=== itch_msg_sequencer ===
Figure 1. Routing congestion (itch_msg_sequencer).
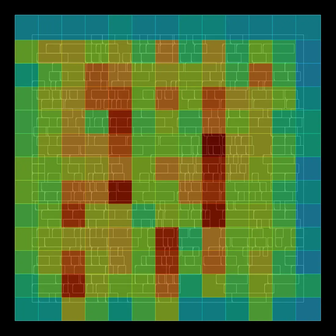
File: src/rtl/itch_msg_sequencer.sv
// Sequences the header parser's byte stream into whole ITCH 5.0 messages.
// It steers bytes to per-type decoders and flags truncated, unknown or interrupted messages.
module itch_msg_sequencer #(
  parameter int unsigned CNT_W = 16,
  parameter int unsigned IDX_W = 6
) (
  input  logic             clk,
  input  logic             rst_n,
  input  logic             start_flag_in,
  input  logic [7:0]       payload_in,
  input  logic             payload_valid_in,
  output logic [7:0]       byte_out,
  output logic             byte_valid_out,
  output logic [IDX_W-1:0] byte_idx_out,
  output logic [5:0]       dec_en_out,
  output logic             msg_end_out,
  output logic             msg_err_out,
  output logic [1:0]       err_code_out,
  output logic [CNT_W-1:0] msg_count_out,
  output logic [CNT_W-1:0] err_count_out
);

  typedef enum logic [1:0] {StIdle, StActive, StDrain} state_e;

  state_e           state_q, state_d;
  logic [IDX_W-1:0] rem_q, rem_d;
  logic [IDX_W-1:0] idx_q, idx_d;
  logic [7:0]       byte_q, byte_d;
  logic             bv_q, bv_d;
  logic             end_q, end_d;
  logic             err_q, err_d;
  logic [1:0]       code_q, code_d;
  logic [5:0]       dec_q, dec_d;
  logic [CNT_W-1:0] mcnt_q, mcnt_d;
  logic [CNT_W-1:0] ecnt_q, ecnt_d;

  logic [5:0]       type_sel;
  logic [IDX_W-1:0] type_rem;
  logic             take_type;

  // Type table: rem is the byte count following the type byte.
  always_comb begin
    type_sel = '0;
    type_rem = '0;
    case (payload_in)
      8'h41: begin type_sel = 6'b000001; type_rem = IDX_W'(35); end
      8'h44: begin type_sel = 6'b000010; type_rem = IDX_W'(18); end
      8'h55: begin type_sel = 6'b000100; type_rem = IDX_W'(34); end
      8'h45: begin type_sel = 6'b001000; type_rem = IDX_W'(30); end
      8'h58: begin type_sel = 6'b010000; type_rem = IDX_W'(22); end
      8'h50: begin type_sel = 6'b100000; type_rem = IDX_W'(43); end
      default: begin type_sel = '0; type_rem = '0; end
    endcase
  end

  always_comb begin
    state_d   = state_q;
    rem_d     = rem_q;
    idx_d     = idx_q;
    byte_d    = byte_q;
    code_d    = code_q;
    bv_d      = 1'b0;
    end_d     = 1'b0;
    err_d     = 1'b0;
    dec_d     = '0;
    take_type = 1'b0;

    unique case (state_q)
      StIdle: take_type = payload_valid_in;
      StActive: begin
        if (!payload_valid_in) begin
          err_d   = 1'b1;
          code_d  = 2'b10;
          state_d = StIdle;
        end else if (start_flag_in) begin
          // Interrupted message is dropped; this byte opens the next one.
          err_d     = 1'b1;
          code_d    = 2'b11;
          take_type = 1'b1;
        end else begin
          bv_d   = 1'b1;
          byte_d = payload_in;
          idx_d  = idx_q + 1'b1;
          rem_d  = rem_q - 1'b1;
          dec_d  = dec_q;
          if (rem_q == IDX_W'(1)) begin
            end_d   = 1'b1;
            state_d = StIdle;
          end
        end
      end
      StDrain: begin
        if (!payload_valid_in) begin
          state_d = StIdle;
        end else if (start_flag_in) begin
          take_type = 1'b1;
        end
      end
      default: state_d = StIdle;
    endcase

    if (take_type) begin
      if (|type_sel) begin
        bv_d    = 1'b1;
        byte_d  = payload_in;
        idx_d   = '0;
        rem_d   = type_rem;
        dec_d   = type_sel;
        state_d = StActive;
      end else begin
        // An interruption code outranks the unknown-type code on the same byte.
        err_d = 1'b1;
        if (state_q != StActive) code_d = 2'b01;
        state_d = StDrain;
      end
    end

    mcnt_d = (end_d && !(&mcnt_q)) ? mcnt_q + 1'b1 : mcnt_q;
    ecnt_d = (err_d && !(&ecnt_q)) ? ecnt_q + 1'b1 : ecnt_q;
  end

  always_ff @(posedge clk or negedge rst_n) begin
    if (!rst_n) begin
      state_q <= StIdle;
      rem_q   <= '0;
      idx_q   <= '0;
      byte_q  <= '0;
      bv_q    <= 1'b0;
      end_q   <= 1'b0;
      err_q   <= 1'b0;
      code_q  <= '0;
      dec_q   <= '0;
      mcnt_q  <= '0;
      ecnt_q  <= '0;
    end else begin
      state_q <= state_d;
      rem_q   <= rem_d;
      idx_q   <= idx_d;
      byte_q  <= byte_d;
      bv_q    <= bv_d;
      end_q   <= end_d;
      err_q   <= err_d;
      code_q  <= code_d;
      dec_q   <= dec_d;
      mcnt_q  <= mcnt_d;
      ecnt_q  <= ecnt_d;
    end
  end

  assign byte_out       = byte_q;
  assign byte_valid_out = bv_q;
  assign byte_idx_out   = idx_q;
  assign dec_en_out     = dec_q;
  assign msg_end_out    = end_q;
  assign msg_err_out    = err_q;
  assign err_code_out   = code_q;
  assign msg_count_out  = mcnt_q;
  assign err_count_out  = ecnt_q;

endmodule
File: config.mk
export PLATFORM = sky130hd
export DESIGN_NAME = itch_msg_sequencer
export DESIGN_NICKNAME = d
export VERILOG_FILES = /design/src/rtl/itch_msg_sequencer.sv
export SDC_FILE = /design/constraint.sdc
export NUM_CORES = 1
export LEC_CHECK = 0
export CAP_MARGIN = 10
export CORE_MARGIN = 5
export CORE_UTILIZATION = 50
export CTS_CLUSTER_DIAMETER = 80
export DETAILED_ROUTE_END_ITERATION = 8
export GPL_ROUTABILITY_DRIVEN = 0
export GPL_TIMING_DRIVEN = 0
export PLACE_DENSITY = 0.75
export SETUP_SLACK_MARGIN = 0.5
export SKIP_LAST_GASP = 1
export SLEW_MARGIN = 20
export SYNTH_ARGS = -nofsm -noshare
export SYNTH_HDL_FRONTEND = slang
export SYNTH_SLANG_ARGS = --single-unit
File: constraint.sdc
create_clock -name clk -period 2.7 [get_ports clk]
set_input_delay 0.405 -clock clk [delete_from_list [all_inputs] [get_ports clk]]
set_output_delay 0.405 -clock clk [all_outputs]
set_load 0.01 [all_outputs]
==> Slide: Implementation Results <==
Key Metrics from the Run

Outcome
  – Status: finished clean

Timing
  – Fin. max-slew vios: 0
  – Worst Tran Pin Value: 0.559 ns
  – Fmax achieved: 471 MHz
  – Minimum clock period: 2.12 ns
  – Endpoints failing hold: 0
  – Slew HR: 61.8%

Pwr
  – Flop pwr share: 41.4%
  – Max power group: sequential cells
  – Gate power share: 24.4%
  – Switching part of the total: 28.2%

Synth
  – Most area-hungry cell type in the Yosys netlist: dfrtp_1
  – Unique cell types: ~50
  – Post-synth top cells: 65 x dfrtp_1, 24 x xnor2_1, 17 x nand2_1
  – Max-area cell share: between 50% and 60%
  – Ys async rst share: 100%
  – Top logic family: simple AND/OR/NAND/NOR gates
  – Mapped cell area: 0.00321 mm^2

Critical path
  – Critical-path cell with the highest stage delay: clkdlybuf4s50_1
  – Source of the critical timing path: payload_in[3]
  – Levels on crit path: 7
  – Max incr delay on CP: 0.60 ns
  – CP arrival: 2.36 ns
  – Reg-to-Reg End: byte_out[3]$_DFF_PN0_
  – Worst r2r path cells: 9

Final layout
  – Most numerous logic cell after layout: dfrtp_1
  – Leading cell kind: registers
  – Logic share of the area: 35.9%
  – Finished Cell Area: 0.00440 mm^2
  – Filler Cell Count: 491
  – Multi-In Gates: 208
  – Layout cells sized above 1: 13.6%
  – Logic inverters: 10

Placement
  – Final HPWL DP: 4940 um
  – Setup WS pre-CTS: 0.0556 ns
  – Cell total after placement: 433

Global route
  – Vias in the first global route: 2632
  – Gr usage total: 18.0%

Floorplan
  – Die footprint: 0.00813 mm^2
  – Initial Util: between 50% and 60%
  – Boundary Pins: about 69

Detailed routing
  – Post-DR wirelength/cell: 15.5 um
  – Final ANT Viol Nets: 0
  – Initial DRT Pass Iterations: 4
  – DR vias: 2557
  – DR iter-0 viols: ~100

Flow run
  – Log Warnings: 32

Clocking
  – CTS tree: yes
  – TritonCTS Sinks: about 65
  – H-tree depth: 3
  – Cts bufs inserted: 9
  – Postcts setup bufs: 4

Min path
  – Hold path depth: 2
About Figure 1:
post-layout util: 69.7%
GRT Max-Usage Layer: met2


=== bitpack_stream_ctrl_flat ===
Figure 2. Metal 2 (bitpack_stream_ctrl_flat).
Scale: 1 px per um.
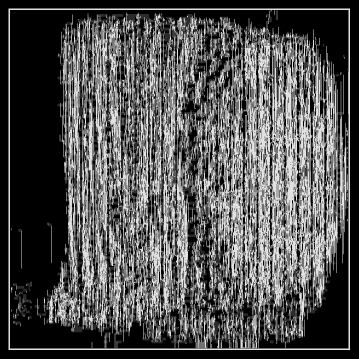
Figure 3. M3 wires (bitpack_stream_ctrl_flat).
Scale: 1 px per um.
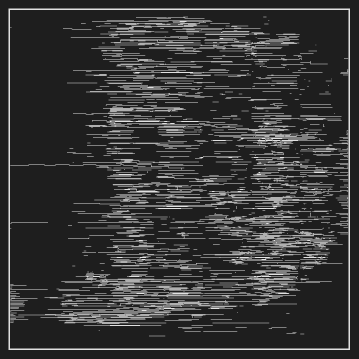
<file path="src/rtl/bitpack_stream_if.sv">
// Code-in / word-out stream bundle for the bit-packing controller.
// The slave side is the packer; the master side is the encoder plus memory writer.
interface bitpack_stream_if #(
  parameter int unsigned OUT_W = 64
);
  logic             in_valid;
  logic             in_ready;
  logic [31:0]      in_code;
  logic [5:0]       in_len;
  logic             in_last;
  logic             out_valid;
  logic             out_ready;
  logic [OUT_W-1:0] out_data;
  logic [7:0]       out_bits;
  logic             out_last;
  logic [31:0]      total_bits;

  modport slave (
    input  in_valid, in_code, in_len, in_last, out_ready,
    output in_ready, out_valid, out_data, out_bits, out_last, total_bits
  );

  modport master (
    output in_valid, in_code, in_len, in_last, out_ready,
    input  in_ready, out_valid, out_data, out_bits, out_last, total_bits
  );
endinterface

</file>
<file path="src/rtl/bitpack_stream_ctrl.sv">
// MSB-first bit packer: appends 0..32-bit codes into an ACC_W accumulator and
// emits left-aligned OUT_W words; end of stream drains and zero-pads the residue.
module bitpack_stream_ctrl #(
  parameter int unsigned ACC_W = 256,
  parameter int unsigned OUT_W = 64,
  parameter int unsigned LEN_W = $clog2(ACC_W) + 1
) (
  input logic              clk,
  input logic              reset,
  bitpack_stream_if.slave  bus
);

  typedef enum logic {StAccum, StFlush} state_e;

  localparam logic [LEN_W-1:0] LenOut   = LEN_W'(OUT_W);
  localparam logic [LEN_W-1:0] LenInMax = LEN_W'(ACC_W - 32);
  localparam logic [LEN_W-1:0] LenAcc   = LEN_W'(ACC_W);

  state_e           r_state, w_state_next;
  logic [ACC_W-1:0] r_acc, w_acc_next;
  logic [LEN_W-1:0] r_len, w_len_next;
  logic [31:0]      r_total, w_total_next;

  logic [LEN_W-1:0] w_shamt;
  logic [ACC_W-1:0] w_window;
  logic [LEN_W-1:0] w_flush_bits;
  logic [31:0]      w_mask;
  logic [31:0]      w_code;
  logic             w_in_ready, w_out_valid, w_out_last;
  logic             w_accept, w_emit;

  // Shifting the valid bits to the top drops stale history above r_len and zero-fills below.
  assign w_shamt      = LenAcc - r_len;
  assign w_window     = r_acc << w_shamt;
  assign w_flush_bits = (r_len < LenOut) ? r_len : LenOut;
  // A shift by 32 yields zero, so the subtraction gives an all-ones mask for full-width codes.
  assign w_mask       = (32'h1 << bus.in_len) - 32'h1;
  assign w_code       = bus.in_code & w_mask;

  always_comb begin : p_out
    w_in_ready    = 1'b0;
    w_out_valid   = 1'b0;
    w_out_last    = 1'b0;
    bus.out_bits  = 8'd0;
    bus.out_data  = '0;
    if (!reset) begin
      unique case (r_state)
        StAccum: begin
          w_in_ready   = (r_len <= LenInMax);
          w_out_valid  = (r_len >= LenOut);
          bus.out_bits = 8'(OUT_W);
          bus.out_data = OUT_W'(w_window >> (ACC_W - OUT_W));
        end
        StFlush: begin
          w_out_valid  = 1'b1;
          w_out_last   = (r_len <= LenOut);
          bus.out_bits = 8'(w_flush_bits);
          bus.out_data = OUT_W'(w_window >> (ACC_W - OUT_W));
        end
        default: ;
      endcase
    end
  end

  assign bus.in_ready   = w_in_ready;
  assign bus.out_valid  = w_out_valid;
  assign bus.out_last   = w_out_last;
  assign bus.total_bits = r_total;

  assign w_accept = bus.in_valid && w_in_ready;
  assign w_emit   = w_out_valid && bus.out_ready;

  always_comb begin : p_next
    w_state_next = r_state;
    w_acc_next   = r_acc;
    w_len_next   = r_len;
    w_total_next = r_total;
    // The outgoing word is read from the pre-update accumulator, so both can happen at once.
    if (w_accept) begin
      w_acc_next   = (r_acc << bus.in_len) | ACC_W'(w_code);
      w_len_next   = r_len + LEN_W'(bus.in_len);
      w_total_next = r_total + 32'(bus.in_len);
    end
    if (w_emit) begin
      w_len_next = w_len_next - LenOut;
    end
    unique case (r_state)
      StAccum: begin
        if (w_accept && bus.in_last) begin
          w_state_next = StFlush;
        end
      end
      StFlush: begin
        if (w_emit && w_out_last) begin
          w_state_next = StAccum;
          w_len_next   = '0;
          w_total_next = '0;
        end
      end
      default: w_state_next = StAccum;
    endcase
  end

  always_ff @(posedge clk) begin : p_state
    if (reset) begin
      r_state <= StAccum;
      r_len   <= '0;
      r_total <= '0;
    end else begin
      r_state <= w_state_next;
      r_len   <= w_len_next;
      r_total <= w_total_next;
    end
  end

  always_ff @(posedge clk) begin : p_acc
    r_acc <= w_acc_next;
  end

endmodule

</file>
<file path="src/flat_wrapper.sv">
// flat-port wrapper written by rule: the top's interface ports become plain ports
module bitpack_stream_ctrl_flat 
#(
  parameter int unsigned ACC_W = 256,
  parameter int unsigned OUT_W = 64,
  parameter int unsigned LEN_W = $clog2(ACC_W) + 1
)
  (clk, reset, bus_in_valid, bus_in_code, bus_in_len, bus_in_last, bus_out_ready, bus_in_ready, bus_out_valid, bus_out_data, bus_out_bits, bus_out_last, bus_total_bits);
  bitpack_stream_if #(.OUT_W(OUT_W)) bus_i ();
  input logic clk;
  input logic reset;
  input wire logic [$bits(bus_i.in_valid)-1:0] bus_in_valid;
  input wire logic [$bits(bus_i.in_code)-1:0] bus_in_code;
  input wire logic [$bits(bus_i.in_len)-1:0] bus_in_len;
  input wire logic [$bits(bus_i.in_last)-1:0] bus_in_last;
  input wire logic [$bits(bus_i.out_ready)-1:0] bus_out_ready;
  output wire logic [$bits(bus_i.in_ready)-1:0] bus_in_ready;
  output wire logic [$bits(bus_i.out_valid)-1:0] bus_out_valid;
  output wire logic [$bits(bus_i.out_data)-1:0] bus_out_data;
  output wire logic [$bits(bus_i.out_bits)-1:0] bus_out_bits;
  output wire logic [$bits(bus_i.out_last)-1:0] bus_out_last;
  output wire logic [$bits(bus_i.total_bits)-1:0] bus_total_bits;
  assign bus_i.in_valid = bus_in_valid;
  assign bus_i.in_code = bus_in_code;
  assign bus_i.in_len = bus_in_len;
  assign bus_i.in_last = bus_in_last;
  assign bus_i.out_ready = bus_out_ready;
  assign bus_in_ready = bus_i.in_ready;
  assign bus_out_valid = bus_i.out_valid;
  assign bus_out_data = bus_i.out_data;
  assign bus_out_bits = bus_i.out_bits;
  assign bus_out_last = bus_i.out_last;
  assign bus_total_bits = bus_i.total_bits;
  bitpack_stream_ctrl #(.ACC_W(ACC_W), .OUT_W(OUT_W), .LEN_W(LEN_W)) u_core (.clk(clk), .reset(reset), .bus(bus_i));
endmodule
</file>
<file path="config.mk">
export PLATFORM = sky130hd
export DESIGN_NAME = bitpack_stream_ctrl_flat
export DESIGN_NICKNAME = d
export VERILOG_FILES = /design/src/rtl/bitpack_stream_if.sv /design/src/rtl/bitpack_stream_ctrl.sv /design/src/flat_wrapper.sv
export SDC_FILE = /design/constraint.sdc
export NUM_CORES = 2
export LEC_CHECK = 0
export CORE_MARGIN = 3
export CORE_UTILIZATION = 42
export CTS_BUF_LIST = sky130_fd_sc_hd__clkbuf_8
export DETAILED_ROUTE_END_ITERATION = 8
export HOLD_SLACK_MARGIN = 0.12
export SLEW_MARGIN = 20
export SYNTH_ARGS = -nofsm -noshare
export SYNTH_HDL_FRONTEND = slang
export SYNTH_SLANG_ARGS = --single-unit
</file>
<file path="constraint.sdc">
create_clock -name clk -period 15.7 [get_ports clk]
set_input_delay 3.14 -clock clk [delete_from_list [all_inputs] [get_ports clk]]
set_output_delay 3.14 -clock clk [all_outputs]
set_load 0.03 [all_outputs]
</file>
==> Slide: Implementation Results <==
Key Metrics from the Run

Timing
  – Final WS setup: 4.94 ns

Outcome
  – Status: finished clean

Flow run
  – Max-cap violations: 0

Critical path
  – Data required, critical path: 12.56 ns
  – Worst path top cell family by delay: buffers and inverters
  – Buffers & Inverters on Critical Path: 4

Floorplan
  – Die Wd: roughly 340 um
  – Boundary Pins: 150

Pwr
  – Total power: approximately 6100 uW
  – Gate power share: between 60% and 70%

Clocking
  – Root Buffer: clkbuf_8

Synth
  – Simple-Gate Area Share: 8.12%
  – Syn Area/Cell: 10.5 um^2

Final layout
  – Most common logic cells in the final layout: 792 x mux2i_1, 551 x mux4_2, 444 x mux2_2, 380 x nand2_1, 256 x edfxtp_1

Min path
  – Hold Path Class: flip-flop to flip-flop
## Picture notes: Figure 2
wire length on this layer = 82.0 mm
main direction = vertical
DR vias: 42800
GR Layer Usage met2: 46.8%
final WL: 198000 um

## Picture notes: Figure 3
share of all routed wire = 14%
nets with wire on the layer = 992
wire length on this layer = 27.7 mm
longest straight run = 113 um


=== switch_debounce ===
<file path="src/rtl/switch_debounce_pkg.sv">
// Shared definitions for input-conditioning blocks: debounce FSM state
// encodings and the default settle time.
package switch_debounce_pkg;

  typedef enum logic {
    ST_STABLE   = 1'b0,
    ST_SETTLING = 1'b1
  } deb_state_e;

  // 10 ms at a 100 MHz system clock
  localparam int DEFAULT_DEBOUNCE_CYCLES = 1000000;

endpackage : switch_debounce_pkg

</file>
<file path="src/rtl/switch_debounce_bit.sv">
// One switch bit: 2-FF synchroniser, settle counter and a two-state debounce
// FSM producing a registered level plus registered rise/fall strobes.
module debounce_bit
  import switch_debounce_pkg::*;
#(
  parameter int DEBOUNCE_CYCLES = DEFAULT_DEBOUNCE_CYCLES,
  parameter int CNT_W           = $clog2(DEBOUNCE_CYCLES + 1)
) (
  input  logic clk,
  input  logic reset,
  input  logic sw_raw,
  output logic level,
  output logic rise,
  output logic fall,
  output logic accept_next
);

  localparam logic [CNT_W-1:0] CNT_LAST = CNT_W'(DEBOUNCE_CYCLES - 1);

  logic             sync1_q, sync1_d;
  logic             sync2_q, sync2_d;
  deb_state_e       state_q, state_d;
  logic [CNT_W-1:0] cnt_q, cnt_d;
  logic             level_q, level_d;
  logic             rise_q, rise_d;
  logic             fall_q, fall_d;
  logic             take;

  always_comb begin
    sync1_d = sw_raw;
    sync2_d = sync1_q;
    state_d = state_q;
    cnt_d   = cnt_q;
    level_d = level_q;
    rise_d  = 1'b0;
    fall_d  = 1'b0;
    take    = 1'b0;

    case (state_q)
      ST_STABLE: begin
        if (sync2_q != level_q) begin
          // A one-cycle settle time accepts on the very first disagreement
          if (CNT_LAST == '0) begin
            take = 1'b1;
          end else begin
            state_d = ST_SETTLING;
            cnt_d   = CNT_W'(1);
          end
        end else begin
          cnt_d = '0;
        end
      end
      ST_SETTLING: begin
        if (sync2_q == level_q) begin
          state_d = ST_STABLE;
          cnt_d   = '0;
        end else if (cnt_q == CNT_LAST) begin
          take = 1'b1;
        end else begin
          cnt_d = cnt_q + CNT_W'(1);
        end
      end
    endcase

    if (take) begin
      level_d = sync2_q;
      rise_d  = sync2_q;
      fall_d  = ~sync2_q;
      cnt_d   = '0;
      state_d = ST_STABLE;
    end
  end

  always_ff @(posedge clk) begin
    if (reset) begin
      sync1_q <= 1'b0;
      sync2_q <= 1'b0;
      state_q <= ST_STABLE;
      cnt_q   <= '0;
      level_q <= 1'b0;
      rise_q  <= 1'b0;
      fall_q  <= 1'b0;
    end else begin
      sync1_q <= sync1_d;
      sync2_q <= sync2_d;
      state_q <= state_d;
      cnt_q   <= cnt_d;
      level_q <= level_d;
      rise_q  <= rise_d;
      fall_q  <= fall_d;
    end
  end

  assign level       = level_q;
  assign rise        = rise_q;
  assign fall        = fall_q;
  // Lets the parent register a combined strobe in step with rise/fall
  assign accept_next = rise_d | fall_d;

endmodule : debounce_bit

</file>
<file path="src/rtl/switch_debounce.sv">
// Debounces WIDTH independent slide switches and provides a combined,
// registered change strobe for the downstream blink-rate selector.
module switch_debounce
  import switch_debounce_pkg::*;
#(
  parameter int WIDTH           = 2,
  parameter int DEBOUNCE_CYCLES = DEFAULT_DEBOUNCE_CYCLES,
  parameter int CNT_W           = $clog2(DEBOUNCE_CYCLES + 1)
) (
  input  logic             clk,
  input  logic             reset,
  input  logic [WIDTH-1:0] sw_raw,
  output logic [WIDTH-1:0] switch,
  output logic [WIDTH-1:0] sw_rise,
  output logic [WIDTH-1:0] sw_fall,
  output logic             sw_changed
);

  logic [WIDTH-1:0] accept_next;
  logic             changed_q, changed_d;

  for (genvar gi = 0; gi < WIDTH; gi++) begin : g_bit
    debounce_bit #(
      .DEBOUNCE_CYCLES(DEBOUNCE_CYCLES),
      .CNT_W          (CNT_W)
    ) u_bit (
      .clk        (clk),
      .reset      (reset),
      .sw_raw     (sw_raw[gi]),
      .level      (switch[gi]),
      .rise       (sw_rise[gi]),
      .fall       (sw_fall[gi]),
      .accept_next(accept_next[gi])
    );
  end

  always_comb begin
    changed_d = |accept_next;
  end

  always_ff @(posedge clk) begin
    if (reset) begin
      changed_q <= 1'b0;
    end else begin
      changed_q <= changed_d;
    end
  end

  assign sw_changed = changed_q;

endmodule : switch_debounce

</file>
<file path="config.mk">
export PLATFORM = sky130hd
export DESIGN_NAME = switch_debounce
export DESIGN_NICKNAME = d
export VERILOG_FILES = /design/src/rtl/switch_debounce_pkg.sv /design/src/rtl/switch_debounce_bit.sv /design/src/rtl/switch_debounce.sv
export SDC_FILE = /design/constraint.sdc
export NUM_CORES = 1
export LEC_CHECK = 0
export CORE_ASPECT_RATIO = 0.9
export CORE_MARGIN = 2
export CORE_UTILIZATION = 50
export CTS_CLUSTER_SIZE = 10
export DETAILED_ROUTE_END_ITERATION = 7
export HOLD_SLACK_MARGIN = 0.02
export PLACE_DENSITY = 0.68
export SYNTH_ARGS = -nofsm -noshare
export SYNTH_HDL_FRONTEND = slang
export SYNTH_HIERARCHICAL = 1
export SYNTH_SLANG_ARGS = --single-unit
export TNS_END_PERCENT = 5
</file>
<file path="constraint.sdc">
create_clock -name clk -period 1.93 [get_ports clk]
set_input_delay 0.2895 -clock clk [delete_from_list [all_inputs] [get_ports clk]]
set_output_delay 0.2895 -clock clk [all_outputs]
set_load 0.03 [all_outputs]
</file>
Figure 4. Metal 2 (switch_debounce).
Scale: 4 px per um.
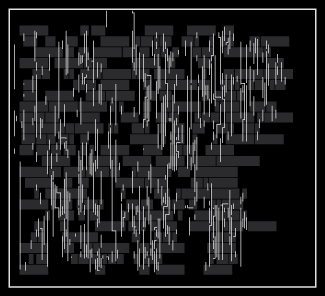
wire length on this layer = 1750 um
longest straight run = 26.9 um
share of all routed wire = 41%
main direction = vertical
GR Layer Usage met2: 25.8%
DR vias: 1756

Figure 5. M3 wires (switch_debounce).
Scale: 4 px per um.
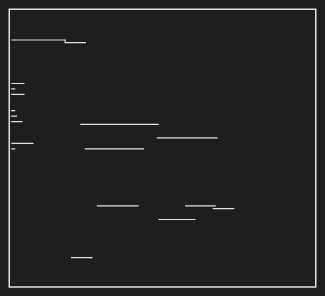
nets with wire on the layer = 14
wire length on this layer = 121 um
share of all routed wire = 2.8%
longest straight run = 19.3 um
main direction = horizontal
final WL: 4280 um
met3 Usage GRT: 3.93%

==> Slide: Implementation Results <==
Key Metrics from the Run

Pwr
  – Flop pwr share: 55.1%
  – Internal power: 1630 uW
  – PD cells: 748 mW/mm^2
  – Total power: roughly 2000 uW
  – Seq. pwr: 1100 uW

Critical path
  – Levels on crit path: 4
  – Data required, critical path: 2.16 ns
  – Max incr delay on CP: 0.51 ns
  – Setup Crit Path Kind: flip-flop to flip-flop
  – CP Capture Type: flip-flop
  – Critical-path cell with the highest stage delay: or4_1

Final layout
  – Filler Cell Count: 403
  – Most common logic cells in the final layout: 53 x dfxtp_1, 32 x nor2_1, 20 x xor2_1, 16 x nand2_1, 14 x nand4_1
  – Max FFs per register: 40
  – Clk cell area share: about 5.0%
  – Most numerous logic cell after layout: dfxtp_1
  – Finished Cell Area: 0.00267 mm^2
  – Layout cells sized above 1: 10.9%
  – Post-layout util: slightly below 60%
  – Logic inverters: 6

Synth
  – Mapped cell area: roughly 0.0023 mm^2
  – Post-synth mux share: 0%
  – Cell count after synthesis: 248
  – Ys flop type: dfxtp_1
  – Syn Area/Cell: 9.47 um^2
  – Compound Share, Synth: under 10%
  – Simple-Gate Area Share: 32.5%
  – Mapped Nets: 254
  – XOR Share, Synth: 10.4%

Clocking
  – Cts bufs inserted: 5
  – Hold Buf Count CTS: 0
  – Clock insertion delay at the later pin of the skew report: 0.30 ns
  – TritonCTS Sinks: 53
  – Clock buffer depth: 2

Timing
  – Post-layout period usage: 93.1%
  – RSZ-0062 raised after global routing: false
  – Minimum clock period: 1.80 ns

Min path
  – HP Start: g_bit[0].u_bit/sync1_q$_SDFF_PP0_

Placement
  – Cell total after placement: 320
  – Final HPWL DP: ~3000 um
  – Port bufs: 10

Outcome
  – Status: finished clean

Floorplan
  – Die H: 69.0 um
  – Initial Util: 52.3%
  – N_taps: 62
  – Die Wd: around 76 um

Global route
  – Vias in the first global route: 1643
  – Total gr overflow: 0
  – Pin count of the biggest net entering global routing: 20

Detailed routing
  – Post-route DRC violation count: 0

=== jedro_1_test_sequencer_flat ===
Figure 6. Routing congestion (jedro_1_test_sequencer_flat).
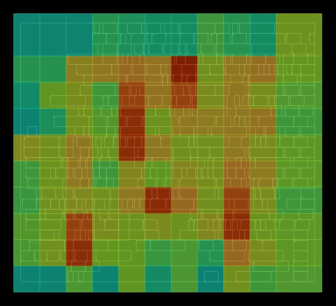
<file path="src/rtl/jedro_1_test_sequencer_if.sv">
// Core-side connection of the jedro_1 test sequencer: core reset, halt flag and
// the register-file debug read port. Signal directions are named from the sequencer.
interface jedro_1_test_sequencer_if #(
    parameter int DATA_WIDTH     = 32,
    parameter int REG_ADDR_WIDTH = 5
);
    logic                      core_rstn_o;
    logic [REG_ADDR_WIDTH-1:0] rf_raddr_o;
    logic                      halt_i;
    logic [DATA_WIDTH-1:0]     rf_rdata_i;

    modport master (
        output core_rstn_o,
        output rf_raddr_o,
        input  halt_i,
        input  rf_rdata_i
    );

    modport slave (
        input  core_rstn_o,
        input  rf_raddr_o,
        output halt_i,
        output rf_rdata_i
    );
endinterface

</file>
<file path="src/rtl/jedro_1_test_sequencer.sv">
// Program-run controller for jedro_1 directed tests: reset, run, drain, register readback.
// Define JEDRO_1_CHECK_MASK_EN to compare only the bits set in CHECK_MASKS.
module jedro_1_test_sequencer #(
    parameter int DATA_WIDTH     = 32,
    parameter int REG_ADDR_WIDTH = 5,
    parameter int NUM_CHECKS     = 4,
    parameter int RST_CYCLES     = 3,
    parameter int MAX_CYCLES     = 32,
    parameter int DRAIN_CYCLES   = 3,
    parameter logic [NUM_CHECKS*REG_ADDR_WIDTH-1:0] CHECK_ADDRS  = '0,
    parameter logic [NUM_CHECKS*DATA_WIDTH-1:0]     CHECK_VALUES = '0,
    parameter logic [NUM_CHECKS*DATA_WIDTH-1:0]     CHECK_MASKS  = '1
) (
    input  logic                                                 clk_i,
    input  logic                                                 rstn_i,
    input  logic                                                 start_i,
    jedro_1_test_sequencer_if.master                             core_if,
    output logic                                                 done_o,
    output logic                                                 pass_o,
    output logic                                                 timeout_o,
    output logic [$clog2(MAX_CYCLES+1)-1:0]                      run_cycles_o,
    output logic [$clog2(NUM_CHECKS+1)-1:0]                      fail_cnt_o,
    output logic [((NUM_CHECKS > 1) ? $clog2(NUM_CHECKS) : 1)-1:0] first_fail_idx_o,
    output logic [DATA_WIDTH-1:0]                                first_fail_data_o
);
    localparam int RUN_W      = $clog2(MAX_CYCLES + 1);
    localparam int FC_W       = $clog2(NUM_CHECKS + 1);
    localparam int IDX_W      = (NUM_CHECKS > 1) ? $clog2(NUM_CHECKS) : 1;
    localparam int CNT_MAX_A  = (RST_CYCLES > DRAIN_CYCLES) ? RST_CYCLES : DRAIN_CYCLES;
    localparam int CNT_MAX    = (CNT_MAX_A > NUM_CHECKS) ? CNT_MAX_A : NUM_CHECKS;
    localparam int CNT_W      = $clog2(CNT_MAX + 1);
    localparam int DRAIN_LAST = (DRAIN_CYCLES > 0) ? DRAIN_CYCLES - 1 : 0;

    typedef enum logic [2:0] {
        S_IDLE,
        S_CORE_RST,
        S_RUN,
        S_DRAIN,
        S_CHECK,
        S_DONE
    } state_t;

    state_t                    state_q, state_d;
    logic [CNT_W-1:0]          cnt_q, cnt_d;
    logic [RUN_W-1:0]          run_cnt_q, run_cnt_d;
    logic                      timeout_q, timeout_d;
    logic [FC_W-1:0]           fail_cnt_q, fail_cnt_d;
    logic [IDX_W-1:0]          ff_idx_q, ff_idx_d;
    logic [DATA_WIDTH-1:0]     ff_data_q, ff_data_d;
    logic                      done_q, done_d;
    logic                      pass_q, pass_d;
    logic                      core_rstn_q, core_rstn_d;
    logic [REG_ADDR_WIDTH-1:0] raddr_q, raddr_d;
    logic                      clear_res;

    logic                      cmp_valid;
    logic [IDX_W-1:0]          cmp_idx;
    logic [DATA_WIDTH-1:0]     exp_val;
    logic                      mismatch;
`ifdef JEDRO_1_CHECK_MASK_EN
    logic [DATA_WIDTH-1:0]     exp_mask;
`else
    // Masks have no effect in this build; the reduction folds to a constant.
    logic                      unused_masks;
    assign unused_masks = ^CHECK_MASKS;
`endif

    // In CHECK cycle c (c >= 1) the read data belongs to entry c-1.
    always_comb begin
        cmp_valid = (state_q == S_CHECK) && (cnt_q != '0);
        cmp_idx   = '0;
        exp_val   = '0;
`ifdef JEDRO_1_CHECK_MASK_EN
        exp_mask  = '1;
`endif
        for (int k = 0; k < NUM_CHECKS; k++) begin
            if (cnt_q == CNT_W'(k + 1)) begin
                cmp_idx = IDX_W'(k);
                exp_val = CHECK_VALUES[k*DATA_WIDTH +: DATA_WIDTH];
`ifdef JEDRO_1_CHECK_MASK_EN
                exp_mask = CHECK_MASKS[k*DATA_WIDTH +: DATA_WIDTH];
`endif
            end
        end
`ifdef JEDRO_1_CHECK_MASK_EN
        mismatch = ((core_if.rf_rdata_i & exp_mask) != (exp_val & exp_mask));
`else
        mismatch = (core_if.rf_rdata_i != exp_val);
`endif
    end

    always_comb begin
        // NOTE: every variable driven here gets a default first, so no path can infer a latch.
        state_d    = state_q;
        cnt_d      = cnt_q;
        run_cnt_d  = run_cnt_q;
        timeout_d  = timeout_q;
        fail_cnt_d = fail_cnt_q;
        ff_idx_d   = ff_idx_q;
        ff_data_d  = ff_data_q;
        done_d     = done_q;
        pass_d     = pass_q;
        clear_res  = 1'b0;

        unique case (state_q)
            S_IDLE: begin
                clear_res = 1'b1;
                cnt_d     = '0;
                if (start_i) state_d = S_CORE_RST;
            end
            S_CORE_RST: begin
                if (cnt_q == CNT_W'(RST_CYCLES - 1)) begin
                    state_d = S_RUN;
                    cnt_d   = '0;
                end else begin
                    cnt_d = cnt_q + 1'b1;
                end
            end
            S_RUN: begin
                run_cnt_d = run_cnt_q + 1'b1;
                // A halt on the limit cycle is a normal end, not a timeout.
                if (core_if.halt_i || (run_cnt_d == RUN_W'(MAX_CYCLES))) begin
                    timeout_d = !core_if.halt_i;
                    state_d   = (DRAIN_CYCLES == 0) ? S_CHECK : S_DRAIN;
                    cnt_d     = '0;
                end
            end
            S_DRAIN: begin
                if (cnt_q == CNT_W'(DRAIN_LAST)) begin
                    state_d = S_CHECK;
                    cnt_d   = '0;
                end else begin
                    cnt_d = cnt_q + 1'b1;
                end
            end
            S_CHECK: begin
                if (cmp_valid && mismatch) begin
                    if (fail_cnt_q == '0) begin
                        ff_idx_d  = cmp_idx;
                        ff_data_d = core_if.rf_rdata_i;
                    end
                    fail_cnt_d = fail_cnt_q + 1'b1;
                end
                if (cnt_q == CNT_W'(NUM_CHECKS)) begin
                    state_d = S_DONE;
                    cnt_d   = '0;
                    done_d  = 1'b1;
                    pass_d  = !timeout_q && (fail_cnt_d == '0);
                end else begin
                    cnt_d = cnt_q + 1'b1;
                end
            end
            S_DONE: begin
                if (start_i) begin
                    state_d   = S_CORE_RST;
                    clear_res = 1'b1;
                end
            end
            default: state_d = S_IDLE;
        endcase

        if (clear_res) begin
            run_cnt_d  = '0;
            timeout_d  = 1'b0;
            fail_cnt_d = '0;
            ff_idx_d   = '0;
            ff_data_d  = '0;
            done_d     = 1'b0;
            pass_d     = 1'b0;
        end

        // Core reset and read address come from flops so the core never sees decode glitches.
        core_rstn_d = (state_d != S_IDLE) && (state_d != S_CORE_RST);
        raddr_d     = '0;
        if (state_d == S_CHECK) begin
            for (int k = 0; k < NUM_CHECKS; k++) begin
                if (cnt_d == CNT_W'(k)) raddr_d = CHECK_ADDRS[k*REG_ADDR_WIDTH +: REG_ADDR_WIDTH];
            end
        end
    end

    // NOTE: non-blocking assignments throughout, so every flop samples pre-edge values.
    always_ff @(posedge clk_i or negedge rstn_i) begin
        if (!rstn_i) begin
            state_q     <= S_IDLE;
            cnt_q       <= '0;
            run_cnt_q   <= '0;
            timeout_q   <= 1'b0;
            fail_cnt_q  <= '0;
            ff_idx_q    <= '0;
            ff_data_q   <= '0;
            done_q      <= 1'b0;
            pass_q      <= 1'b0;
            core_rstn_q <= 1'b0;
            raddr_q     <= '0;
        end else begin
            state_q     <= state_d;
            cnt_q       <= cnt_d;
            run_cnt_q   <= run_cnt_d;
            timeout_q   <= timeout_d;
            fail_cnt_q  <= fail_cnt_d;
            ff_idx_q    <= ff_idx_d;
            ff_data_q   <= ff_data_d;
            done_q      <= done_d;
            pass_q      <= pass_d;
            core_rstn_q <= core_rstn_d;
            raddr_q     <= raddr_d;
        end
    end

    assign core_if.core_rstn_o = core_rstn_q;
    assign core_if.rf_raddr_o  = raddr_q;
    assign done_o              = done_q;
    assign pass_o              = pass_q;
    assign timeout_o           = timeout_q;
    assign run_cycles_o        = run_cnt_q;
    assign fail_cnt_o          = fail_cnt_q;
    assign first_fail_idx_o    = ff_idx_q;
    assign first_fail_data_o   = ff_data_q;

endmodule
</file>
<file path="src/flat_wrapper.sv">
// flat-port wrapper written by rule: the top's interface ports become plain ports
module jedro_1_test_sequencer_flat 
#(
    parameter int DATA_WIDTH     = 32,
    parameter int REG_ADDR_WIDTH = 5,
    parameter int NUM_CHECKS     = 4,
    parameter int RST_CYCLES     = 3,
    parameter int MAX_CYCLES     = 32,
    parameter int DRAIN_CYCLES   = 3,
    parameter logic [NUM_CHECKS*REG_ADDR_WIDTH-1:0] CHECK_ADDRS  = '0,
    parameter logic [NUM_CHECKS*DATA_WIDTH-1:0]     CHECK_VALUES = '0,
    parameter logic [NUM_CHECKS*DATA_WIDTH-1:0]     CHECK_MASKS  = '1
)
  (clk_i, rstn_i, start_i, done_o, pass_o, timeout_o, run_cycles_o, fail_cnt_o, first_fail_idx_o, first_fail_data_o, core_if_core_rstn_o, core_if_rf_raddr_o, core_if_halt_i, core_if_rf_rdata_i);
  jedro_1_test_sequencer_if #(.DATA_WIDTH(DATA_WIDTH), .REG_ADDR_WIDTH(REG_ADDR_WIDTH)) core_if_i ();
  input  logic clk_i;
  input  logic rstn_i;
  input  logic start_i;
  output logic done_o;
  output logic pass_o;
  output logic timeout_o;
  output logic [$clog2(MAX_CYCLES+1)-1:0] run_cycles_o;
  output logic [$clog2(NUM_CHECKS+1)-1:0] fail_cnt_o;
  output logic [((NUM_CHECKS > 1) ? $clog2(NUM_CHECKS) : 1)-1:0] first_fail_idx_o;
  output logic [DATA_WIDTH-1:0] first_fail_data_o;
  output wire logic [$bits(core_if_i.core_rstn_o)-1:0] core_if_core_rstn_o;
  output wire logic [$bits(core_if_i.rf_raddr_o)-1:0] core_if_rf_raddr_o;
  input wire logic [$bits(core_if_i.halt_i)-1:0] core_if_halt_i;
  input wire logic [$bits(core_if_i.rf_rdata_i)-1:0] core_if_rf_rdata_i;
  assign core_if_core_rstn_o = core_if_i.core_rstn_o;
  assign core_if_rf_raddr_o = core_if_i.rf_raddr_o;
  assign core_if_i.halt_i = core_if_halt_i;
  assign core_if_i.rf_rdata_i = core_if_rf_rdata_i;
  jedro_1_test_sequencer #(.DATA_WIDTH(DATA_WIDTH), .REG_ADDR_WIDTH(REG_ADDR_WIDTH), .NUM_CHECKS(NUM_CHECKS), .RST_CYCLES(RST_CYCLES), .MAX_CYCLES(MAX_CYCLES), .DRAIN_CYCLES(DRAIN_CYCLES), .CHECK_ADDRS(CHECK_ADDRS), .CHECK_VALUES(CHECK_VALUES), .CHECK_MASKS(CHECK_MASKS)) u_core (.clk_i(clk_i), .rstn_i(rstn_i), .start_i(start_i), .core_if(core_if_i), .done_o(done_o), .pass_o(pass_o), .timeout_o(timeout_o), .run_cycles_o(run_cycles_o), .fail_cnt_o(fail_cnt_o), .first_fail_idx_o(first_fail_idx_o), .first_fail_data_o(first_fail_data_o));
endmodule
</file>
<file path="config.mk">
export PLATFORM = sky130hd
export DESIGN_NAME = jedro_1_test_sequencer_flat
export DESIGN_NICKNAME = d
export VERILOG_FILES = /design/src/rtl/jedro_1_test_sequencer_if.sv /design/src/rtl/jedro_1_test_sequencer.sv /design/src/flat_wrapper.sv
export SDC_FILE = /design/constraint.sdc
export NUM_CORES = 1
export LEC_CHECK = 0
export CORE_ASPECT_RATIO = 0.9
export CORE_MARGIN = 1.5
export CORE_UTILIZATION = 50
export CTS_CLUSTER_SIZE = 24
export DETAILED_ROUTE_END_ITERATION = 6
export PLACE_DENSITY = 0.95
export SLEW_MARGIN = 15
export SYNTH_ARGS = -nofsm -noshare
export SYNTH_HDL_FRONTEND = slang
export SYNTH_SLANG_ARGS = --single-unit
</file>
<file path="constraint.sdc">
create_clock -name clk_i -period 5.2 [get_ports clk_i]
set_clock_uncertainty 0.05 [all_clocks]
set_input_delay 1.04 -clock clk_i [delete_from_list [all_inputs] [get_ports clk_i]]
set_output_delay 1.04 -clock clk_i [all_outputs]
set_load 0.01 [all_outputs]
</file>
==> Slide: Implementation Results <==
Key Metrics from the Run

Outcome
  – Status: finished clean

Critical path
  – Critical Path End: u_core.first_fail_data_o[21]$_DFFE_PN0P_
  – Reg2reg start: u_core.state_q[1]$_DFF_PN0_
  – Reg-to-Reg End: u_core.first_fail_data_o[21]$_DFFE_PN0P_
  – CP Capture Type: flip-flop
  – Type of origin of the critical path: input port
  – Setup Crit Path Kind: input port to flip-flop

Detailed routing
  – Met2 routed WL: roughly 2900 um

Timing
  – Minimum clock period: 3.02 ns
  – Endpoints failing hold: 0

Pwr
  – Gate power share: 36.6%
  – Leak Pwr: 0.00193 uW
  – PD cells: between 300 and 400 mW/mm^2

Final layout
  – Final nets: about 390
  – Logic inverters: roughly 40
  – Logic area: 0.00114 mm^2
  – Finished Cell Area: 0.00364 mm^2

Synth
  – Mapped cell area: 0.00274 mm^2
  – Cell count in the Yosys report: ~270
  – Unique cell types: just over 40
  – Top cells, area: dfrtp_1 48%, mux2i_1 14%, nand2_1 5.9%
  – Synthesized chip area reported by yosys: 0.00274 mm^2
  – Synth Seq Share: 48.4%

Clocking
  – Cts bufs inserted: 5
  – CTS tree: yes

Floorplan
  – Die footprint: 0.00593 mm^2
  – Boundary Pins: 88
About Figure 6:
met3 Usage GRT: 4.13%
GR Layer Usage met2: 34.2%
post-DR wirelength/cell: 14.2 um
gr usage total: 20.4%


=== if_stage ===
Figure 7. M3 wires (if_stage).
Scale: 2 px per um.
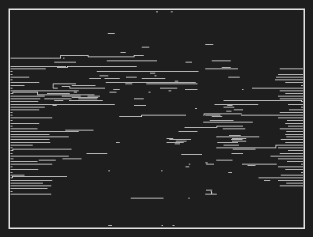
Figure 8. Routing congestion (if_stage).
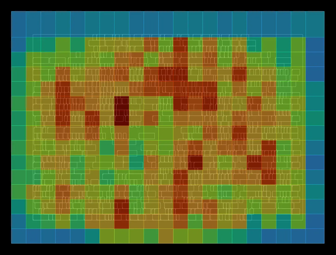
`src/rtl/if_stage.sv`:
```
// Instruction-fetch stage: PC register, ROM fetch address and the IF/ID pipeline register.
// Define IF_PERF_CNT_EN to add the fetch/stall/flush performance counters.
module if_stage #(
  parameter logic [31:0] RESET_PC = 32'h0000_0000,
  parameter logic [31:0] NOP_INST = 32'h0000_0000
) (
  input  logic        clk,
  input  logic        rst_n,
  input  logic        stall_i,
  input  logic        flush_i,
  input  logic        redirect_i,
  input  logic [31:0] redirect_pc_i,
  output logic [31:0] pc_o,
  input  logic [31:0] inst_i,
  output logic        if_id_valid_o,
  output logic [31:0] if_id_pc_o,
  output logic [31:0] if_id_pc4_o,
  output logic [31:0] if_id_inst_o
`ifdef IF_PERF_CNT_EN
  ,
  output logic [31:0] perf_fetch_o,
  output logic [31:0] perf_stall_o,
  output logic [31:0] perf_flush_o
`endif
);

  logic [31:0] pc_q;
  logic [31:0] pc_plus4;
  logic        bubble;
  logic        load;

  assign pc_o     = pc_q;
  assign pc_plus4 = pc_q + 32'd4;
  // A redirect also squashes IF/ID: the word fetched this cycle is on the wrong path.
  assign bubble   = flush_i | redirect_i;
  assign load     = ~bubble & ~stall_i;

  always_ff @(posedge clk) begin
    if (!rst_n) begin
      pc_q <= RESET_PC;
    end else if (redirect_i) begin
      pc_q <= {redirect_pc_i[31:2], 2'b00};
    end else if (!stall_i) begin
      pc_q <= pc_plus4;
    end
  end

  always_ff @(posedge clk) begin
    if (!rst_n || bubble) begin
      if_id_valid_o <= 1'b0;
      if_id_pc_o    <= 32'h0000_0000;
      if_id_pc4_o   <= 32'h0000_0000;
      if_id_inst_o  <= NOP_INST;
    end else if (load) begin
      if_id_valid_o <= 1'b1;
      if_id_pc_o    <= pc_q;
      if_id_pc4_o   <= pc_plus4;
      if_id_inst_o  <= inst_i;
    end
  end

`ifdef IF_PERF_CNT_EN
  always_ff @(posedge clk) begin
    if (!rst_n) begin
      perf_fetch_o <= 32'h0000_0000;
      perf_stall_o <= 32'h0000_0000;
      perf_flush_o <= 32'h0000_0000;
    end else begin
      if (load)                    perf_fetch_o <= perf_fetch_o + 32'd1;
      if (stall_i && !redirect_i)  perf_stall_o <= perf_stall_o + 32'd1;
      if (bubble)                  perf_flush_o <= perf_flush_o + 32'd1;
    end
  end
`endif

endmodule

```
`config.mk`:
```
export PLATFORM = sky130hd
export DESIGN_NAME = if_stage
export DESIGN_NICKNAME = d
export VERILOG_FILES = /design/src/rtl/if_stage.sv
export SDC_FILE = /design/constraint.sdc
export NUM_CORES = 1
export LEC_CHECK = 0
export ABC_AREA = 1
export CAP_MARGIN = 5
export CORE_ASPECT_RATIO = 0.7
export CORE_MARGIN = 10
export CORE_UTILIZATION = 49
export DETAILED_ROUTE_END_ITERATION = 10
export HOLD_SLACK_MARGIN = 0.1
export PLACE_DENSITY = 0.94
export SKIP_LAST_GASP = 1
export SLEW_MARGIN = 30
export SYNTH_ARGS = -nofsm -noshare
export SYNTH_HDL_FRONTEND = slang
export SYNTH_SLANG_ARGS = --single-unit
export TNS_END_PERCENT = 5
```
`constraint.sdc`:
```
create_clock -name clk -period 3.6 [get_ports clk]
set_clock_uncertainty 0.2 [all_clocks]
set_input_delay 0.72 -clock clk [delete_from_list [all_inputs] [get_ports clk]]
set_output_delay 0.72 -clock clk [all_outputs]
set_load 0.03 [all_outputs]
```
==> Slide: Implementation Results <==
Key Metrics from the Run

Critical path
  – CP arrival: 2.87 ns
  – Data required, critical path: 3.70 ns
  – Worst path top cell family by delay: buffers and inverters
  – Reg2reg start: pc_o[12]$_SDFFE_PN0P_
  – Buffers & Inverters on Critical Path: 2
  – CP cell instances: clkdlybuf4s50_1 -> nor3_4 -> clkinv_1 -> a211oi_1
  – Source of the critical timing path: redirect_i
  – Levels on crit path: 4

Min path
  – Hold worst-path end: if_id_pc4_o[4]$_SDFFE_PP0P_
  – Hold path depth: 2

Placement
  – Final HPWL DP: 13500 um
  – Gpl congestion: 0.920
  – Setup WS pre-CTS: between 0.6 and 0.7 ns
  – Cell total after placement: 1093

Pwr
  – Gate power share: 12.7%
  – Seq. pwr: 1460 uW
  – Peak VDD IR: 0.391 mV
  – Leak Pwr: approximately 0.0034 uW
  – Combinational power: 479 uW

Final layout
  – Most common logic cells in the final layout: 189 x clkdlybuf4s50_1, 162 x nor2_1, 139 x nand2_1, 123 x dfxtp_1, 103 x o21ai_0
  – Most numerous logic cell after layout: clkdlybuf4s50_1
  – Multi-In Gates: 541
  – Fin cells: 1123
  – Registers: 123
  – Post-layout util: between 70 and 80%
  – Clk cell area share: 7.75%

Synth
  – Mapped cell area: 0.00551 mm^2
  – Syn Area/Cell: 7.03 um^2
  – Cell count after synthesis: roughly 800
  – Synth Register Bits: 123
  – Simple-Gate Area Share: 27.3%
  – Top logic family: simple AND/OR/NAND/NOR gates
  – Synthesized chip area reported by yosys: 0.00551 mm^2
  – Max-area cell share: 44.7%
  – Synth top cell by count: nor2_1
  – Most area-hungry cell type in the Yosys netlist: dfxtp_1
  – Ys async rst share: 0%

Flow run
  – Max-cap violations: 0

Clocking
  – CTS tree: yes
  – Clock insertion delay at the later pin of the skew report: 0.41 ns
  – Clock buffer depth: 2
  – H-tree depth: 4
  – Post-CTS sizing: 0
  – Postcts setup bufs: 0

Timing
  – Worst Tran Pin Value: between 0.8 and 0.9 ns
  – Fmax achieved: about 360 MHz
  – Post-layout period usage: about three quarters
  – RSZ-0062 raised after global routing: false

Detailed routing
  – DR iter-0 viols: 629
  – Post-route DRC violation count: 0
  – Final ANT Viol Nets: 0
  – Met1 wire length: 7700 um
  – Initial DRT Pass Iterations: 6
  – Vias per Instance: 5.14
  – Highest Signal Layer: met4

Global route
  – GRT Max-Usage Layer: met2
  – First-pass GRT wire length: 30700 um
  – Pin count of the biggest net entering global routing: 91

Floorplan
  – N_taps: 153

Outcome
  – Status: finished clean
## Picture notes: Figure 7
longest straight run = 51.8 um
main direction = horizontal

## Picture notes: Figure 8
met1 Use GR: 28.7%
gr usage total: 23.9%
met3 Usage GRT: 8.69%
GR Layer Usage met2: 39.3%


=== axi_lite_ram_bridge ===
$ cat config.mk
export PLATFORM = sky130hd
export DESIGN_NAME = axi_lite_ram_bridge
export DESIGN_NICKNAME = d
export VERILOG_FILES = /design/src/rtl/ram_bridge_pkg.sv /design/src/rtl/strb_to_mask.sv /design/src/rtl/axi_lite_ram_bridge.sv
export SDC_FILE = /design/constraint.sdc
export NUM_CORES = 1
export LEC_CHECK = 0
export CORE_AREA = 2 2 187 189
export CTS_CLUSTER_DIAMETER = 80
export CTS_CLUSTER_SIZE = 8
export DETAILED_ROUTE_END_ITERATION = 6
export DIE_AREA = 0 0 189 191
export GPL_ROUTABILITY_DRIVEN = 0
export SLEW_MARGIN = 20
export SYNTH_ARGS = -nofsm -noshare
export SYNTH_HDL_FRONTEND = slang
export SYNTH_SLANG_ARGS = --single-unit
$ cat constraint.sdc
create_clock -name clk -period 2.2 [get_ports clk]
set_input_delay 0.44 -clock clk [delete_from_list [all_inputs] [get_ports clk]]
set_output_delay 0.44 -clock clk [all_outputs]
set_load 0.01 [all_outputs]
$ cat src/rtl/ram_bridge_pkg.sv
// Shared types and helpers for the AXI4-Lite to data-RAM bridge.
package ram_bridge_pkg;

   typedef enum logic [1:0] {
      R_IDLE,
      R_ACCESS,
      R_RESP
   } r_state_t;

   typedef enum logic [1:0] {
      W_IDLE,
      W_ACCESS,
      W_RESP
   } w_state_t;

   localparam logic [1:0] RESP_OKAY   = 2'b00;
   localparam logic [1:0] RESP_SLVERR = 2'b10;

   // True when addr falls inside [base, base+bytes); subtracting avoids
   // overflow when the window ends at the top of the address space.
   function automatic logic in_range(input logic [31:0] addr,
                                     input logic [31:0] base,
                                     input logic [31:0] bytes);
      return (addr >= base) && ((addr - base) < bytes);
   endfunction

endpackage

$ cat src/rtl/strb_to_mask.sv
// Byte-strobe to bit-mask expander (pure combinational).
module strb_to_mask #(
   parameter int unsigned STRB_W = 8
) (
   input  logic [STRB_W-1:0]   strb,
   output logic [STRB_W*8-1:0] mask
);

   // Replicate each strobe bit across its byte lane
   always_comb begin
      mask = '0;
      for (int unsigned k = 0; k < STRB_W; k++) begin
         mask[k*8 +: 8] = {8{strb[k]}};
      end
   end

endmodule

$ cat src/rtl/axi_lite_ram_bridge.sv
// AXI4-Lite slave driving the data RAM's single-cycle read/write strobes.
// Optional address range check: define RAM_BRIDGE_RANGE_CHECK_EN to answer
// out-of-window accesses with SLVERR and no RAM access.
module axi_lite_ram_bridge
   import ram_bridge_pkg::*;
#(
   parameter int unsigned ADDR_W    = 32,
   parameter int unsigned DATA_W    = 64,
   parameter logic [31:0] BASE_ADDR = 32'h8000_0000,
   parameter logic [31:0] MEM_BYTES = 32'd32768
) (
   input  logic                clk,
   input  logic                rst,
   input  logic                awvalid,
   output logic                awready,
   input  logic [ADDR_W-1:0]   awaddr,
   input  logic                wvalid,
   output logic                wready,
   input  logic [DATA_W-1:0]   wdata,
   input  logic [DATA_W/8-1:0] wstrb,
   output logic                bvalid,
   input  logic                bready,
   output logic [1:0]          bresp,
   input  logic                arvalid,
   output logic                arready,
   input  logic [ADDR_W-1:0]   araddr,
   output logic                rvalid,
   input  logic                rready,
   output logic [DATA_W-1:0]   rdata,
   output logic [1:0]          rresp,
   output logic [ADDR_W-1:0]   ram_waddr_o,
   output logic [DATA_W-1:0]   ram_wdata_o,
   output logic [DATA_W-1:0]   ram_wmask_o,
   output logic                ram_wen_o,
   output logic [ADDR_W-1:0]   ram_raddr_o,
   output logic                ram_ren_o,
   input  logic [DATA_W-1:0]   ram_rdata_i
);

   localparam int unsigned STRB_W = DATA_W / 8;

`ifdef RAM_BRIDGE_RANGE_CHECK_EN
   localparam logic RANGE_CHECK = 1'b1;
`else
   localparam logic RANGE_CHECK = 1'b0;
`endif

   r_state_t            r_state, r_next;
   w_state_t            w_state, w_next;
   logic                alive;
   logic [ADDR_W-1:3]   raddr_q, waddr_q;
   logic [DATA_W-1:0]   rdata_q, wdata_q;
   logic [STRB_W-1:0]   wstrb_q;
   logic                aw_got, w_got;
   logic [1:0]          rresp_q, bresp_q;
   logic                ar_hs, aw_hs, w_hs, w_both, b_hs;
   logic                rd_err, wr_err, collide;
   logic [ADDR_W-1:0]   wr_chk_addr;
   logic [DATA_W-1:0]   mask;

   // Handshake outputs and strobes decoded from registered state only
   assign arready   = alive && (r_state == R_IDLE);
   assign awready   = alive && (w_state == W_IDLE) && !aw_got;
   assign wready    = alive && (w_state == W_IDLE) && !w_got;
   assign rvalid    = (r_state == R_RESP);
   assign bvalid    = (w_state == W_RESP);
   assign ram_ren_o = (r_state == R_ACCESS);
   assign ram_wen_o = (w_state == W_ACCESS);

   assign ar_hs  = arvalid && arready;
   assign aw_hs  = awvalid && awready;
   assign w_hs   = wvalid && wready;
   assign b_hs   = bvalid && bready;
   assign w_both = (aw_got || aw_hs) && (w_got || w_hs);

   // The write address may arrive in the completing cycle or earlier
   assign wr_chk_addr = aw_hs ? awaddr : {waddr_q, 3'b000};
   assign rd_err = RANGE_CHECK && !in_range(araddr, BASE_ADDR, MEM_BYTES);
   assign wr_err = RANGE_CHECK && !in_range(wr_chk_addr, BASE_ADDR, MEM_BYTES);

   // Same-word read during the write strobe would see stale data
   assign collide = (r_state == R_ACCESS) && (w_state == W_ACCESS) &&
                    (raddr_q == waddr_q);

   strb_to_mask #(.STRB_W(STRB_W)) u_mask (
      .strb (wstrb_q),
      .mask (mask)
   );

   assign ram_raddr_o = {raddr_q, 3'b000};
   assign ram_waddr_o = {waddr_q, 3'b000};
   assign ram_wmask_o = mask;
   assign ram_wdata_o = wdata_q & mask;
   assign rdata       = rdata_q;
   assign rresp       = rresp_q;
   assign bresp       = bresp_q;

   // State registers; alive holds readies low until the first edge out of reset
   always_ff @(posedge clk or negedge rst) begin
      if (!rst) begin
         r_state <= R_IDLE;
         w_state <= W_IDLE;
         alive   <= 1'b0;
      end else begin
         r_state <= r_next;
         w_state <= w_next;
         alive   <= 1'b1;
      end
   end

   // Read next-state: errored reads skip the RAM access
   always_comb begin
      r_next = r_state;
      unique case (r_state)
         R_IDLE:   if (ar_hs) r_next = rd_err ? R_RESP : R_ACCESS;
         R_ACCESS: if (!collide) r_next = R_RESP;
         R_RESP:   if (rready) r_next = R_IDLE;
         default:  r_next = R_IDLE;
      endcase
   end

   // Write next-state: leave idle once both address and data are held
   always_comb begin
      w_next = w_state;
      unique case (w_state)
         W_IDLE:   if (w_both) w_next = wr_err ? W_RESP : W_ACCESS;
         W_ACCESS: w_next = W_RESP;
         W_RESP:   if (bready) w_next = W_IDLE;
         default:  w_next = W_IDLE;
      endcase
   end

   // Read datapath: latch address at AR, capture RAM data at end of access
   always_ff @(posedge clk or negedge rst) begin
      if (!rst) begin
         raddr_q <= '0;
         rdata_q <= '0;
         rresp_q <= RESP_OKAY;
      end else begin
         if (ar_hs) begin
            raddr_q <= araddr[ADDR_W-1:3];
            rresp_q <= rd_err ? RESP_SLVERR : RESP_OKAY;
            if (rd_err) rdata_q <= '0;
         end
         if (ram_ren_o && !collide) rdata_q <= ram_rdata_i;
      end
   end

   // Write datapath: independent AW/W capture flags, cleared on B handshake
   always_ff @(posedge clk or negedge rst) begin
      if (!rst) begin
         waddr_q <= '0;
         wdata_q <= '0;
         wstrb_q <= '0;
         aw_got  <= 1'b0;
         w_got   <= 1'b0;
         bresp_q <= RESP_OKAY;
      end else begin
         if (aw_hs) begin
            waddr_q <= awaddr[ADDR_W-1:3];
            aw_got  <= 1'b1;
         end
         if (w_hs) begin
            wdata_q <= wdata;
            wstrb_q <= wstrb;
            w_got   <= 1'b1;
         end
         if ((w_state == W_IDLE) && w_both) begin
            bresp_q <= wr_err ? RESP_SLVERR : RESP_OKAY;
         end
         if (b_hs) begin
            aw_got <= 1'b0;
            w_got  <= 1'b0;
         end
      end
   end

endmodule

Figure 9. Sizing map (axi_lite_ram_bridge).
Scale: 2 px per um.
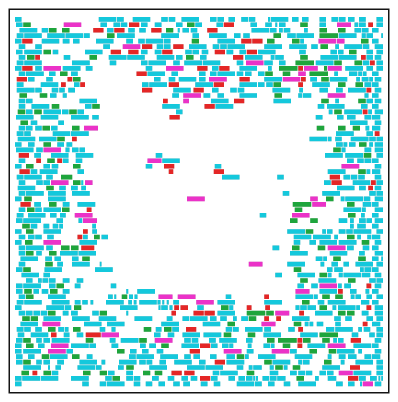
cyan -> _0 and _1 cells  # cells 781
green -> _2 cells  # cells 158
red -> _3 and _4 cells  # cells 92
magenta -> _6 and larger  # cells 48
bufs w/o clock: 515
Layout area overhead: 67.8%
Final WS setup: 0.0483 ns
Finished Cell Area: 0.0149 mm^2

==> Slide: Implementation Results <==
Key Metrics from the Run

Outcome
  – Status: finished clean

Synth
  – Synthesized chip area reported by yosys: 0.00889 mm^2
  – Top cells, area: dfrtp_1 57%, mux2_2 18%, mux2_4 8.3%
  – Simple-Gate Area Share: around 6%
  – Synth Register Bits: between 200 and 250
  – Post-synth mux share: 26.6%
  – Unique cell types: 22
  – Syn Area/Cell: 14.6 um^2
  – Syn. warnings: 0
  – Ys async rst share: 100%

Global route
  – GR Layer Usage met2: 27.6%
  – GRT Max-Usage Layer: met2

Critical path
  – Reg2reg start: waddr_q[25]$_DFFE_PN0P_
  – Levels on crit path: 3
  – Reg-to-Reg End: rdata[60]$_DFFE_PN0P_
  – Critical-path cell with the highest stage delay: clkdlybuf4s50_1
  – Critical Path End: ram_wdata_o[5]
  – Worst path top cell family by delay: buffers and inverters
  – Buffers & Inverters on Critical Path: 2
  – Worst r2r path cells: 7
  – Max incr delay on CP: 0.49 ns

Final layout
  – Logic area: about 0.0033 mm^2
  – Logic share of the area: 22.1%
  – Clk cell area share: 5.01%
  – NonClk Buf Share: 35.3%
  – Diode count: 0
  – Most common logic cells in the final layout: 399 x clkdlybuf4s50_1, 193 x dfrtp_1, 145 x mux2_2, 65 x and2_1, 49 x mux2_4
  – Sequential cell area share: 33.8%
  – Final nets: ~1300

Detailed routing
  – Met2 routed WL: roughly 14000 um
  – Vias per Instance: 4.16
  – DR vias: 6377
  – Final WL: 27700 um
  – Final ANT Viol Nets: 0

Clocking
  – Clock insertion delay at the later pin of the skew report: roughly 0.54 ns
  – Clock buffer depth: 3
  – Hold Buf Count CTS: 1
  – H-tree depth: 1
  – Root Buffer: clkbuf_16
  – TritonCTS Sinks: roughly 200
  – Post-CTS sizing: 38

Pwr
  – Flop pwr share: 32.0%
  – Clock Power: 3870 uW
  – Clock Power Share: 19.6%
  – Seq. pwr: 6320 uW
  – Internal power: 13700 uW

Floorplan
  – Die footprint: 0.0361 mm^2
  – Die H: 191 um
  – Initial Util: 26.1%

Placement
  – Cell total after placement: 1471

Timing
  – Post-layout period usage: 97.8%
  – RSZ-0062 raised after global routing: true
  – Minimum clock period: 2.15 ns
  – Slew HR: 65.1%
Figure 10. Routing congestion (axi_lite_ram_bridge).
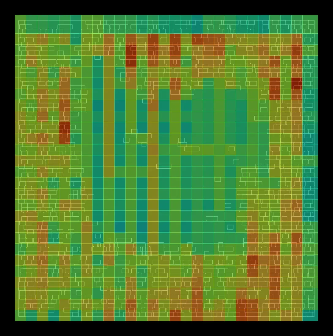
met1 Use GR: 16.1%
met3 Usage GRT: 5.62%
gr usage total: 15.1%
post-layout util: 43.7%
post-DR wirelength/cell: 18.1 um


=== alu_pwr_seq ===
$ cat config.mk
export PLATFORM = sky130hd
export DESIGN_NAME = alu_pwr_seq
export DESIGN_NICKNAME = d
export VERILOG_FILES = /design/src/rtl/alu_pwr_seq.sv
export SDC_FILE = /design/constraint.sdc
export NUM_CORES = 1
export LEC_CHECK = 0
export CORE_ASPECT_RATIO = 0.8
export CORE_MARGIN = 1.5
export CORE_UTILIZATION = 55
export CTS_BUF_LIST = sky130_fd_sc_hd__clkbuf_8
export DETAILED_ROUTE_END_ITERATION = 10
export MAX_ROUTING_LAYER = met4
export PLACE_DENSITY = 0.89
export SYNTH_ARGS = -nofsm -noshare
export SYNTH_HDL_FRONTEND = slang
export SYNTH_SLANG_ARGS = --single-unit
export TNS_END_PERCENT = 10
$ cat constraint.sdc
create_clock -name clk -period 2.9 [get_ports clk]
set_input_delay 0.29 -clock clk [delete_from_list [all_inputs] [get_ports clk]]
set_output_delay 0.29 -clock clk [all_outputs]
set_load 0.01 [all_outputs]
$ cat src/rtl/alu_pwr_seq.sv
// Power sequencer for the ALU input and mux domains: isolate, (save), power off, ramp, (restore).
// Optional retention states are built only when ALU_PWR_SEQ_RETENTION_EN is defined.
module alu_pwr_seq #(
   parameter int ISO_SETUP = 2,
   parameter int OFF_MIN   = 8,
   parameter int RAMP      = 4
) (
   input  logic       clk,
   input  logic       reset,
   input  logic       in_off_req,
   input  logic       mux_off_req,
   output logic       IN_PWR,
   output logic       MUX_PWR,
   output logic [1:0] iso,
   output logic [1:0] ret_save,
   output logic [1:0] ret_restore,
   output logic       busy,
   output logic [2:0] seq_state
);

   typedef enum logic [2:0] {
      S_IDLE    = 3'd0,
      S_ISO     = 3'd1,
      S_SAVE    = 3'd2,
      S_OFF     = 3'd3,
      S_RAMP    = 3'd4,
      S_RESTORE = 3'd5
   } state_t;

   // Counter is loaded with (cycles - 1) and the state exits when it reaches zero.
   function automatic logic [7:0] load_val(input int n);
      if (n <= 1)
         return 8'd0;
      else if (n > 255)
         return 8'd254;
      else
         return 8'(n - 1);
   endfunction

   localparam logic [7:0] ISO_LD  = load_val(ISO_SETUP);
   localparam logic [7:0] OFF_LD  = load_val(OFF_MIN);
   localparam logic [7:0] RAMP_LD = load_val(RAMP);

   state_t     state_q, state_d;
   logic [7:0] cnt_q, cnt_d;
   logic       dom_q, dom_d;
   logic [1:0] pwr_q, pwr_d;
   logic [1:0] iso_q, iso_d;
   logic       busy_q, busy_d;
   logic [2:0] seq_state_q, seq_state_d;
   logic [1:0] req;
   logic [1:0] pend;

`ifdef ALU_PWR_SEQ_RETENTION_EN
   logic [1:0] ret_save_q, ret_save_d;
   logic [1:0] ret_restore_q, ret_restore_d;
`endif

   assign req = {mux_off_req, in_off_req};

   // A domain needs work when its request level equals its current supply level.
   genvar gi;
   generate
      for (gi = 0; gi < 2; gi++) begin : g_pend
         assign pend[gi] = (req[gi] == pwr_q[gi]);
      end
   endgenerate

   always_comb begin
      state_d = state_q;
      cnt_d   = cnt_q;
      dom_d   = dom_q;
      pwr_d   = pwr_q;
      iso_d   = iso_q;
`ifdef ALU_PWR_SEQ_RETENTION_EN
      ret_save_d    = 2'b00;
      ret_restore_d = 2'b00;
`endif
      case (state_q)
         S_IDLE: begin
            if (pend != 2'b00) begin
               dom_d = ~pend[0];
               if (pwr_q[dom_d]) begin
                  state_d      = S_ISO;
                  iso_d[dom_d] = 1'b1;
                  cnt_d        = ISO_LD;
               end else begin
                  state_d      = S_RAMP;
                  pwr_d[dom_d] = 1'b1;
                  cnt_d        = RAMP_LD;
               end
            end
         end
         S_ISO: begin
            if (cnt_q == 8'd0) begin
`ifdef ALU_PWR_SEQ_RETENTION_EN
               state_d           = S_SAVE;
               ret_save_d[dom_q] = 1'b1;
               cnt_d             = 8'd0;
`else
               state_d      = S_OFF;
               pwr_d[dom_q] = 1'b0;
               cnt_d        = OFF_LD;
`endif
            end else begin
               cnt_d = cnt_q - 8'd1;
            end
         end
`ifdef ALU_PWR_SEQ_RETENTION_EN
         S_SAVE: begin
            state_d      = S_OFF;
            pwr_d[dom_q] = 1'b0;
            cnt_d        = OFF_LD;
         end
`endif
         S_OFF: begin
            if (cnt_q == 8'd0)
               state_d = S_IDLE;
            else
               cnt_d = cnt_q - 8'd1;
         end
         S_RAMP: begin
            if (cnt_q == 8'd0) begin
`ifdef ALU_PWR_SEQ_RETENTION_EN
               state_d              = S_RESTORE;
               ret_restore_d[dom_q] = 1'b1;
               cnt_d                = 8'd0;
`else
               state_d      = S_IDLE;
               iso_d[dom_q] = 1'b0;
`endif
            end else begin
               cnt_d = cnt_q - 8'd1;
            end
         end
`ifdef ALU_PWR_SEQ_RETENTION_EN
         S_RESTORE: begin
            state_d      = S_IDLE;
            iso_d[dom_q] = 1'b0;
         end
`endif
         default: begin
            state_d = S_IDLE;
            cnt_d   = 8'd0;
         end
      endcase
      busy_d      = (state_d != S_IDLE);
      seq_state_d = state_d;
   end

   always_ff @(posedge clk or negedge reset) begin
      if (!reset) begin
         state_q     <= S_IDLE;
         cnt_q       <= 8'd0;
         dom_q       <= 1'b0;
         pwr_q       <= 2'b11;
         iso_q       <= 2'b00;
         busy_q      <= 1'b0;
         seq_state_q <= 3'd0;
      end else begin
         state_q     <= state_d;
         cnt_q       <= cnt_d;
         dom_q       <= dom_d;
         pwr_q       <= pwr_d;
         iso_q       <= iso_d;
         busy_q      <= busy_d;
         seq_state_q <= seq_state_d;
      end
   end

`ifdef ALU_PWR_SEQ_RETENTION_EN
   always_ff @(posedge clk or negedge reset) begin
      if (!reset) begin
         ret_save_q    <= 2'b00;
         ret_restore_q <= 2'b00;
      end else begin
         ret_save_q    <= ret_save_d;
         ret_restore_q <= ret_restore_d;
      end
   end
   assign ret_save    = ret_save_q;
   assign ret_restore = ret_restore_q;
`else
   assign ret_save    = 2'b00;
   assign ret_restore = 2'b00;
`endif

   assign IN_PWR    = pwr_q[0];
   assign MUX_PWR   = pwr_q[1];
   assign iso       = iso_q;
   assign busy      = busy_q;
   assign seq_state = seq_state_q;

endmodule
Figure 11. M3 wires (alu_pwr_seq).
Scale: 6 px per um.
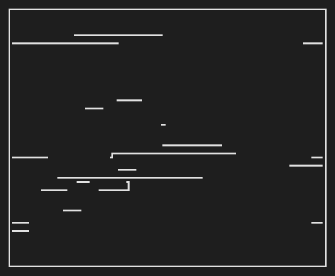
wire length on this layer = 134 um
main direction = horizontal
longest straight run = 23.9 um
share of all routed wire = 5.7%
nets with wire on the layer = 17
final WL: 2360 um
met3 Usage GRT: 6.43%
DR vias: 920

Figure 12. Sizing map (alu_pwr_seq).
Scale: 10 px per um.
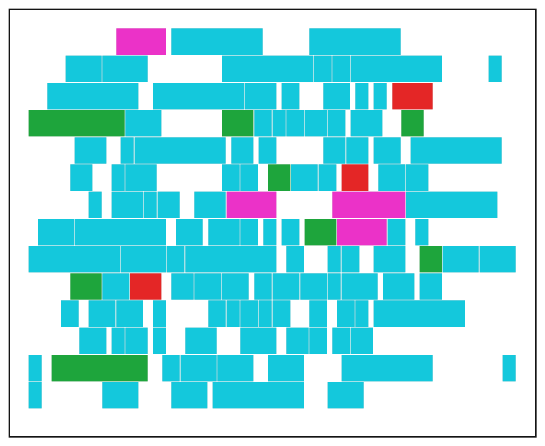
green -> _2 cells  # cells 8
red -> _3 and _4 cells  # cells 3
cyan -> _0 and _1 cells  # cells 112
magenta -> _6 and larger  # cells 4

==> Slide: Implementation Results <==
Key Metrics from the Run

Timing
  – Final setup violation count: 0
  – Slew HR: 48.3%
  – Fin. max-slew vios: 0
  – Worst Tran Pin Value: 0.773 ns

Critical path
  – Data required, critical path: 3.06 ns
  – Type of origin of the critical path: flip-flop
  – R2R setup slack: 0.54 ns

Global route
  – First-pass GRT wire length: 4080 um

Final layout
  – Logic share of the area: 47.4%
  – Max FFs per register: 8
  – Layout cells sized above 1: 11.8%
  – Seq. cell area: 428 um^2
  – Bufs w/o clock: 11
  – Final nets: approximately 130
  – Finished Cell Area: 0.00122 mm^2
  – Filler Cell Count: roughly 170

Synth
  – Adder-Cell Fraction of Synth Area: approximately 2.3%
  – Flip-flops with a built-in enable: 0
  – Syn Area/Cell: 9.06 um^2
  – Synth Seq Share: 39.7%

Clocking
  – CTS tree: yes
  – Post-CTS sizing: 0

Outcome
  – Status: finished clean

Pwr
  – Clock Power: roughly 190 uW
  – PD cells: 365 mW/mm^2
  – Total power: ~440 uW

Flow run
  – Log Warnings: 26

Floorplan
  – N_taps: 24

=== clk_freq_meter ===
==> config.mk <==
export PLATFORM = sky130hd
export DESIGN_NAME = clk_freq_meter
export DESIGN_NICKNAME = d
export VERILOG_FILES = /design/src/rtl/clk_freq_meter_pkg.sv /design/src/rtl/clk_freq_meter_sync_edge_detect.sv /design/src/rtl/clk_freq_meter.sv
export SDC_FILE = /design/constraint.sdc
export NUM_CORES = 1
export LEC_CHECK = 0
export CORE_MARGIN = 2
export CORE_UTILIZATION = 60
export DETAILED_ROUTE_END_ITERATION = 12
export DONT_BUFFER_PORTS = 1
export GPL_TIMING_DRIVEN = 0
export PLACE_DENSITY = 0.76
export SYNTH_ARGS = -nofsm -noshare
export SYNTH_HDL_FRONTEND = slang
export SYNTH_SLANG_ARGS = --single-unit
==> constraint.sdc <==
create_clock -name out_clk -period 2.4 [get_ports out_clk]
set_input_delay 0.48 -clock out_clk [delete_from_list [all_inputs] [get_ports out_clk]]
set_output_delay 0.48 -clock out_clk [all_outputs]
set_load 0.005 [all_outputs]
==> src/rtl/clk_freq_meter_pkg.sv <==
// Shared constants and state encoding for the clock frequency meter.
package clk_freq_meter_pkg;

    localparam int unsigned FMETER_TIMEOUT = 32'd100_000_000;

    typedef enum logic [1:0] {
        FM_IDLE    = 2'd0,
        FM_ARM     = 2'd1,
        FM_MEASURE = 2'd2
    } fm_state_t;

endpackage

==> src/rtl/clk_freq_meter_sync_edge_detect.sv <==
// Multi-stage synchroniser for an asynchronous input plus one history flop
// for rising/falling edge detection in the receiving clock domain.
module clk_freq_meter_sync_edge_detect #(
    parameter int SYNC_STAGES = 2
) (
    input  logic i_clk,
    input  logic i_rst_n,
    input  logic i_async,
    output logic o_level,
    output logic o_rise,
    output logic o_fall
);

    // Fewer than two stages would not give metastability time to settle.
    localparam int STAGES = (SYNC_STAGES < 2) ? 2 : SYNC_STAGES;

    logic [STAGES-1:0] r_sync;
    logic              r_prev;

    always_ff @(posedge i_clk or negedge i_rst_n) begin
        if (!i_rst_n) begin
            r_sync <= '0;
            r_prev <= 1'b0;
        end else begin
            r_sync <= {r_sync[STAGES-2:0], i_async};
            r_prev <= r_sync[STAGES-1];
        end
    end

    assign o_level = r_sync[STAGES-1];
    assign o_rise  = r_sync[STAGES-1] & ~r_prev;
    assign o_fall  = ~r_sync[STAGES-1] & r_prev;

endmodule

==> src/rtl/clk_freq_meter.sv <==
// Measures period and high time of a slow asynchronous signal in cycles of
// out_clk, with a sticky timeout when the signal stops toggling.
module clk_freq_meter
    import clk_freq_meter_pkg::*;
#(
    parameter int          CNT_W       = 32,
    parameter int          SYNC_STAGES = 2,
    parameter int unsigned TIMEOUT     = FMETER_TIMEOUT
) (
    input  logic             out_clk,
    input  logic             reset_n,
    input  logic             sig_in,
    input  logic             enable,
    output logic [CNT_W-1:0] period,
    output logic [CNT_W-1:0] high_time,
    output logic             period_valid,
    output logic             timeout,
    output logic             measuring
);

    fm_state_t        r_state;
    fm_state_t        w_next_state;
    logic [CNT_W-1:0] r_run_cnt;
    logic [CNT_W-1:0] r_hi_cnt;
    logic             w_rise;
    logic             w_fall;
    logic             w_level_unused;
    logic             w_active;
    logic             w_timeout_hit;

    clk_freq_meter_sync_edge_detect #(
        .SYNC_STAGES (SYNC_STAGES)
    ) u_sync (
        .i_clk   (out_clk),
        .i_rst_n (reset_n),
        .i_async (sig_in),
        .o_level (w_level_unused),
        .o_rise  (w_rise),
        .o_fall  (w_fall)
    );

    assign w_active  = (r_state != FM_IDLE);
    assign measuring = w_active;

    // Zero-extend both sides so a TIMEOUT wider than the counter never matches.
    assign w_timeout_hit = ({32'd0, r_run_cnt} >= {{CNT_W{1'b0}}, TIMEOUT});

    always_ff @(posedge out_clk or negedge reset_n) begin
        if (!reset_n) begin
            r_state <= FM_IDLE;
        end else begin
            r_state <= w_next_state;
        end
    end

    always_comb begin
        w_next_state = r_state;
        case (r_state)
            FM_IDLE: begin
                if (enable) w_next_state = FM_ARM;
            end
            FM_ARM: begin
                if (!enable)     w_next_state = FM_IDLE;
                else if (w_rise) w_next_state = FM_MEASURE;
            end
            FM_MEASURE: begin
                if (!enable)                       w_next_state = FM_IDLE;
                else if (!w_rise && w_timeout_hit) w_next_state = FM_ARM;
            end
            default: w_next_state = FM_IDLE;
        endcase
    end

    // Disable has priority over a coincident rise; the first rise after arming
    // only restarts the count, so a partial period is never reported.
    always_ff @(posedge out_clk or negedge reset_n) begin
        if (!reset_n) begin
            r_run_cnt    <= '0;
            r_hi_cnt     <= '0;
            period       <= '0;
            high_time    <= '0;
            period_valid <= 1'b0;
            timeout      <= 1'b0;
        end else begin
            period_valid <= 1'b0;
            if (!w_active) begin
                if (enable) r_run_cnt <= '0;
            end else if (enable) begin
                if (w_rise) begin
                    r_run_cnt <= CNT_W'(1);
                    if (r_state == FM_ARM) begin
                        timeout <= 1'b0;
                    end else begin
                        period       <= r_run_cnt;
                        high_time    <= r_hi_cnt;
                        period_valid <= 1'b1;
                    end
                end else if (w_timeout_hit) begin
                    timeout   <= 1'b1;
                    r_run_cnt <= '0;
                end else if (r_run_cnt != '1) begin
                    r_run_cnt <= r_run_cnt + CNT_W'(1);
                end
                if (w_fall) r_hi_cnt <= r_run_cnt;
            end
        end
    end

endmodule

Figure 13. Gate families picked out (clk_freq_meter).
Scale: 4 px per um.
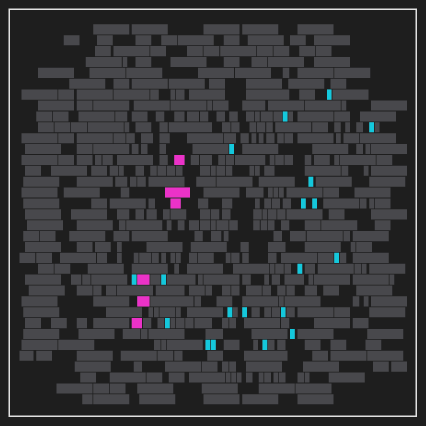
magenta -> non-inverting ao/oa cells  # cells 6, most used o21a_1
cyan -> inv cells  # cells 19, most used inv_1

Figure 14. M3 wires (clk_freq_meter).
Scale: 3 px per um.
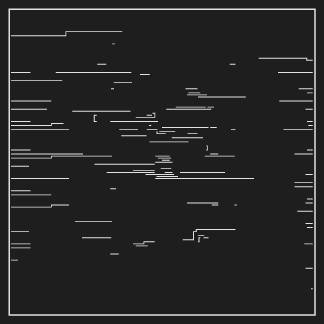
longest straight run = 32.7 um
share of all routed wire = 6.6%
main direction = horizontal
wire length on this layer = 804 um
nets with wire on the layer = 81

==> Slide: Implementation Results <==
Key Metrics from the Run

Pwr
  – Leak Pwr: 0.00303 uW
  – Internal power: 4090 uW
  – Peak VDD IR: 0.519 mV
  – Gate power share: under 10%
  – Clock Power Share: 51.4%
  – Net Sw Power: 1090 uW

Synth
  – Max-area cell share: 59.3%
  – Synth Seq Share: roughly three fifths
  – Compound Share, Synth: 9.45%
  – Unique cell types: 48
  – Synth Register Bits: 135
  – Top cells, area: dfrtp_1 59%, mux2_2 16%, a31oi_1 2.9%
  – Most area-hungry cell type in the Yosys netlist: dfrtp_1
  – Cell count after synthesis: 451
  – Syn. warnings: 0

Clocking
  – H-tree depth: 4
  – Cts bufs inserted: 17
  – TritonCTS Sinks: 135
  – Postcts setup bufs: 0
  – CTS tree: yes
  – Clock insertion delay at the later pin of the skew report: 0.52 ns

Global route
  – GR Layer Usage met2: 40.9%

Critical path
  – Max FO, Critical Path: 10
  – Max incr delay on CP: 0.46 ns
  – Type of origin of the critical path: flip-flop

Placement
  – Cell total after placement: ~580
  – Placed Area: 0.00585 mm^2
  – Gpl congestion: 0.910
  – Port bufs: 0

Detailed routing
  – Post-route DRC violation count: 0
  – Final WL: roughly 12000 um

Final layout
  – Most common logic cells in the final layout: 135 x dfrtp_1, 82 x mux2_2, 39 x nand2_1, 26 x a31oi_1, 21 x nand3_1
  – Leading cell kind: registers
  – Seq. cell area: 0.00338 mm^2
  – Clock buf count: 19

Outcome
  – Violated checks: negative hold slack
  – Status: complete, but fails checks

Timing
  – Endpoints failing hold: 135
  – Final setup violation count: 0
  – Worst hold slack: -0.350 ns

Floorplan
  – Die Wd: approximately 100 um

=== leading_one_normalizer_flat ===
$ cat config.mk
export PLATFORM = sky130hd
export DESIGN_NAME = leading_one_normalizer_flat
export DESIGN_NICKNAME = d
export VERILOG_FILES = /design/src/rtl/leading_one_normalizer_if.sv /design/src/rtl/leading_one_normalizer.sv /design/src/flat_wrapper.sv
export SDC_FILE = /design/constraint.sdc
export NUM_CORES = 1
export LEC_CHECK = 0
export CAP_MARGIN = 20
export CORE_UTILIZATION = 35
export DETAILED_ROUTE_END_ITERATION = 12
export GPL_ROUTABILITY_DRIVEN = 0
export GPL_TIMING_DRIVEN = 0
export SLEW_MARGIN = 20
export SYNTH_ARGS = -nofsm -noshare
export SYNTH_HDL_FRONTEND = slang
export SYNTH_SLANG_ARGS = --single-unit
$ cat constraint.sdc
create_clock -name clk -period 2.25 [get_ports clk]
set_clock_uncertainty 0.15 [all_clocks]
set_input_delay 0.45 -clock clk [delete_from_list [all_inputs] [get_ports clk]]
set_output_delay 0.45 -clock clk [all_outputs]
set_load 0.01 [all_outputs]
$ cat src/rtl/leading_one_normalizer_if.sv
// Valid/ready bus between the leading-one detector, the normalizer and its consumer.
// The normalizer connects to the slave side; the upstream/downstream logic uses the master side.
interface leading_one_normalizer_if #(
    parameter int WIDTH = 9,
    parameter int IDX_W = 5,
    parameter int CNT_W = 8
);
    logic             in_valid;
    logic             in_ready;
    logic [WIDTH-1:0] in_a;
    logic [IDX_W-1:0] in_index;
    logic             out_valid;
    logic             out_ready;
    logic [WIDTH-1:0] out_mant;
    logic [IDX_W-1:0] out_exp;
    logic             out_zero;
    logic             out_err;
    logic [CNT_W-1:0] err_count;

    modport master (
        output in_valid, in_a, in_index, out_ready,
        input  in_ready, out_valid, out_mant, out_exp, out_zero, out_err, err_count
    );

    modport slave (
        input  in_valid, in_a, in_index, out_ready,
        output in_ready, out_valid, out_mant, out_exp, out_zero, out_err, err_count
    );
endinterface

$ cat src/rtl/leading_one_normalizer.sv
// Two-stage normalizer: shifts an operand so its leading one lands on the MSB,
// validating the detector's index and counting inconsistent beats.
module leading_one_normalizer #(
    parameter int WIDTH     = 9,
    parameter int IDX_W     = 5,
    parameter int ZERO_CODE = 31,
    parameter int CNT_W     = 8
) (
    input logic                  clk,
    input logic                  rst,
    leading_one_normalizer_if.slave bus
);
    localparam int SH_W = (WIDTH > 1) ? $clog2(WIDTH) : 1;
    localparam logic [IDX_W-1:0] MAX_IDX   = IDX_W'(WIDTH - 1);
    localparam logic [IDX_W-1:0] WIDTH_IDX = IDX_W'(WIDTH);
    localparam logic [IDX_W-1:0] ZERO_IDX  = IDX_W'(ZERO_CODE);

    // Handshake enables
    logic s1_valid_reg;
    logic s2_valid_reg;
    logic s2_en;
    logic s1_en;
    logic in_fire;

    assign s2_en   = !s2_valid_reg || bus.out_ready;
    assign s1_en   = !s1_valid_reg || s2_en;
    assign in_fire = bus.in_valid && s1_en;

    assign bus.in_ready  = s1_en;
    assign bus.out_valid = s2_valid_reg;

    // Stage-1 classification of the incoming beat
    logic             zero_comb;
    logic             err_comb;
    logic [WIDTH-1:0] above_idx;
    logic [SH_W-1:0]  shamt_comb;

    always_comb begin
        zero_comb  = (bus.in_a == '0);
        above_idx  = bus.in_a >> bus.in_index;
        err_comb   = 1'b0;
        shamt_comb = '0;
        if (zero_comb) begin
            err_comb = (bus.in_index != ZERO_IDX);
        end else begin
            // A correct index has exactly one set bit at or above it: the leading one itself.
            err_comb = (bus.in_index >= WIDTH_IDX) || (above_idx != WIDTH'(1));
        end
        if (!zero_comb && !err_comb) begin
            shamt_comb = SH_W'(MAX_IDX - bus.in_index);
        end
    end

    logic [WIDTH-1:0] s1_a_reg;
    logic [IDX_W-1:0] s1_index_reg;
    logic             s1_zero_reg;
    logic             s1_err_reg;
    logic [SH_W-1:0]  s1_shamt_reg;

    always_ff @(posedge clk) begin
        if (rst) begin
            s1_valid_reg <= 1'b0;
            s1_a_reg     <= '0;
            s1_index_reg <= '0;
            s1_zero_reg  <= 1'b0;
            s1_err_reg   <= 1'b0;
            s1_shamt_reg <= '0;
        end else if (s1_en) begin
            s1_valid_reg <= bus.in_valid;
            if (bus.in_valid) begin
                s1_a_reg     <= bus.in_a;
                s1_index_reg <= bus.in_index;
                s1_zero_reg  <= zero_comb;
                s1_err_reg   <= err_comb;
                s1_shamt_reg <= shamt_comb;
            end
        end
    end

    // Logarithmic barrel shifter; shamt is zero for zero/err beats so they pass unshifted.
    logic [WIDTH-1:0] shift_stage [0:SH_W];

    assign shift_stage[0] = s1_a_reg;

    generate
        for (genvar gi = 0; gi < SH_W; gi++) begin : g_shift
            assign shift_stage[gi+1] = s1_shamt_reg[gi] ? (shift_stage[gi] << (2 ** gi))
                                                        : shift_stage[gi];
        end
    endgenerate

    logic [WIDTH-1:0] mant_reg;
    logic [IDX_W-1:0] exp_reg;
    logic             zero_reg;
    logic             err_reg;

    always_ff @(posedge clk) begin
        if (rst) begin
            s2_valid_reg <= 1'b0;
            mant_reg     <= '0;
            exp_reg      <= '0;
            zero_reg     <= 1'b0;
            err_reg      <= 1'b0;
        end else if (s2_en) begin
            s2_valid_reg <= s1_valid_reg;
            if (s1_valid_reg) begin
                mant_reg <= shift_stage[SH_W];
                exp_reg  <= s1_index_reg;
                zero_reg <= s1_zero_reg;
                err_reg  <= s1_err_reg;
            end
        end
    end

    assign bus.out_mant = mant_reg;
    assign bus.out_exp  = exp_reg;
    assign bus.out_zero = zero_reg;
    assign bus.out_err  = err_reg;

    logic [CNT_W-1:0] err_count_reg;

    always_ff @(posedge clk) begin
        if (rst) begin
            err_count_reg <= '0;
        end else if (in_fire && err_comb && (err_count_reg != '1)) begin
            err_count_reg <= err_count_reg + 1'b1;
        end
    end

    assign bus.err_count = err_count_reg;
endmodule

$ cat src/flat_wrapper.sv
// flat-port wrapper written by rule: the top's interface ports become plain ports
module leading_one_normalizer_flat 
#(
    parameter int WIDTH     = 9,
    parameter int IDX_W     = 5,
    parameter int ZERO_CODE = 31,
    parameter int CNT_W     = 8
)
  (clk, rst, bus_in_valid, bus_in_a, bus_in_index, bus_out_ready, bus_in_ready, bus_out_valid, bus_out_mant, bus_out_exp, bus_out_zero, bus_out_err, bus_err_count);
  leading_one_normalizer_if #(.WIDTH(WIDTH), .IDX_W(IDX_W), .CNT_W(CNT_W)) bus_i ();
  input logic clk;
  input logic rst;
  input wire logic [$bits(bus_i.in_valid)-1:0] bus_in_valid;
  input wire logic [$bits(bus_i.in_a)-1:0] bus_in_a;
  input wire logic [$bits(bus_i.in_index)-1:0] bus_in_index;
  input wire logic [$bits(bus_i.out_ready)-1:0] bus_out_ready;
  output wire logic [$bits(bus_i.in_ready)-1:0] bus_in_ready;
  output wire logic [$bits(bus_i.out_valid)-1:0] bus_out_valid;
  output wire logic [$bits(bus_i.out_mant)-1:0] bus_out_mant;
  output wire logic [$bits(bus_i.out_exp)-1:0] bus_out_exp;
  output wire logic [$bits(bus_i.out_zero)-1:0] bus_out_zero;
  output wire logic [$bits(bus_i.out_err)-1:0] bus_out_err;
  output wire logic [$bits(bus_i.err_count)-1:0] bus_err_count;
  assign bus_i.in_valid = bus_in_valid;
  assign bus_i.in_a = bus_in_a;
  assign bus_i.in_index = bus_in_index;
  assign bus_i.out_ready = bus_out_ready;
  assign bus_in_ready = bus_i.in_ready;
  assign bus_out_valid = bus_i.out_valid;
  assign bus_out_mant = bus_i.out_mant;
  assign bus_out_exp = bus_i.out_exp;
  assign bus_out_zero = bus_i.out_zero;
  assign bus_out_err = bus_i.out_err;
  assign bus_err_count = bus_i.err_count;
  leading_one_normalizer #(.WIDTH(WIDTH), .IDX_W(IDX_W), .ZERO_CODE(ZERO_CODE), .CNT_W(CNT_W)) u_core (.clk(clk), .rst(rst), .bus(bus_i));
endmodule
Figure 15. Metal 2 (leading_one_normalizer_flat).
Scale: 3 px per um.
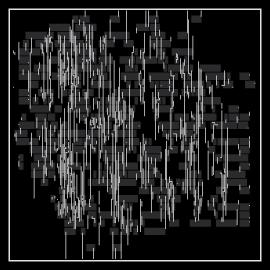
wire length on this layer = 2450 um
nets with wire on the layer = 298

==> Slide: Implementation Results <==
Key Metrics from the Run

Synth
  – Mapped Nets: ~300
  – Ys flop type: dfxtp_1

Placement
  – Final HPWL DP: 4030 um

Pwr
  – PD cells: 527 mW/mm^2
  – Peak VDD IR: 0.331 mV

Final layout
  – Registers: about 46
  – NonClk Buf Share: 19.6%
  – Filler Cell Count: 599
  – Most numerous logic cell after layout: nand2_1
  – Diode count: 0
  – Final nets: approximately 370

Critical path
  – Critical Path End: u_core.bus.err_count[0]$_SDFFE_PP0P_
  – Levels on crit path: 9

Timing
  – Final WS setup: -0.0304 ns
  – Final setup violation count: 5
  – Minimum clock period: 2.28 ns

Detailed routing
  – Final ANT Viol Nets: 0

Outcome
  – Status: complete, but fails checks
  – Violated checks: negative setup slack

Clocking
  – Clock buffer depth: 2

Global route
  – First-pass GRT wire length: 9670 um

Floorplan
  – Die Wd: 83.3 um

=== bcd_conv_param ===
<file path="config.mk">
export PLATFORM = sky130hd
export DESIGN_NAME = bcd_conv_param
export DESIGN_NICKNAME = d
export VERILOG_FILES = /design/src/rtl/bcd_conv_pkg.sv /design/src/rtl/bcd_conv_param_digit_adj.sv /design/src/rtl/bcd_conv_param.sv
export SDC_FILE = /design/constraint.sdc
export NUM_CORES = 1
export LEC_CHECK = 0
export CAP_MARGIN = 10
export CORE_ASPECT_RATIO = 1.25
export CORE_MARGIN = 4
export CORE_UTILIZATION = 40
export DETAILED_ROUTE_END_ITERATION = 10
export PLACE_DENSITY = 0.62
export SLEW_MARGIN = 20
export SYNTH_ARGS = -nofsm -noshare
export SYNTH_HDL_FRONTEND = slang
export SYNTH_SLANG_ARGS = --single-unit
</file>
<file path="constraint.sdc">
create_clock -name clk -period 3.1 [get_ports clk]
set_input_delay 0.775 -clock clk [delete_from_list [all_inputs] [get_ports clk]]
set_output_delay 0.775 -clock clk [all_outputs]
set_load 0.02 [all_outputs]
</file>
<file path="src/rtl/bcd_conv_pkg.sv">
// Shared types and sizing helpers for the parametrised binary-to-BCD converter.
package bcd_conv_pkg;

    typedef enum logic [2:0] {
        IDLE  = 3'd0,
        SETUP = 3'd1,
        ADD   = 3'd2,
        SHIFT = 3'd3,
        DONE  = 3'd4
    } state_t;

    function automatic int bcd_w(input int digits);
        return 4 * digits;
    endfunction

    // Bits needed to hold the value BIN_W in the bit counter.
    function automatic int cnt_w(input int bin_w);
        int w;
        w = 0;
        while ((1 << w) < (bin_w + 1)) begin
            w = w + 1;
        end
        return w;
    endfunction

endpackage

</file>
<file path="src/rtl/bcd_conv_param_digit_adj.sv">
// Double-dabble digit correction: a BCD digit of 5 or more gets +3, kept within its own nibble.
module bcd_digit_adj (
    input  logic [3:0] digit_in,
    output logic [3:0] digit_out
);

    always_comb begin
        digit_out = digit_in;
        if (digit_in >= 4'd5) begin
            digit_out = digit_in + 4'd3;
        end
    end

endmodule

</file>
<file path="src/rtl/bcd_conv_param.sv">
// Multi-cycle binary-to-BCD converter with busy, sticky overflow and optional signed input.
// Build macro: BCD_CONV_SIGNED_EN adds two's-complement input and a sign_out port.
//
// state | meaning
// IDLE  | waiting for en; captures operand on accept
// SETUP | loads the bit counter with BIN_W
// ADD   | +3 on every BCD digit >= 5
// SHIFT | shifts {bcd, bin} left, collects overflow, counts down
// DONE  | publishes result and ovf, pulses rdy
module bcd_conv_param
    import bcd_conv_pkg::*;
#(
    parameter int BIN_W  = 12,
    parameter int DIGITS = 4
) (
    input  logic                  clk,
    input  logic                  rst_n,
    input  logic                  en,
    input  logic [BIN_W-1:0]      bin_d_in,
    output logic [4*DIGITS-1:0]   bcd_d_out,
    output logic                  rdy,
    output logic                  busy,
    output logic                  ovf
`ifdef BCD_CONV_SIGNED_EN
    ,
    output logic                  sign_out
`endif
);

    localparam int BW = bcd_w(DIGITS);
    localparam int CW = cnt_w(BIN_W);
    localparam logic [BIN_W-1:0] BIN_ONE = BIN_W'(1);
    localparam logic [CW-1:0]    CNT_ONE = CW'(1);
    localparam logic [CW-1:0]    CNT_LOAD = CW'(BIN_W);

    state_t            state_q;
    state_t            state_d;
    logic [BW-1:0]     bcd_q;
    logic [BW-1:0]     bcd_adj;
    logic [BIN_W-1:0]  bin_q;
    logic [BIN_W-1:0]  mag;
    logic [CW-1:0]     cnt_q;
    logic              sticky_q;

    genvar g;
    generate
        for (g = 0; g < DIGITS; g++) begin : g_adj
            bcd_digit_adj u_adj (
                .digit_in  (bcd_q[4*g +: 4]),
                .digit_out (bcd_adj[4*g +: 4])
            );
        end
    endgenerate

`ifdef BCD_CONV_SIGNED_EN
    logic sign_in;
    logic sign_q;

    // Most-negative input wraps to itself, which reads correctly as the unsigned magnitude.
    always_comb begin
        sign_in = bin_d_in[BIN_W-1];
        mag     = bin_d_in;
        if (sign_in) begin
            mag = ~bin_d_in + BIN_ONE;
        end
    end
`else
    assign mag = bin_d_in;
`endif

    assign busy = (state_q != IDLE);

    always_ff @(posedge clk or negedge rst_n) begin
        if (!rst_n) begin
            state_q <= IDLE;
        end else begin
            state_q <= state_d;
        end
    end

    always_comb begin
        state_d = state_q;
        case (state_q)
            IDLE:    if (en) state_d = SETUP;
            SETUP:   state_d = ADD;
            ADD:     state_d = SHIFT;
            SHIFT:   state_d = (cnt_q == CNT_ONE) ? DONE : ADD;
            DONE:    state_d = IDLE;
            default: state_d = IDLE;
        endcase
    end

    always_ff @(posedge clk or negedge rst_n) begin
        if (!rst_n) begin
            bcd_q     <= '0;
            bin_q     <= '0;
            cnt_q     <= '0;
            sticky_q  <= 1'b0;
            bcd_d_out <= '0;
            ovf       <= 1'b0;
            rdy       <= 1'b0;
`ifdef BCD_CONV_SIGNED_EN
            sign_q    <= 1'b0;
            sign_out  <= 1'b0;
`endif
        end else begin
            rdy <= 1'b0;
            case (state_q)
                IDLE: begin
                    if (en) begin
                        bin_q    <= mag;
                        bcd_q    <= '0;
                        sticky_q <= 1'b0;
`ifdef BCD_CONV_SIGNED_EN
                        sign_q   <= sign_in;
`endif
                    end
                end
                SETUP: cnt_q <= CNT_LOAD;
                ADD:   bcd_q <= bcd_adj;
                SHIFT: begin
                    {bcd_q, bin_q} <= {bcd_q, bin_q} << 1;
                    sticky_q       <= sticky_q | bcd_q[BW-1];
                    cnt_q          <= cnt_q - CNT_ONE;
                end
                DONE: begin
                    bcd_d_out <= bcd_q;
                    ovf       <= sticky_q;
                    rdy       <= 1'b1;
`ifdef BCD_CONV_SIGNED_EN
                    sign_out  <= sign_q;
`endif
                end
                default: ;
            endcase
        end
    end

endmodule

</file>
Figure 16. Metal 2 (bcd_conv_param).
Scale: 3 px per um.
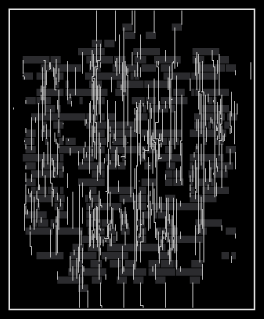
share of all routed wire = 49%
nets with wire on the layer = 240
main direction = vertical
wire length on this layer = 2590 um
GR Layer Usage met2: 23.5%
final WL: 5240 um
DR vias: 1826

Figure 17. Routing congestion (bcd_conv_param).
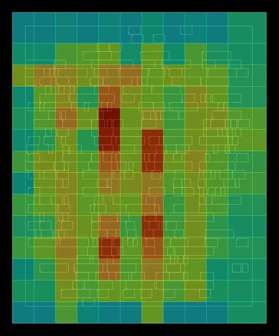
met1 Use GR: 17.3%
post-DR wirelength/cell: 14.8 um

==> Slide: Implementation Results <==
Key Metrics from the Run

Outcome
  – Status: finished clean

Pwr
  – Internal power: 1880 uW
  – Switching part of the total: slightly above 40%
  – Max power group: combinational cells
  – Clock Power Share: between 10% and 20%

Timing
  – Worst Tran Pin Value: 1.07 ns
  – Slew HR: 28.8%
  – Fin. max-slew vios: 0
  – RSZ-0062 raised after global routing: false

Synth
  – Post-synth top cells: 54 x dfrtp_1, 19 x nand2_1, 17 x mux2_2
  – Most area-hungry cell type in the Yosys netlist: dfrtp_1
  – Top cells, area: dfrtp_1 50%, mux2_2 7.1%, mux2i_1 5.6%

Final layout
  – Layout cells sized above 1: 16.4%
  – Final nets: 292
  – Seq. cell area: 0.00135 mm^2
  – NonClk Buf Share: 10.9%
  – Sequential cell area share: 43.2%

Critical path
  – Buffers & Inverters on Critical Path: 1
  – Data required, critical path: ~2.3 ns
  – Levels on crit path: 2
  – R2R setup slack: 1.08 ns

Placement
  – Final HPWL DP: about 3500 um
  – Port bufs: 33

Clocking
  – H-tree depth: 2

Detailed routing
  – Final ANT Viol Nets: 0

Floorplan
  – Core box area: 0.00652 mm^2

Global route
  – First-pass GRT wire length: 8730 um

=== dma_write_sched ===
Figure 18. Metal 2 (dma_write_sched).
Scale: 2 px per um.
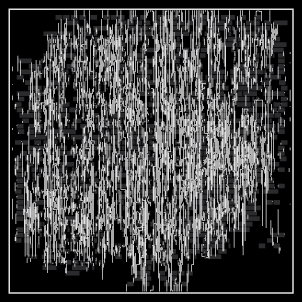
Figure 19. M3 wires (dma_write_sched).
Scale: 2 px per um.
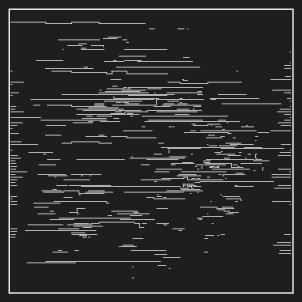
File: config.mk
export PLATFORM = sky130hd
export DESIGN_NAME = dma_write_sched
export DESIGN_NICKNAME = d
export VERILOG_FILES = /design/src/rtl/dma_write_sched.sv
export SDC_FILE = /design/constraint.sdc
export NUM_CORES = 1
export LEC_CHECK = 0
export ABC_AREA = 1
export CAP_MARGIN = 20
export CORE_MARGIN = 2
export CORE_UTILIZATION = 47
export CTS_BUF_LIST = sky130_fd_sc_hd__clkbuf_4 sky130_fd_sc_hd__clkbuf_8
export DETAILED_ROUTE_END_ITERATION = 10
export GPL_ROUTABILITY_DRIVEN = 0
export GPL_TIMING_DRIVEN = 0
export PLACE_DENSITY = 0.74
export SYNTH_ARGS = -nofsm -noshare
export SYNTH_HDL_FRONTEND = slang
export SYNTH_SLANG_ARGS = --single-unit
export TNS_END_PERCENT = 20
File: constraint.sdc
create_clock -name clk -period 2.51 [get_ports clk]
set_input_delay 0.3765 -clock clk [delete_from_list [all_inputs] [get_ports clk]]
set_output_delay 0.3765 -clock clk [all_outputs]
set_load 0.1 [all_outputs]
File: src/rtl/dma_write_sched.sv
// rtl/dma_write_sched.sv - splits a DMA write job into boundary-safe engine chunks
module dma_write_sched #(
    parameter int MAX_CHUNK = 256,
    parameter int BOUNDARY  = 4096
) (
    input  logic        clk,
    input  logic        rst,
    input  logic        job_valid,
    output logic        job_ready,
    input  logic [31:0] job_addr,
    input  logic [31:0] job_len,
    input  logic        abort,
    output logic        eng_start,
    output logic [31:0] eng_addr,
    output logic [15:0] eng_size,
    input  logic        eng_done,
    output logic        busy,
    output logic        job_done,
    output logic        aborted,
    output logic        err,
    output logic [15:0] chunk_cnt
);

    typedef enum logic [2:0] {
        IDLE,
        CALC,
        ISSUE,
        WAIT,
        FINISH
    } state_t;

    localparam logic [31:0] MAX_U   = 32'(MAX_CHUNK);
    localparam logic [31:0] BOUND_U = 32'(BOUNDARY);

    state_t      state;
    state_t      state_nxt;
    logic [31:0] cur_addr;
    logic [31:0] rem;
    logic        abort_pend;
    logic        err_q;
    logic        job_bad;
    logic [31:0] to_bound;
    logic [31:0] lim;
    logic [31:0] rem_after;

    assign job_bad = (job_len == 32'd0) || (job_addr[1:0] != 2'd0) || (job_len[1:0] != 2'd0);

    // eng_size doubles as the registered chunk length for the in-flight transfer
    always_comb begin
        to_bound  = BOUND_U - (cur_addr & (BOUND_U - 32'd1));
        lim       = (to_bound < MAX_U) ? to_bound : MAX_U;
        rem_after = rem - {16'd0, eng_size};
    end

    always_ff @(posedge clk) begin
        if (rst) begin
            state <= IDLE;
        end else begin
            state <= state_nxt;
        end
    end

    always_comb begin
        state_nxt = state;
        job_ready = 1'b0;
        busy      = 1'b1;
        eng_start = 1'b0;
        job_done  = 1'b0;
        aborted   = 1'b0;
        case (state)
            IDLE: begin
                job_ready = 1'b1;
                busy      = 1'b0;
                if (job_valid && !job_bad) begin
                    state_nxt = CALC;
                end
            end
            CALC:  state_nxt = abort ? FINISH : ISSUE;
            ISSUE: begin
                eng_start = 1'b1;
                state_nxt = WAIT;
            end
            WAIT: begin
                if (eng_done) begin
                    state_nxt = (rem_after == 32'd0 || abort_pend || abort) ? FINISH : CALC;
                end
            end
            FINISH: begin
                job_done  = 1'b1;
                aborted   = abort_pend;
                state_nxt = IDLE;
            end
            default: state_nxt = IDLE;
        endcase
    end

    always_ff @(posedge clk) begin
        if (rst) begin
            cur_addr   <= 32'd0;
            rem        <= 32'd0;
            eng_addr   <= 32'd0;
            eng_size   <= 16'd0;
            chunk_cnt  <= 16'd0;
            abort_pend <= 1'b0;
            err_q      <= 1'b0;
        end else begin
            err_q <= 1'b0;
            case (state)
                IDLE: begin
                    if (job_valid) begin
                        chunk_cnt <= 16'd0;
                        if (job_bad) begin
                            err_q <= 1'b1;
                        end else begin
                            cur_addr   <= job_addr;
                            rem        <= job_len;
                            abort_pend <= 1'b0;
                        end
                    end
                end
                CALC: begin
                    if (abort) begin
                        abort_pend <= 1'b1;
                    end else begin
                        eng_addr <= cur_addr;
                        eng_size <= (rem < lim) ? rem[15:0] : lim[15:0];
                    end
                end
                ISSUE: begin
                    if (abort) abort_pend <= 1'b1;
                end
                WAIT: begin
                    if (abort) abort_pend <= 1'b1;
                    if (eng_done) begin
                        cur_addr <= cur_addr + {16'd0, eng_size};
                        rem      <= rem_after;
                        if (chunk_cnt != 16'hFFFF) chunk_cnt <= chunk_cnt + 16'd1;
                    end
                end
                FINISH:  abort_pend <= 1'b0;
                default: ;
            endcase
        end
    end

    assign err = err_q;

endmodule

==> Slide: Implementation Results <==
Key Metrics from the Run

Outcome
  – Status: complete, but fails checks
  – Violated checks: negative setup slack

Global route
  – Initial antenna violation count: 0
  – Gr usage total: 31.1%
  – GR Layer Usage met2: 48.0%

Timing
  – Fin. max-slew vios: 0
  – Final setup violation count: 34
  – Final WS setup: -0.487 ns
  – Slew HR: 33.1%
  – Clock skew: about 0.017 ns
  – Fmax achieved: 334 MHz

Synth
  – Simple-Gate Area Share: 30.5%
  – Synth Register Bits: between 100 and 150
  – Synth top cell by count: nand2_1
  – Mapped cell area: slightly below 0.009 mm^2

Final layout
  – Fin cells: ~1800
  – Diode count: 0

Critical path
  – CP cell instances: inv_4 -> ha_4 -> nand2_4 -> nor2_4 -> nand2_1 -> nand2_1 -> nand2_1 -> nor2_1 -> and2_1 -> buf_6 -> o211ai_1 -> ha_1 -> buf_6 -> a211oi_2 -> nand2_2 -> nand2_8 -> nand2_8 -> nand2_1 -> nand3_1 -> a21oi_2
  – Buffers & Inverters on Critical Path: 3
  – Setup Crit Path Kind: flip-flop to flip-flop
  – Cell mode on critical path: nand2_1

Clocking
  – H-tree depth: 4
  – Cts bufs inserted: 17

Detailed routing
  – DR iter-0 viols: 976
  – Initial DRT Pass Iterations: 8

Pwr
  – PD cells: 508 mW/mm^2
  – Gate power share: around a third

Placement
  – Cell total after placement: about 1700

Floorplan
  – Boundary Pins: 139
  – Initial Util: between 40% and 50%

Min path
  – Hold path depth: 3
## Picture notes: Figure 18
nets with wire on the layer = 1386
longest straight run = 56.8 um

## Picture notes: Figure 19
wire length on this layer = 3320 um
share of all routed wire = 10%
nets with wire on the layer = 261
final WL: 32300 um
DR vias: 10400
met3 Usage GRT: 8.32%


=== dcache_controller ===
Figure 20. Sizing map (dcache_controller).
Scale: 2 px per um.
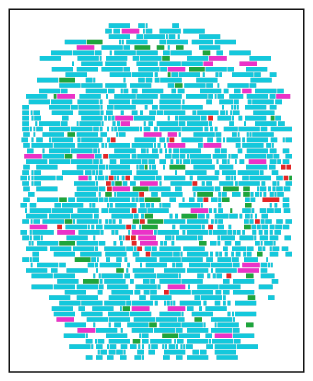
Figure 21. Gate families picked out (dcache_controller).
Scale: 2 px per um.
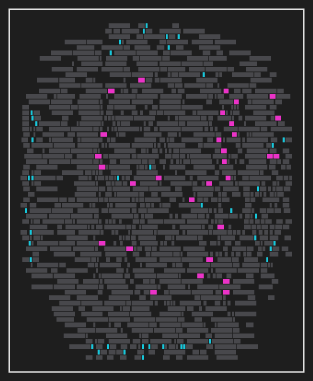
Figure 22. Routing congestion (dcache_controller).
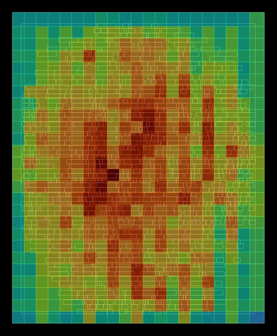
[src/rtl/dcache_controller.sv]
// rtl/dcache_controller.sv - direct-mapped write-back data cache controller
// Holds the tag/valid/dirty/data arrays and sequences write-back and refill.
module dcache_controller #(
    parameter int ADDR_W   = 8,
    parameter int INDEX_W  = 3,
    parameter int OFFSET_W = 2,
    parameter int TAG_W    = ADDR_W - INDEX_W - OFFSET_W
) (
    input  logic                        CLK,
    input  logic                        RESET,
    input  logic                        READ,
    input  logic                        WRITE,
    input  logic [ADDR_W-1:0]           ADDRESS,
    input  logic [7:0]                  WRITEDATA,
    output logic [7:0]                  READDATA,
    output logic                        BUSYWAIT,
    output logic                        MEM_READ,
    output logic                        MEM_WRITE,
    output logic [TAG_W+INDEX_W-1:0]    MEM_ADDRESS,
    output logic [(8<<OFFSET_W)-1:0]    MEM_WRITEDATA,
    input  logic [(8<<OFFSET_W)-1:0]    MEM_READDATA,
    input  logic                        MEM_BUSYWAIT
);
    localparam int SETS  = 1 << INDEX_W;
    localparam int BLK_W = 8 << OFFSET_W;

    localparam logic [1:0] S_IDLE      = 2'd0;
    localparam logic [1:0] S_MEM_WRITE = 2'd1;
    localparam logic [1:0] S_MEM_READ  = 2'd2;
    localparam logic [1:0] S_UPDATE    = 2'd3;

    logic [1:0]        state_q, state_d;
    logic [SETS-1:0]   valid_q;
    logic [SETS-1:0]   dirty_q;
    logic [TAG_W-1:0]  tag_q  [SETS];
    logic [BLK_W-1:0]  data_q [SETS];

    logic [TAG_W-1:0]    addr_tag;
    logic [INDEX_W-1:0]  idx;
    logic [OFFSET_W-1:0] off;
    logic [BLK_W-1:0]    cur_data;
    logic                request, hit, fill, store;

    assign addr_tag = ADDRESS[ADDR_W-1 -: TAG_W];
    assign idx      = ADDRESS[OFFSET_W +: INDEX_W];
    assign off      = ADDRESS[OFFSET_W-1:0];
    assign cur_data = data_q[idx];

    assign request = READ | WRITE;
    assign hit     = valid_q[idx] & (tag_q[idx] == addr_tag);

    // A simultaneous READ and WRITE is serviced as a store.
    assign fill  = (state_q == S_MEM_READ) & ~MEM_BUSYWAIT;
    assign store = (state_q == S_IDLE) & WRITE & hit;

    assign READDATA      = cur_data[{off, 3'b000} +: 8];
    assign BUSYWAIT      = (state_q != S_IDLE) | (request & ~hit);
    assign MEM_READ      = (state_q == S_MEM_READ);
    assign MEM_WRITE     = (state_q == S_MEM_WRITE);
    assign MEM_WRITEDATA = cur_data;
    assign MEM_ADDRESS   = (state_q == S_MEM_WRITE) ? {tag_q[idx], idx} : {addr_tag, idx};

    always_comb begin
        state_d = state_q;
        case (state_q)
            S_IDLE: begin
                if (request && !hit) begin
                    state_d = (valid_q[idx] && dirty_q[idx]) ? S_MEM_WRITE : S_MEM_READ;
                end
            end
            S_MEM_WRITE: if (!MEM_BUSYWAIT) state_d = S_MEM_READ;
            S_MEM_READ:  if (!MEM_BUSYWAIT) state_d = S_UPDATE;
            S_UPDATE:    state_d = S_IDLE;
            default:     state_d = S_IDLE;
        endcase
    end

    // Tag and data arrays are never cleared; reset only invalidates and blocks array writes.
    always_ff @(posedge CLK) begin
        if (!RESET) begin
            state_q <= S_IDLE;
            valid_q <= '0;
            dirty_q <= '0;
        end else begin
            state_q <= state_d;
            if (fill) begin
                data_q[idx]  <= MEM_READDATA;
                tag_q[idx]   <= addr_tag;
                valid_q[idx] <= 1'b1;
                dirty_q[idx] <= 1'b0;
            end else if (store) begin
                data_q[idx][{off, 3'b000} +: 8] <= WRITEDATA;
                dirty_q[idx] <= 1'b1;
            end
        end
    end
endmodule

[config.mk]
export PLATFORM = sky130hd
export DESIGN_NAME = dcache_controller
export DESIGN_NICKNAME = d
export VERILOG_FILES = /design/src/rtl/dcache_controller.sv
export SDC_FILE = /design/constraint.sdc
export NUM_CORES = 1
export LEC_CHECK = 0
export CAP_MARGIN = 20
export CORE_ASPECT_RATIO = 1.25
export CORE_MARGIN = 5
export CORE_UTILIZATION = 55
export DETAILED_ROUTE_END_ITERATION = 16
export HOLD_SLACK_MARGIN = 0.05
export PLACE_DENSITY = 0.76
export SLEW_MARGIN = 15
export SYNTH_ARGS = -nofsm -noshare
export SYNTH_HDL_FRONTEND = slang
export SYNTH_SLANG_ARGS = --single-unit
[constraint.sdc]
create_clock -name CLK -period 7.6 [get_ports CLK]
set_input_delay 1.9 -clock CLK [delete_from_list [all_inputs] [get_ports CLK]]
set_output_delay 1.9 -clock CLK [all_outputs]
set_load 0.01 [all_outputs]
==> Slide: Implementation Results <==
Key Metrics from the Run

Floorplan
  – FP Rows: 62
  – Die H: 181 um

Outcome
  – Status: finished clean

Timing
  – Setup TNS: 0 ns
  – Minimum clock period: 6.87 ns
  – Slew HR: 24.0%

Global route
  – Pin count of the biggest net entering global routing: approximately 41

Min path
  – Hold worst-path end: valid_q[0]$_SDFFE_PN0P_

Synth
  – Mapped Nets: between 900 and 1000
  – Adder-Cell Fraction of Synth Area: less than 1%
  – Synthesized chip area reported by yosys: about 0.013 mm^2
  – Post-synth mux share: ~11%
  – Post-synth top cells: 280 x edfxtp_1, 80 x mux2i_1, 63 x a21oi_1
  – Flip-flops with a built-in enable: 280

Detailed routing
  – Final WL: 36200 um
  – Met1 wire length: 12900 um

Pwr
  – Peak VDD IR: 0.250 mV
  – Clock Power: 1330 uW
  – Internal power: between 2000 and 3000 uW

Final layout
  – Finished Cell Area: 0.0150 mm^2
  – Max FFs per register: 256
  – Logic share of the area: roughly 24%

Flow run
  – Max-cap violations: 0

Critical path
  – Critical Path End: READDATA[1]
  – Worst r2r path cells: 7
Notes on Figure 20 above:
cyan -> _0 and _1 cells  # cells 885
red -> _3 and _4 cells  # cells 28
green -> _2 cells  # cells 50
magenta -> _6 and larger  # cells 35

Notes on Figure 21 above:
magenta -> non-inverting ao/oa cells  # cells 30, most used a221o_1
cyan -> inv cells  # cells 41, most used inv_1, where widely spread

Notes on Figure 22 above:
post-DR wirelength/cell: 28.1 um
met1 Use GR: 34.9%
gr usage total: 26.7%


=== demo_scene_scheduler_flat ===
Figure 23. Sizing map (demo_scene_scheduler_flat).
Scale: 6 px per um.
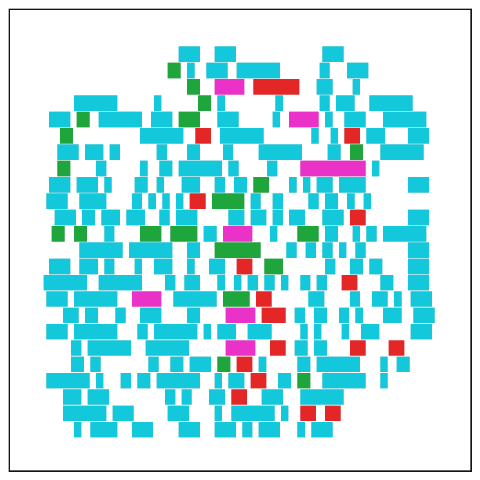
$ cat src/rtl/demo_scene_scheduler_if.sv
// demo_scene_scheduler_if
//   Groups the control inputs and scene outputs of demo_scene_scheduler.
//   slave  : the scheduler (receives vsync/controls, drives scene outputs)
//   master : the controller side (drives vsync/controls, observes scene outputs)
//   Signals:
//     vsync            frame sync from the timing generator, active-high level
//     pause            hold the current scene
//     step_btn         rising edge requests a one-scene advance
//     mode_manual      scene taken from manual_state
//     manual_state     scene requested in manual mode
//     background_state scene code to the pixel datapath (upper bits zero)
//     solid_color      {R,G,B} 2 bits each, used by scene 0
//     scene_changed    one-cycle pulse when background_state changes
//     dwell_count      frames shown in the current scene, saturating at 255
interface demo_scene_scheduler_if;
  logic       vsync;
  logic       pause;
  logic       step_btn;
  logic       mode_manual;
  logic [3:0] manual_state;
  logic [7:0] background_state;
  logic [5:0] solid_color;
  logic       scene_changed;
  logic [7:0] dwell_count;

  modport slave (
    input  vsync, pause, step_btn, mode_manual, manual_state,
    output background_state, solid_color, scene_changed, dwell_count
  );

  modport master (
    output vsync, pause, step_btn, mode_manual, manual_state,
    input  background_state, solid_color, scene_changed, dwell_count
  );
endinterface

$ cat src/rtl/demo_scene_scheduler.sv
// demo_scene_scheduler
//   Frame-synchronous scene sequencer feeding background_state and solid_color
//   into the pixel colour datapath. Scenes advance automatically after a dwell
//   time, with pause, single-step and manual-select overrides. Every output
//   change is applied on a vsync rising edge so a scene never switches mid-frame.
//   Ports:
//     clk  pixel clock, the only clock
//     rst  synchronous reset, active-high
//     bus  demo_scene_scheduler_if.slave (controls in, scene outputs out)
module demo_scene_scheduler #(
  parameter int        NUM_SCENES   = 12,
  parameter int        DWELL_FRAMES = 256,
  parameter logic [5:0] COLOR_STEP  = 6'd5,
  parameter logic [5:0] RESET_COLOR = 6'h30
) (
  input logic                    clk,
  input logic                    rst,
  demo_scene_scheduler_if.slave  bus
);

  // Dwell counter is at least 8 bits so dwell_count can reach 255 even for
  // short dwell times (manual mode keeps counting past DWELL_FRAMES).
  localparam int CW = ($clog2(DWELL_FRAMES + 1) > 8) ? $clog2(DWELL_FRAMES + 1) : 8;
  localparam logic [7:0]    LAST_SCENE   = 8'(NUM_SCENES - 1);
  localparam logic [7:0]    NUM_SCENES_B = 8'(NUM_SCENES);
  localparam logic [CW-1:0] DWELL_LAST   = CW'(DWELL_FRAMES - 1);

  typedef enum logic [1:0] {
    RUN    = 2'd0,
    PAUSE  = 2'd1,
    MANUAL = 2'd2
  } mode_e;

  mode_e         mode_q, mode_d;
  logic          vsync_q, step_q;
  logic          step_pending_q, step_pending_d;
  logic [7:0]    bs_q, bs_d;
  logic [5:0]    color_q, color_d;
  logic          changed_q, changed_d;
  logic [CW-1:0] dwell_q, dwell_d;

  logic          frame_tick;
  logic          step_rise;
  logic [7:0]    adv_bs;
  logic [5:0]    adv_color;
  logic [7:0]    manual_sel;
  logic [CW-1:0] dwell_inc;

  // Next-state logic. Scene, colour and dwell only move on a frame tick; the
  // mode register tracks the control levels every cycle so a mid-frame mode
  // change is only acted on at the following tick.
  always_comb begin
    frame_tick = bus.vsync & ~vsync_q;
    step_rise  = bus.step_btn & ~step_q;

    if (bus.mode_manual)  mode_d = MANUAL;
    else if (bus.pause)   mode_d = PAUSE;
    else                  mode_d = RUN;

    adv_bs     = (bs_q == LAST_SCENE) ? 8'd0 : bs_q + 8'd1;
    adv_color  = (bs_q == LAST_SCENE) ? color_q + COLOR_STEP : color_q;
    manual_sel = ({4'b0, bus.manual_state} < NUM_SCENES_B) ? {4'b0, bus.manual_state} : 8'd0;
    dwell_inc  = (&dwell_q) ? dwell_q : dwell_q + CW'(1);

    bs_d           = bs_q;
    color_d        = color_q;
    dwell_d        = dwell_q;
    step_pending_d = step_pending_q;

    if (frame_tick) begin
      // A pending request is consumed by this tick; a rise in the same cycle
      // is kept for the next frame.
      step_pending_d = step_rise && (mode_q != MANUAL);
      case (mode_q)
        RUN: begin
          if (step_pending_q || dwell_q >= DWELL_LAST) begin
            bs_d    = adv_bs;
            color_d = adv_color;
            dwell_d = '0;
          end else begin
            dwell_d = dwell_inc;
          end
        end
        PAUSE: begin
          if (step_pending_q) begin
            bs_d    = adv_bs;
            color_d = adv_color;
            dwell_d = '0;
          end
        end
        default: begin
          bs_d    = manual_sel;
          dwell_d = (manual_sel != bs_q) ? '0 : dwell_inc;
        end
      endcase
    end else if (step_rise && mode_q != MANUAL) begin
      step_pending_d = 1'b1;
    end

    changed_d = (bs_d != bs_q);
  end

  // State registers. Edge detectors reset high so a level already asserted
  // when reset releases is not mistaken for an edge.
  always_ff @(posedge clk) begin
    if (rst) begin
      mode_q         <= RUN;
      vsync_q        <= 1'b1;
      step_q         <= 1'b1;
      step_pending_q <= 1'b0;
      bs_q           <= 8'd0;
      color_q        <= RESET_COLOR;
      changed_q      <= 1'b0;
      dwell_q        <= '0;
    end else begin
      mode_q         <= mode_d;
      vsync_q        <= bus.vsync;
      step_q         <= bus.step_btn;
      step_pending_q <= step_pending_d;
      bs_q           <= bs_d;
      color_q        <= color_d;
      changed_q      <= changed_d;
      dwell_q        <= dwell_d;
    end
  end

  // Saturate the reported dwell at 255 when the counter is wider than 8 bits.
  generate
    if (CW > 8) begin : g_wide_dwell
      assign bus.dwell_count = (|dwell_q[CW-1:8]) ? 8'hFF : dwell_q[7:0];
    end else begin : g_narrow_dwell
      assign bus.dwell_count = dwell_q[7:0];
    end
  endgenerate

  assign bus.background_state = bs_q;
  assign bus.solid_color      = color_q;
  assign bus.scene_changed    = changed_q;

endmodule

$ cat src/flat_wrapper.sv
// flat-port wrapper written by rule: the top's interface ports become plain ports
module demo_scene_scheduler_flat 
#(
  parameter int        NUM_SCENES   = 12,
  parameter int        DWELL_FRAMES = 256,
  parameter logic [5:0] COLOR_STEP  = 6'd5,
  parameter logic [5:0] RESET_COLOR = 6'h30
)
  (clk, rst, bus_vsync, bus_pause, bus_step_btn, bus_mode_manual, bus_manual_state, bus_background_state, bus_solid_color, bus_scene_changed, bus_dwell_count);
  demo_scene_scheduler_if bus_i ();
  input logic clk;
  input logic rst;
  input wire logic [$bits(bus_i.vsync)-1:0] bus_vsync;
  input wire logic [$bits(bus_i.pause)-1:0] bus_pause;
  input wire logic [$bits(bus_i.step_btn)-1:0] bus_step_btn;
  input wire logic [$bits(bus_i.mode_manual)-1:0] bus_mode_manual;
  input wire logic [$bits(bus_i.manual_state)-1:0] bus_manual_state;
  output wire logic [$bits(bus_i.background_state)-1:0] bus_background_state;
  output wire logic [$bits(bus_i.solid_color)-1:0] bus_solid_color;
  output wire logic [$bits(bus_i.scene_changed)-1:0] bus_scene_changed;
  output wire logic [$bits(bus_i.dwell_count)-1:0] bus_dwell_count;
  assign bus_i.vsync = bus_vsync;
  assign bus_i.pause = bus_pause;
  assign bus_i.step_btn = bus_step_btn;
  assign bus_i.mode_manual = bus_mode_manual;
  assign bus_i.manual_state = bus_manual_state;
  assign bus_background_state = bus_i.background_state;
  assign bus_solid_color = bus_i.solid_color;
  assign bus_scene_changed = bus_i.scene_changed;
  assign bus_dwell_count = bus_i.dwell_count;
  demo_scene_scheduler #(.NUM_SCENES(NUM_SCENES), .DWELL_FRAMES(DWELL_FRAMES), .COLOR_STEP(COLOR_STEP), .RESET_COLOR(RESET_COLOR)) u_core (.clk(clk), .rst(rst), .bus(bus_i));
endmodule
$ cat config.mk
export PLATFORM = sky130hd
export DESIGN_NAME = demo_scene_scheduler_flat
export DESIGN_NICKNAME = d
export VERILOG_FILES = /design/src/rtl/demo_scene_scheduler_if.sv /design/src/rtl/demo_scene_scheduler.sv /design/src/flat_wrapper.sv
export SDC_FILE = /design/constraint.sdc
export NUM_CORES = 1
export LEC_CHECK = 0
export CELL_PAD_IN_SITES_DETAIL_PLACEMENT = 1
export CELL_PAD_IN_SITES_GLOBAL_PLACEMENT = 1
export CORE_MARGIN = 5
export CORE_UTILIZATION = 37
export CTS_CLUSTER_SIZE = 40
export DETAILED_ROUTE_END_ITERATION = 7
export PLACE_DENSITY = 0.85
export SLEW_MARGIN = 5
export SYNTH_ARGS = -nofsm -noshare
export SYNTH_HDL_FRONTEND = slang
export SYNTH_SLANG_ARGS = --single-unit
$ cat constraint.sdc
create_clock -name clk -period 2.55 [get_ports clk]
set_clock_uncertainty 0.2 [all_clocks]
set_input_delay 0.6375 -clock clk [delete_from_list [all_inputs] [get_ports clk]]
set_output_delay 0.6375 -clock clk [all_outputs]
set_load 0.02 [all_outputs]
==> Slide: Implementation Results <==
Key Metrics from the Run

Final layout
  – Most common logic cells in the final layout: 32 x clkdlybuf4s50_1, 28 x nand2_1, 28 x dfxtp_1, 15 x a21oi_1
  – Reg with most FFs: u_core.dwell_q
  – Logic inverters: 4
  – Multi-In Gates: 159

Global route
  – GRT Max-Usage Layer: met2
  – Met1 Use GR: 21.3%
  – Initial antenna violation count: 0

Pwr
  – Leak Pwr: 0.000850 uW
  – Gate power share: 8.6%
  – Max power group: clock
  – Switching part of the total: roughly 22%
  – Clock Power Share: about 47%

Clocking
  – Post-CTS sizing: 0
  – Clock-pin slew on the worst setup and hold paths: approximately 0.070 ns
  – Clock insertion delay at the later pin of the skew report: 0.28 ns
  – Root Buffer: clkbuf_8
  – Hold Buf Count CTS: 0
  – Clock buffer depth: 2
  – Cts bufs inserted: 5

Detailed routing
  – DR iter-0 viols: around 84
  – WL met3: 178 um
  – Initial DRT Pass Iterations: 4
  – Post-route DRC violation count: 0
  – Met2 routed WL: 2260 um

Flow run
  – Max-cap violations: 0
  – Log Warnings: 26

Synth
  – XOR Share, Synth: 3.72%
  – Cell count after synthesis: 199
  – Mapped Nets: 212
  – Ys async rst share: 0%

Min path
  – Hold path depth: 2
  – Hold worst-path end: u_core.bus.solid_color[5]$_SDFFE_PP1P_
  – Hold Path Class: flip-flop to flip-flop

Placement
  – Gpl congestion: 0.822
  – Setup WS pre-CTS: 0.00413 ns
  – Final HPWL DP: 3520 um

Critical path
  – Max FO, Critical Path: 15
  – Reg-to-Reg End: u_core.bus.solid_color[3]$_SDFFE_PP0P_

Floorplan
  – FP Rows: 24
  – Die Wd: 76.7 um

Timing
  – Worst Tran Pin Value: 0.535 ns
  – RSZ-0062 raised after global routing: false

Outcome
  – Status: finished clean
## Picture notes: Figure 23
cyan -> _0 and _1 cells  # cells 202
red -> _3 and _4 cells  # cells 17
magenta -> _6 and larger  # cells 7
green -> _2 cells  # cells 20
bufs w/o clock: 46
Finished Cell Area: 0.00221 mm^2
Final WS setup: 0.176 ns
Layout area overhead: 33.9%


=== hd63701_sci_gen ===
Figure 24. Routing congestion (hd63701_sci_gen).
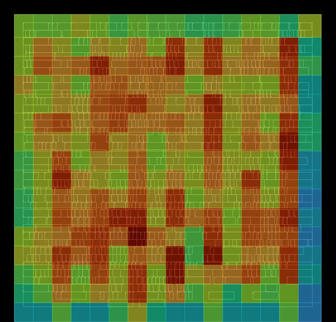
Figure 25. Sizing map (hd63701_sci_gen).
Scale: 4 px per um.
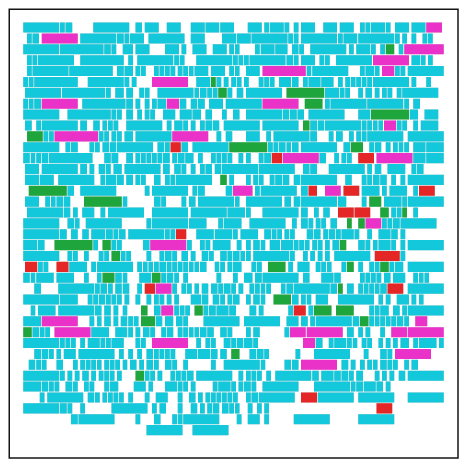
[src/rtl/hd63701_sci_pkg.sv]
// Shared definitions for the HD63701-compatible serial communication interface.
// Holds the register offsets within the four-byte window, the TRCSR bit
// positions, the bit-rate multiplier table and the transmit/receive state
// encodings. No ports.
package hd63701_sci_pkg;

    // Register offsets relative to BASE_ADDR
    localparam logic [1:0] OFF_RMCR  = 2'd0;
    localparam logic [1:0] OFF_TRCSR = 2'd1;
    localparam logic [1:0] OFF_RDR   = 2'd2;
    localparam logic [1:0] OFF_TDR   = 2'd3;

    // TRCSR bit positions
    localparam int BIT_RDRF = 7;
    localparam int BIT_ORFE = 6;
    localparam int BIT_TDRE = 5;
    localparam int BIT_RIE  = 4;
    localparam int BIT_RE   = 3;
    localparam int BIT_TIE  = 2;
    localparam int BIT_TE   = 1;
    localparam int BIT_WU   = 0;

    // Bit-period counters; wide enough for PERIOD0 x 256 up to 4M clocks
    localparam int CNT_W = 22;

    typedef enum logic [1:0] {TX_IDLE, TX_START, TX_DATA, TX_STOP} tx_state_t;
    typedef enum logic [1:0] {RX_IDLE, RX_START, RX_DATA, RX_STOP} rx_state_t;

    // Rate multipliers {1, 8, 64, 256} expressed as left-shift amounts
    function automatic logic [3:0] rate_shift(input logic [1:0] sel);
        case (sel)
            2'd0:    return 4'd0;
            2'd1:    return 4'd3;
            2'd2:    return 4'd6;
            default: return 4'd8;
        endcase
    endfunction

endpackage

[src/rtl/hd63701_sci_fifo.sv]
// Synchronous receive FIFO, DEPTH entries of WIDTH bits (DEPTH a power of two).
// Ports: clk, rst_n (async active-low), push/din write side, pop read side,
// full/empty status and head (current oldest entry, valid when not empty).
// A push while full is accepted only if a pop happens in the same cycle.
module hd63701_sci_fifo #(
    parameter int DEPTH = 1,
    parameter int WIDTH = 8
) (
    input  logic             clk,
    input  logic             rst_n,
    input  logic             push,
    input  logic [WIDTH-1:0] din,
    input  logic             pop,
    output logic             full,
    output logic             empty,
    output logic [WIDTH-1:0] head
);
    localparam int PTR_W = (DEPTH > 1) ? $clog2(DEPTH) : 1;
    localparam int CNT_W = $clog2(DEPTH + 1);
    localparam logic [CNT_W-1:0] DEPTH_C = CNT_W'(DEPTH);
    localparam logic [PTR_W-1:0] LAST_C  = PTR_W'(DEPTH - 1);

    logic [WIDTH-1:0] mem [1 << PTR_W];
    logic [PTR_W-1:0] wr_ptr_reg, rd_ptr_reg;
    logic [CNT_W-1:0] count_reg;
    logic             do_push, do_pop;

    assign empty   = (count_reg == '0);
    assign full    = (count_reg == DEPTH_C);
    assign do_pop  = pop & ~empty;
    // When full, the slot being written is the one being popped this cycle
    assign do_push = push & (~full | do_pop);
    assign head    = mem[rd_ptr_reg];

    always_ff @(posedge clk) begin
        if (do_push) begin
            mem[wr_ptr_reg] <= din;
        end
    end

    always_ff @(posedge clk or negedge rst_n) begin
        if (!rst_n) begin
            wr_ptr_reg <= '0;
            rd_ptr_reg <= '0;
            count_reg  <= '0;
        end else begin
            if (do_push) begin
                wr_ptr_reg <= (wr_ptr_reg == LAST_C) ? '0 : wr_ptr_reg + 1'b1;
            end
            if (do_pop) begin
                rd_ptr_reg <= (rd_ptr_reg == LAST_C) ? '0 : rd_ptr_reg + 1'b1;
            end
            case ({do_push, do_pop})
                2'b10:   count_reg <= count_reg + 1'b1;
                2'b01:   count_reg <= count_reg - 1'b1;
                default: count_reg <= count_reg;
            endcase
        end
    end

endmodule

[src/rtl/hd63701_sci_gen.sv]
// HD63701-compatible SCI with selectable bit rate, mid-bit sampled receiver,
// framing/overrun detection and a parametrised receive FIFO.
// Ports: mcu_clx2 clock, mcu_rst_n async active-low reset; bus side mcu_ad,
// mcu_wr, mcu_do in and iod, en_sci out; serial rx in, tx out; te mirrors
// TRCSR.TE for pin muxing; mcu_irq0 interrupt request.
module hd63701_sci_gen
    import hd63701_sci_pkg::*;
#(
    parameter logic [15:0] BASE_ADDR = 16'h0010,
    parameter int          DATA_BITS = 8,
    parameter int          PERIOD0   = 64,
    parameter int          RX_DEPTH  = 1
) (
    input  logic        mcu_clx2,
    input  logic        mcu_rst_n,
    input  logic [15:0] mcu_ad,
    input  logic        mcu_wr,
    input  logic [7:0]  mcu_do,
    input  logic        rx,
    output logic        tx,
    output logic        te,
    output logic        mcu_irq0,
    output logic        en_sci,
    output logic [7:0]  iod
);
    localparam logic [16:0] END_ADDR = {1'b0, BASE_ADDR} + 17'd3;
    localparam logic [2:0]  LAST_BIT = 3'(DATA_BITS - 1);

    // Bus decode
    logic [1:0]       off;
    logic [15:0]      prev_ad_reg;
    logic             prev_wr_reg;
    logic             rd_access, wr_rmcr, wr_trcsr, wr_tdr, rdr_pop, arm;
    logic [7:0]       rmcr_reg, tdr_reg, trcsr_rd, rdr_rd;
    logic             rie_reg, re_reg, tie_reg, te_reg;
    logic             tdre_reg, orfe_reg, clr_armed_reg;
    logic [CNT_W-1:0] period, half;

    assign en_sci    = ({1'b0, mcu_ad} >= {1'b0, BASE_ADDR}) && ({1'b0, mcu_ad} <= END_ADDR);
    assign off       = mcu_ad[1:0] - BASE_ADDR[1:0];
    // A read is a new access only when the address moved or a write preceded it,
    // so a CPU holding the address for several cycles triggers side effects once
    assign rd_access = en_sci & ~mcu_wr & ((mcu_ad != prev_ad_reg) | prev_wr_reg);
    assign wr_rmcr   = en_sci & mcu_wr & (off == OFF_RMCR);
    assign wr_trcsr  = en_sci & mcu_wr & (off == OFF_TRCSR);
    assign wr_tdr    = en_sci & mcu_wr & (off == OFF_TDR);
    assign rdr_pop   = rd_access & (off == OFF_RDR) & clr_armed_reg;
    assign period    = CNT_W'(PERIOD0) << rate_shift(rmcr_reg[1:0]);
    assign half      = period >> 1;

    // FIFO
    logic                 fifo_full, fifo_empty, rx_push, rx_err, overrun;
    logic [DATA_BITS-1:0] fifo_head;
    logic [DATA_BITS-1:0] rx_shift_reg, rx_shift_next;

    assign arm     = rd_access & (off == OFF_TRCSR) & (~fifo_empty | orfe_reg);
    // Full and no pop this cycle: the incoming frame is lost
    assign overrun = rx_push & fifo_full & ~rdr_pop;

    hd63701_sci_fifo #(.DEPTH(RX_DEPTH), .WIDTH(DATA_BITS)) u_fifo (
        .clk   (mcu_clx2),
        .rst_n (mcu_rst_n),
        .push  (rx_push),
        .din   (rx_shift_reg),
        .pop   (rdr_pop),
        .full  (fifo_full),
        .empty (fifo_empty),
        .head  (fifo_head)
    );

    always_comb begin
        trcsr_rd           = '0;
        trcsr_rd[BIT_RDRF] = ~fifo_empty;
        trcsr_rd[BIT_ORFE] = orfe_reg;
        trcsr_rd[BIT_TDRE] = tdre_reg;
        trcsr_rd[BIT_RIE]  = rie_reg;
        trcsr_rd[BIT_RE]   = re_reg;
        trcsr_rd[BIT_TIE]  = tie_reg;
        trcsr_rd[BIT_TE]   = te_reg;
        trcsr_rd[BIT_WU]   = 1'b0;
        rdr_rd             = fifo_empty ? 8'h00 : 8'(fifo_head);
        iod                = 8'h00;
        if (en_sci) begin
            case (off)
                OFF_RMCR:  iod = rmcr_reg;
                OFF_TRCSR: iod = trcsr_rd;
                OFF_RDR:   iod = rdr_rd;
                default:   iod = tdr_reg;
            endcase
        end
    end

    assign te       = te_reg;
    assign mcu_irq0 = (rie_reg & (~fifo_empty | orfe_reg)) | (tie_reg & tdre_reg);

    // Transmitter
    tx_state_t            tx_state_reg, tx_state_next;
    logic [CNT_W-1:0]     tx_cnt_reg, tx_cnt_next;
    logic [2:0]           tx_bit_reg, tx_bit_next;
    logic [DATA_BITS-1:0] tx_shift_reg, tx_shift_next;
    logic                 tx_load, tx_reg, tx_next;

    always_comb begin
        tx_state_next = tx_state_reg;
        tx_cnt_next   = tx_cnt_reg;
        tx_bit_next   = tx_bit_reg;
        tx_shift_next = tx_shift_reg;
        tx_load       = 1'b0;
        case (tx_state_reg)
            TX_IDLE: tx_load = te_reg & ~tdre_reg;
            TX_START: begin
                if (tx_cnt_reg == '0) begin
                    tx_state_next = TX_DATA;
                    tx_cnt_next   = period - 1'b1;
                    tx_bit_next   = '0;
                end else begin
                    tx_cnt_next = tx_cnt_reg - 1'b1;
                end
            end
            TX_DATA: begin
                if (tx_cnt_reg == '0) begin
                    tx_shift_next = tx_shift_reg >> 1;
                    tx_cnt_next   = period - 1'b1;
                    tx_bit_next   = tx_bit_reg + 1'b1;
                    if (tx_bit_reg == LAST_BIT) begin
                        tx_state_next = TX_STOP;
                    end
                end else begin
                    tx_cnt_next = tx_cnt_reg - 1'b1;
                end
            end
            default: begin
                if (tx_cnt_reg == '0) begin
                    // Chain straight into the next start bit when data is waiting
                    tx_load       = te_reg & ~tdre_reg;
                    tx_state_next = TX_IDLE;
                end else begin
                    tx_cnt_next = tx_cnt_reg - 1'b1;
                end
            end
        endcase
        if (tx_load) begin
            tx_state_next = TX_START;
            tx_cnt_next   = period - 1'b1;
            tx_shift_next = tdr_reg[DATA_BITS-1:0];
        end
        // Registered line level keeps tx glitch-free
        case (tx_state_next)
            TX_START: tx_next = 1'b0;
            TX_DATA:  tx_next = tx_shift_next[0];
            default:  tx_next = 1'b1;
        endcase
    end

    assign tx = tx_reg;

    // Receiver
    rx_state_t        rx_state_reg, rx_state_next;
    logic [CNT_W-1:0] rx_cnt_reg, rx_cnt_next;
    logic [2:0]       rx_bit_reg, rx_bit_next;
    logic             rx_s1_reg, rx_s2_reg, rx_s3_reg;
    logic             brk_reg, brk_next;

    always_comb begin
        rx_state_next = rx_state_reg;
        rx_cnt_next   = rx_cnt_reg;
        rx_bit_next   = rx_bit_reg;
        rx_shift_next = rx_shift_reg;
        brk_next      = brk_reg;
        rx_push       = 1'b0;
        rx_err        = 1'b0;
        case (rx_state_reg)
            RX_IDLE: begin
                if (~rx_s2_reg & rx_s3_reg) begin
                    rx_state_next = RX_START;
                    rx_cnt_next   = half - 1'b1;
                end
            end
            RX_START: begin
                if (rx_cnt_reg == '0) begin
                    // Line back high at mid start bit: noise, not a frame
                    rx_state_next = rx_s2_reg ? RX_IDLE : RX_DATA;
                    rx_cnt_next   = period - 1'b1;
                    rx_bit_next   = '0;
                end else begin
                    rx_cnt_next = rx_cnt_reg - 1'b1;
                end
            end
            RX_DATA: begin
                if (rx_cnt_reg == '0) begin
                    rx_shift_next = {rx_s2_reg, rx_shift_reg[DATA_BITS-1:1]};
                    rx_cnt_next   = period - 1'b1;
                    rx_bit_next   = rx_bit_reg + 1'b1;
                    if (rx_bit_reg == LAST_BIT) begin
                        rx_state_next = RX_STOP;
                    end
                end else begin
                    rx_cnt_next = rx_cnt_reg - 1'b1;
                end
            end
            default: begin
                if (brk_reg) begin
                    // Break/framing error: hold off until the line idles
                    if (rx_s2_reg) begin
                        rx_state_next = RX_IDLE;
                        brk_next      = 1'b0;
                    end
                end else if (rx_cnt_reg == '0) begin
                    if (rx_s2_reg) begin
                        rx_push       = 1'b1;
                        rx_state_next = RX_IDLE;
                    end else begin
                        rx_err   = 1'b1;
                        brk_next = 1'b1;
                    end
                end else begin
                    rx_cnt_next = rx_cnt_reg - 1'b1;
                end
            end
        endcase
        if (!re_reg) begin
            rx_state_next = RX_IDLE;
            brk_next      = 1'b0;
            rx_push       = 1'b0;
            rx_err        = 1'b0;
        end
    end

    always_ff @(posedge mcu_clx2 or negedge mcu_rst_n) begin
        if (!mcu_rst_n) begin
            prev_ad_reg   <= '0;
            prev_wr_reg   <= 1'b1;
            rmcr_reg      <= '0;
            tdr_reg       <= '0;
            rie_reg       <= 1'b0;
            re_reg        <= 1'b0;
            tie_reg       <= 1'b0;
            te_reg        <= 1'b0;
            tdre_reg      <= 1'b1;
            orfe_reg      <= 1'b0;
            clr_armed_reg <= 1'b0;
        end else begin
            prev_ad_reg <= mcu_ad;
            prev_wr_reg <= mcu_wr;
            if (wr_rmcr) rmcr_reg <= mcu_do;
            if (wr_tdr)  tdr_reg  <= mcu_do;
            if (wr_trcsr) begin
                rie_reg <= mcu_do[BIT_RIE];
                re_reg  <= mcu_do[BIT_RE];
                tie_reg <= mcu_do[BIT_TIE];
                te_reg  <= mcu_do[BIT_TE];
            end
            // A write in the load cycle keeps the new byte pending
            if (wr_tdr)       tdre_reg <= 1'b0;
            else if (tx_load) tdre_reg <= 1'b1;
            if (rx_err | overrun) orfe_reg <= 1'b1;
            else if (rdr_pop)     orfe_reg <= 1'b0;
            if (arm)          clr_armed_reg <= 1'b1;
            else if (rdr_pop) clr_armed_reg <= 1'b0;
        end
    end

    always_ff @(posedge mcu_clx2 or negedge mcu_rst_n) begin
        if (!mcu_rst_n) begin
            tx_state_reg <= TX_IDLE;
            tx_cnt_reg   <= '0;
            tx_bit_reg   <= '0;
            tx_shift_reg <= '0;
            tx_reg       <= 1'b1;
            rx_state_reg <= RX_IDLE;
            rx_cnt_reg   <= '0;
            rx_bit_reg   <= '0;
            rx_shift_reg <= '0;
            brk_reg      <= 1'b0;
            rx_s1_reg    <= 1'b1;
            rx_s2_reg    <= 1'b1;
            rx_s3_reg    <= 1'b1;
        end else begin
            tx_state_reg <= tx_state_next;
            tx_cnt_reg   <= tx_cnt_next;
            tx_bit_reg   <= tx_bit_next;
            tx_shift_reg <= tx_shift_next;
            tx_reg       <= tx_next;
            rx_state_reg <= rx_state_next;
            rx_cnt_reg   <= rx_cnt_next;
            rx_bit_reg   <= rx_bit_next;
            rx_shift_reg <= rx_shift_next;
            brk_reg      <= brk_next;
            rx_s1_reg    <= rx;
            rx_s2_reg    <= rx_s1_reg;
            rx_s3_reg    <= rx_s2_reg;
        end
    end

endmodule

[config.mk]
export PLATFORM = sky130hd
export DESIGN_NAME = hd63701_sci_gen
export DESIGN_NICKNAME = d
export VERILOG_FILES = /design/src/rtl/hd63701_sci_pkg.sv /design/src/rtl/hd63701_sci_fifo.sv /design/src/rtl/hd63701_sci_gen.sv
export SDC_FILE = /design/constraint.sdc
export NUM_CORES = 1
export LEC_CHECK = 0
export ABC_AREA = 1
export CAP_MARGIN = 40
export CORE_MARGIN = 3
export CORE_UTILIZATION = 65
export DETAILED_ROUTE_END_ITERATION = 6
export GPL_TIMING_DRIVEN = 0
export PLACE_DENSITY = 0.86
export SYNTH_ARGS = -nofsm -noshare
export SYNTH_HDL_FRONTEND = slang
export SYNTH_SLANG_ARGS = --single-unit
[constraint.sdc]
create_clock -name mcu_clx2 -period 5.2 [get_ports mcu_clx2]
set_input_delay 1.04 -clock mcu_clx2 [delete_from_list [all_inputs] [get_ports mcu_clx2]]
set_output_delay 1.04 -clock mcu_clx2 [all_outputs]
set_load 0.02 [all_outputs]
==> Slide: Implementation Results <==
Key Metrics from the Run

Detailed routing
  – Met1 wire length: between 7000 and 8000 um
  – DR iter-0 viols: 678
  – Final ANT Viol Nets: 0
  – Met2 routed WL: 8800 um
  – Final WL: roughly 18000 um
  – Highest Signal Layer: met4
  – Initial DRT Pass Iterations: 6
  – Post-route DRC violation count: 0
  – WL met3: 1000 um
  – DR vias: 6684

Synth
  – Most area-hungry cell type in the Yosys netlist: dfrtp_1
  – Synthesized chip area reported by yosys: between 0.007 and 0.008 mm^2
  – Mapped Nets: 1030
  – Max-area cell share: between 30% and 40%
  – Adder-Cell Fraction of Synth Area: 3.95%
  – Mapped cell area: 0.00728 mm^2
  – Synth Seq Share: 43.3%
  – Synth top cell by count: nand2_1
  – Flip-flops with a built-in enable: 8
  – XOR Share, Synth: approximately 3.6%
  – Synth Register Bits: between 100 and 150
  – Post-synth mux share: 0.155%
  – Compound Share, Synth: approximately 11%

Final layout
  – Seq. cell area: 0.00315 mm^2
  – Most numerous logic cell after layout: nand2_1
  – Layout cells sized above 1: 8.28%
  – NonClk Buf Share: between 6 and 7%
  – Filler Cell Count: 808
  – Final nets: around 1100
  – Logic inverters: 113
  – Logic area: 0.00359 mm^2
  – Post-layout util: a little under 80%

Timing
  – RSZ-0062 raised after global routing: false
  – Fin. max-slew vios: 0
  – Endpoints failing hold: 0
  – Final setup violation count: 0
  – Worst Tran Pin Value: between 0.7 and 0.8 ns

Clocking
  – Clock buffer depth: 2
  – Postcts setup bufs: 0
  – H-tree depth: 4
  – Cts bufs inserted: 17

Placement
  – Port bufs: 39
  – Final HPWL DP: between 10000 and 15000 um
  – Cell total after placement: around 1200

Critical path
  – Reg2reg start: rx_cnt_reg[0]$_DFFE_PN0P_
  – Max FO, Critical Path: 10
  – CP cell instances: clkdlybuf4s50_1 -> clkbuf_1 -> nor2_1 -> clkbuf_1 -> a221oi_1 -> a221oi_1 -> clkdlybuf4s50_1
  – Worst path top cell family by delay: buffers and inverters
  – CP arrival: 3.47 ns
  – Levels on crit path: 7
  – Data required, critical path: 4.16 ns
  – R2R setup slack: 2.64 ns
  – Setup Crit Path Kind: input port to output port

Global route
  – GRT Max-Usage Layer: met2
  – Initial antenna violation count: 0
  – Met3 Usage GRT: 6.09%
  – Total gr overflow: 0

Floorplan
  – Initial Util: 66.9%
  – Boundary Pins: 40
  – N_taps: 140

Pwr
  – Peak VDD IR: roughly 0.32 mV
  – Switching part of the total: 25.2%
  – Clock Power Share: between 50 and 60%
  – Flop pwr share: around 43%

Outcome
  – Status: finished clean
About Figure 24:
met1 Use GR: 41.0%
gr usage total: 30.6%

About Figure 25:
red -> _3 and _4 cells  # cells 17
green -> _2 cells  # cells 38
magenta -> _6 and larger  # cells 32
cyan -> _0 and _1 cells  # cells 964
Final WS setup: 0.689 ns
Layout area overhead: 16.3%
Finished Cell Area: 0.00846 mm^2
bufs w/o clock: 61


=== flot_sqrt_rr_scheduler ===
Figure 26. Metal 2 (flot_sqrt_rr_scheduler).
Scale: 2 px per um.
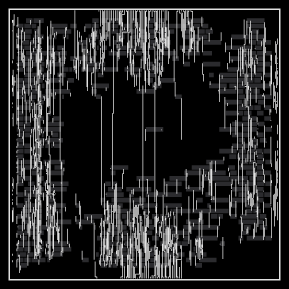
Figure 27. Gate families picked out (flot_sqrt_rr_scheduler).
Scale: 4 px per um.
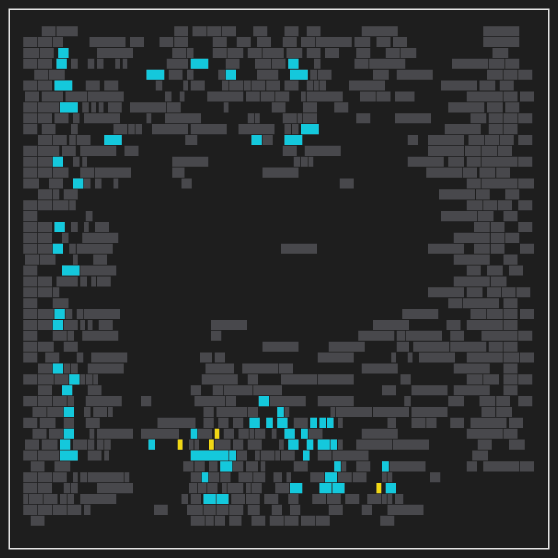
--- src/rtl/flot_sqrt_rr_scheduler.sv ---
// Round-robin scheduler sharing one pipelined float sqrt unit among NREQ requesters.
// Latency: transfer at cycle t -> sq_ce at t+1 -> rsp_valid at t+2+LATENCY; one issue per cycle.
// Backpressure: one-hot req_ready grant in RUN only; responses are strobes and cannot be stalled.
// Optional feature macro FLOT_SQRT_NEGCHK_EN: negative/Inf/NaN operands are answered with a quiet NaN.
module flot_sqrt_rr_scheduler #(
  parameter int WIDTH   = 32,
  parameter int NREQ    = 4,
  parameter int LATENCY = 3
) (
  input  logic                  CLK,
  input  logic                  nRST,
  input  logic [NREQ-1:0]       req_valid,
  input  logic [NREQ*WIDTH-1:0] req_op,
  output logic [NREQ-1:0]       req_ready,
  output logic [NREQ-1:0]       rsp_valid,
  output logic [WIDTH-1:0]      rsp_result,
  output logic                  rsp_exce,
  input  logic                  flush,
  output logic                  flush_done,
  output logic                  busy,
  output logic                  sq_ce,
  output logic [WIDTH-1:0]      sq_op,
  output logic                  sq_exce_in,
  input  logic [WIDTH-1:0]      sq_result,
  input  logic                  sq_exce_out
);

  localparam int IW = (NREQ > 1) ? $clog2(NREQ) : 1;

  typedef enum logic [1:0] {
    RUN   = 2'd0,
    DRAIN = 2'd1,
    FLUSH = 2'd2
  } state_t;

  state_t                   state;
  state_t                   state_nxt;
  logic [IW-1:0]            rr_ptr;
  logic [IW-1:0]            cand;
  logic [IW-1:0]            grant_idx;
  logic                     grant_any;
  logic                     xfer;
  logic [WIDTH-1:0]         sel_op;
  // Stage k holds the issue that entered the sqrt unit k cycles ago; stage LATENCY lines up
  // with the unit's output.
  logic [LATENCY:0]         tag_vld;
  logic [LATENCY:0][IW-1:0] tag_idx;

`ifdef FLOT_SQRT_NEGCHK_EN
  localparam int EW = (WIDTH == 64) ? 11 : (WIDTH == 16) ? 5 : 8;
  localparam logic [WIDTH-1:0] QNAN = {1'b0, {EW{1'b1}}, 1'b1, {(WIDTH-EW-2){1'b0}}};
  logic [LATENCY:0] tag_bad;
  logic             sel_bad;

  // Negative nonzero operands and Inf/NaN inputs have no real root.
  assign sel_bad    = (sel_op[WIDTH-1] && (|sel_op[WIDTH-2:0])) || (&sel_op[WIDTH-2 -: EW]);
  // Stage 0 of the bad-flag pipe is aligned with sq_op, so it doubles as the unit's exception input.
  assign sq_exce_in = tag_bad[0];

  // Carry the bad-operand flag alongside the tag so the response can be overridden.
  always_ff @(posedge CLK or negedge nRST) begin
    if (!nRST) begin
      tag_bad <= '0;
    end else begin
      tag_bad <= {tag_bad[LATENCY-1:0], (xfer & sel_bad)};
    end
  end
`else
  assign sq_exce_in = 1'b0;
`endif

  // Round-robin search: first valid requester after the last one granted, with wrap-around.
  always_comb begin
    grant_idx = rr_ptr;
    grant_any = 1'b0;
    cand      = rr_ptr;
    for (int k = 1; k <= NREQ; k++) begin
      cand = IW'((int'(rr_ptr) + k) % NREQ);
      if (!grant_any && req_valid[cand]) begin
        grant_any = 1'b1;
        grant_idx = cand;
      end
    end
  end

  // Operand mux for the granted requester.
  always_comb begin
    sel_op = '0;
    for (int i = 0; i < NREQ; i++) begin
      if (grant_idx == IW'(i)) begin
        sel_op = req_op[i*WIDTH +: WIDTH];
      end
    end
  end

  // Grants only exist in RUN and outside reset; the grant only ever targets a valid requester.
  assign xfer       = (state == RUN) && nRST && grant_any;
  assign req_ready  = xfer ? (NREQ'(1) << grant_idx) : '0;
  assign flush_done = (state == FLUSH);
  assign busy       = (|tag_vld) | sq_ce;

  // State register.
  always_ff @(posedge CLK or negedge nRST) begin
    if (!nRST) begin
      state <= RUN;
    end else begin
      state <= state_nxt;
    end
  end

  // Flush sequencing: stop granting, wait for every tag to retire, hold until flush drops.
  always_comb begin
    state_nxt = state;
    case (state)
      RUN:     if (flush)     state_nxt = DRAIN;
      DRAIN:   if (!(|tag_vld)) state_nxt = FLUSH;
      FLUSH:   if (!flush)    state_nxt = RUN;
      default:                state_nxt = RUN;
    endcase
  end

  // Issue register toward the sqrt unit and round-robin pointer update.
  always_ff @(posedge CLK or negedge nRST) begin
    if (!nRST) begin
      sq_ce  <= 1'b0;
      sq_op  <= '0;
      rr_ptr <= IW'(NREQ - 1);
    end else begin
      sq_ce <= xfer;
      if (xfer) begin
        sq_op  <= sel_op;
        rr_ptr <= grant_idx;
      end
    end
  end

  // Tag pipe advances every cycle regardless of issue.
  always_ff @(posedge CLK or negedge nRST) begin
    if (!nRST) begin
      tag_vld <= '0;
      tag_idx <= '0;
    end else begin
      tag_vld <= {tag_vld[LATENCY-1:0], xfer};
      tag_idx <= {tag_idx[LATENCY-1:0], grant_idx};
    end
  end

  // Capture the unit output for the tag that lines up with it and strobe its requester.
  always_ff @(posedge CLK or negedge nRST) begin
    if (!nRST) begin
      rsp_valid  <= '0;
      rsp_result <= '0;
      rsp_exce   <= 1'b0;
    end else if (tag_vld[LATENCY]) begin
      rsp_valid  <= NREQ'(1) << tag_idx[LATENCY];
`ifdef FLOT_SQRT_NEGCHK_EN
      rsp_result <= tag_bad[LATENCY] ? QNAN : sq_result;
      rsp_exce   <= tag_bad[LATENCY] | sq_exce_out;
`else
      rsp_result <= sq_result;
      rsp_exce   <= sq_exce_out;
`endif
    end else begin
      rsp_valid <= '0;
    end
  end

endmodule

--- config.mk ---
export PLATFORM = sky130hd
export DESIGN_NAME = flot_sqrt_rr_scheduler
export DESIGN_NICKNAME = d
export VERILOG_FILES = /design/src/rtl/flot_sqrt_rr_scheduler.sv
export SDC_FILE = /design/constraint.sdc
export NUM_CORES = 1
export LEC_CHECK = 0
export CORE_MARGIN = 3
export CORE_UTILIZATION = 25
export CTS_CLUSTER_DIAMETER = 60
export DETAILED_ROUTE_END_ITERATION = 8
export GPL_ROUTABILITY_DRIVEN = 0
export PLACE_DENSITY = 0.68
export REMOVE_ABC_BUFFERS = 1
export SYNTH_ARGS = -nofsm -noshare
export SYNTH_HDL_FRONTEND = slang
export SYNTH_SLANG_ARGS = --single-unit
--- constraint.sdc ---
create_clock -name CLK -period 2.7 [get_ports CLK]
set_input_delay 0.54 -clock CLK [delete_from_list [all_inputs] [get_ports CLK]]
set_output_delay 0.54 -clock CLK [all_outputs]
set_load 0.03 [all_outputs]
==> Slide: Implementation Results <==
Key Metrics from the Run

Outcome
  – Status: finished clean

Pwr
  – Combinational power: 4340 uW
  – Clock Power: 1160 uW
  – Seq. pwr: 2220 uW
  – Gate power share: 56.1%
  – Total power: 7730 uW

Synth
  – Cell count after synthesis: roughly 360
  – Simple-Gate Area Share: 14.9%
  – Compound Share, Synth: 11.7%
  – Top logic family: multiplexers
  – Mapped cell area: 0.00413 mm^2

Detailed routing
  – Met2 routed WL: 6640 um
  – Initial DRT Pass Iterations: 5
  – DR iter-0 viols: 188
  – Final ANT Viol Nets: 0

Final layout
  – Logic area: 0.00186 mm^2
  – Seq. cell area: 0.00213 mm^2
  – Clock buf count: 10
  – Sequential cell area share: about 30%
  – Final nets: 789
  – Filler Cell Count: 1480
  – Finished Cell Area: 0.00726 mm^2
  – Leading cell kind: buffers
  – Clk cell area share: 3.93%
  – Layout cells sized above 1: a little over a fifth

Floorplan
  – Die H: about 130 um
  – Core box area: 0.0160 mm^2
  – Boundary Pins: 245

Placement
  – Placed Area: 0.00691 mm^2
  – Port bufs: roughly 240

Critical path
  – Cell mode on critical path: buf_4
  – Critical-path cell with the highest stage delay: or4_1
  – Buffers & Inverters on Critical Path: 4
  – Max incr delay on CP: about 0.53 ns
  – CP cell instances: clkdlybuf4s50_1 -> or4_1 -> nand3_2 -> buf_4 -> buf_4 -> nor2_1 -> buf_4
  – R2R setup slack: 0.36 ns

Clocking
  – Postcts setup bufs: 0
  – CTS tree: yes
  – Clock buffer depth: 2
  – Post-CTS sizing: 8

Timing
  – Minimum clock period: 2.64 ns
  – Worst hold slack: around 0.25 ns
  – Worst Tran Pin Value: 0.704 ns

Global route
  – First-pass GRT wire length: 21300 um
  – GRT Max-Usage Layer: met2

Flow run
  – Max-cap violations: 0
Notes on Figure 26 above:
main direction = vertical
share of all routed wire = 49%
wire length on this layer = 6640 um
nets with wire on the layer = 665
DR vias: 3842
GR Layer Usage met2: 25.3%
final WL: 13400 um

Notes on Figure 27 above:
cyan -> aoi and oai cells  # cells 57, most used a22oi_1
yellow -> inv cells  # cells 4
logic share of the area: 25.7%
fin cells: 842


=== spi_slave_fsm ===
## src/rtl/spi_slave_fsm.sv

```systemverilog
`default_nettype none
// ============================================================================
// Module : spi_slave_fsm
// Desc   : SPI slave front end; MOSI frames -> 10-bit RAM words, RAM read
//          data -> MISO. Define SPI_SLAVE_ASSERT_EN for embedded assertions.
// Rev    : 1.0  initial release
// ============================================================================
module spi_slave_fsm #(
  parameter int WORD_W = 10,
  parameter int DATA_W = 8
) (
  input  logic              clk,
  input  logic              rst,
  input  logic              SS_n,
  input  logic              MOSI,
  output logic              MISO,
  output logic [WORD_W-1:0] rx_data,
  output logic              rx_valid,
  input  logic [DATA_W-1:0] tx_data,
  input  logic              tx_valid
);

  localparam int BIT_CNT_W = $clog2(WORD_W);
  localparam int TX_CNT_W  = $clog2(DATA_W + 1);

  localparam logic [2:0] c_idle      = 3'd0;
  localparam logic [2:0] c_chk_cmd   = 3'd1;
  localparam logic [2:0] c_write     = 3'd2;
  localparam logic [2:0] c_read_add  = 3'd3;
  localparam logic [2:0] c_read_data = 3'd4;

  localparam logic [BIT_CNT_W-1:0] c_last_bit = BIT_CNT_W'(WORD_W - 1);
  localparam logic [TX_CNT_W-1:0]  c_tx_bits  = TX_CNT_W'(DATA_W);

  logic [2:0]           r_state;
  logic [BIT_CNT_W-1:0] r_bit_cnt;
  logic [WORD_W-1:0]    r_shift;
  logic [WORD_W-1:0]    r_rx_data;
  logic                 r_rx_valid;
  logic                 r_done;
  logic                 r_wait_tx;
  logic                 r_rd_addr_seen;
  logic [DATA_W-1:0]    r_tx_shift;
  logic [TX_CNT_W-1:0]  r_tx_cnt;
  logic                 r_miso;
  logic [WORD_W-1:0]    w_shift_next;

  assign w_shift_next = {r_shift[WORD_W-2:0], MOSI};

  always_ff @(posedge clk) begin
    if (rst) begin
      r_state        <= c_idle;
      r_bit_cnt      <= '0;
      r_shift        <= '0;
      r_rx_data      <= '0;
      r_rx_valid     <= 1'b0;
      r_done         <= 1'b0;
      r_wait_tx      <= 1'b0;
      r_rd_addr_seen <= 1'b0;
      r_tx_shift     <= '0;
      r_tx_cnt       <= '0;
      r_miso         <= 1'b0;
    end else begin
      r_rx_valid <= 1'b0;
      if (r_state == c_idle) begin
        r_miso <= 1'b0;
        if (!SS_n) begin
          r_state   <= c_chk_cmd;
          r_bit_cnt <= '0;
          r_shift   <= '0;
          r_done    <= 1'b0;
          r_wait_tx <= 1'b0;
          r_tx_cnt  <= '0;
        end
      end else if (SS_n || (r_state > c_read_data)) begin
        // Abort: partial word and any MISO burst are dropped; the read flag survives.
        r_state    <= c_idle;
        r_bit_cnt  <= '0;
        r_shift    <= '0;
        r_done     <= 1'b0;
        r_wait_tx  <= 1'b0;
        r_tx_shift <= '0;
        r_tx_cnt   <= '0;
        r_miso     <= 1'b0;
      end else if (r_state == c_chk_cmd) begin
        r_shift   <= w_shift_next;
        r_bit_cnt <= BIT_CNT_W'(1);
        if (!MOSI)
          r_state <= c_write;
        else if (r_rd_addr_seen)
          r_state <= c_read_data;
        else
          r_state <= c_read_add;
      end else if (!r_done) begin
        r_shift <= w_shift_next;
        if (r_bit_cnt == c_last_bit) begin
          r_rx_data  <= w_shift_next;
          r_rx_valid <= 1'b1;
          r_done     <= 1'b1;
          if (r_state == c_read_add) begin
            r_rd_addr_seen <= 1'b1;
          end else if (r_state == c_read_data) begin
            r_rd_addr_seen <= 1'b0;
            r_wait_tx      <= 1'b1;
          end
        end else begin
          r_bit_cnt <= r_bit_cnt + BIT_CNT_W'(1);
        end
      end else if (r_wait_tx) begin
        if (tx_valid) begin
          r_tx_shift <= tx_data;
          r_tx_cnt   <= c_tx_bits;
          r_wait_tx  <= 1'b0;
        end
      end else if (r_tx_cnt != '0) begin
        r_miso     <= r_tx_shift[DATA_W-1];
        r_tx_shift <= {r_tx_shift[DATA_W-2:0], 1'b0};
        r_tx_cnt   <= r_tx_cnt - TX_CNT_W'(1);
      end else begin
        r_miso <= 1'b0;
      end
    end
  end

  assign MISO     = r_miso;
  assign rx_data  = r_rx_data;
  assign rx_valid = r_rx_valid;

`ifdef SPI_SLAVE_ASSERT_EN
  a_rx_valid_single: assert property (@(posedge clk) disable iff (rst)
    r_rx_valid |=> !r_rx_valid);
  cov_rx_valid_single: cover property (@(posedge clk) disable iff (rst)
    r_rx_valid ##1 !r_rx_valid);

  a_rx_valid_selected: assert property (@(posedge clk) disable iff (rst)
    r_rx_valid |-> !$past(SS_n));
  cov_rx_valid_selected: cover property (@(posedge clk) disable iff (rst)
    r_rx_valid && !$past(SS_n));

  // A high MISO must come from a burst step taken on the previous edge.
  a_miso_in_burst: assert property (@(posedge clk) disable iff (rst)
    r_miso |-> $past((r_state == c_read_data) && (r_tx_cnt != '0) && !SS_n));
  cov_miso_in_burst: cover property (@(posedge clk) disable iff (rst)
    r_miso);

  a_deselect_idle: assert property (@(posedge clk) disable iff (rst)
    SS_n |=> (r_state == c_idle));
  cov_deselect_idle: cover property (@(posedge clk) disable iff (rst)
    (SS_n && (r_state != c_idle)) ##1 (r_state == c_idle));
`endif

endmodule
`default_nettype wire

```

## config.mk

```make
export PLATFORM = sky130hd
export DESIGN_NAME = spi_slave_fsm
export DESIGN_NICKNAME = d
export VERILOG_FILES = /design/src/rtl/spi_slave_fsm.sv
export SDC_FILE = /design/constraint.sdc
export NUM_CORES = 1
export LEC_CHECK = 0
export CAP_MARGIN = 20
export CORE_ASPECT_RATIO = 1.5
export CORE_MARGIN = 2
export CORE_UTILIZATION = 40
export CTS_CLUSTER_SIZE = 30
export DETAILED_ROUTE_END_ITERATION = 7
export SYNTH_ARGS = -nofsm -noshare
export SYNTH_HDL_FRONTEND = slang
export SYNTH_SLANG_ARGS = --single-unit
```

## constraint.sdc

```tcl
create_clock -name clk -period 1.9 [get_ports clk]
set_input_delay 0.57 -clock clk [delete_from_list [all_inputs] [get_ports clk]]
set_output_delay 0.57 -clock clk [all_outputs]
set_load 0.05 [all_outputs]
```

Figure 28. Sizing map (spi_slave_fsm).
Scale: 4 px per um.
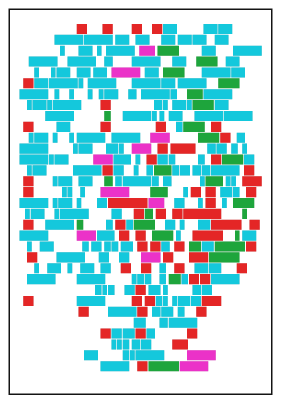
green -> _2 cells  # cells 26
cyan -> _0 and _1 cells  # cells 203
red -> _3 and _4 cells  # cells 62
magenta -> _6 and larger  # cells 11

Figure 29. M3 wires (spi_slave_fsm).
Scale: 3 px per um.
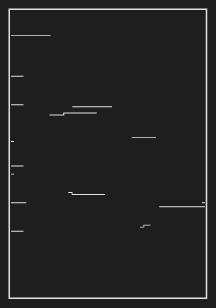
wire length on this layer = 104 um
longest straight run = 15.0 um
main direction = horizontal
nets with wire on the layer = 13
share of all routed wire = 1.9%

Figure 30. Gate families picked out (spi_slave_fsm).
Scale: 4 px per um.
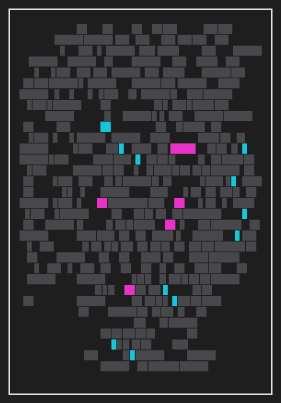
magenta -> non-inverting ao/oa cells  # cells 5, most used a21o_1
cyan -> inv cells  # cells 11, most used inv_1

==> Slide: Implementation Results <==
Key Metrics from the Run

Detailed routing
  – Met2 routed WL: 2940 um
  – Final ANT Viol Nets: 0
  – Met1 wire length: between 2000 and 2500 um

Synth
  – Flip-flops with a built-in enable: 0
  – XOR Share, Synth: 0%
  – Unique cell types: 51
  – Ys async rst share: 0%
  – Syn. warnings: 0
  – Compound Share, Synth: 19.3%
  – Cell count in the Yosys report: 244
  – Cell count after synthesis: 244
  – Top logic family: simple AND/OR/NAND/NOR gates

Timing
  – Worst hold slack: 0.465 ns
  – Slew HR: 58.5%
  – Fin. max-slew vios: 0
  – Fmax achieved: 539 MHz
  – Endpoints failing hold: 0
  – Final setup violation count: 0
  – Setup TNS: 0 ns

Global route
  – GR Layer Usage met2: 34.8%
  – Pin count of the biggest net entering global routing: 18
  – Vias in the first global route: between 1500 and 2000
  – GRT Max-Usage Layer: met2
  – Met3 Usage GRT: 2.92%

Final layout
  – Max FFs per register: 10
  – Seq. cell area: 865 um^2
  – Logic share of the area: 44.0%
  – Logic area: around 0.0013 mm^2
  – Finished Cell Area: 0.00302 mm^2
  – Bufs w/o clock: 70
  – Registers: about 43
  – Fin cells: 372
  – Diode count: 0
  – Layout area overhead: 34.2%
  – Filler Cell Count: 511
  – Layout cells sized above 1: 32.8%

Floorplan
  – Boundary Pins: 25
  – N_taps: 70
  – FP Rows: 33

Clocking
  – Root Buffer: clkbuf_8
  – Hold Buf Count CTS: 0
  – Cts bufs inserted: 5
  – Clock-pin slew on the worst setup and hold paths: 0.08 ns
  – H-tree depth: 2
  – Clock buffer depth: 2
  – TritonCTS Sinks: ~43
  – Postcts setup bufs: 1

Pwr
  – Clock Power Share: 34.2%
  – Combinational power: between 150 and 200 uW

Critical path
  – CP Capture Type: flip-flop
  – Source of the critical timing path: r_tx_cnt[0]$_SDFFE_PP0P_
  – Reg-to-Reg End: r_tx_shift[4]$_SDFFE_PP0P_
  – Data required, critical path: 2.13 ns
  – Critical Path End: r_tx_shift[4]$_SDFFE_PP0P_

Outcome
  – Status: finished clean

Min path
  – Hold worst-path end: r_tx_shift[7]$_SDFFE_PP0P_
  – Hold path depth: 2

Placement
  – Cell total after placement: 359

=== ysyx_23060236_btb_upd ===
`config.mk`:
```
export PLATFORM = sky130hd
export DESIGN_NAME = ysyx_23060236_btb_upd
export DESIGN_NICKNAME = d
export VERILOG_FILES = /design/src/rtl/ysyx_23060236_btb_upd.sv
export SDC_FILE = /design/constraint.sdc
export NUM_CORES = 1
export LEC_CHECK = 0
export CAP_MARGIN = 20
export CORE_UTILIZATION = 40
export DETAILED_ROUTE_END_ITERATION = 10
export PLACE_DENSITY = 0.79
export REMOVE_ABC_BUFFERS = 1
export SYNTH_ARGS = -nofsm -noshare
export SYNTH_HDL_FRONTEND = slang
export SYNTH_SLANG_ARGS = --single-unit
```
`constraint.sdc`:
```
create_clock -name clock -period 7.17 [get_ports clock]
set_input_delay 2.151 -clock clock [delete_from_list [all_inputs] [get_ports clock]]
set_output_delay 2.151 -clock clock [all_outputs]
set_load 0.05 [all_outputs]
```
`src/rtl/ysyx_23060236_btb_upd.sv`:
```
`default_nettype none
// ============================================================================
// Module      : ysyx_23060236_btb_upd
// Description : BTB update controller. It keeps only mispredicted control-flow
//               instructions from the EXU and queues them in a small in-order
//               FIFO. It drains one BTB write per cycle unless fetch holds the
//               BTB, and it counts mispredictions.
// Revision    : 1.0 - initial release
// ============================================================================
module ysyx_23060236_btb_upd #(
  parameter int ADDR_LEN = 32,
  parameter int DEPTH    = 2
) (
  input  logic                     clock,
  input  logic                     reset,
  input  logic                     exu_valid,
  output logic                     exu_ready,
  input  logic                     exu_is_cf,
  input  logic [ADDR_LEN-1:0]      exu_pc,
  input  logic [ADDR_LEN-1:0]      exu_pred,
  input  logic [ADDR_LEN-1:0]      exu_target,
  input  logic                     flush,
  input  logic                     btb_hold,
  output logic                     btb_wvalid,
  output logic [ADDR_LEN-1:0]      btb_awaddr,
  output logic [ADDR_LEN-1:0]      btb_wdata,
  output logic [$clog2(DEPTH):0]   occupancy,
  output logic [31:0]              perf_mispred
);

  localparam int c_PTR_W = $clog2(DEPTH);
  localparam logic [c_PTR_W:0] c_CNT_FULL = DEPTH[c_PTR_W:0];
  localparam logic [c_PTR_W:0] c_CNT_ONE  = 1;

  // Payload storage; contents are meaningless until written, so no reset.
  logic [ADDR_LEN-1:0] r_mem_pc  [DEPTH];
  logic [ADDR_LEN-1:0] r_mem_tgt [DEPTH];

  logic [c_PTR_W-1:0]  r_rd_ptr;
  logic [c_PTR_W-1:0]  r_wr_ptr;
  logic [c_PTR_W:0]    r_count;
  logic [31:0]         r_perf;

  logic w_full;
  logic w_empty;
  logic w_mispred;
  logic w_handshake;
  logic w_push;
  logic w_pop;

  assign w_full      = (r_count == c_CNT_FULL);
  assign w_empty     = (r_count == '0);
  assign w_mispred   = exu_is_cf & (exu_target != exu_pred);
  // Full-and-held is the only state that can refuse: when not held, the head
  // pops this cycle and frees a slot; during flush the entry is dropped anyway.
  assign exu_ready   = ~w_full | ~btb_hold | flush;
  assign w_handshake = exu_valid & exu_ready;
  assign w_push      = w_handshake & w_mispred & ~flush;
  assign w_pop       = ~w_empty & ~btb_hold & ~flush;

  assign btb_wvalid   = w_pop;
  assign btb_awaddr   = r_mem_pc[r_rd_ptr];
  assign btb_wdata    = r_mem_tgt[r_rd_ptr];
  assign occupancy    = r_count;
  assign perf_mispred = r_perf;

  // Pointer and occupancy bookkeeping; flush empties the queue in one edge.
  always_ff @(posedge clock) begin
    if (reset || flush) begin
      r_rd_ptr <= '0;
      r_wr_ptr <= '0;
      r_count  <= '0;
    end else begin
      if (w_push) r_wr_ptr <= r_wr_ptr + 1'b1;
      if (w_pop)  r_rd_ptr <= r_rd_ptr + 1'b1;
      unique case ({w_push, w_pop})
        2'b10:   r_count <= r_count + c_CNT_ONE;
        2'b01:   r_count <= r_count - c_CNT_ONE;
        default: r_count <= r_count;
      endcase
    end
  end

  // Tail write of {pc, target} for each accepted misprediction.
  always_ff @(posedge clock) begin
    if (w_push) begin
      r_mem_pc[r_wr_ptr]  <= exu_pc;
      r_mem_tgt[r_wr_ptr] <= exu_target;
    end
  end

  // Misprediction counter; counts even the ones a flush discards.
  always_ff @(posedge clock) begin
    if (reset) begin
      r_perf <= '0;
    end else if (w_handshake && w_mispred) begin
      r_perf <= r_perf + 32'd1;
    end
  end

endmodule
`default_nettype wire

```
==> Slide: Implementation Results <==
Key Metrics from the Run

Detailed routing
  – Post-DR wirelength/cell: 18.3 um
  – Final WL: 16600 um
  – Met1 wire length: 6550 um
  – Initial DRT Pass Iterations: 4
  – DR iter-0 viols: about 310

Critical path
  – Type of origin of the critical path: input port
  – Max FO, Critical Path: 8
  – Max incr delay on CP: 0.89 ns
  – CP Capture Type: output port
  – Data required, critical path: 5.02 ns
  – Source of the critical timing path: flush

Timing
  – Fin. max-slew vios: 0
  – Final WS setup: 1.02 ns
  – Minimum clock period: ~6.2 ns
  – Slew HR: between 30 and 40%
  – Worst hold slack: 0.518 ns

Pwr
  – Combinational power: 182 uW
  – Total power: 2140 uW
  – Peak VDD IR: 0.151 mV

Synth
  – Unique cell types: 41
  – Syn. warnings: 0
  – Post-synth top cells: 128 x edfxtp_1, 64 x mux2_2, 37 x dfxtp_1
  – Synth Register Bits: 165
  – Top cells, area: edfxtp_1 55%, dfxtp_1 11%, mux2_2 10%

Clocking
  – H-tree depth: 4
  – Cts bufs inserted: 17
  – TritonCTS Sinks: 165
  – Clock buffer depth: 2

Global route
  – Pin count of the biggest net entering global routing: approximately 43
  – Gr usage total: 18.7%
  – Initial antenna violation count: 0
  – GR Layer Usage met2: 32.5%
  – Vias in the first global route: just under 5000
  – GRT Max-Usage Layer: met2
  – Total gr overflow: 0

Final layout
  – Most common logic cells in the final layout: 201 x clkdlybuf4s50_1, 128 x edfxtp_1, 64 x mux2_2, 36 x dfxtp_1, 35 x xor2_1
  – Seq. cell area: around 0.0046 mm^2
  – Layout area overhead: 41.1%

Placement
  – Final HPWL DP: 11600 um

Outcome
  – Status: finished clean

Floorplan
  – Boundary Pins: 202

Flow run
  – Log Warnings: 25
Figure 31. Sizing map (ysyx_23060236_btb_upd).
Scale: 4 px per um.
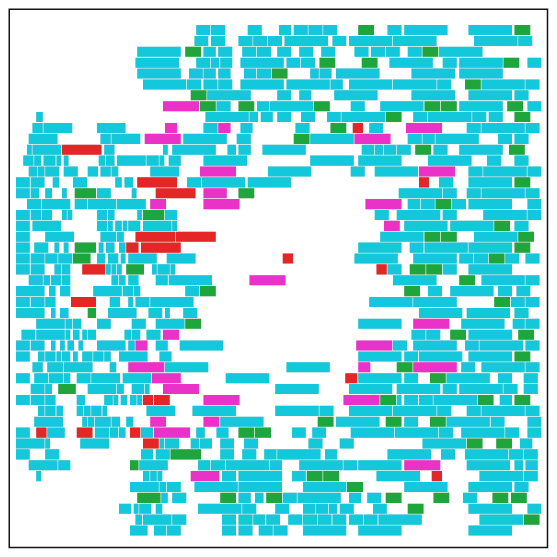
red -> _3 and _4 cells  # cells 21
cyan -> _0 and _1 cells  # cells 560
magenta -> _6 and larger  # cells 30
green -> _2 cells  # cells 74
bufs w/o clock: 209
Finished Cell Area: 0.00987 mm^2


=== smg_scan_receiver ===
**config.mk**
```make
export PLATFORM = sky130hd
export DESIGN_NAME = smg_scan_receiver
export DESIGN_NICKNAME = d
export VERILOG_FILES = /design/src/rtl/smg_scan_receiver_pkg.sv /design/src/rtl/smg_scan_receiver_segment_decoder.sv /design/src/rtl/smg_scan_receiver.sv
export SDC_FILE = /design/constraint.sdc
export NUM_CORES = 1
export LEC_CHECK = 0
export CORE_AREA = 5 5 124 126
export DETAILED_ROUTE_END_ITERATION = 10
export DIE_AREA = 0 0 129 131
export PLACE_DENSITY = 0.67
export SYNTH_ARGS = -nofsm -noshare
export SYNTH_HDL_FRONTEND = slang
export SYNTH_SLANG_ARGS = --single-unit
```
**constraint.sdc**
```tcl
create_clock -name CLK -period 7.31 [get_ports CLK]
set_input_delay 0.731 -clock CLK [delete_from_list [all_inputs] [get_ports CLK]]
set_output_delay 0.731 -clock CLK [all_outputs]
set_load 0.02 [all_outputs]
```
**src/rtl/smg_scan_receiver_pkg.sv**
```systemverilog
// Shared definitions for the 7-segment scan-bus receiver: digit count,
// segment bit positions, active-low segment codes and the FSM state type.
package smg_scan_receiver_pkg;

   localparam int NUM_DIGITS = 6;
   localparam int SEG_DP     = 7;
   localparam int BUS_W      = NUM_DIGITS + 8;

   // Active-low segment codes {dp,g,f,e,d,c,b,a} with dp forced off
   localparam logic [7:0] SEG_0 = 8'hC0;
   localparam logic [7:0] SEG_1 = 8'hF9;
   localparam logic [7:0] SEG_2 = 8'hA4;
   localparam logic [7:0] SEG_3 = 8'hB0;
   localparam logic [7:0] SEG_4 = 8'h99;
   localparam logic [7:0] SEG_5 = 8'h92;
   localparam logic [7:0] SEG_6 = 8'h82;
   localparam logic [7:0] SEG_7 = 8'hF8;
   localparam logic [7:0] SEG_8 = 8'h80;
   localparam logic [7:0] SEG_9 = 8'h90;
   localparam logic [7:0] SEG_A = 8'h88;
   localparam logic [7:0] SEG_B = 8'h83;
   localparam logic [7:0] SEG_C = 8'hC6;
   localparam logic [7:0] SEG_D = 8'hA1;
   localparam logic [7:0] SEG_E = 8'h86;
   localparam logic [7:0] SEG_F = 8'h8E;

   typedef enum logic [1:0] {
      WAIT_SCAN = 2'd0,
      SETTLE    = 2'd1,
      HOLD      = 2'd2
   } rx_state_t;

   // Exactly one strobe low (strobes are active-low)
   function automatic logic scan_valid(input logic [NUM_DIGITS-1:0] scan);
      logic [NUM_DIGITS-1:0] act;
      act = ~scan;
      return (act != '0) && ((act & (act - NUM_DIGITS'(1))) == '0);
   endfunction

   // Index of the low strobe; only meaningful when scan_valid() holds
   function automatic logic [2:0] scan_slot(input logic [NUM_DIGITS-1:0] scan);
      logic [2:0] idx;
      idx = 3'd0;
      for (int i = 0; i < NUM_DIGITS; i++) begin
         if (!scan[i]) idx = 3'(i);
      end
      return idx;
   endfunction

endpackage

```
**src/rtl/smg_scan_receiver_segment_decoder.sv**
```systemverilog
// Combinational decode of a 7-bit active-low segment pattern back to a hex
// nibble. Unknown patterns decode to F and raise err.
module smg_scan_receiver_segment_decoder
   import smg_scan_receiver_pkg::*;
(
   input  logic [6:0] seg_code,
   output logic [3:0] digit,
   output logic       err
);

   // Lookup with dp forced off so the dp segment never affects the digit
   always_comb begin
      digit = 4'hF;
      err   = 1'b0;
      case ({1'b1, seg_code})
         SEG_0:   digit = 4'h0;
         SEG_1:   digit = 4'h1;
         SEG_2:   digit = 4'h2;
         SEG_3:   digit = 4'h3;
         SEG_4:   digit = 4'h4;
         SEG_5:   digit = 4'h5;
         SEG_6:   digit = 4'h6;
         SEG_7:   digit = 4'h7;
         SEG_8:   digit = 4'h8;
         SEG_9:   digit = 4'h9;
         SEG_A:   digit = 4'hA;
         SEG_B:   digit = 4'hB;
         SEG_C:   digit = 4'hC;
         SEG_D:   digit = 4'hD;
         SEG_E:   digit = 4'hE;
         SEG_F:   digit = 4'hF;
         default: err   = 1'b1;
      endcase
   end

endmodule

```
**src/rtl/smg_scan_receiver.sv**
```systemverilog
// Capture side of the multiplexed 7-segment scan bus. Each strobed digit is
// sampled once after the bus has been stable long enough, decoded, and
// staged; a full set of six digits is published as one frame.
//
//  state     | meaning
//  WAIT_SCAN | no single digit strobed, idle
//  SETTLE    | one digit strobed, counting stable cycles before sampling
//  HOLD      | digit sampled, waiting for the bus to move on
module smg_scan_receiver
   import smg_scan_receiver_pkg::*;
#(
   parameter int SETTLE_CYC  = 16,
   parameter int TIMEOUT_CYC = 1_000_000
) (
   input  logic        CLK,
   input  logic        RST,
   input  logic [7:0]  SMG_Data,
   input  logic [5:0]  Scan_Sig,
   output logic [23:0] Number_Sig,
   output logic [5:0]  DP_Sig,
   output logic        Frame_Valid,
   output logic        Seg_Err,
   output logic        Scan_Timeout
);

   localparam int SETTLE_W  = (SETTLE_CYC > 1) ? $clog2(SETTLE_CYC) : 1;
   localparam int TIMEOUT_W = (TIMEOUT_CYC > 1) ? $clog2(TIMEOUT_CYC) : 1;

   logic [BUS_W-1:0]      sync_meta, sync_bus, snap;
   logic [NUM_DIGITS-1:0] cur_scan;
   logic [7:0]            cur_data;
   logic                  cur_valid, bus_changed, settle_done;
   logic                  snap_load, sample_en, frame_done;
   logic [SETTLE_W-1:0]   settle_cnt;
   logic [TIMEOUT_W-1:0]  timeout_cnt;
   logic [2:0]            slot;
   logic [3:0]            dec_digit;
   logic                  dec_err;
   logic [23:0]           stage_num;
   logic [5:0]            stage_dp, stage_err, mask;
   rx_state_t             state, state_nxt;

   assign cur_scan    = sync_bus[BUS_W-1:8];
   assign cur_data    = sync_bus[7:0];
   assign cur_valid   = scan_valid(cur_scan);
   assign bus_changed = (sync_bus != snap);
   assign settle_done = (settle_cnt == SETTLE_W'(SETTLE_CYC - 1));
   assign slot        = scan_slot(cur_scan);
   assign frame_done  = &mask;

   smg_scan_receiver_segment_decoder u_dec (
      .seg_code (cur_data[6:0]),
      .digit    (dec_digit),
      .err      (dec_err)
   );

   // Two-flop synchronizer on the whole scan/data bus
   always_ff @(posedge CLK or posedge RST) begin
      if (RST) begin
         sync_meta <= {{NUM_DIGITS{1'b1}}, 8'hFF};
         sync_bus  <= {{NUM_DIGITS{1'b1}}, 8'hFF};
      end else begin
         sync_meta <= {Scan_Sig, SMG_Data};
         sync_bus  <= sync_meta;
      end
   end

   // FSM state register
   always_ff @(posedge CLK or posedge RST) begin
      if (RST) state <= WAIT_SCAN;
      else     state <= state_nxt;
   end

   // FSM next-state logic; an invalid scan always wins so nothing is sampled on it
   always_comb begin
      state_nxt = state;
      case (state)
         WAIT_SCAN: if (cur_valid) state_nxt = SETTLE;
         SETTLE: begin
            if (!cur_valid)                       state_nxt = WAIT_SCAN;
            else if (!bus_changed && settle_done) state_nxt = HOLD;
         end
         HOLD: if (bus_changed) state_nxt = cur_valid ? SETTLE : WAIT_SCAN;
         default: state_nxt = WAIT_SCAN;
      endcase
   end

   // FSM outputs: snapshot reload and the single-cycle sample strobe
   always_comb begin
      snap_load = 1'b0;
      sample_en = 1'b0;
      case (state)
         WAIT_SCAN: snap_load = cur_valid;
         SETTLE: begin
            snap_load = cur_valid && bus_changed;
            sample_en = cur_valid && !bus_changed && settle_done;
         end
         HOLD:    snap_load = cur_valid && bus_changed;
         default: ;
      endcase
   end

   // Snapshot and settle counter; any bus change restarts the stability window
   always_ff @(posedge CLK or posedge RST) begin
      if (RST) begin
         snap       <= '0;
         settle_cnt <= '0;
      end else if (snap_load) begin
         snap       <= sync_bus;
         settle_cnt <= '0;
      end else if (state == SETTLE && !settle_done) begin
         settle_cnt <= settle_cnt + SETTLE_W'(1);
      end
   end

   // Staging slots; the latest sample of a digit wins until the frame closes
   always_ff @(posedge CLK or posedge RST) begin
      if (RST) begin
         stage_num <= '0;
         stage_dp  <= '0;
         stage_err <= '0;
         mask      <= '0;
      end else if (frame_done) begin
         stage_err <= '0;
         mask      <= '0;
      end else if (sample_en) begin
         stage_num[{slot, 2'b00} +: 4] <= dec_digit;
         stage_dp[slot]                <= ~cur_data[SEG_DP];
         stage_err[slot]               <= dec_err;
         mask[slot]                    <= 1'b1;
      end
   end

   // Published frame registers
   always_ff @(posedge CLK or posedge RST) begin
      if (RST) begin
         Number_Sig  <= '0;
         DP_Sig      <= '0;
         Seg_Err     <= 1'b0;
         Frame_Valid <= 1'b0;
      end else begin
         Frame_Valid <= frame_done;
         if (frame_done) begin
            Number_Sig <= stage_num;
            DP_Sig     <= stage_dp;
            Seg_Err    <= |stage_err;
         end
      end
   end

   // Frame watchdog; restarts on the edge that publishes a frame and saturates
   always_ff @(posedge CLK or posedge RST) begin
      if (RST) begin
         timeout_cnt  <= '0;
         Scan_Timeout <= 1'b0;
      end else if (frame_done) begin
         timeout_cnt  <= '0;
         Scan_Timeout <= 1'b0;
      end else if (timeout_cnt == TIMEOUT_W'(TIMEOUT_CYC - 1)) begin
         Scan_Timeout <= 1'b1;
      end else begin
         timeout_cnt <= timeout_cnt + TIMEOUT_W'(1);
      end
   end

endmodule

```
Figure 32. Metal 2 (smg_scan_receiver).
Scale: 2 px per um.
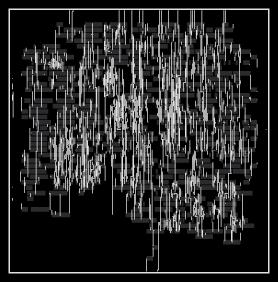
nets with wire on the layer = 542
longest straight run = 49.1 um
main direction = vertical
share of all routed wire = 48%
wire length on this layer = 5880 um

==> Slide: Implementation Results <==
Key Metrics from the Run

Outcome
  – Status: finished clean

Synth
  – Ys async rst share: 100%
  – Top logic family: simple AND/OR/NAND/NOR gates
  – Ys flop type: dfrtp_1
  – Syn. warnings: 0

Flow run
  – Log Warnings: 29

Clocking
  – H-tree depth: 4
  – Clock buffer depth: 2

Timing
  – Clock skew: 0.0169 ns

Critical path
  – CP cell instances: xnor2_1 -> nand4_1 -> nor4_4 -> and4bb_1 -> and3_1 -> mux2_4

Global route
  – First-pass GRT wire length: about 21000 um

Pwr
  – Net Sw Power: between 400 and 500 uW
  – PD cells: 258 mW/mm^2
  – Clock Power Share: 42.5%
  – Internal power: 1500 uW

Min path
  – Hold path depth: 0

Detailed routing
  – Post-route DRC violation count: 0

Floorplan
  – N_taps: 184
Figure 33. Gate families picked out (smg_scan_receiver).
Scale: 4 px per um.
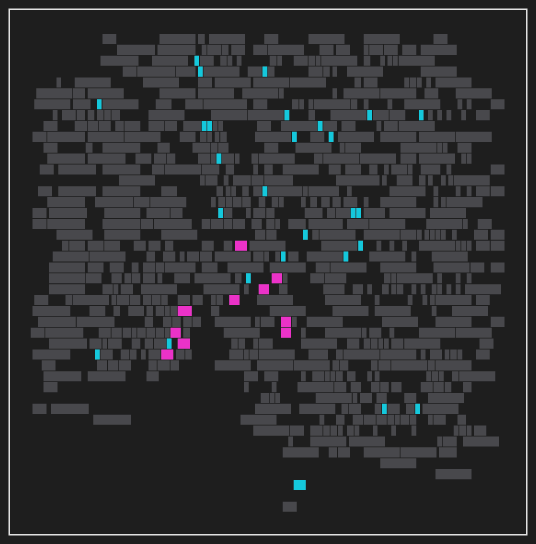
magenta -> non-inverting ao/oa cells  # cells 10, most used o21a_1, where middle
cyan -> inv cells  # cells 27, most used inv_1
fin cells: 841
logic share of the area: 34.3%
most numerous logic cell after layout: dfrtp_1


=== packet_rr_arbiter ===
Figure 34. M3 wires (packet_rr_arbiter).
Scale: 2 px per um.
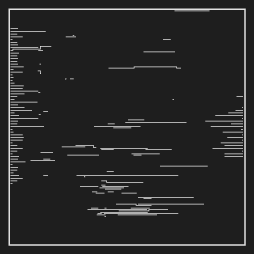
Figure 35. Metal 2 (packet_rr_arbiter).
Scale: 2 px per um.
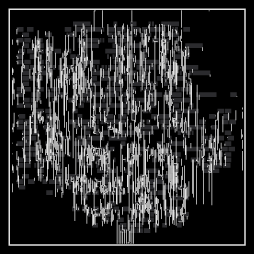
<file path="config.mk">
export PLATFORM = sky130hd
export DESIGN_NAME = packet_rr_arbiter
export DESIGN_NICKNAME = d
export VERILOG_FILES = /design/src/rtl/packet_rr_arbiter.sv
export SDC_FILE = /design/constraint.sdc
export NUM_CORES = 1
export LEC_CHECK = 0
export ABC_AREA = 0
export ABC_CLOCK_PERIOD_IN_PS = 8200
export CAP_MARGIN = 20
export CORE_MARGIN = 3
export CORE_UTILIZATION = 35
export CTS_CLUSTER_SIZE = 20
export DETAILED_ROUTE_END_ITERATION = 6
export PLACE_DENSITY = 0.64
export SYNTH_ARGS = -nofsm -noshare
export SYNTH_HDL_FRONTEND = slang
export SYNTH_SLANG_ARGS = --single-unit
</file>
<file path="constraint.sdc">
create_clock -name clk -period 8.2 [get_ports clk]
set_input_delay 1.64 -clock clk [delete_from_list [all_inputs] [get_ports clk]]
set_output_delay 1.64 -clock clk [all_outputs]
set_load 0.01 [all_outputs]
</file>
<file path="src/rtl/packet_rr_arbiter.sv">
// ============================================================================
// Module   : packet_rr_arbiter
// Purpose  : Per-output round-robin packet arbiter for a 5-port router, with
//            a length-sized watchdog that releases stalled packets.
// Revision : 1.0
// ============================================================================
`default_nettype none

module packet_rr_arbiter #(
  parameter int LEN_W = 12,
  parameter int SLACK = 4
) (
  input  logic             clk,
  input  logic             rst,
  input  logic             Lreq,
  input  logic             Nreq,
  input  logic             Ereq,
  input  logic             Wreq,
  input  logic             Sreq,
  input  logic [2:0]       Lflit_id,
  input  logic [2:0]       Nflit_id,
  input  logic [2:0]       Eflit_id,
  input  logic [2:0]       Wflit_id,
  input  logic [2:0]       Sflit_id,
  input  logic [LEN_W-1:0] Llength,
  input  logic [LEN_W-1:0] Nlength,
  input  logic [LEN_W-1:0] Elength,
  input  logic [LEN_W-1:0] Wlength,
  input  logic [LEN_W-1:0] Slength,
  input  logic             out_ready,
  output logic [4:0]       grant,
  output logic [2:0]       xbar_sel,
  output logic             busy,
  output logic             timeout_err
);

  localparam logic [0:0] c_IDLE      = 1'b0;
  localparam logic [0:0] c_HOLD      = 1'b1;
  localparam logic [2:0] c_FLIT_HEAD = 3'b001;
  localparam logic [2:0] c_FLIT_TAIL = 3'b100;
  localparam logic [2:0] c_NO_SEL    = 3'd7;

  logic [4:0]       w_req;
  logic [2:0]       w_fid [5];
  logic [LEN_W-1:0] w_len [5];
  logic [4:0]       w_cand;

  logic [0:0]       r_state;
  logic [4:0]       r_grant;
  logic [2:0]       r_xbar_sel;
  logic [2:0]       r_ptr;
  logic [LEN_W:0]   r_wd;
  logic [LEN_W:0]   r_limit;
  logic             r_timeout_err;

  logic             w_found;
  logic [2:0]       w_win_idx;
  logic [LEN_W-1:0] w_win_len;
  logic [LEN_W:0]   w_win_limit;
  logic [2:0]       w_gfid;
  logic             w_xfer;
  logic             w_tail;
  logic [LEN_W:0]   w_wd_inc;
  logic             w_timeout;

  assign w_req    = {Sreq, Wreq, Ereq, Nreq, Lreq};
  assign w_fid[0] = Lflit_id;
  assign w_fid[1] = Nflit_id;
  assign w_fid[2] = Eflit_id;
  assign w_fid[3] = Wflit_id;
  assign w_fid[4] = Sflit_id;
  assign w_len[0] = Llength;
  assign w_len[1] = Nlength;
  assign w_len[2] = Elength;
  assign w_len[3] = Wlength;
  assign w_len[4] = Slength;

  generate
    for (genvar i = 0; i < 5; i++) begin : g_cand
      assign w_cand[i] = w_req[i] && (w_fid[i] == c_FLIT_HEAD);
    end
  endgenerate

  function automatic logic [2:0] f_wrap(input logic [2:0] p, input int k);
    logic [3:0] s;
    s = {1'b0, p} + 4'(k);
    if (s >= 4'd5) s = s - 4'd5;
    return s[2:0];
  endfunction

  // Round-robin search: first header candidate at or above ptr, mod 5
  always_comb begin
    w_found   = 1'b0;
    w_win_idx = 3'd0;
    for (int k = 0; k < 5; k++) begin
      if (!w_found && w_cand[f_wrap(r_ptr, k)]) begin
        w_found   = 1'b1;
        w_win_idx = f_wrap(r_ptr, k);
      end
    end
  end

  always_comb begin
    w_win_len = '0;
    w_gfid    = 3'b000;
    for (int i = 0; i < 5; i++) begin
      if (w_win_idx == 3'(i)) w_win_len = w_len[i];
      if (r_grant[i])         w_gfid    = w_gfid | w_fid[i];
    end
  end

  // Zero length counts as one flit; limit is one bit wider so it never wraps
  assign w_win_limit = ((w_win_len == '0) ? (LEN_W+1)'(1) : {1'b0, w_win_len})
                       + (LEN_W+1)'(SLACK);

  assign w_xfer    = (|(r_grant & w_req)) && out_ready;
  assign w_tail    = w_xfer && (w_gfid == c_FLIT_TAIL);
  assign w_wd_inc  = (r_wd == '1) ? r_wd : r_wd + 1'b1;
  assign w_timeout = (w_wd_inc >= r_limit);

  always_ff @(posedge clk or posedge rst) begin
    if (rst) begin
      r_state       <= c_IDLE;
      r_grant       <= 5'b00000;
      r_xbar_sel    <= c_NO_SEL;
      r_ptr         <= 3'd0;
      r_wd          <= '0;
      r_limit       <= '0;
      r_timeout_err <= 1'b0;
    end else begin
      r_timeout_err <= 1'b0;
      case (r_state)
        c_IDLE: begin
          if (w_found) begin
            r_grant    <= 5'(1) << w_win_idx;
            r_xbar_sel <= w_win_idx;
            r_limit    <= w_win_limit;
            r_wd       <= '0;
            r_state    <= c_HOLD;
          end
        end
        c_HOLD: begin
          r_wd <= w_wd_inc;
          // A tail arriving on the deadline cycle is a clean release
          if (w_tail || w_timeout) begin
            r_state       <= c_IDLE;
            r_grant       <= 5'b00000;
            r_xbar_sel    <= c_NO_SEL;
            r_ptr         <= f_wrap(r_xbar_sel, 1);
            r_timeout_err <= !w_tail;
          end
        end
        default: r_state <= c_IDLE;
      endcase
    end
  end

  assign grant       = r_grant;
  assign xbar_sel    = r_xbar_sel;
  assign busy        = (r_state == c_HOLD);
  assign timeout_err = r_timeout_err;

endmodule

`default_nettype wire

</file>
==> Slide: Implementation Results <==
Key Metrics from the Run

Critical path
  – CP Capture Type: flip-flop
  – Buffers & Inverters on Critical Path: 4
  – Critical Path End: r_limit[8]$_DFFE_PP0P_
  – Max FO, Critical Path: 27
  – Source of the critical timing path: r_ptr[0]$_DFFE_PP0P_
  – Setup Crit Path Kind: flip-flop to flip-flop
  – Worst path top cell family by delay: AND-OR/OR-AND gates

Detailed routing
  – Met2 routed WL: 6050 um
  – Initial DRT Pass Iterations: 5
  – Vias per Instance: 5.80
  – Post-route DRC violation count: 0
  – Post-DR wirelength/cell: ~18 um

Synth
  – Ys flop type: dfrtp_1
  – Cell count in the Yosys report: 530
  – Adder-Cell Fraction of Synth Area: 7.70%
  – Synthesized chip area reported by yosys: 0.00432 mm^2
  – Cell count after synthesis: 530
  – Simple-Gate Area Share: 24.9%
  – Post-synth mux share: 4.05%
  – Max-area cell share: between 20% and 30%
  – Mapped Nets: roughly 640
  – Syn Area/Cell: 8.15 um^2

Final layout
  – Registers: 39
  – Logic area: 0.00307 mm^2
  – Clk cell area share: 3.16%
  – NonClk Buf Share: between 15 and 20%
  – Leading cell kind: logic gates
  – Clock buf count: 5
  – Layout cells sized above 1: 8.76%
  – Layout area overhead: 26.6%
  – Most common logic cells in the final layout: 92 x clkdlybuf4s50_1, 63 x nand2_1, 40 x o21ai_0, 36 x dfrtp_1, 29 x nor2_1
  – Multi-In Gates: about 440
  – Finished Cell Area: between 0.005 and 0.006 mm^2

Pwr
  – Clock Power: 225 uW
  – Max power group: combinational cells
  – Net Sw Power: 1390 uW
  – Internal power: roughly 1200 uW

Clocking
  – TritonCTS Sinks: 39
  – Clock buffer depth: 2
  – CTS tree: yes
  – Clock-pin slew on the worst setup and hold paths: 0.06 ns

Floorplan
  – Initial Util: a little under two fifths
  – Boundary Pins: 93
  – Die H: 117 um

Global route
  – Total gr overflow: 0
  – Met1 Use GR: 30.4%
  – Initial antenna violation count: 0

Placement
  – Port bufs: around 92
  – Gpl congestion: 0.937
  – Cell total after placement: 761

Outcome
  – Status: finished clean

Min path
  – Hold Path Class: flip-flop to flip-flop
  – HP Start: r_limit[7]$_DFFE_PP0P_

Timing
  – Setup TNS: 0 ns
  – Worst hold slack: 0.480 ns
  – Post-layout period usage: 81.4%
  – Clock skew: 0.00668 ns

Flow run
  – Max-cap violations: 0
Notes on Figure 34 above:
main direction = horizontal
wire length on this layer = 1110 um
longest straight run = 50.6 um
nets with wire on the layer = 129
met3 Usage GRT: 3.70%
DR vias: 4458
final WL: 14000 um

Notes on Figure 35 above:
wire length on this layer = 6050 um
main direction = vertical
share of all routed wire = 43%
longest straight run = 47.9 um


=== pulse_train_receiver_flat ===
`config.mk`:
```
export PLATFORM = sky130hd
export DESIGN_NAME = pulse_train_receiver_flat
export DESIGN_NICKNAME = d
export VERILOG_FILES = /design/src/rtl/pulse_train_receiver_if.sv /design/src/rtl/pulse_train_receiver.sv /design/src/flat_wrapper.sv
export SDC_FILE = /design/constraint.sdc
export NUM_CORES = 1
export LEC_CHECK = 0
export CORE_MARGIN = 2
export CORE_UTILIZATION = 30
export CTS_CLUSTER_DIAMETER = 150
export DETAILED_ROUTE_END_ITERATION = 16
export PLACE_DENSITY = 0.45
export SKIP_CTS_REPAIR_TIMING = 1
export SKIP_LAST_GASP = 1
export SYNTH_ARGS = -nofsm -noshare
export SYNTH_HDL_FRONTEND = slang
export SYNTH_SLANG_ARGS = --single-unit
```
`constraint.sdc`:
```
create_clock -name clock -period 2.4 [get_ports clock]
set_input_delay 0.24 -clock clock [delete_from_list [all_inputs] [get_ports clock]]
set_output_delay 0.24 -clock clock [all_outputs]
set_load 0.02 [all_outputs]
```
`src/rtl/pulse_train_receiver_if.sv`:
```
// ----------------------------------------------------------------------------
// pulse_train_receiver_if
//   Bundles the pulse line, the enable and the measurement results of the
//   pulse train receiver.
//   master : stimulus side, drives signal/on and observes the results
//   slave  : receiver side, samples signal/on and drives the results
//   signal       pulse line (asynchronous to the receiver clock)
//   on           receiver enable
//   pulse_valid  1-cycle strobe, legal pulse accepted
//   pulse_width  width of the last measured pulse, in cycles
//   pulse_error  1-cycle strobe, pulse outside the legal window
//   burst_done   1-cycle strobe, burst closed by the idle timeout
//   burst_count  legal pulses in the last closed burst
// ----------------------------------------------------------------------------
interface pulse_train_receiver_if #(
    parameter int WIDTH_BITS = 8,
    parameter int COUNT_BITS = 4
);
    logic                  signal;
    logic                  on;
    logic                  pulse_valid;
    logic [WIDTH_BITS-1:0] pulse_width;
    logic                  pulse_error;
    logic                  burst_done;
    logic [COUNT_BITS-1:0] burst_count;

    modport master (
        output signal, on,
        input  pulse_valid, pulse_width, pulse_error, burst_done, burst_count
    );

    modport slave (
        input  signal, on,
        output pulse_valid, pulse_width, pulse_error, burst_done, burst_count
    );
endinterface

```
`src/rtl/pulse_train_receiver.sv`:
```
// ----------------------------------------------------------------------------
// pulse_train_receiver
//   Samples an asynchronous pulse line through a 2-FF synchronizer, measures
//   each high pulse in clock cycles, classifies it against [MIN_HIGH,MAX_HIGH]
//   and counts legal pulses per burst. A burst is closed once the line has
//   been low for GAP_TIMEOUT consecutive cycles.
//   clock  rising-edge clock
//   reset  asynchronous, active-high; clears all state and outputs
//   bus    pulse_train_receiver_if.slave (signal/on in, results out)
//   All strobes are registered and mutually exclusive; pulse_width and
//   burst_count only change together with their strobe.
// ----------------------------------------------------------------------------
module pulse_train_receiver #(
    parameter int WIDTH_BITS  = 8,
    parameter int COUNT_BITS  = 4,
    parameter int MIN_HIGH    = 2,
    parameter int MAX_HIGH    = 20,
    parameter int GAP_TIMEOUT = 40
) (
    input  logic                  clock,
    input  logic                  reset,
    pulse_train_receiver_if.slave bus
);
    localparam int GAP_BITS = $clog2(GAP_TIMEOUT + 1);

    localparam logic [WIDTH_BITS-1:0] WIDTH_ZERO = {WIDTH_BITS{1'b0}};
    localparam logic [WIDTH_BITS-1:0] WIDTH_ONE  = WIDTH_BITS'(32'd1);
    localparam logic [WIDTH_BITS-1:0] WIDTH_SAT  = {WIDTH_BITS{1'b1}};
    localparam logic [WIDTH_BITS-1:0] WIDTH_MIN  = WIDTH_BITS'(MIN_HIGH);
    localparam logic [WIDTH_BITS-1:0] WIDTH_MAX  = WIDTH_BITS'(MAX_HIGH);
    localparam logic [COUNT_BITS-1:0] COUNT_ZERO = {COUNT_BITS{1'b0}};
    localparam logic [COUNT_BITS-1:0] COUNT_ONE  = COUNT_BITS'(32'd1);
    localparam logic [COUNT_BITS-1:0] COUNT_SAT  = {COUNT_BITS{1'b1}};
    localparam logic [GAP_BITS-1:0]   GAP_ZERO   = {GAP_BITS{1'b0}};
    localparam logic [GAP_BITS-1:0]   GAP_ONE    = GAP_BITS'(32'd1);
    localparam logic [GAP_BITS-1:0]   GAP_LAST   = GAP_BITS'(GAP_TIMEOUT - 1);

    typedef enum logic [1:0] {
        ST_IDLE = 2'd0,
        ST_HIGH = 2'd1,
        ST_GAP  = 2'd2
    } state_t;

    // Input path
    logic       sync1_r;
    logic       sync2_r;        // synchronized line (s_sync)
    logic       prev_r;         // s_sync delayed one cycle
    logic [1:0] fill_r;         // marks when sync2_r holds a real post-reset sample
    logic       armed_r;        // line has been seen low since reset
    logic       rise_s;
    logic       fall_s;

    // FSM and counters
    state_t                state_r,  state_s;
    logic [WIDTH_BITS-1:0] width_r,  width_s;
    logic [GAP_BITS-1:0]   gap_r,    gap_s;
    logic [COUNT_BITS-1:0] pcnt_r,   pcnt_s;

    // Registered outputs
    logic                  pulse_valid_r, pulse_valid_s;
    logic                  pulse_error_r, pulse_error_s;
    logic                  burst_done_r,  burst_done_s;
    logic [WIDTH_BITS-1:0] pulse_width_r, pulse_width_s;
    logic [COUNT_BITS-1:0] burst_count_r, burst_count_s;

    assign rise_s = sync2_r & ~prev_r;
    assign fall_s = ~sync2_r & prev_r;

    // Synchronizer, edge history and post-reset arming.
    // A line that is already high when reset releases looks like a rise
    // (the flops restart at 0), so rises are ignored until a genuine low
    // sample has passed through the synchronizer.
    always_ff @(posedge clock or posedge reset) begin
        if (reset) begin
            sync1_r <= 1'b0;
            sync2_r <= 1'b0;
            prev_r  <= 1'b0;
            fill_r  <= 2'b00;
            armed_r <= 1'b0;
        end else begin
            sync1_r <= bus.signal;
            sync2_r <= sync1_r;
            prev_r  <= sync2_r;
            fill_r  <= {fill_r[0], 1'b1};
            armed_r <= armed_r | (fill_r[1] & ~sync2_r);
        end
    end

    // Next-state, counter and strobe decision logic.
    always_comb begin
        state_s       = state_r;
        width_s       = width_r;
        gap_s         = gap_r;
        pcnt_s        = pcnt_r;
        pulse_valid_s = 1'b0;
        pulse_error_s = 1'b0;
        burst_done_s  = 1'b0;
        pulse_width_s = pulse_width_r;
        burst_count_s = burst_count_r;

        if (!bus.on) begin
            // Disabled: abandon any pulse or burst in progress silently.
            state_s = ST_IDLE;
            width_s = WIDTH_ZERO;
            gap_s   = GAP_ZERO;
            pcnt_s  = COUNT_ZERO;
        end else begin
            case (state_r)
                ST_IDLE: begin
                    pcnt_s = COUNT_ZERO;
                    gap_s  = GAP_ZERO;
                    if (rise_s && armed_r) begin
                        state_s = ST_HIGH;
                        width_s = WIDTH_ONE;
                    end else begin
                        width_s = WIDTH_ZERO;
                    end
                end
                ST_HIGH: begin
                    if (fall_s) begin
                        pulse_width_s = width_r;
                        if ((width_r >= WIDTH_MIN) && (width_r <= WIDTH_MAX)) begin
                            pulse_valid_s = 1'b1;
                            if (pcnt_r != COUNT_SAT) begin
                                pcnt_s = pcnt_r + COUNT_ONE;
                            end else begin
                                pcnt_s = pcnt_r;
                            end
                        end else begin
                            pulse_error_s = 1'b1;
                        end
                        state_s = ST_GAP;
                        gap_s   = GAP_ONE;
                    end else if (width_r != WIDTH_SAT) begin
                        width_s = width_r + WIDTH_ONE;
                    end else begin
                        // Stuck-high line: hold at saturation until the fall.
                        width_s = width_r;
                    end
                end
                ST_GAP: begin
                    if (rise_s) begin
                        // A new pulse beats the timeout in the same cycle.
                        state_s = ST_HIGH;
                        width_s = WIDTH_ONE;
                        gap_s   = GAP_ZERO;
                    end else if (gap_r >= GAP_LAST) begin
                        burst_done_s  = 1'b1;
                        burst_count_s = pcnt_r;
                        pcnt_s        = COUNT_ZERO;
                        gap_s         = GAP_ZERO;
                        state_s       = ST_IDLE;
                    end else begin
                        gap_s = gap_r + GAP_ONE;
                    end
                end
                default: begin
                    state_s = ST_IDLE;
                    width_s = WIDTH_ZERO;
                    gap_s   = GAP_ZERO;
                    pcnt_s  = COUNT_ZERO;
                end
            endcase
        end
    end

    // State, counter and output registers.
    always_ff @(posedge clock or posedge reset) begin
        if (reset) begin
            state_r       <= ST_IDLE;
            width_r       <= WIDTH_ZERO;
            gap_r         <= GAP_ZERO;
            pcnt_r        <= COUNT_ZERO;
            pulse_valid_r <= 1'b0;
            pulse_error_r <= 1'b0;
            burst_done_r  <= 1'b0;
            pulse_width_r <= WIDTH_ZERO;
            burst_count_r <= COUNT_ZERO;
        end else begin
            state_r       <= state_s;
            width_r       <= width_s;
            gap_r         <= gap_s;
            pcnt_r        <= pcnt_s;
            pulse_valid_r <= pulse_valid_s;
            pulse_error_r <= pulse_error_s;
            burst_done_r  <= burst_done_s;
            pulse_width_r <= pulse_width_s;
            burst_count_r <= burst_count_s;
        end
    end

    assign bus.pulse_valid = pulse_valid_r;
    assign bus.pulse_error = pulse_error_r;
    assign bus.burst_done  = burst_done_r;
    assign bus.pulse_width = pulse_width_r;
    assign bus.burst_count = burst_count_r;

endmodule
```
`src/flat_wrapper.sv`:
```
// flat-port wrapper written by rule: the top's interface ports become plain ports
module pulse_train_receiver_flat 
#(
    parameter int WIDTH_BITS  = 8,
    parameter int COUNT_BITS  = 4,
    parameter int MIN_HIGH    = 2,
    parameter int MAX_HIGH    = 20,
    parameter int GAP_TIMEOUT = 40
)
  (clock, reset, bus_signal, bus_on, bus_pulse_valid, bus_pulse_width, bus_pulse_error, bus_burst_done, bus_burst_count);
  pulse_train_receiver_if #(.WIDTH_BITS(WIDTH_BITS), .COUNT_BITS(COUNT_BITS)) bus_i ();
  input  logic clock;
  input  logic reset;
  input wire logic [$bits(bus_i.signal)-1:0] bus_signal;
  input wire logic [$bits(bus_i.on)-1:0] bus_on;
  output wire logic [$bits(bus_i.pulse_valid)-1:0] bus_pulse_valid;
  output wire logic [$bits(bus_i.pulse_width)-1:0] bus_pulse_width;
  output wire logic [$bits(bus_i.pulse_error)-1:0] bus_pulse_error;
  output wire logic [$bits(bus_i.burst_done)-1:0] bus_burst_done;
  output wire logic [$bits(bus_i.burst_count)-1:0] bus_burst_count;
  assign bus_i.signal = bus_signal;
  assign bus_i.on = bus_on;
  assign bus_pulse_valid = bus_i.pulse_valid;
  assign bus_pulse_width = bus_i.pulse_width;
  assign bus_pulse_error = bus_i.pulse_error;
  assign bus_burst_done = bus_i.burst_done;
  assign bus_burst_count = bus_i.burst_count;
  pulse_train_receiver #(.WIDTH_BITS(WIDTH_BITS), .COUNT_BITS(COUNT_BITS), .MIN_HIGH(MIN_HIGH), .MAX_HIGH(MAX_HIGH), .GAP_TIMEOUT(GAP_TIMEOUT)) u_core (.clock(clock), .reset(reset), .bus(bus_i));
endmodule
```
==> Slide: Implementation Results <==
Key Metrics from the Run

Synth
  – Synth Seq Share: 52.5%
  – Synth top cell by count: dfrtp_1
  – Mapped cell area: 0.00195 mm^2
  – Top logic family: simple AND/OR/NAND/NOR gates
  – Ys flop type: dfrtp_1
  – Most area-hungry cell type in the Yosys netlist: dfrtp_1
  – Unique cell types: 40
  – Flip-flops with a built-in enable: 0
  – Simple-Gate Area Share: ~17%
  – Synth Register Bits: roughly 40
  – Adder-Cell Fraction of Synth Area: about 5.1%

Min path
  – Hold path depth: 0

Detailed routing
  – Met2 routed WL: between 1500 and 2000 um
  – Highest Signal Layer: met4
  – WL met3: 126 um
  – DR iter-0 viols: between 60 and 70
  – Post-route DRC violation count: 0
  – Final ANT Viol Nets: 0

Timing
  – Minimum clock period: 2.13 ns
  – Worst Tran Pin Value: 0.516 ns
  – Clock skew: 0.00757 ns
  – Fmax achieved: between 400 and 500 MHz
  – Worst hold slack: 0.354 ns
  – Fin. max-slew vios: 0
  – Post-layout period usage: 88.9%
  – Setup TNS: 0 ns
  – Final WS setup: between 0.2 and 0.3 ns
  – Slew HR: 65.6%

Critical path
  – Reg2reg start: u_core.state_r[1]$_DFFE_PP0P_
  – Reg-to-Reg End: u_core.pcnt_r[3]$_DFFE_PP0P_
  – Type of origin of the critical path: flip-flop
  – Critical Path End: u_core.pcnt_r[3]$_DFFE_PP0P_
  – Worst r2r path cells: 6
  – Data required, critical path: about 2.6 ns

Final layout
  – Clock buf count: 7
  – Seq. cell area: 0.00103 mm^2
  – Multi-In Gates: 129
  – Layout area overhead: 19.6%
  – Bufs w/o clock: 23
  – Clk cell area share: 3.70%
  – Fin cells: ~290
  – Most numerous logic cell after layout: dfrtp_1
  – Sequential cell area share: a little over two fifths

Clocking
  – Root Buffer: clkbuf_8
  – Clock insertion delay at the later pin of the skew report: 0.29 ns

Pwr
  – Peak VDD IR: 0.289 mV
  – Clock Power: 460 uW
  – Switching part of the total: about 31%
  – PD cells: 698 mW/mm^2
  – Flop pwr share: 47.5%
  – Gate power share: 24.3%

Flow run
  – Max-cap violations: 0

Global route
  – Vias in the first global route: 1478
  – Pin count of the biggest net entering global routing: about 42
  – Initial antenna violation count: 0

Placement
  – Final HPWL DP: 2740 um

Outcome
  – Status: finished clean

Floorplan
  – Core box area: 0.00631 mm^2
  – Die footprint: 0.00717 mm^2
  – N_taps: just under 80
Figure 36. Sizing map (pulse_train_receiver_flat).
Scale: 6 px per um.
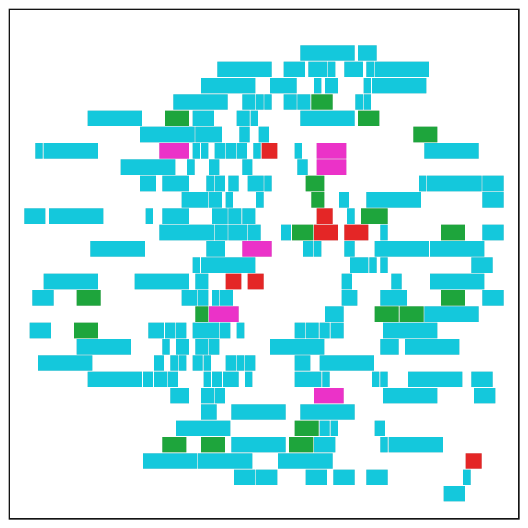
magenta -> _6 and larger  # cells 6
red -> _3 and _4 cells  # cells 7
cyan -> _0 and _1 cells  # cells 179
green -> _2 cells  # cells 19

Figure 37. Metal 2 (pulse_train_receiver_flat).
Scale: 3 px per um.
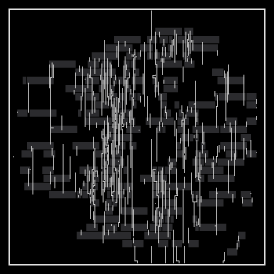
nets with wire on the layer = 184
wire length on this layer = 1770 um
main direction = vertical
GR Layer Usage met2: 18.3%
DR vias: 1447
final WL: 3850 um

Figure 38. Routing congestion (pulse_train_receiver_flat).
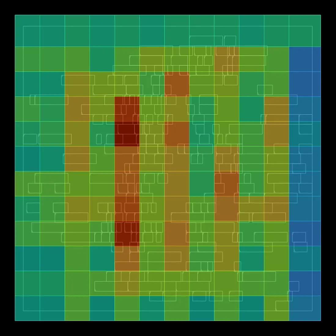
gr usage total: 12.0%
met1 Use GR: 15.7%
GRT Max-Usage Layer: met2
post-layout util: 37.0%
met3 Usage GRT: 3.54%


=== screen_draw_engine_flat ===
Figure 39. Gate families picked out (screen_draw_engine_flat).
Scale: 4 px per um.
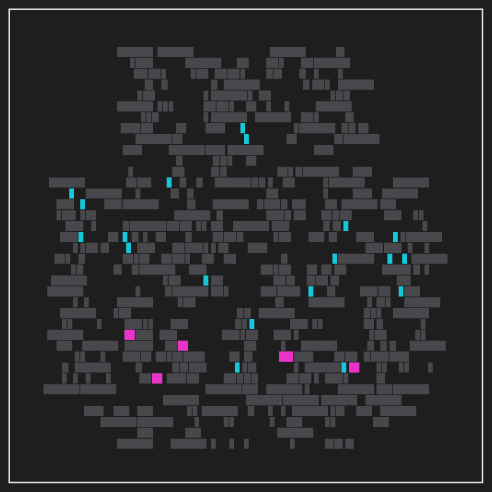
Figure 40. Sizing map (screen_draw_engine_flat).
Scale: 4 px per um.
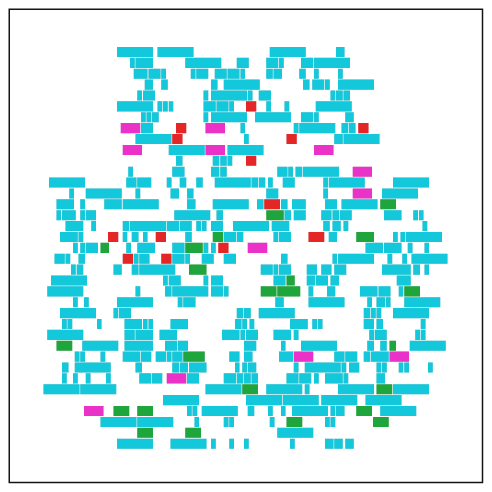
### src/rtl/draw_pkg.sv
// Shared constants and types for the screen/sprite draw engine.
// Holds the default screen and sprite geometry, the widths of the ROM
// address and the VGA x/y coordinates, and the engine state encoding.
package draw_pkg;

  localparam int SCREEN_W   = 160;
  localparam int SCREEN_H   = 120;
  localparam int SPRITE_DIM = 40;

  localparam int ADDR_W = 15;  // 160*120-1 = 19199 fits in 15 bits
  localparam int X_W    = 8;
  localparam int Y_W    = 7;
  localparam int COL_W  = 3;

  typedef enum logic [1:0] {
    IDLE  = 2'd0,
    DRAW  = 2'd1,
    FLUSH = 2'd2,
    DONE  = 2'd3
  } draw_state_t;

endpackage

### src/rtl/screen_draw_engine_if.sv
// Bus bundle between a draw requester and the draw engine.
//   start/stop          : single-cycle command inputs to the engine
//   spriteMode/xInit/yInit/black : draw parameters, sampled on start
//   romAddr / romData   : ROM read port (data returns one cycle after address)
//   x/y/colour/plot     : VGA adapter write port
//   busy/done           : status (busy while drawing, done = one-cycle pulse)
// Handshake: start is a request taken only while the engine is idle; it is
// not held and has no ready, so a start while busy is simply dropped. plot
// acts as a valid with no back-pressure: x/y/colour are meaningful exactly
// in cycles where plot=1 and the sink must accept every such cycle.
// master = requester/ROM/VGA side, slave = engine side.
interface screen_draw_engine_if;
  import draw_pkg::*;

  logic              start;
  logic              stop;
  logic              spriteMode;
  logic [X_W-1:0]    xInit;
  logic [Y_W-1:0]    yInit;
  logic              black;
  logic [ADDR_W-1:0] romAddr;
  logic [COL_W-1:0]  romData;
  logic [X_W-1:0]    x;
  logic [Y_W-1:0]    y;
  logic [COL_W-1:0]  colour;
  logic              plot;
  logic              busy;
  logic              done;

  modport master (
    output start, stop, spriteMode, xInit, yInit, black, romData,
    input  romAddr, x, y, colour, plot, busy, done
  );

  modport slave (
    input  start, stop, spriteMode, xInit, yInit, black, romData,
    output romAddr, x, y, colour, plot, busy, done
  );

endinterface

### src/rtl/xy_sweep_counter.sv
// Raster sweep counter: walks col 0..w_last, then row 0..h_last, while a
// linear address counts up by one per step so the address equals
// row*width+col without a multiplier.
//   clr    : synchronous clear of col/row/addr (start of a draw)
//   en     : advance one pixel
//   w_last/h_last : last column/row index of the current area
//   last   : high while col/row sit on the final pixel
module xy_sweep_counter
  import draw_pkg::*;
(
  input  logic              clk,
  input  logic              rst,
  input  logic              clr,
  input  logic              en,
  input  logic [X_W-1:0]    w_last,
  input  logic [Y_W-1:0]    h_last,
  output logic [X_W-1:0]    col,
  output logic [Y_W-1:0]    row,
  output logic [ADDR_W-1:0] addr,
  output logic              last
);

  assign last = (col == w_last) && (row == h_last);

  always_ff @(posedge clk or posedge rst) begin
    if (rst) begin
      col  <= '0;
      row  <= '0;
      addr <= '0;
    end else if (clr) begin
      col  <= '0;
      row  <= '0;
      addr <= '0;
    end else if (en) begin
      addr <= addr + 1'b1;
      if (col == w_last) begin
        col <= '0;
        row <= (row == h_last) ? '0 : row + 1'b1;
      end else begin
        col <= col + 1'b1;
      end
    end
  end

endmodule

### src/rtl/screen_draw_engine.sv
// Copies a full screen (160x120) or a sprite (40x40) from a ROM to a VGA
// adapter write port, offset by an origin, with optional forced black and
// clipping against the visible screen.
//   clk, stateReset : clock, asynchronous active-high reset
//   bus (slave)     : command, ROM and VGA signals (see interface)
//   state_dbg       : current engine state
// Pipeline: in DRAW the address for (col,row) is presented; the ROM answers
// one cycle later, so x/y/plot are registered once to line up with romData.
// FLUSH exists only to emit the plot for the final address.
module screen_draw_engine #(
  parameter int SCREEN_W   = draw_pkg::SCREEN_W,
  parameter int SCREEN_H   = draw_pkg::SCREEN_H,
  parameter int SPRITE_DIM = draw_pkg::SPRITE_DIM
) (
  input  logic                  clk,
  input  logic                  stateReset,
  screen_draw_engine_if.slave   bus,
  output draw_pkg::draw_state_t state_dbg
);
  import draw_pkg::*;

  localparam logic [X_W-1:0] SCR_X_LAST = X_W'(SCREEN_W - 1);
  localparam logic [Y_W-1:0] SCR_Y_LAST = Y_W'(SCREEN_H - 1);
  localparam logic [X_W-1:0] SPR_X_LAST = X_W'(SPRITE_DIM - 1);
  localparam logic [Y_W-1:0] SPR_Y_LAST = Y_W'(SPRITE_DIM - 1);
  localparam logic [X_W:0]   X_LIM      = (X_W+1)'(SCREEN_W);
  localparam logic [Y_W:0]   Y_LIM      = (Y_W+1)'(SCREEN_H);

  draw_state_t       state;
  logic              spr_r;
  logic              black_r;
  logic [X_W-1:0]    xo_r;
  logic [Y_W-1:0]    yo_r;
  logic [X_W-1:0]    x_r;
  logic [Y_W-1:0]    y_r;
  logic              plot_r;
  logic              pix_valid;  // a ROM word for a swept pixel arrives now
  logic              busy_r;
  logic              done_r;

  logic [X_W-1:0]    col;
  logic [Y_W-1:0]    row;
  logic [ADDR_W-1:0] addr;
  logic              last;
  logic              start_ok;
  logic [X_W:0]      x_wide;
  logic [Y_W:0]      y_wide;
  logic              on_screen;

  assign start_ok  = (state == IDLE) && bus.start && !bus.stop;
  // One extra bit so an origin near the right/bottom edge cannot wrap
  // back onto the visible screen.
  assign x_wide    = {1'b0, xo_r} + {1'b0, col};
  assign y_wide    = {1'b0, yo_r} + {1'b0, row};
  assign on_screen = (x_wide < X_LIM) && (y_wide < Y_LIM);

  xy_sweep_counter u_sweep (
    .clk    (clk),
    .rst    (stateReset),
    .clr    (start_ok),
    .en     (state == DRAW),
    .w_last (spr_r ? SPR_X_LAST : SCR_X_LAST),
    .h_last (spr_r ? SPR_Y_LAST : SCR_Y_LAST),
    .col    (col),
    .row    (row),
    .addr   (addr),
    .last   (last)
  );

  always_ff @(posedge clk or posedge stateReset) begin
    if (stateReset) begin
      state     <= IDLE;
      spr_r     <= 1'b0;
      black_r   <= 1'b0;
      xo_r      <= '0;
      yo_r      <= '0;
      x_r       <= '0;
      y_r       <= '0;
      plot_r    <= 1'b0;
      pix_valid <= 1'b0;
      busy_r    <= 1'b0;
      done_r    <= 1'b0;
    end else begin
      plot_r    <= 1'b0;
      pix_valid <= 1'b0;
      case (state)
        IDLE: begin
          done_r <= 1'b0;
          if (start_ok) begin
            state   <= DRAW;
            spr_r   <= bus.spriteMode;
            black_r <= bus.black;
            xo_r    <= bus.xInit;
            yo_r    <= bus.yInit;
            busy_r  <= 1'b1;
          end
        end
        DRAW: begin
          x_r       <= x_wide[X_W-1:0];
          y_r       <= y_wide[Y_W-1:0];
          plot_r    <= on_screen;
          pix_valid <= 1'b1;
          if (last) state <= FLUSH;
        end
        FLUSH: begin
          state  <= DONE;
          busy_r <= 1'b0;
          done_r <= 1'b1;
        end
        DONE: begin
          state  <= IDLE;
          done_r <= 1'b0;
        end
        default: state <= IDLE;
      endcase
      // Abort overrides everything above, including a same-cycle start.
      if (bus.stop) begin
        state     <= IDLE;
        plot_r    <= 1'b0;
        pix_valid <= 1'b0;
        busy_r    <= 1'b0;
        done_r    <= 1'b0;
      end
    end
  end

  assign bus.romAddr = addr;
  assign bus.x       = x_r;
  assign bus.y       = y_r;
  assign bus.plot    = plot_r;
  assign bus.busy    = busy_r;
  assign bus.done    = done_r;
  // Colour follows romData in the same cycle it arrives; clipping only
  // gates plot, so colour is still driven for off-screen pixels.
  assign bus.colour  = (pix_valid && !black_r) ? bus.romData : 3'b000;
  assign state_dbg   = state;

endmodule

### src/flat_wrapper.sv
// flat-port wrapper written by rule: the top's interface ports become plain ports
module screen_draw_engine_flat import draw_pkg::*;
#(
  parameter int SCREEN_W   = draw_pkg::SCREEN_W,
  parameter int SCREEN_H   = draw_pkg::SCREEN_H,
  parameter int SPRITE_DIM = draw_pkg::SPRITE_DIM
)
  (clk, stateReset, state_dbg, bus_start, bus_stop, bus_spriteMode, bus_xInit, bus_yInit, bus_black, bus_romData, bus_romAddr, bus_x, bus_y, bus_colour, bus_plot, bus_busy, bus_done);
  screen_draw_engine_if bus_i ();
  input  logic clk;
  input  logic stateReset;
  output draw_pkg::draw_state_t state_dbg;
  input wire logic [$bits(bus_i.start)-1:0] bus_start;
  input wire logic [$bits(bus_i.stop)-1:0] bus_stop;
  input wire logic [$bits(bus_i.spriteMode)-1:0] bus_spriteMode;
  input wire logic [$bits(bus_i.xInit)-1:0] bus_xInit;
  input wire logic [$bits(bus_i.yInit)-1:0] bus_yInit;
  input wire logic [$bits(bus_i.black)-1:0] bus_black;
  input wire logic [$bits(bus_i.romData)-1:0] bus_romData;
  output wire logic [$bits(bus_i.romAddr)-1:0] bus_romAddr;
  output wire logic [$bits(bus_i.x)-1:0] bus_x;
  output wire logic [$bits(bus_i.y)-1:0] bus_y;
  output wire logic [$bits(bus_i.colour)-1:0] bus_colour;
  output wire logic [$bits(bus_i.plot)-1:0] bus_plot;
  output wire logic [$bits(bus_i.busy)-1:0] bus_busy;
  output wire logic [$bits(bus_i.done)-1:0] bus_done;
  assign bus_i.start = bus_start;
  assign bus_i.stop = bus_stop;
  assign bus_i.spriteMode = bus_spriteMode;
  assign bus_i.xInit = bus_xInit;
  assign bus_i.yInit = bus_yInit;
  assign bus_i.black = bus_black;
  assign bus_i.romData = bus_romData;
  assign bus_romAddr = bus_i.romAddr;
  assign bus_x = bus_i.x;
  assign bus_y = bus_i.y;
  assign bus_colour = bus_i.colour;
  assign bus_plot = bus_i.plot;
  assign bus_busy = bus_i.busy;
  assign bus_done = bus_i.done;
  screen_draw_engine #(.SCREEN_W(SCREEN_W), .SCREEN_H(SCREEN_H), .SPRITE_DIM(SPRITE_DIM)) u_core (.clk(clk), .stateReset(stateReset), .bus(bus_i), .state_dbg(state_dbg));
endmodule
### config.mk
export PLATFORM = sky130hd
export DESIGN_NAME = screen_draw_engine_flat
export DESIGN_NICKNAME = d
export VERILOG_FILES = /design/src/rtl/draw_pkg.sv /design/src/rtl/screen_draw_engine_if.sv /design/src/rtl/xy_sweep_counter.sv /design/src/rtl/screen_draw_engine.sv /design/src/flat_wrapper.sv
export SDC_FILE = /design/constraint.sdc
export NUM_CORES = 1
export LEC_CHECK = 0
export CELL_PAD_IN_SITES_DETAIL_PLACEMENT = 0
export CELL_PAD_IN_SITES_GLOBAL_PLACEMENT = 2
export CORE_MARGIN = 8
export CORE_UTILIZATION = 37
export CTS_CLUSTER_SIZE = 12
export DETAILED_ROUTE_END_ITERATION = 12
export DONT_BUFFER_PORTS = 1
export PLACE_DENSITY = 0.77
export SLEW_MARGIN = 0
export SYNTH_ARGS = -nofsm -noshare
export SYNTH_HDL_FRONTEND = slang
export SYNTH_HIERARCHICAL = 1
export SYNTH_SLANG_ARGS = --single-unit
### constraint.sdc
create_clock -name clk -period 2.9 [get_ports clk]
set_clock_uncertainty 0.05 [all_clocks]
set_input_delay 0.87 -clock clk [delete_from_list [all_inputs] [get_ports clk]]
set_output_delay 0.87 -clock clk [all_outputs]
set_load 0.02 [all_outputs]
==> Slide: Implementation Results <==
Key Metrics from the Run

Final layout
  – Leading cell kind: logic gates
  – Clock buf count: 15
  – Most common logic cells in the final layout: 68 x dfrtp_1, 63 x nand2_1, 37 x nor2_1, 27 x xor2_1
  – Logic inverters: 19
  – Final nets: 464
  – Multi-In Gates: 307
  – Sequential cell area share: 40.0%
  – Registers: 68

Timing
  – Fin. max-slew vios: 0
  – Post-layout period usage: 89.3%
  – Slew HR: 54.5%
  – Final setup violation count: 0
  – Endpoints failing hold: 0
  – RSZ-0062 raised after global routing: false

Critical path
  – Type of origin of the critical path: flip-flop
  – Reg2reg start: u_core/u_sweep/col[0]$_DFFE_PP0P_
  – Worst path top cell family by delay: AND-OR/OR-AND gates
  – Critical Path End: u_core/bus.plot$_DFF_PP0_
  – Data required, critical path: 3.06 ns

Synth
  – Adder-Cell Fraction of Synth Area: under 10%
  – Cell count after synthesis: roughly 400
  – Ys async rst share: 100%
  – Max-area cell share: 44.3%
  – Flip-flops with a built-in enable: 0
  – Synthesized chip area reported by yosys: 0.00384 mm^2

Clocking
  – Cts bufs inserted: 9

Outcome
  – Status: finished clean

Global route
  – First-pass GRT wire length: 14800 um
  – Initial antenna violation count: 0
  – Pin count of the biggest net entering global routing: 39
  – Vias in the first global route: 2875

Detailed routing
  – Highest Signal Layer: met4

Placement
  – Final HPWL DP: 6600 um

Pwr
  – Flop pwr share: between 40 and 50%
  – PD cells: 911 mW/mm^2
  – Clock Power Share: 19.0%
  – Combinational power: 1450 uW
  – Seq. pwr: 1690 uW
  – Gate power share: 37.4%
  – Leak Pwr: 0.00199 uW

Min path
  – Hold Path Class: flip-flop to flip-flop
## Picture notes: Figure 39
cyan -> inv cells  # cells 19, most used inv_1
magenta -> non-inverting ao/oa cells  # cells 5, most used a21o_1

## Picture notes: Figure 40
magenta -> _6 and larger  # cells 12
cyan -> _0 and _1 cells  # cells 373
red -> _3 and _4 cells  # cells 13
green -> _2 cells  # cells 23
Finished Cell Area: 0.00425 mm^2
bufs w/o clock: 11
Final WS setup: 0.310 ns
Layout area overhead: 10.5%


=== imem_loader ===
Figure 41. Metal 2 (imem_loader).
Scale: 2 px per um.
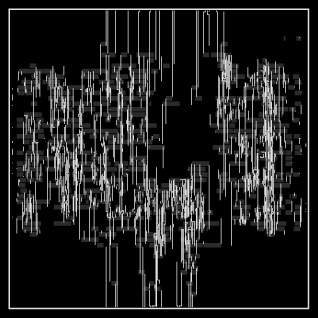
Figure 42. Sizing map (imem_loader).
Scale: 3 px per um.
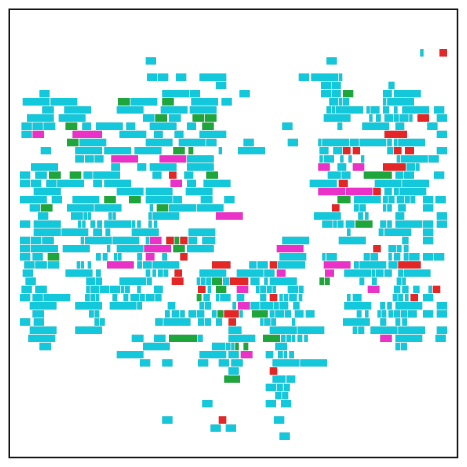
===== src/rtl/imem_loader_pkg.sv =====
// imem_loader_pkg: shared types and sizing for the instruction-memory loader.
//   state_t          - loader FSM states
//   IMEM_WORDS       - maximum number of words a single load may write
//   BYTES_PER_WORD   - serial bytes assembled into one instruction word
//   last_word_idx()  - clamped index of the final word of a load
package imem_loader_pkg;

    localparam int unsigned IMEM_WORDS     = 16;
    localparam int unsigned BYTES_PER_WORD = 4;
    localparam int unsigned BYTE_W         = 8;
    localparam int unsigned WORD_W         = 32;
    localparam int unsigned ADDR_W         = 32;
    localparam int unsigned CNT_W          = 5;
    localparam int unsigned IDX_W          = 4;
    localparam int unsigned BCNT_W         = 2;

    typedef enum logic [1:0] {
        IDLE = 2'd0,
        LOAD = 2'd1,
        CSUM = 2'd2,
        DONE = 2'd3
    } state_t;

    // Index of the last word to write; counts above IMEM_WORDS clamp to the full memory.
    // Only meaningful for a non-zero count.
    function automatic logic [IDX_W-1:0] last_word_idx(input logic [CNT_W-1:0] wc);
        logic [CNT_W-1:0] w_clamped;
        w_clamped = (wc > CNT_W'(IMEM_WORDS)) ? CNT_W'(IMEM_WORDS) : wc;
        return IDX_W'(w_clamped - CNT_W'(1));
    endfunction

endpackage


===== src/rtl/imem_loader.sv =====
// imem_loader: loads a byte stream into instruction memory as 32-bit words,
// then checks a trailing XOR checksum byte while holding the CPU in clear.
// Ports:
//   clk, clear_n          - clock, asynchronous active-low reset
//   start, word_count     - load request and number of words (sampled at start)
//   rx_valid, rx_data     - incoming program bytes, MSB-first per word
//   rx_ready              - byte accepted when rx_valid & rx_ready
//   mem_we/addr/wdata     - one-cycle instruction-memory write
//   cpu_hold              - pipeline clear hold, released only by a clean load
//   busy, done, load_err  - status: loading, end pulse, sticky checksum error
module imem_loader
    import imem_loader_pkg::*;
(
    input  logic                clk,
    input  logic                clear_n,
    input  logic                start,
    input  logic [CNT_W-1:0]    word_count,
    input  logic                rx_valid,
    input  logic [BYTE_W-1:0]   rx_data,
    output logic                rx_ready,
    output logic                mem_we,
    output logic [ADDR_W-1:0]   mem_addr,
    output logic [WORD_W-1:0]   mem_wdata,
    output logic                cpu_hold,
    output logic                busy,
    output logic                done,
    output logic                load_err
);

    state_t                 r_state;
    logic [BCNT_W-1:0]      r_byte_cnt;
    logic [IDX_W-1:0]       r_word_idx;
    logic [IDX_W-1:0]       r_last_idx;
    logic [WORD_W-BYTE_W-1:0] r_shift;
    logic [BYTE_W-1:0]      r_csum;

    logic                   w_accept;
    logic                   w_word_end;
    logic                   w_last_word;
    logic                   w_csum_bad;
    logic [WORD_W-1:0]      w_word;

    // Handshake and word-assembly helpers
    assign w_accept    = rx_valid & rx_ready;
    assign w_word_end  = (r_byte_cnt == BCNT_W'(BYTES_PER_WORD - 1));
    assign w_last_word = (r_word_idx == r_last_idx);
    assign w_csum_bad  = (rx_data != r_csum);
    assign w_word      = {r_shift, rx_data};

    // Loader FSM with registered outputs
    always_ff @(posedge clk or negedge clear_n) begin
        if (!clear_n) begin
            r_state    <= IDLE;
            r_byte_cnt <= '0;
            r_word_idx <= '0;
            r_last_idx <= '0;
            r_shift    <= '0;
            r_csum     <= '0;
            rx_ready   <= 1'b0;
            mem_we     <= 1'b0;
            mem_addr   <= '0;
            mem_wdata  <= '0;
            cpu_hold   <= 1'b1;
            busy       <= 1'b0;
            done       <= 1'b0;
            load_err   <= 1'b0;
        end else begin
            mem_we <= 1'b0;
            done   <= 1'b0;

            // Address moves to the next word once the current write has been presented
            if (mem_we) begin
                mem_addr <= mem_addr + ADDR_W'(BYTES_PER_WORD);
            end

            case (r_state)
                IDLE: begin
                    if (start) begin
                        r_byte_cnt <= '0;
                        r_word_idx <= '0;
                        r_shift    <= '0;
                        r_csum     <= '0;
                        mem_addr   <= '0;
                        load_err   <= 1'b0;
                        cpu_hold   <= 1'b1;
                        rx_ready   <= 1'b1;
                        busy       <= 1'b1;
                        if (word_count != '0) begin
                            r_last_idx <= last_word_idx(word_count);
                            r_state    <= LOAD;
                        end else begin
                            r_state    <= CSUM;
                        end
                    end
                end

                LOAD: begin
                    if (w_accept) begin
                        r_csum     <= r_csum ^ rx_data;
                        r_shift    <= {r_shift[WORD_W-2*BYTE_W-1:0], rx_data};
                        r_byte_cnt <= r_byte_cnt + BCNT_W'(1);
                        if (w_word_end) begin
                            mem_we    <= 1'b1;
                            mem_wdata <= w_word;
                            // Final word: move to CSUM so it overlaps the write cycle
                            if (w_last_word) begin
                                r_state <= CSUM;
                            end else begin
                                r_word_idx <= r_word_idx + IDX_W'(1);
                            end
                        end
                    end
                end

                CSUM: begin
                    if (w_accept) begin
                        load_err <= w_csum_bad;
                        cpu_hold <= w_csum_bad;
                        done     <= 1'b1;
                        rx_ready <= 1'b0;
                        busy     <= 1'b0;
                        r_state  <= DONE;
                    end
                end

                DONE: begin
                    r_state <= IDLE;
                end

                default: begin
                    r_state <= IDLE;
                end
            endcase
        end
    end

endmodule


===== config.mk =====
export PLATFORM = sky130hd
export DESIGN_NAME = imem_loader
export DESIGN_NICKNAME = d
export VERILOG_FILES = /design/src/rtl/imem_loader_pkg.sv /design/src/rtl/imem_loader.sv
export SDC_FILE = /design/constraint.sdc
export NUM_CORES = 1
export LEC_CHECK = 0
export CAP_MARGIN = 5
export CORE_MARGIN = 3
export CORE_UTILIZATION = 25
export DETAILED_ROUTE_END_ITERATION = 10
export GPL_TIMING_DRIVEN = 0
export SLEW_MARGIN = 20
export SYNTH_ARGS = -nofsm -noshare
export SYNTH_HDL_FRONTEND = slang
export SYNTH_SLANG_ARGS = --single-unit

===== constraint.sdc =====
create_clock -name clk -period 1.9 [get_ports clk]
set_input_delay 0.19 -clock clk [delete_from_list [all_inputs] [get_ports clk]]
set_output_delay 0.19 -clock clk [all_outputs]
set_load 0.01 [all_outputs]

==> Slide: Implementation Results <==
Key Metrics from the Run

Critical path
  – Levels on crit path: 8
  – CP arrival: 2.08 ns
  – Setup Crit Path Kind: flip-flop to flip-flop
  – Type of origin of the critical path: flip-flop
  – Max incr delay on CP: slightly below 0.4 ns

Outcome
  – Status: finished clean

Clocking
  – Postcts setup bufs: 3
  – Cts bufs inserted: 9
  – H-tree depth: 3

Pwr
  – Gate power share: ~3.0%
  – Leak Pwr: roughly 0.003 uW
  – Total power: ~4300 uW

Floorplan
  – FP Rows: 51
  – Boundary Pins: 87
  – Die H: 149 um

Final layout
  – Diode count: 0
  – Logic inverters: 12
  – Finished Cell Area: 0.00678 mm^2
  – Post-layout util: around 34%
  – Filler Cell Count: 1988
  – Layout cells sized above 1: 15.8%
  – Logic area: 0.00219 mm^2
  – Final nets: 584

Detailed routing
  – Met2 routed WL: 6400 um
  – WL met3: 525 um

Synth
  – Unique cell types: 54
  – Post-synth top cells: 110 x dfrtp_1, 40 x nand2_1, 32 x o21ai_1

Placement
  – Setup WS pre-CTS: -0.292 ns
Notes on Figure 41 above:
longest straight run = 54.7 um
nets with wire on the layer = 512
share of all routed wire = 50%
DR vias: 3861
GR Layer Usage met2: 20.3%
final WL: 12700 um

Notes on Figure 42 above:
magenta -> _6 and larger  # cells 23
cyan -> _0 and _1 cells  # cells 475
red -> _3 and _4 cells  # cells 30
green -> _2 cells  # cells 36


=== codec_arbiter ===
File: config.mk
export PLATFORM = sky130hd
export DESIGN_NAME = codec_arbiter
export DESIGN_NICKNAME = d
export VERILOG_FILES = /design/src/rtl/codec_arbiter.sv
export SDC_FILE = /design/constraint.sdc
export NUM_CORES = 1
export LEC_CHECK = 0
export ABC_AREA = 1
export CAP_MARGIN = 25
export CORE_AREA = 2 2 184 186
export CTS_BUF_LIST = sky130_fd_sc_hd__clkbuf_4 sky130_fd_sc_hd__clkbuf_8
export CTS_CLUSTER_SIZE = 30
export DETAILED_ROUTE_END_ITERATION = 16
export DIE_AREA = 0 0 186 188
export PLACE_DENSITY = 0.7
export SLEW_MARGIN = 20
export SYNTH_ARGS = -nofsm -noshare
export SYNTH_HDL_FRONTEND = slang
export SYNTH_SLANG_ARGS = --single-unit
File: constraint.sdc
create_clock -name clk -period 2.17 [get_ports clk]
set_input_delay 0.651 -clock clk [delete_from_list [all_inputs] [get_ports clk]]
set_output_delay 0.651 -clock clk [all_outputs]
set_load 0.05 [all_outputs]
File: src/rtl/codec_arbiter.sv
// Two-requester round-robin front end for a single compress/decompress engine.
// Optional error counter enabled by defining CODEC_ARB_ERRCNT_EN.
module codec_arbiter #(
    parameter int DATA_W = 80,
    parameter int CODE_W = 8
) (
    input  logic                  clk,
    input  logic                  reset_n,
    input  logic [1:0]            req_valid,
    output logic [1:0]            req_ready,
    input  logic [3:0]            req_cmd,
    input  logic [2*DATA_W-1:0]   req_data,
    input  logic [2*CODE_W-1:0]   req_code,
    output logic [1:0]            rsp_valid,
    input  logic [1:0]            rsp_ready,
    output logic [1:0]            rsp_status,
    output logic [DATA_W-1:0]     rsp_data,
    output logic [CODE_W-1:0]     rsp_code,
    output logic [1:0]            eng_command,
    output logic [DATA_W-1:0]     eng_data_in,
    output logic [CODE_W-1:0]     eng_compressed_in,
    input  logic [CODE_W-1:0]     eng_compressed_out,
    input  logic [DATA_W-1:0]     eng_decompressed_out,
    input  logic [1:0]            eng_response,
    output logic                  busy,
    output logic [15:0]           err_count
);

    typedef enum logic [1:0] {IDLE, ISSUE, CAPTURE, RESP} state_t;

    state_t              state_q;
    logic                last_grant_q;
    logic [1:0]          eng_cmd_q;
    logic [DATA_W-1:0]   data_q;
    logic [CODE_W-1:0]   code_q;
    logic [1:0]          rsp_valid_q;
    logic [1:0]          rsp_status_q;
    logic [DATA_W-1:0]   rsp_data_q;
    logic [CODE_W-1:0]   rsp_code_q;

    logic                accept_d;
    logic                gnt_d;
    logic [1:0]          cmd_d;
    logic [DATA_W-1:0]   data_d;
    logic [CODE_W-1:0]   code_d;
    logic                legal_d;

    // With both requesters valid, the one not served last wins.
    always_comb begin
        gnt_d    = (req_valid == 2'b11) ? ~last_grant_q : req_valid[1];
        cmd_d    = gnt_d ? req_cmd[3:2] : req_cmd[1:0];
        data_d   = gnt_d ? req_data[2*DATA_W-1:DATA_W] : req_data[DATA_W-1:0];
        code_d   = gnt_d ? req_code[2*CODE_W-1:CODE_W] : req_code[CODE_W-1:0];
        legal_d  = (cmd_d == 2'b01) || (cmd_d == 2'b10);
        accept_d = (state_q == IDLE) && (req_valid != 2'b00);
    end

    // The accept strobe is a same-cycle handshake so the grant edge is cycle 0.
    assign req_ready         = (accept_d && reset_n) ? (gnt_d ? 2'b10 : 2'b01) : 2'b00;
    assign busy              = (state_q != IDLE);
    assign eng_command       = eng_cmd_q;
    assign eng_data_in       = data_q;
    assign eng_compressed_in = code_q;
    assign rsp_valid         = rsp_valid_q;
    assign rsp_status        = rsp_status_q;
    assign rsp_data          = rsp_data_q;
    assign rsp_code          = rsp_code_q;

    always_ff @(posedge clk or negedge reset_n) begin
        if (!reset_n) begin
            state_q      <= IDLE;
            last_grant_q <= 1'b1;
            eng_cmd_q    <= 2'b00;
            data_q       <= '0;
            code_q       <= '0;
            rsp_valid_q  <= 2'b00;
            rsp_status_q <= 2'b00;
            rsp_data_q   <= '0;
            rsp_code_q   <= '0;
        end else begin
            case (state_q)
                IDLE: begin
                    if (accept_d) begin
                        last_grant_q <= gnt_d;
                        data_q       <= data_d;
                        code_q       <= code_d;
                        if (legal_d) begin
                            eng_cmd_q <= cmd_d;
                            state_q   <= ISSUE;
                        end else begin
                            rsp_status_q <= 2'b11;
                            rsp_data_q   <= '0;
                            rsp_code_q   <= '0;
                            rsp_valid_q  <= gnt_d ? 2'b10 : 2'b01;
                            state_q      <= RESP;
                        end
                    end
                end
                ISSUE: begin
                    eng_cmd_q <= 2'b00;
                    state_q   <= CAPTURE;
                end
                CAPTURE: begin
                    rsp_status_q <= eng_response;
                    rsp_code_q   <= eng_compressed_out;
                    rsp_data_q   <= eng_decompressed_out;
                    rsp_valid_q  <= last_grant_q ? 2'b10 : 2'b01;
                    state_q      <= RESP;
                end
                RESP: begin
                    if (rsp_ready[last_grant_q]) begin
                        rsp_valid_q <= 2'b00;
                        state_q     <= IDLE;
                    end
                end
                default: state_q <= IDLE;
            endcase
        end
    end

`ifdef CODEC_ARB_ERRCNT_EN
    logic [15:0] err_cnt_q;
    logic        err_inc_d;

    // Counts every response that enters RESP carrying error status.
    assign err_inc_d = (accept_d && !legal_d) ||
                       ((state_q == CAPTURE) && (eng_response == 2'b11));

    always_ff @(posedge clk or negedge reset_n) begin
        if (!reset_n) begin
            err_cnt_q <= 16'h0000;
        end else if (err_inc_d && (err_cnt_q != 16'hFFFF)) begin
            err_cnt_q <= err_cnt_q + 16'h0001;
        end
    end

    assign err_count = err_cnt_q;
`else
    assign err_count = 16'h0000;
`endif

endmodule

Figure 43. Sizing map (codec_arbiter).
Scale: 2 px per um.
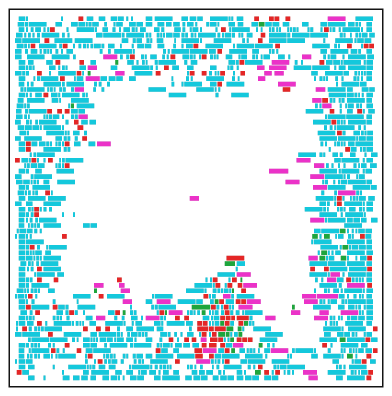
red -> _3 and _4 cells  # cells 153
cyan -> _0 and _1 cells  # cells 1216
green -> _2 cells  # cells 34
magenta -> _6 and larger  # cells 60

==> Slide: Implementation Results <==
Key Metrics from the Run

Final layout
  – Seq. cell area: ~0.0046 mm^2
  – Most common logic cells in the final layout: 283 x nand2_1, 272 x clkdlybuf4s50_1, 184 x dfrtp_1, 139 x buf_4, 136 x o21ai_1
  – Finished Cell Area: 0.0141 mm^2
  – Final nets: 1731

Floorplan
  – Boundary Pins: around 480
  – Die Wd: between 150 and 200 um

Flow run
  – Log Warnings: 34
  – Max-cap violations: 0

Outcome
  – Status: complete, but fails checks
  – Violated checks: negative setup slack

Placement
  – Final HPWL DP: 21700 um

Global route
  – Total gr overflow: 0
  – Vias in the first global route: 8454

Synth
  – Post-synth top cells: 288 x nand2_1, 184 x dfrtp_1, 138 x o21ai_1

Timing
  – Clock skew: 0.0152 ns
  – Final WS setup: -0.0924 ns
  – Final setup violation count: 3
  – Worst hold slack: 0.315 ns

Critical path
  – Max FO, Critical Path: 4
  – Buffers & Inverters on Critical Path: 2
  – Setup Crit Path Kind: flip-flop to output port

Detailed routing
  – Highest Signal Layer: met4
  – Vias per Instance: 4.48

Clocking
  – Post-CTS sizing: about 100
  – CTS tree: yes
  – Hold Buf Count CTS: 0
Figure 44. M3 wires (codec_arbiter).
Scale: 1.5 px per um.
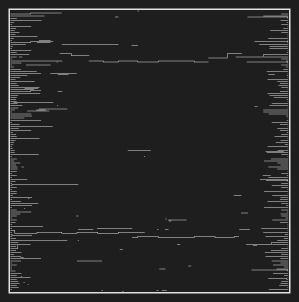
longest straight run = 43.9 um
wire length on this layer = 2670 um
nets with wire on the layer = 303
main direction = horizontal
met3 Usage GRT: 5.11%
DR vias: 8559
final WL: 31100 um


=== proc_checkpoint_monitor ===
Figure 45. M3 wires (proc_checkpoint_monitor).
Scale: 1 px per um.
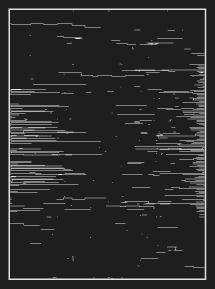
Figure 46. Routing congestion (proc_checkpoint_monitor).
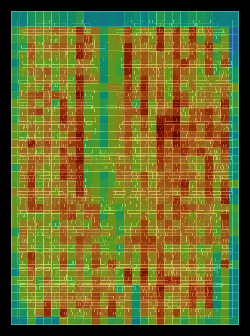
==> config.mk <==
export PLATFORM = sky130hd
export DESIGN_NAME = proc_checkpoint_monitor
export DESIGN_NICKNAME = d
export VERILOG_FILES = /design/src/rtl/proc_mon_pkg.sv /design/src/rtl/mon_watchdog.sv /design/src/rtl/proc_checkpoint_monitor.sv
export SDC_FILE = /design/constraint.sdc
export NUM_CORES = 1
export LEC_CHECK = 0
export CORE_ASPECT_RATIO = 1.4
export CORE_MARGIN = 5
export CORE_UTILIZATION = 60
export CTS_CLUSTER_DIAMETER = 80
export CTS_CLUSTER_SIZE = 16
export DETAILED_ROUTE_END_ITERATION = 10
export DONT_BUFFER_PORTS = 1
export GPL_TIMING_DRIVEN = 0
export PLACE_DENSITY = 0.76
export SYNTH_ARGS = -nofsm -noshare
export SYNTH_HDL_FRONTEND = slang
export SYNTH_HIERARCHICAL = 1
export SYNTH_SLANG_ARGS = --single-unit
export TNS_END_PERCENT = 1
==> constraint.sdc <==
create_clock -name CLK -period 9.4 [get_ports CLK]
set_input_delay 2.82 -clock CLK [delete_from_list [all_inputs] [get_ports CLK]]
set_output_delay 2.82 -clock CLK [all_outputs]
set_load 0.02 [all_outputs]
==> src/rtl/proc_mon_pkg.sv <==
// Shared types and defaults for the processor checkpoint monitor.
// Optional per-entry compare mask: define CHK_MASK_EN.
package proc_mon_pkg;

  localparam int unsigned MON_DATA_W     = 64;
  localparam int unsigned MON_NUM_CHECKS = 4;
  localparam int unsigned MON_WDOG_W     = 16;
  localparam int unsigned MON_WDOG_LIMIT = 32'h0000_00FF;

  typedef enum logic [1:0] {
    ST_IDLE    = 2'd0,
    ST_RUN     = 2'd1,
    ST_DONE    = 2'd2,
    ST_TIMEOUT = 2'd3
  } mon_state_e;

  typedef struct packed {
    logic [MON_DATA_W-1:0] pc;
    logic [MON_DATA_W-1:0] exp;
`ifdef CHK_MASK_EN
    logic [MON_DATA_W-1:0] mask;
`endif
  } mon_entry_t;

  // Requested checkpoint count forced into 1..max_checks.
  function automatic int unsigned clamp_active(input int unsigned n,
                                               input int unsigned max_checks);
    if (n == 0) return 1;
    if (n > max_checks) return max_checks;
    return n;
  endfunction

endpackage

==> src/rtl/mon_watchdog.sv <==
// Saturating run-length watchdog for proc_checkpoint_monitor.
// Unaffected by CHK_MASK_EN.
module mon_watchdog #(
  parameter int unsigned WDOG_W     = 16,
  parameter int unsigned WDOG_LIMIT = 32'h0000_00FF
) (
  input  logic CLK,
  input  logic resetl,
  input  logic clear,
  input  logic enable,
  output logic expired
);

  localparam logic [WDOG_W-1:0] LIMIT_C = WDOG_W'(WDOG_LIMIT);

  logic [WDOG_W-1:0] count;

  always_ff @(posedge CLK or negedge resetl) begin
    if (!resetl) begin
      count <= '0;
    end else if (clear) begin
      count <= '0;
    end else if (enable && (count != LIMIT_C)) begin
      count <= count + 1'b1;
    end
  end

  assign expired = (count == LIMIT_C);

endmodule

==> src/rtl/proc_checkpoint_monitor.sv <==
// Checkpoint monitor for the single-cycle processor: PC-triggered value checks plus watchdog.
// Define CHK_MASK_EN to add a per-entry compare mask (cfg_mask port).
module proc_checkpoint_monitor
  import proc_mon_pkg::*;
#(
  parameter int unsigned DATA_W     = MON_DATA_W,
  parameter int unsigned NUM_CHECKS = MON_NUM_CHECKS,
  parameter int unsigned IDX_W      = (NUM_CHECKS > 1) ? $clog2(NUM_CHECKS) : 1,
  parameter int unsigned WDOG_W     = MON_WDOG_W,
  parameter int unsigned WDOG_LIMIT = MON_WDOG_LIMIT
) (
  input  logic              CLK,
  input  logic              resetl,
  input  logic              start,
  input  logic [IDX_W:0]    num_active,
  input  logic              cfg_we,
  input  logic [IDX_W-1:0]  cfg_idx,
  input  logic [DATA_W-1:0] cfg_pc,
  input  logic [DATA_W-1:0] cfg_exp,
`ifdef CHK_MASK_EN
  input  logic [DATA_W-1:0] cfg_mask,
`endif
  input  logic [DATA_W-1:0] currentpc,
  input  logic [DATA_W-1:0] MemtoRegOut,
  output logic              busy,
  output logic              done,
  output logic              timeout,
  output logic              all_passed,
  output logic [IDX_W:0]    pass_count,
  output logic              fail_valid,
  output logic [IDX_W-1:0]  fail_idx,
  output logic [DATA_W-1:0] fail_actual
);

  localparam logic [1:0] S_IDLE    = ST_IDLE;
  localparam logic [1:0] S_RUN     = ST_RUN;
  localparam logic [1:0] S_DONE    = ST_DONE;
  localparam logic [1:0] S_TIMEOUT = ST_TIMEOUT;

  localparam logic [IDX_W:0] NUM_CHECKS_C = (IDX_W+1)'(NUM_CHECKS);
  localparam logic [IDX_W:0] ONE_C        = (IDX_W+1)'(1);

  logic [1:0]        state;
  mon_entry_t        tbl [NUM_CHECKS];
  logic [IDX_W-1:0]  idx;
  logic [IDX_W:0]    num_lat;

  mon_entry_t        cur;
  logic [DATA_W-1:0] cur_pc;
  logic [DATA_W-1:0] cur_exp;
  logic              hit;
  logic              match;
  logic              last;
  logic [IDX_W:0]    pass_next;
  logic              accept_start;
  logic              tbl_we;
  logic              wd_en;
  logic              wd_expired;

  assign busy         = (state == S_RUN);
  assign accept_start = start && (state != S_RUN);
  assign wd_en        = (state == S_RUN);
  assign tbl_we       = cfg_we && (state != S_RUN) && ({1'b0, cfg_idx} < NUM_CHECKS_C);

  mon_watchdog #(
    .WDOG_W     (WDOG_W),
    .WDOG_LIMIT (WDOG_LIMIT)
  ) u_wdog (
    .CLK     (CLK),
    .resetl  (resetl),
    .clear   (accept_start),
    .enable  (wd_en),
    .expired (wd_expired)
  );

  always_comb begin
    cur     = tbl[idx];
    cur_pc  = DATA_W'(cur.pc);
    cur_exp = DATA_W'(cur.exp);
    hit     = (currentpc >= cur_pc);
`ifdef CHK_MASK_EN
    match   = (((MemtoRegOut ^ cur_exp) & DATA_W'(cur.mask)) == '0);
`else
    match   = (MemtoRegOut == cur_exp);
`endif
    last      = (({1'b0, idx} + ONE_C) == num_lat);
    pass_next = pass_count + {{IDX_W{1'b0}}, (hit && match)};
  end

  always_ff @(posedge CLK or negedge resetl) begin
    if (!resetl) begin
      for (int unsigned i = 0; i < NUM_CHECKS; i++) begin
        tbl[i] <= '0;
      end
    end else if (tbl_we) begin
      tbl[cfg_idx].pc  <= MON_DATA_W'(cfg_pc);
      tbl[cfg_idx].exp <= MON_DATA_W'(cfg_exp);
`ifdef CHK_MASK_EN
      tbl[cfg_idx].mask <= MON_DATA_W'(cfg_mask);
`endif
    end
  end

  always_ff @(posedge CLK or negedge resetl) begin
    if (!resetl) begin
      state       <= S_IDLE;
      idx         <= '0;
      num_lat     <= '0;
      pass_count  <= '0;
      fail_valid  <= 1'b0;
      fail_idx    <= '0;
      fail_actual <= '0;
      done        <= 1'b0;
      timeout     <= 1'b0;
      all_passed  <= 1'b0;
    end else if (accept_start) begin
      state       <= S_RUN;
      idx         <= '0;
      num_lat     <= (IDX_W+1)'(clamp_active(32'(num_active), NUM_CHECKS));
      pass_count  <= '0;
      fail_valid  <= 1'b0;
      fail_idx    <= '0;
      fail_actual <= '0;
      done        <= 1'b0;
      timeout     <= 1'b0;
      all_passed  <= 1'b0;
    end else begin
      case (state)
        S_RUN: begin
          if (hit) begin
            pass_count <= pass_next;
            if (!match && !fail_valid) begin
              fail_valid  <= 1'b1;
              fail_idx    <= idx;
              fail_actual <= MemtoRegOut;
            end
            idx <= idx + 1'b1;
          end
          // Completing the final checkpoint outranks a watchdog hit on the same edge.
          if (hit && last) begin
            state      <= S_DONE;
            done       <= 1'b1;
            all_passed <= (pass_next == num_lat);
          end else if (wd_expired) begin
            state   <= S_TIMEOUT;
            timeout <= 1'b1;
          end
        end
        S_IDLE, S_DONE, S_TIMEOUT: begin
          state <= state;
        end
        default: begin
          state <= S_IDLE;
        end
      endcase
    end
  end

endmodule

==> Slide: Implementation Results <==
Key Metrics from the Run

Timing
  – Setup TNS: 0 ns
  – Minimum clock period: 7.31 ns
  – Endpoints failing hold: 0
  – Slew HR: -48.7%
  – Worst Tran Pin Value: 2.23 ns
  – Fin. max-slew vios: between 400 and 500
  – Clock skew: around 0.026 ns

Pwr
  – Switching part of the total: approximately a third
  – Gate power share: 40.2%
  – Seq. pwr: about 4700 uW
  – PD cells: 351 mW/mm^2
  – Flop pwr share: 43.5%
  – Clock Power: 1750 uW
  – Combinational power: 4320 uW

Clocking
  – Clock buffer depth: 3
  – Root Buffer: clkbuf_16
  – CTS tree: yes

Min path
  – Hold Path Class: flip-flop to flip-flop

Detailed routing
  – Post-route DRC violation count: 0
  – WL met3: between 5000 and 6000 um

Placement
  – Final HPWL DP: roughly 53000 um
  – Cell total after placement: 2622

Floorplan
  – FP Rows: 94

Synth
  – Post-synth mux share: about 33%
  – Synthesized chip area reported by yosys: 0.0286 mm^2
  – Cell count after synthesis: 1998
  – Ys flop type: dfrtp_1
  – Top logic family: multiplexers
  – Syn Area/Cell: about 14 um^2
  – Max-area cell share: a little over half
  – Flip-flops with a built-in enable: 0
  – Mapped Nets: 2331
  – Adder-Cell Fraction of Synth Area: 2.97%
  – Post-synth top cells: 608 x dfrtp_1, 514 x mux2_2, 135 x inv_1
  – Mapped cell area: 0.0286 mm^2
  – Synth Register Bits: 608

Global route
  – Met1 Use GR: 31.8%
  – Initial antenna violation count: 1
  – Total gr overflow: 0
  – First-pass GRT wire length: about 110000 um
  – Vias in the first global route: 18600
  – Pin count of the biggest net entering global routing: roughly 610

Final layout
  – Sequential cell area share: 49.7%
  – Logic inverters: 135
  – Seq. cell area: roughly 0.015 mm^2
  – Registers: 608
  – Bufs w/o clock: between 100 and 150
  – Multi-In Gates: 1151
  – Clk cell area share: 3.82%
  – Layout area overhead: 6.81%
  – NonClk Buf Share: between 1.5 and 2%
  – Biggest registers after layout: tbl (512), fail_actual (64), u_wdog/count (16)
  – Fin cells: 2672
  – Finished Cell Area: 0.0306 mm^2
  – Layout cells sized above 1: 35.2%
  – Max FFs per register: 512
  – Most common logic cells in the final layout: 608 x dfrtp_1, 514 x mux2_2, 135 x inv_1, 128 x mux4_2, 106 x nand2_1

Critical path
  – Setup Crit Path Kind: flip-flop to flip-flop
  – R2R setup slack: ~2.1 ns
  – Worst path top cell family by delay: buffers and inverters
  – Buffers & Inverters on Critical Path: 7
  – Reg2reg start: idx[1]$_DFFE_PN0P_
  – Critical-path cell with the highest stage delay: buf_1

Outcome
  – Violated checks: max-slew violations
  – Status: complete, but fails checks
Notes on Figure 45 above:
main direction = horizontal
share of all routed wire = 7.0%
longest straight run = 89.5 um
final WL: 72700 um
met3 Usage GRT: 7.70%
DR vias: 16600

Notes on Figure 46 above:
GR Layer Usage met2: 50.1%
post-DR wirelength/cell: 27.2 um
gr usage total: 27.9%
GRT Max-Usage Layer: met2
post-layout util: 64.9%


=== hub75_fbw_mux ===
$ cat src/rtl/hub75_pkg.sv
// Shared HUB75 definitions: frame-buffer write mux FSM encoding and width helpers.
package hub75_pkg;

  typedef enum logic [1:0] {
    ST_RUN   = 2'd0,
    ST_DRAIN = 2'd1,
    ST_GAP   = 2'd2
  } fbw_state_t;

  // Select width never collapses to zero, even for a two-source build.
  function automatic int sel_width(input int n);
    return ($clog2(n) > 1) ? $clog2(n) : 1;
  endfunction

endpackage

$ cat src/rtl/hub75_fbw_mux_timer.sv
// Drain timeout counter for hub75_fbw_mux; only instantiated when FBW_MUX_TIMEOUT_EN is defined.
module hub75_fbw_mux_timer #(
  parameter int unsigned TIMEOUT_CYCLES = 1 << 20
) (
  input  logic clk,
  input  logic rst_n,
  input  logic run,
  output logic expired
);

  localparam int CW = $clog2(TIMEOUT_CYCLES + 1);

  logic [CW-1:0] count;

  // Counts cycles spent in DRAIN; holding at zero outside DRAIN clears it on every entry.
  always_ff @(posedge clk or negedge rst_n) begin
    if (!rst_n) begin
      count <= '0;
    end else if (!run) begin
      count <= '0;
    end else if (!expired) begin
      count <= count + 1'b1;
    end
  end

  assign expired = run && (count == CW'(TIMEOUT_CYCLES - 1));

endmodule

$ cat src/rtl/hub75_fbw_mux.sv
// Frame-boundary switching multiplexer in front of the hub75_top frame-buffer write port.
// Optional drain timeout is enabled with `define FBW_MUX_TIMEOUT_EN.
module hub75_fbw_mux
  import hub75_pkg::*;
#(
  parameter int          N_SRC          = 3,
  parameter int          N_ROWS         = 64,
  parameter int          N_COLS         = 384,
  parameter int          BITDEPTH       = 16,
  parameter int          DEFAULT_SRC    = 0,
  parameter int unsigned TIMEOUT_CYCLES = 1 << 20,
  localparam int         LR             = $clog2(N_ROWS),
  localparam int         LC             = $clog2(N_COLS),
  localparam int         LS             = sel_width(N_SRC)
) (
  input  logic                      clk,
  input  logic                      rst_n,
  input  logic [N_SRC*LR-1:0]       src_row_addr,
  input  logic [N_SRC-1:0]          src_row_store,
  input  logic [N_SRC-1:0]          src_row_swap,
  output logic [N_SRC-1:0]          src_row_rdy,
  input  logic [N_SRC*BITDEPTH-1:0] src_data,
  input  logic [N_SRC*LC-1:0]       src_col_addr,
  input  logic [N_SRC-1:0]          src_wren,
  input  logic [N_SRC-1:0]          src_frame_swap,
  output logic [N_SRC-1:0]          src_frame_rdy,
  output logic [LR-1:0]             fbw_row_addr,
  output logic                      fbw_row_store,
  output logic                      fbw_row_swap,
  output logic [BITDEPTH-1:0]       fbw_data,
  output logic [LC-1:0]             fbw_col_addr,
  output logic                      fbw_wren,
  output logic                      frame_swap,
  input  logic                      fbw_row_rdy,
  input  logic                      frame_rdy,
  input  logic [LS-1:0]             sel,
  input  logic                      sel_req,
  output logic [LS-1:0]             active,
  output logic                      switching,
  output logic                      timeout_flag
);

  localparam logic [LS:0]   N_SRC_W = (LS + 1)'(N_SRC);
  localparam logic [LS-1:0] DEF_SRC = LS'(DEFAULT_SRC);

  fbw_state_t        state, next_state;
  logic [LS-1:0]     pending, next_pending, next_active;
  logic [LR-1:0]     own_row_addr;
  logic [LC-1:0]     own_col_addr;
  logic [BITDEPTH-1:0] own_data;
  logic              own_row_store, own_row_swap, own_wren, own_frame_swap;
  logic              sel_valid, swap_acc, timeout_hit, go_gap, routed;

  always_comb begin
    own_row_addr   = '0;
    own_col_addr   = '0;
    own_data       = '0;
    own_row_store  = 1'b0;
    own_row_swap   = 1'b0;
    own_wren       = 1'b0;
    own_frame_swap = 1'b0;
    for (int i = 0; i < N_SRC; i++) begin
      if (active == LS'(i)) begin
        own_row_addr   = src_row_addr[i*LR +: LR];
        own_col_addr   = src_col_addr[i*LC +: LC];
        own_data       = src_data[i*BITDEPTH +: BITDEPTH];
        own_row_store  = src_row_store[i];
        own_row_swap   = src_row_swap[i];
        own_wren       = src_wren[i];
        own_frame_swap = src_frame_swap[i];
      end
    end
  end

  assign sel_valid = sel_req && ({1'b0, sel} < N_SRC_W);
  assign swap_acc  = frame_swap && frame_rdy;

  // A cancel request wins over an accepted swap or timeout in the same cycle.
  always_comb begin
    next_state   = state;
    next_active  = active;
    next_pending = pending;
    go_gap       = 1'b0;
    case (state)
      ST_RUN: begin
        if (sel_valid && (sel != active)) begin
          next_pending = sel;
          next_state   = ST_DRAIN;
        end
      end
      ST_DRAIN: begin
        if (sel_valid && (sel == active)) begin
          next_state = ST_RUN;
        end else begin
          if (sel_valid) next_pending = sel;
          if (swap_acc || timeout_hit) begin
            next_state = ST_GAP;
            go_gap     = 1'b1;
          end
        end
      end
      ST_GAP: begin
        next_active = pending;
        next_state  = ST_RUN;
      end
      default: next_state = ST_RUN;
    endcase
  end

  always_ff @(posedge clk or negedge rst_n) begin
    if (!rst_n) begin
      state   <= ST_RUN;
      active  <= DEF_SRC;
      pending <= DEF_SRC;
    end else begin
      state   <= next_state;
      active  <= next_active;
      pending <= next_pending;
    end
  end

  // Readies close on the cycle DRAIN hands over, so nothing is captured for the GAP cycle.
  assign routed = rst_n && ((state == ST_RUN) || ((state == ST_DRAIN) && !go_gap));

  always_comb begin
    src_row_rdy   = '0;
    src_frame_rdy = '0;
    for (int i = 0; i < N_SRC; i++) begin
      if (routed && (active == LS'(i))) begin
        src_row_rdy[i]   = fbw_row_rdy && !(fbw_row_store || fbw_row_swap);
        src_frame_rdy[i] = frame_rdy && !frame_swap;
      end
    end
  end

  always_ff @(posedge clk or negedge rst_n) begin
    if (!rst_n) begin
      fbw_row_addr  <= '0;
      fbw_col_addr  <= '0;
      fbw_data      <= '0;
      fbw_row_store <= 1'b0;
      fbw_row_swap  <= 1'b0;
      fbw_wren      <= 1'b0;
      frame_swap    <= 1'b0;
    end else begin
      fbw_row_addr  <= own_row_addr;
      fbw_col_addr  <= own_col_addr;
      fbw_data      <= own_data;
      fbw_row_store <= own_row_store && routed;
      fbw_row_swap  <= own_row_swap && routed;
      fbw_wren      <= own_wren && routed;
      frame_swap    <= own_frame_swap && routed;
    end
  end

  assign switching = (state != ST_RUN);

`ifdef FBW_MUX_TIMEOUT_EN
  hub75_fbw_mux_timer #(
    .TIMEOUT_CYCLES(TIMEOUT_CYCLES)
  ) u_timer (
    .clk     (clk),
    .rst_n   (rst_n),
    .run     (state == ST_DRAIN),
    .expired (timeout_hit)
  );

  always_ff @(posedge clk or negedge rst_n) begin
    if (!rst_n) begin
      timeout_flag <= 1'b0;
    end else if (go_gap && timeout_hit) begin
      timeout_flag <= 1'b1;
    end
  end
`else
  // No drain counter in this build: DRAIN waits for the owner's frame swap.
  assign timeout_hit  = 1'b0 && (TIMEOUT_CYCLES == 0);
  assign timeout_flag = 1'b0;
`endif

endmodule

$ cat config.mk
export PLATFORM = sky130hd
export DESIGN_NAME = hub75_fbw_mux
export DESIGN_NICKNAME = d
export VERILOG_FILES = /design/src/rtl/hub75_pkg.sv /design/src/rtl/hub75_fbw_mux_timer.sv /design/src/rtl/hub75_fbw_mux.sv
export SDC_FILE = /design/constraint.sdc
export NUM_CORES = 1
export LEC_CHECK = 0
export ABC_AREA = 1
export CORE_MARGIN = 2
export CORE_UTILIZATION = 35
export DETAILED_ROUTE_END_ITERATION = 10
export GPL_ROUTABILITY_DRIVEN = 0
export PLACE_DENSITY = 0.86
export SYNTH_ARGS = -nofsm -noshare
export SYNTH_HDL_FRONTEND = slang
export SYNTH_SLANG_ARGS = --single-unit
$ cat constraint.sdc
create_clock -name clk -period 3.1 [get_ports clk]
set_clock_uncertainty 0.2 [all_clocks]
set_input_delay 0.93 -clock clk [delete_from_list [all_inputs] [get_ports clk]]
set_output_delay 0.93 -clock clk [all_outputs]
set_load 0.005 [all_outputs]
Figure 47. Sizing map (hub75_fbw_mux).
Scale: 6 px per um.
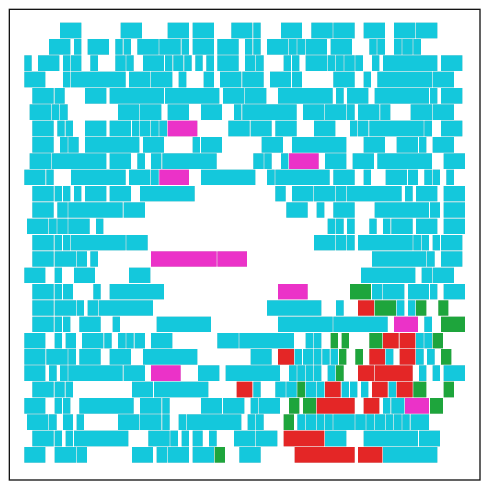
magenta -> _6 and larger  # cells 9
red -> _3 and _4 cells  # cells 17
cyan -> _0 and _1 cells  # cells 373
green -> _2 cells  # cells 21

==> Slide: Implementation Results <==
Key Metrics from the Run

Final layout
  – Post-layout util: 69.7%
  – Fin cells: just under 500
  – Multi-In Gates: 190
  – Most common logic cells in the final layout: 144 x clkdlybuf4s50_1, 122 x nand2_1, 41 x dfrtp_1, 34 x nand3_1, 14 x nor2_1
  – Final nets: 531
  – NonClk Buf Share: 42.9%
  – Seq. cell area: 0.00103 mm^2
  – Leading cell kind: buffers
  – Logic inverters: 13

Detailed routing
  – Post-route DRC violation count: 0
  – Vias per Instance: 4.67
  – Post-DR wirelength/cell: 13.2 um
  – WL met3: 501 um
  – Highest Signal Layer: met4
  – Final WL: around 6500 um
  – Met2 routed WL: 3410 um
  – DR iter-0 viols: 80
  – Met1 wire length: between 2000 and 2500 um

Pwr
  – Clock Power Share: 15.9%
  – Total power: between 2000 and 3000 uW
  – Clock Power: 447 uW
  – Switching part of the total: 34.7%
  – Leak Pwr: 0.00172 uW
  – Peak VDD IR: 0.389 mV

Min path
  – Hold Path Class: flip-flop to flip-flop
  – HP Start: pending[1]$_DFFE_PN0P_

Synth
  – Simple-Gate Area Share: 38.2%
  – Compound Share, Synth: 2.21%
  – Ys flop type: dfrtp_1
  – Mapped Nets: 366
  – Flip-flops with a built-in enable: 0
  – Unique cell types: 16

Timing
  – Worst hold slack: 0.280 ns
  – RSZ-0062 raised after global routing: true
  – Fmax achieved: 327 MHz
  – Slew HR: between 60% and 70%

Critical path
  – CP arrival: 1.93 ns
  – Worst r2r path cells: 8
  – Data required, critical path: between 1.5 and 2 ns
  – Worst path top cell family by delay: buffers and inverters
  – R2R setup slack: 1.38 ns
  – Max incr delay on CP: approximately 0.20 ns
  – Levels on crit path: 8
  – Setup Crit Path Kind: input port to output port

Global route
  – GR Layer Usage met2: between 40% and 50%
  – GRT Max-Usage Layer: met2
  – Met1 Use GR: between 20% and 30%

Floorplan
  – Boundary Pins: 157
  – Die footprint: around 0.0061 mm^2
  – Initial Util: 35.7%

Clocking
  – Root Buffer: clkbuf_8
  – Clock buffer depth: 2
  – Post-CTS sizing: 36

Placement
  – Placed Area: 0.00356 mm^2

Outcome
  – Status: finished clean
Figure 48. Metal 2 (hub75_fbw_mux).
Scale: 4 px per um.
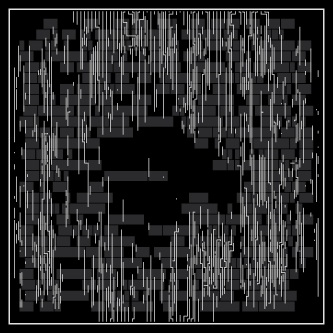
nets with wire on the layer = 442
share of all routed wire = 52%



==> screenshots <==
Metal 2.
picture 1
Scale: 2 px per um.
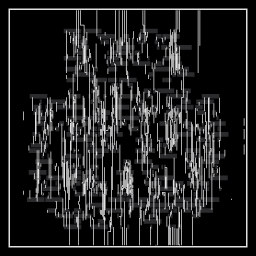
picture 2
Scale: 2 px per um.
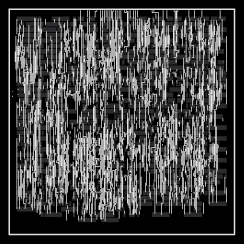
picture 3
Scale: 3 px per um.
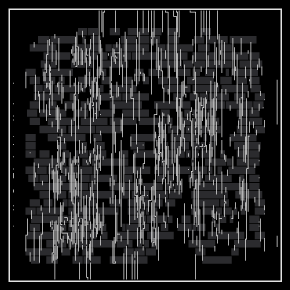
picture 4
Scale: 3 px per um.
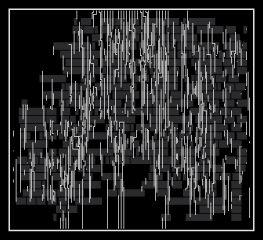
picture 5
Scale: 2 px per um.
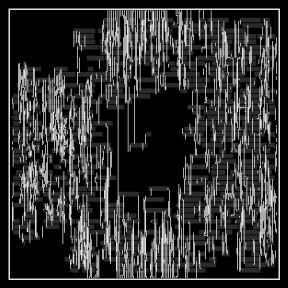
picture 6
Scale: 6 px per um.
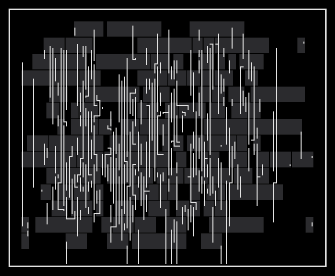
- picture 6 = alu_pwr_seq
- picture 4 = jedro_1_test_sequencer_flat
- picture 3 = itch_msg_sequencer
- picture 2 = hd63701_sci_gen
- picture 1 = screen_draw_engine_flat
- picture 5 = ysyx_23060236_btb_upd
- smallest die: picture 6

Key to picture 1:
nets with wire on the layer = 385
wire length on this layer = 4310 um


## Gallery

M3 wires.
(a)
Scale: 2 px per um.
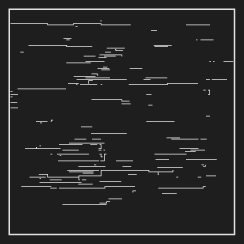
(b)
Scale: 3 px per um.
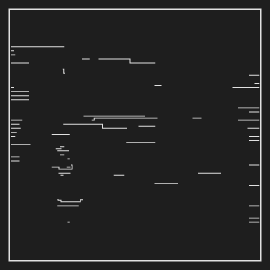
(c)
Scale: 2 px per um.
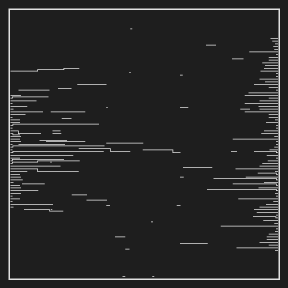
(d)
Scale: 3 px per um.
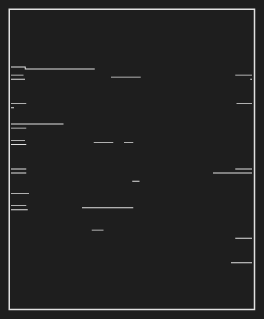
(e)
Scale: 2 px per um.
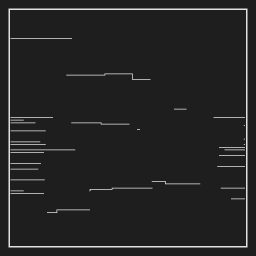
(f)
Scale: 1.5 px per um.
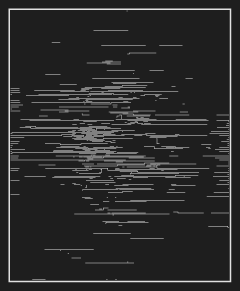
For dcache_controller, see (f).
For screen_draw_engine_flat, see (e).
For leading_one_normalizer_flat, see (b).
For ysyx_23060236_btb_upd, see (c).
For hd63701_sci_gen, see (a).
For bcd_conv_param, see (d).

Key to (f):
wire length on this layer = 4110 um
longest straight run = 67.9 um

Power is estimated from default activity; no workload was simulated.
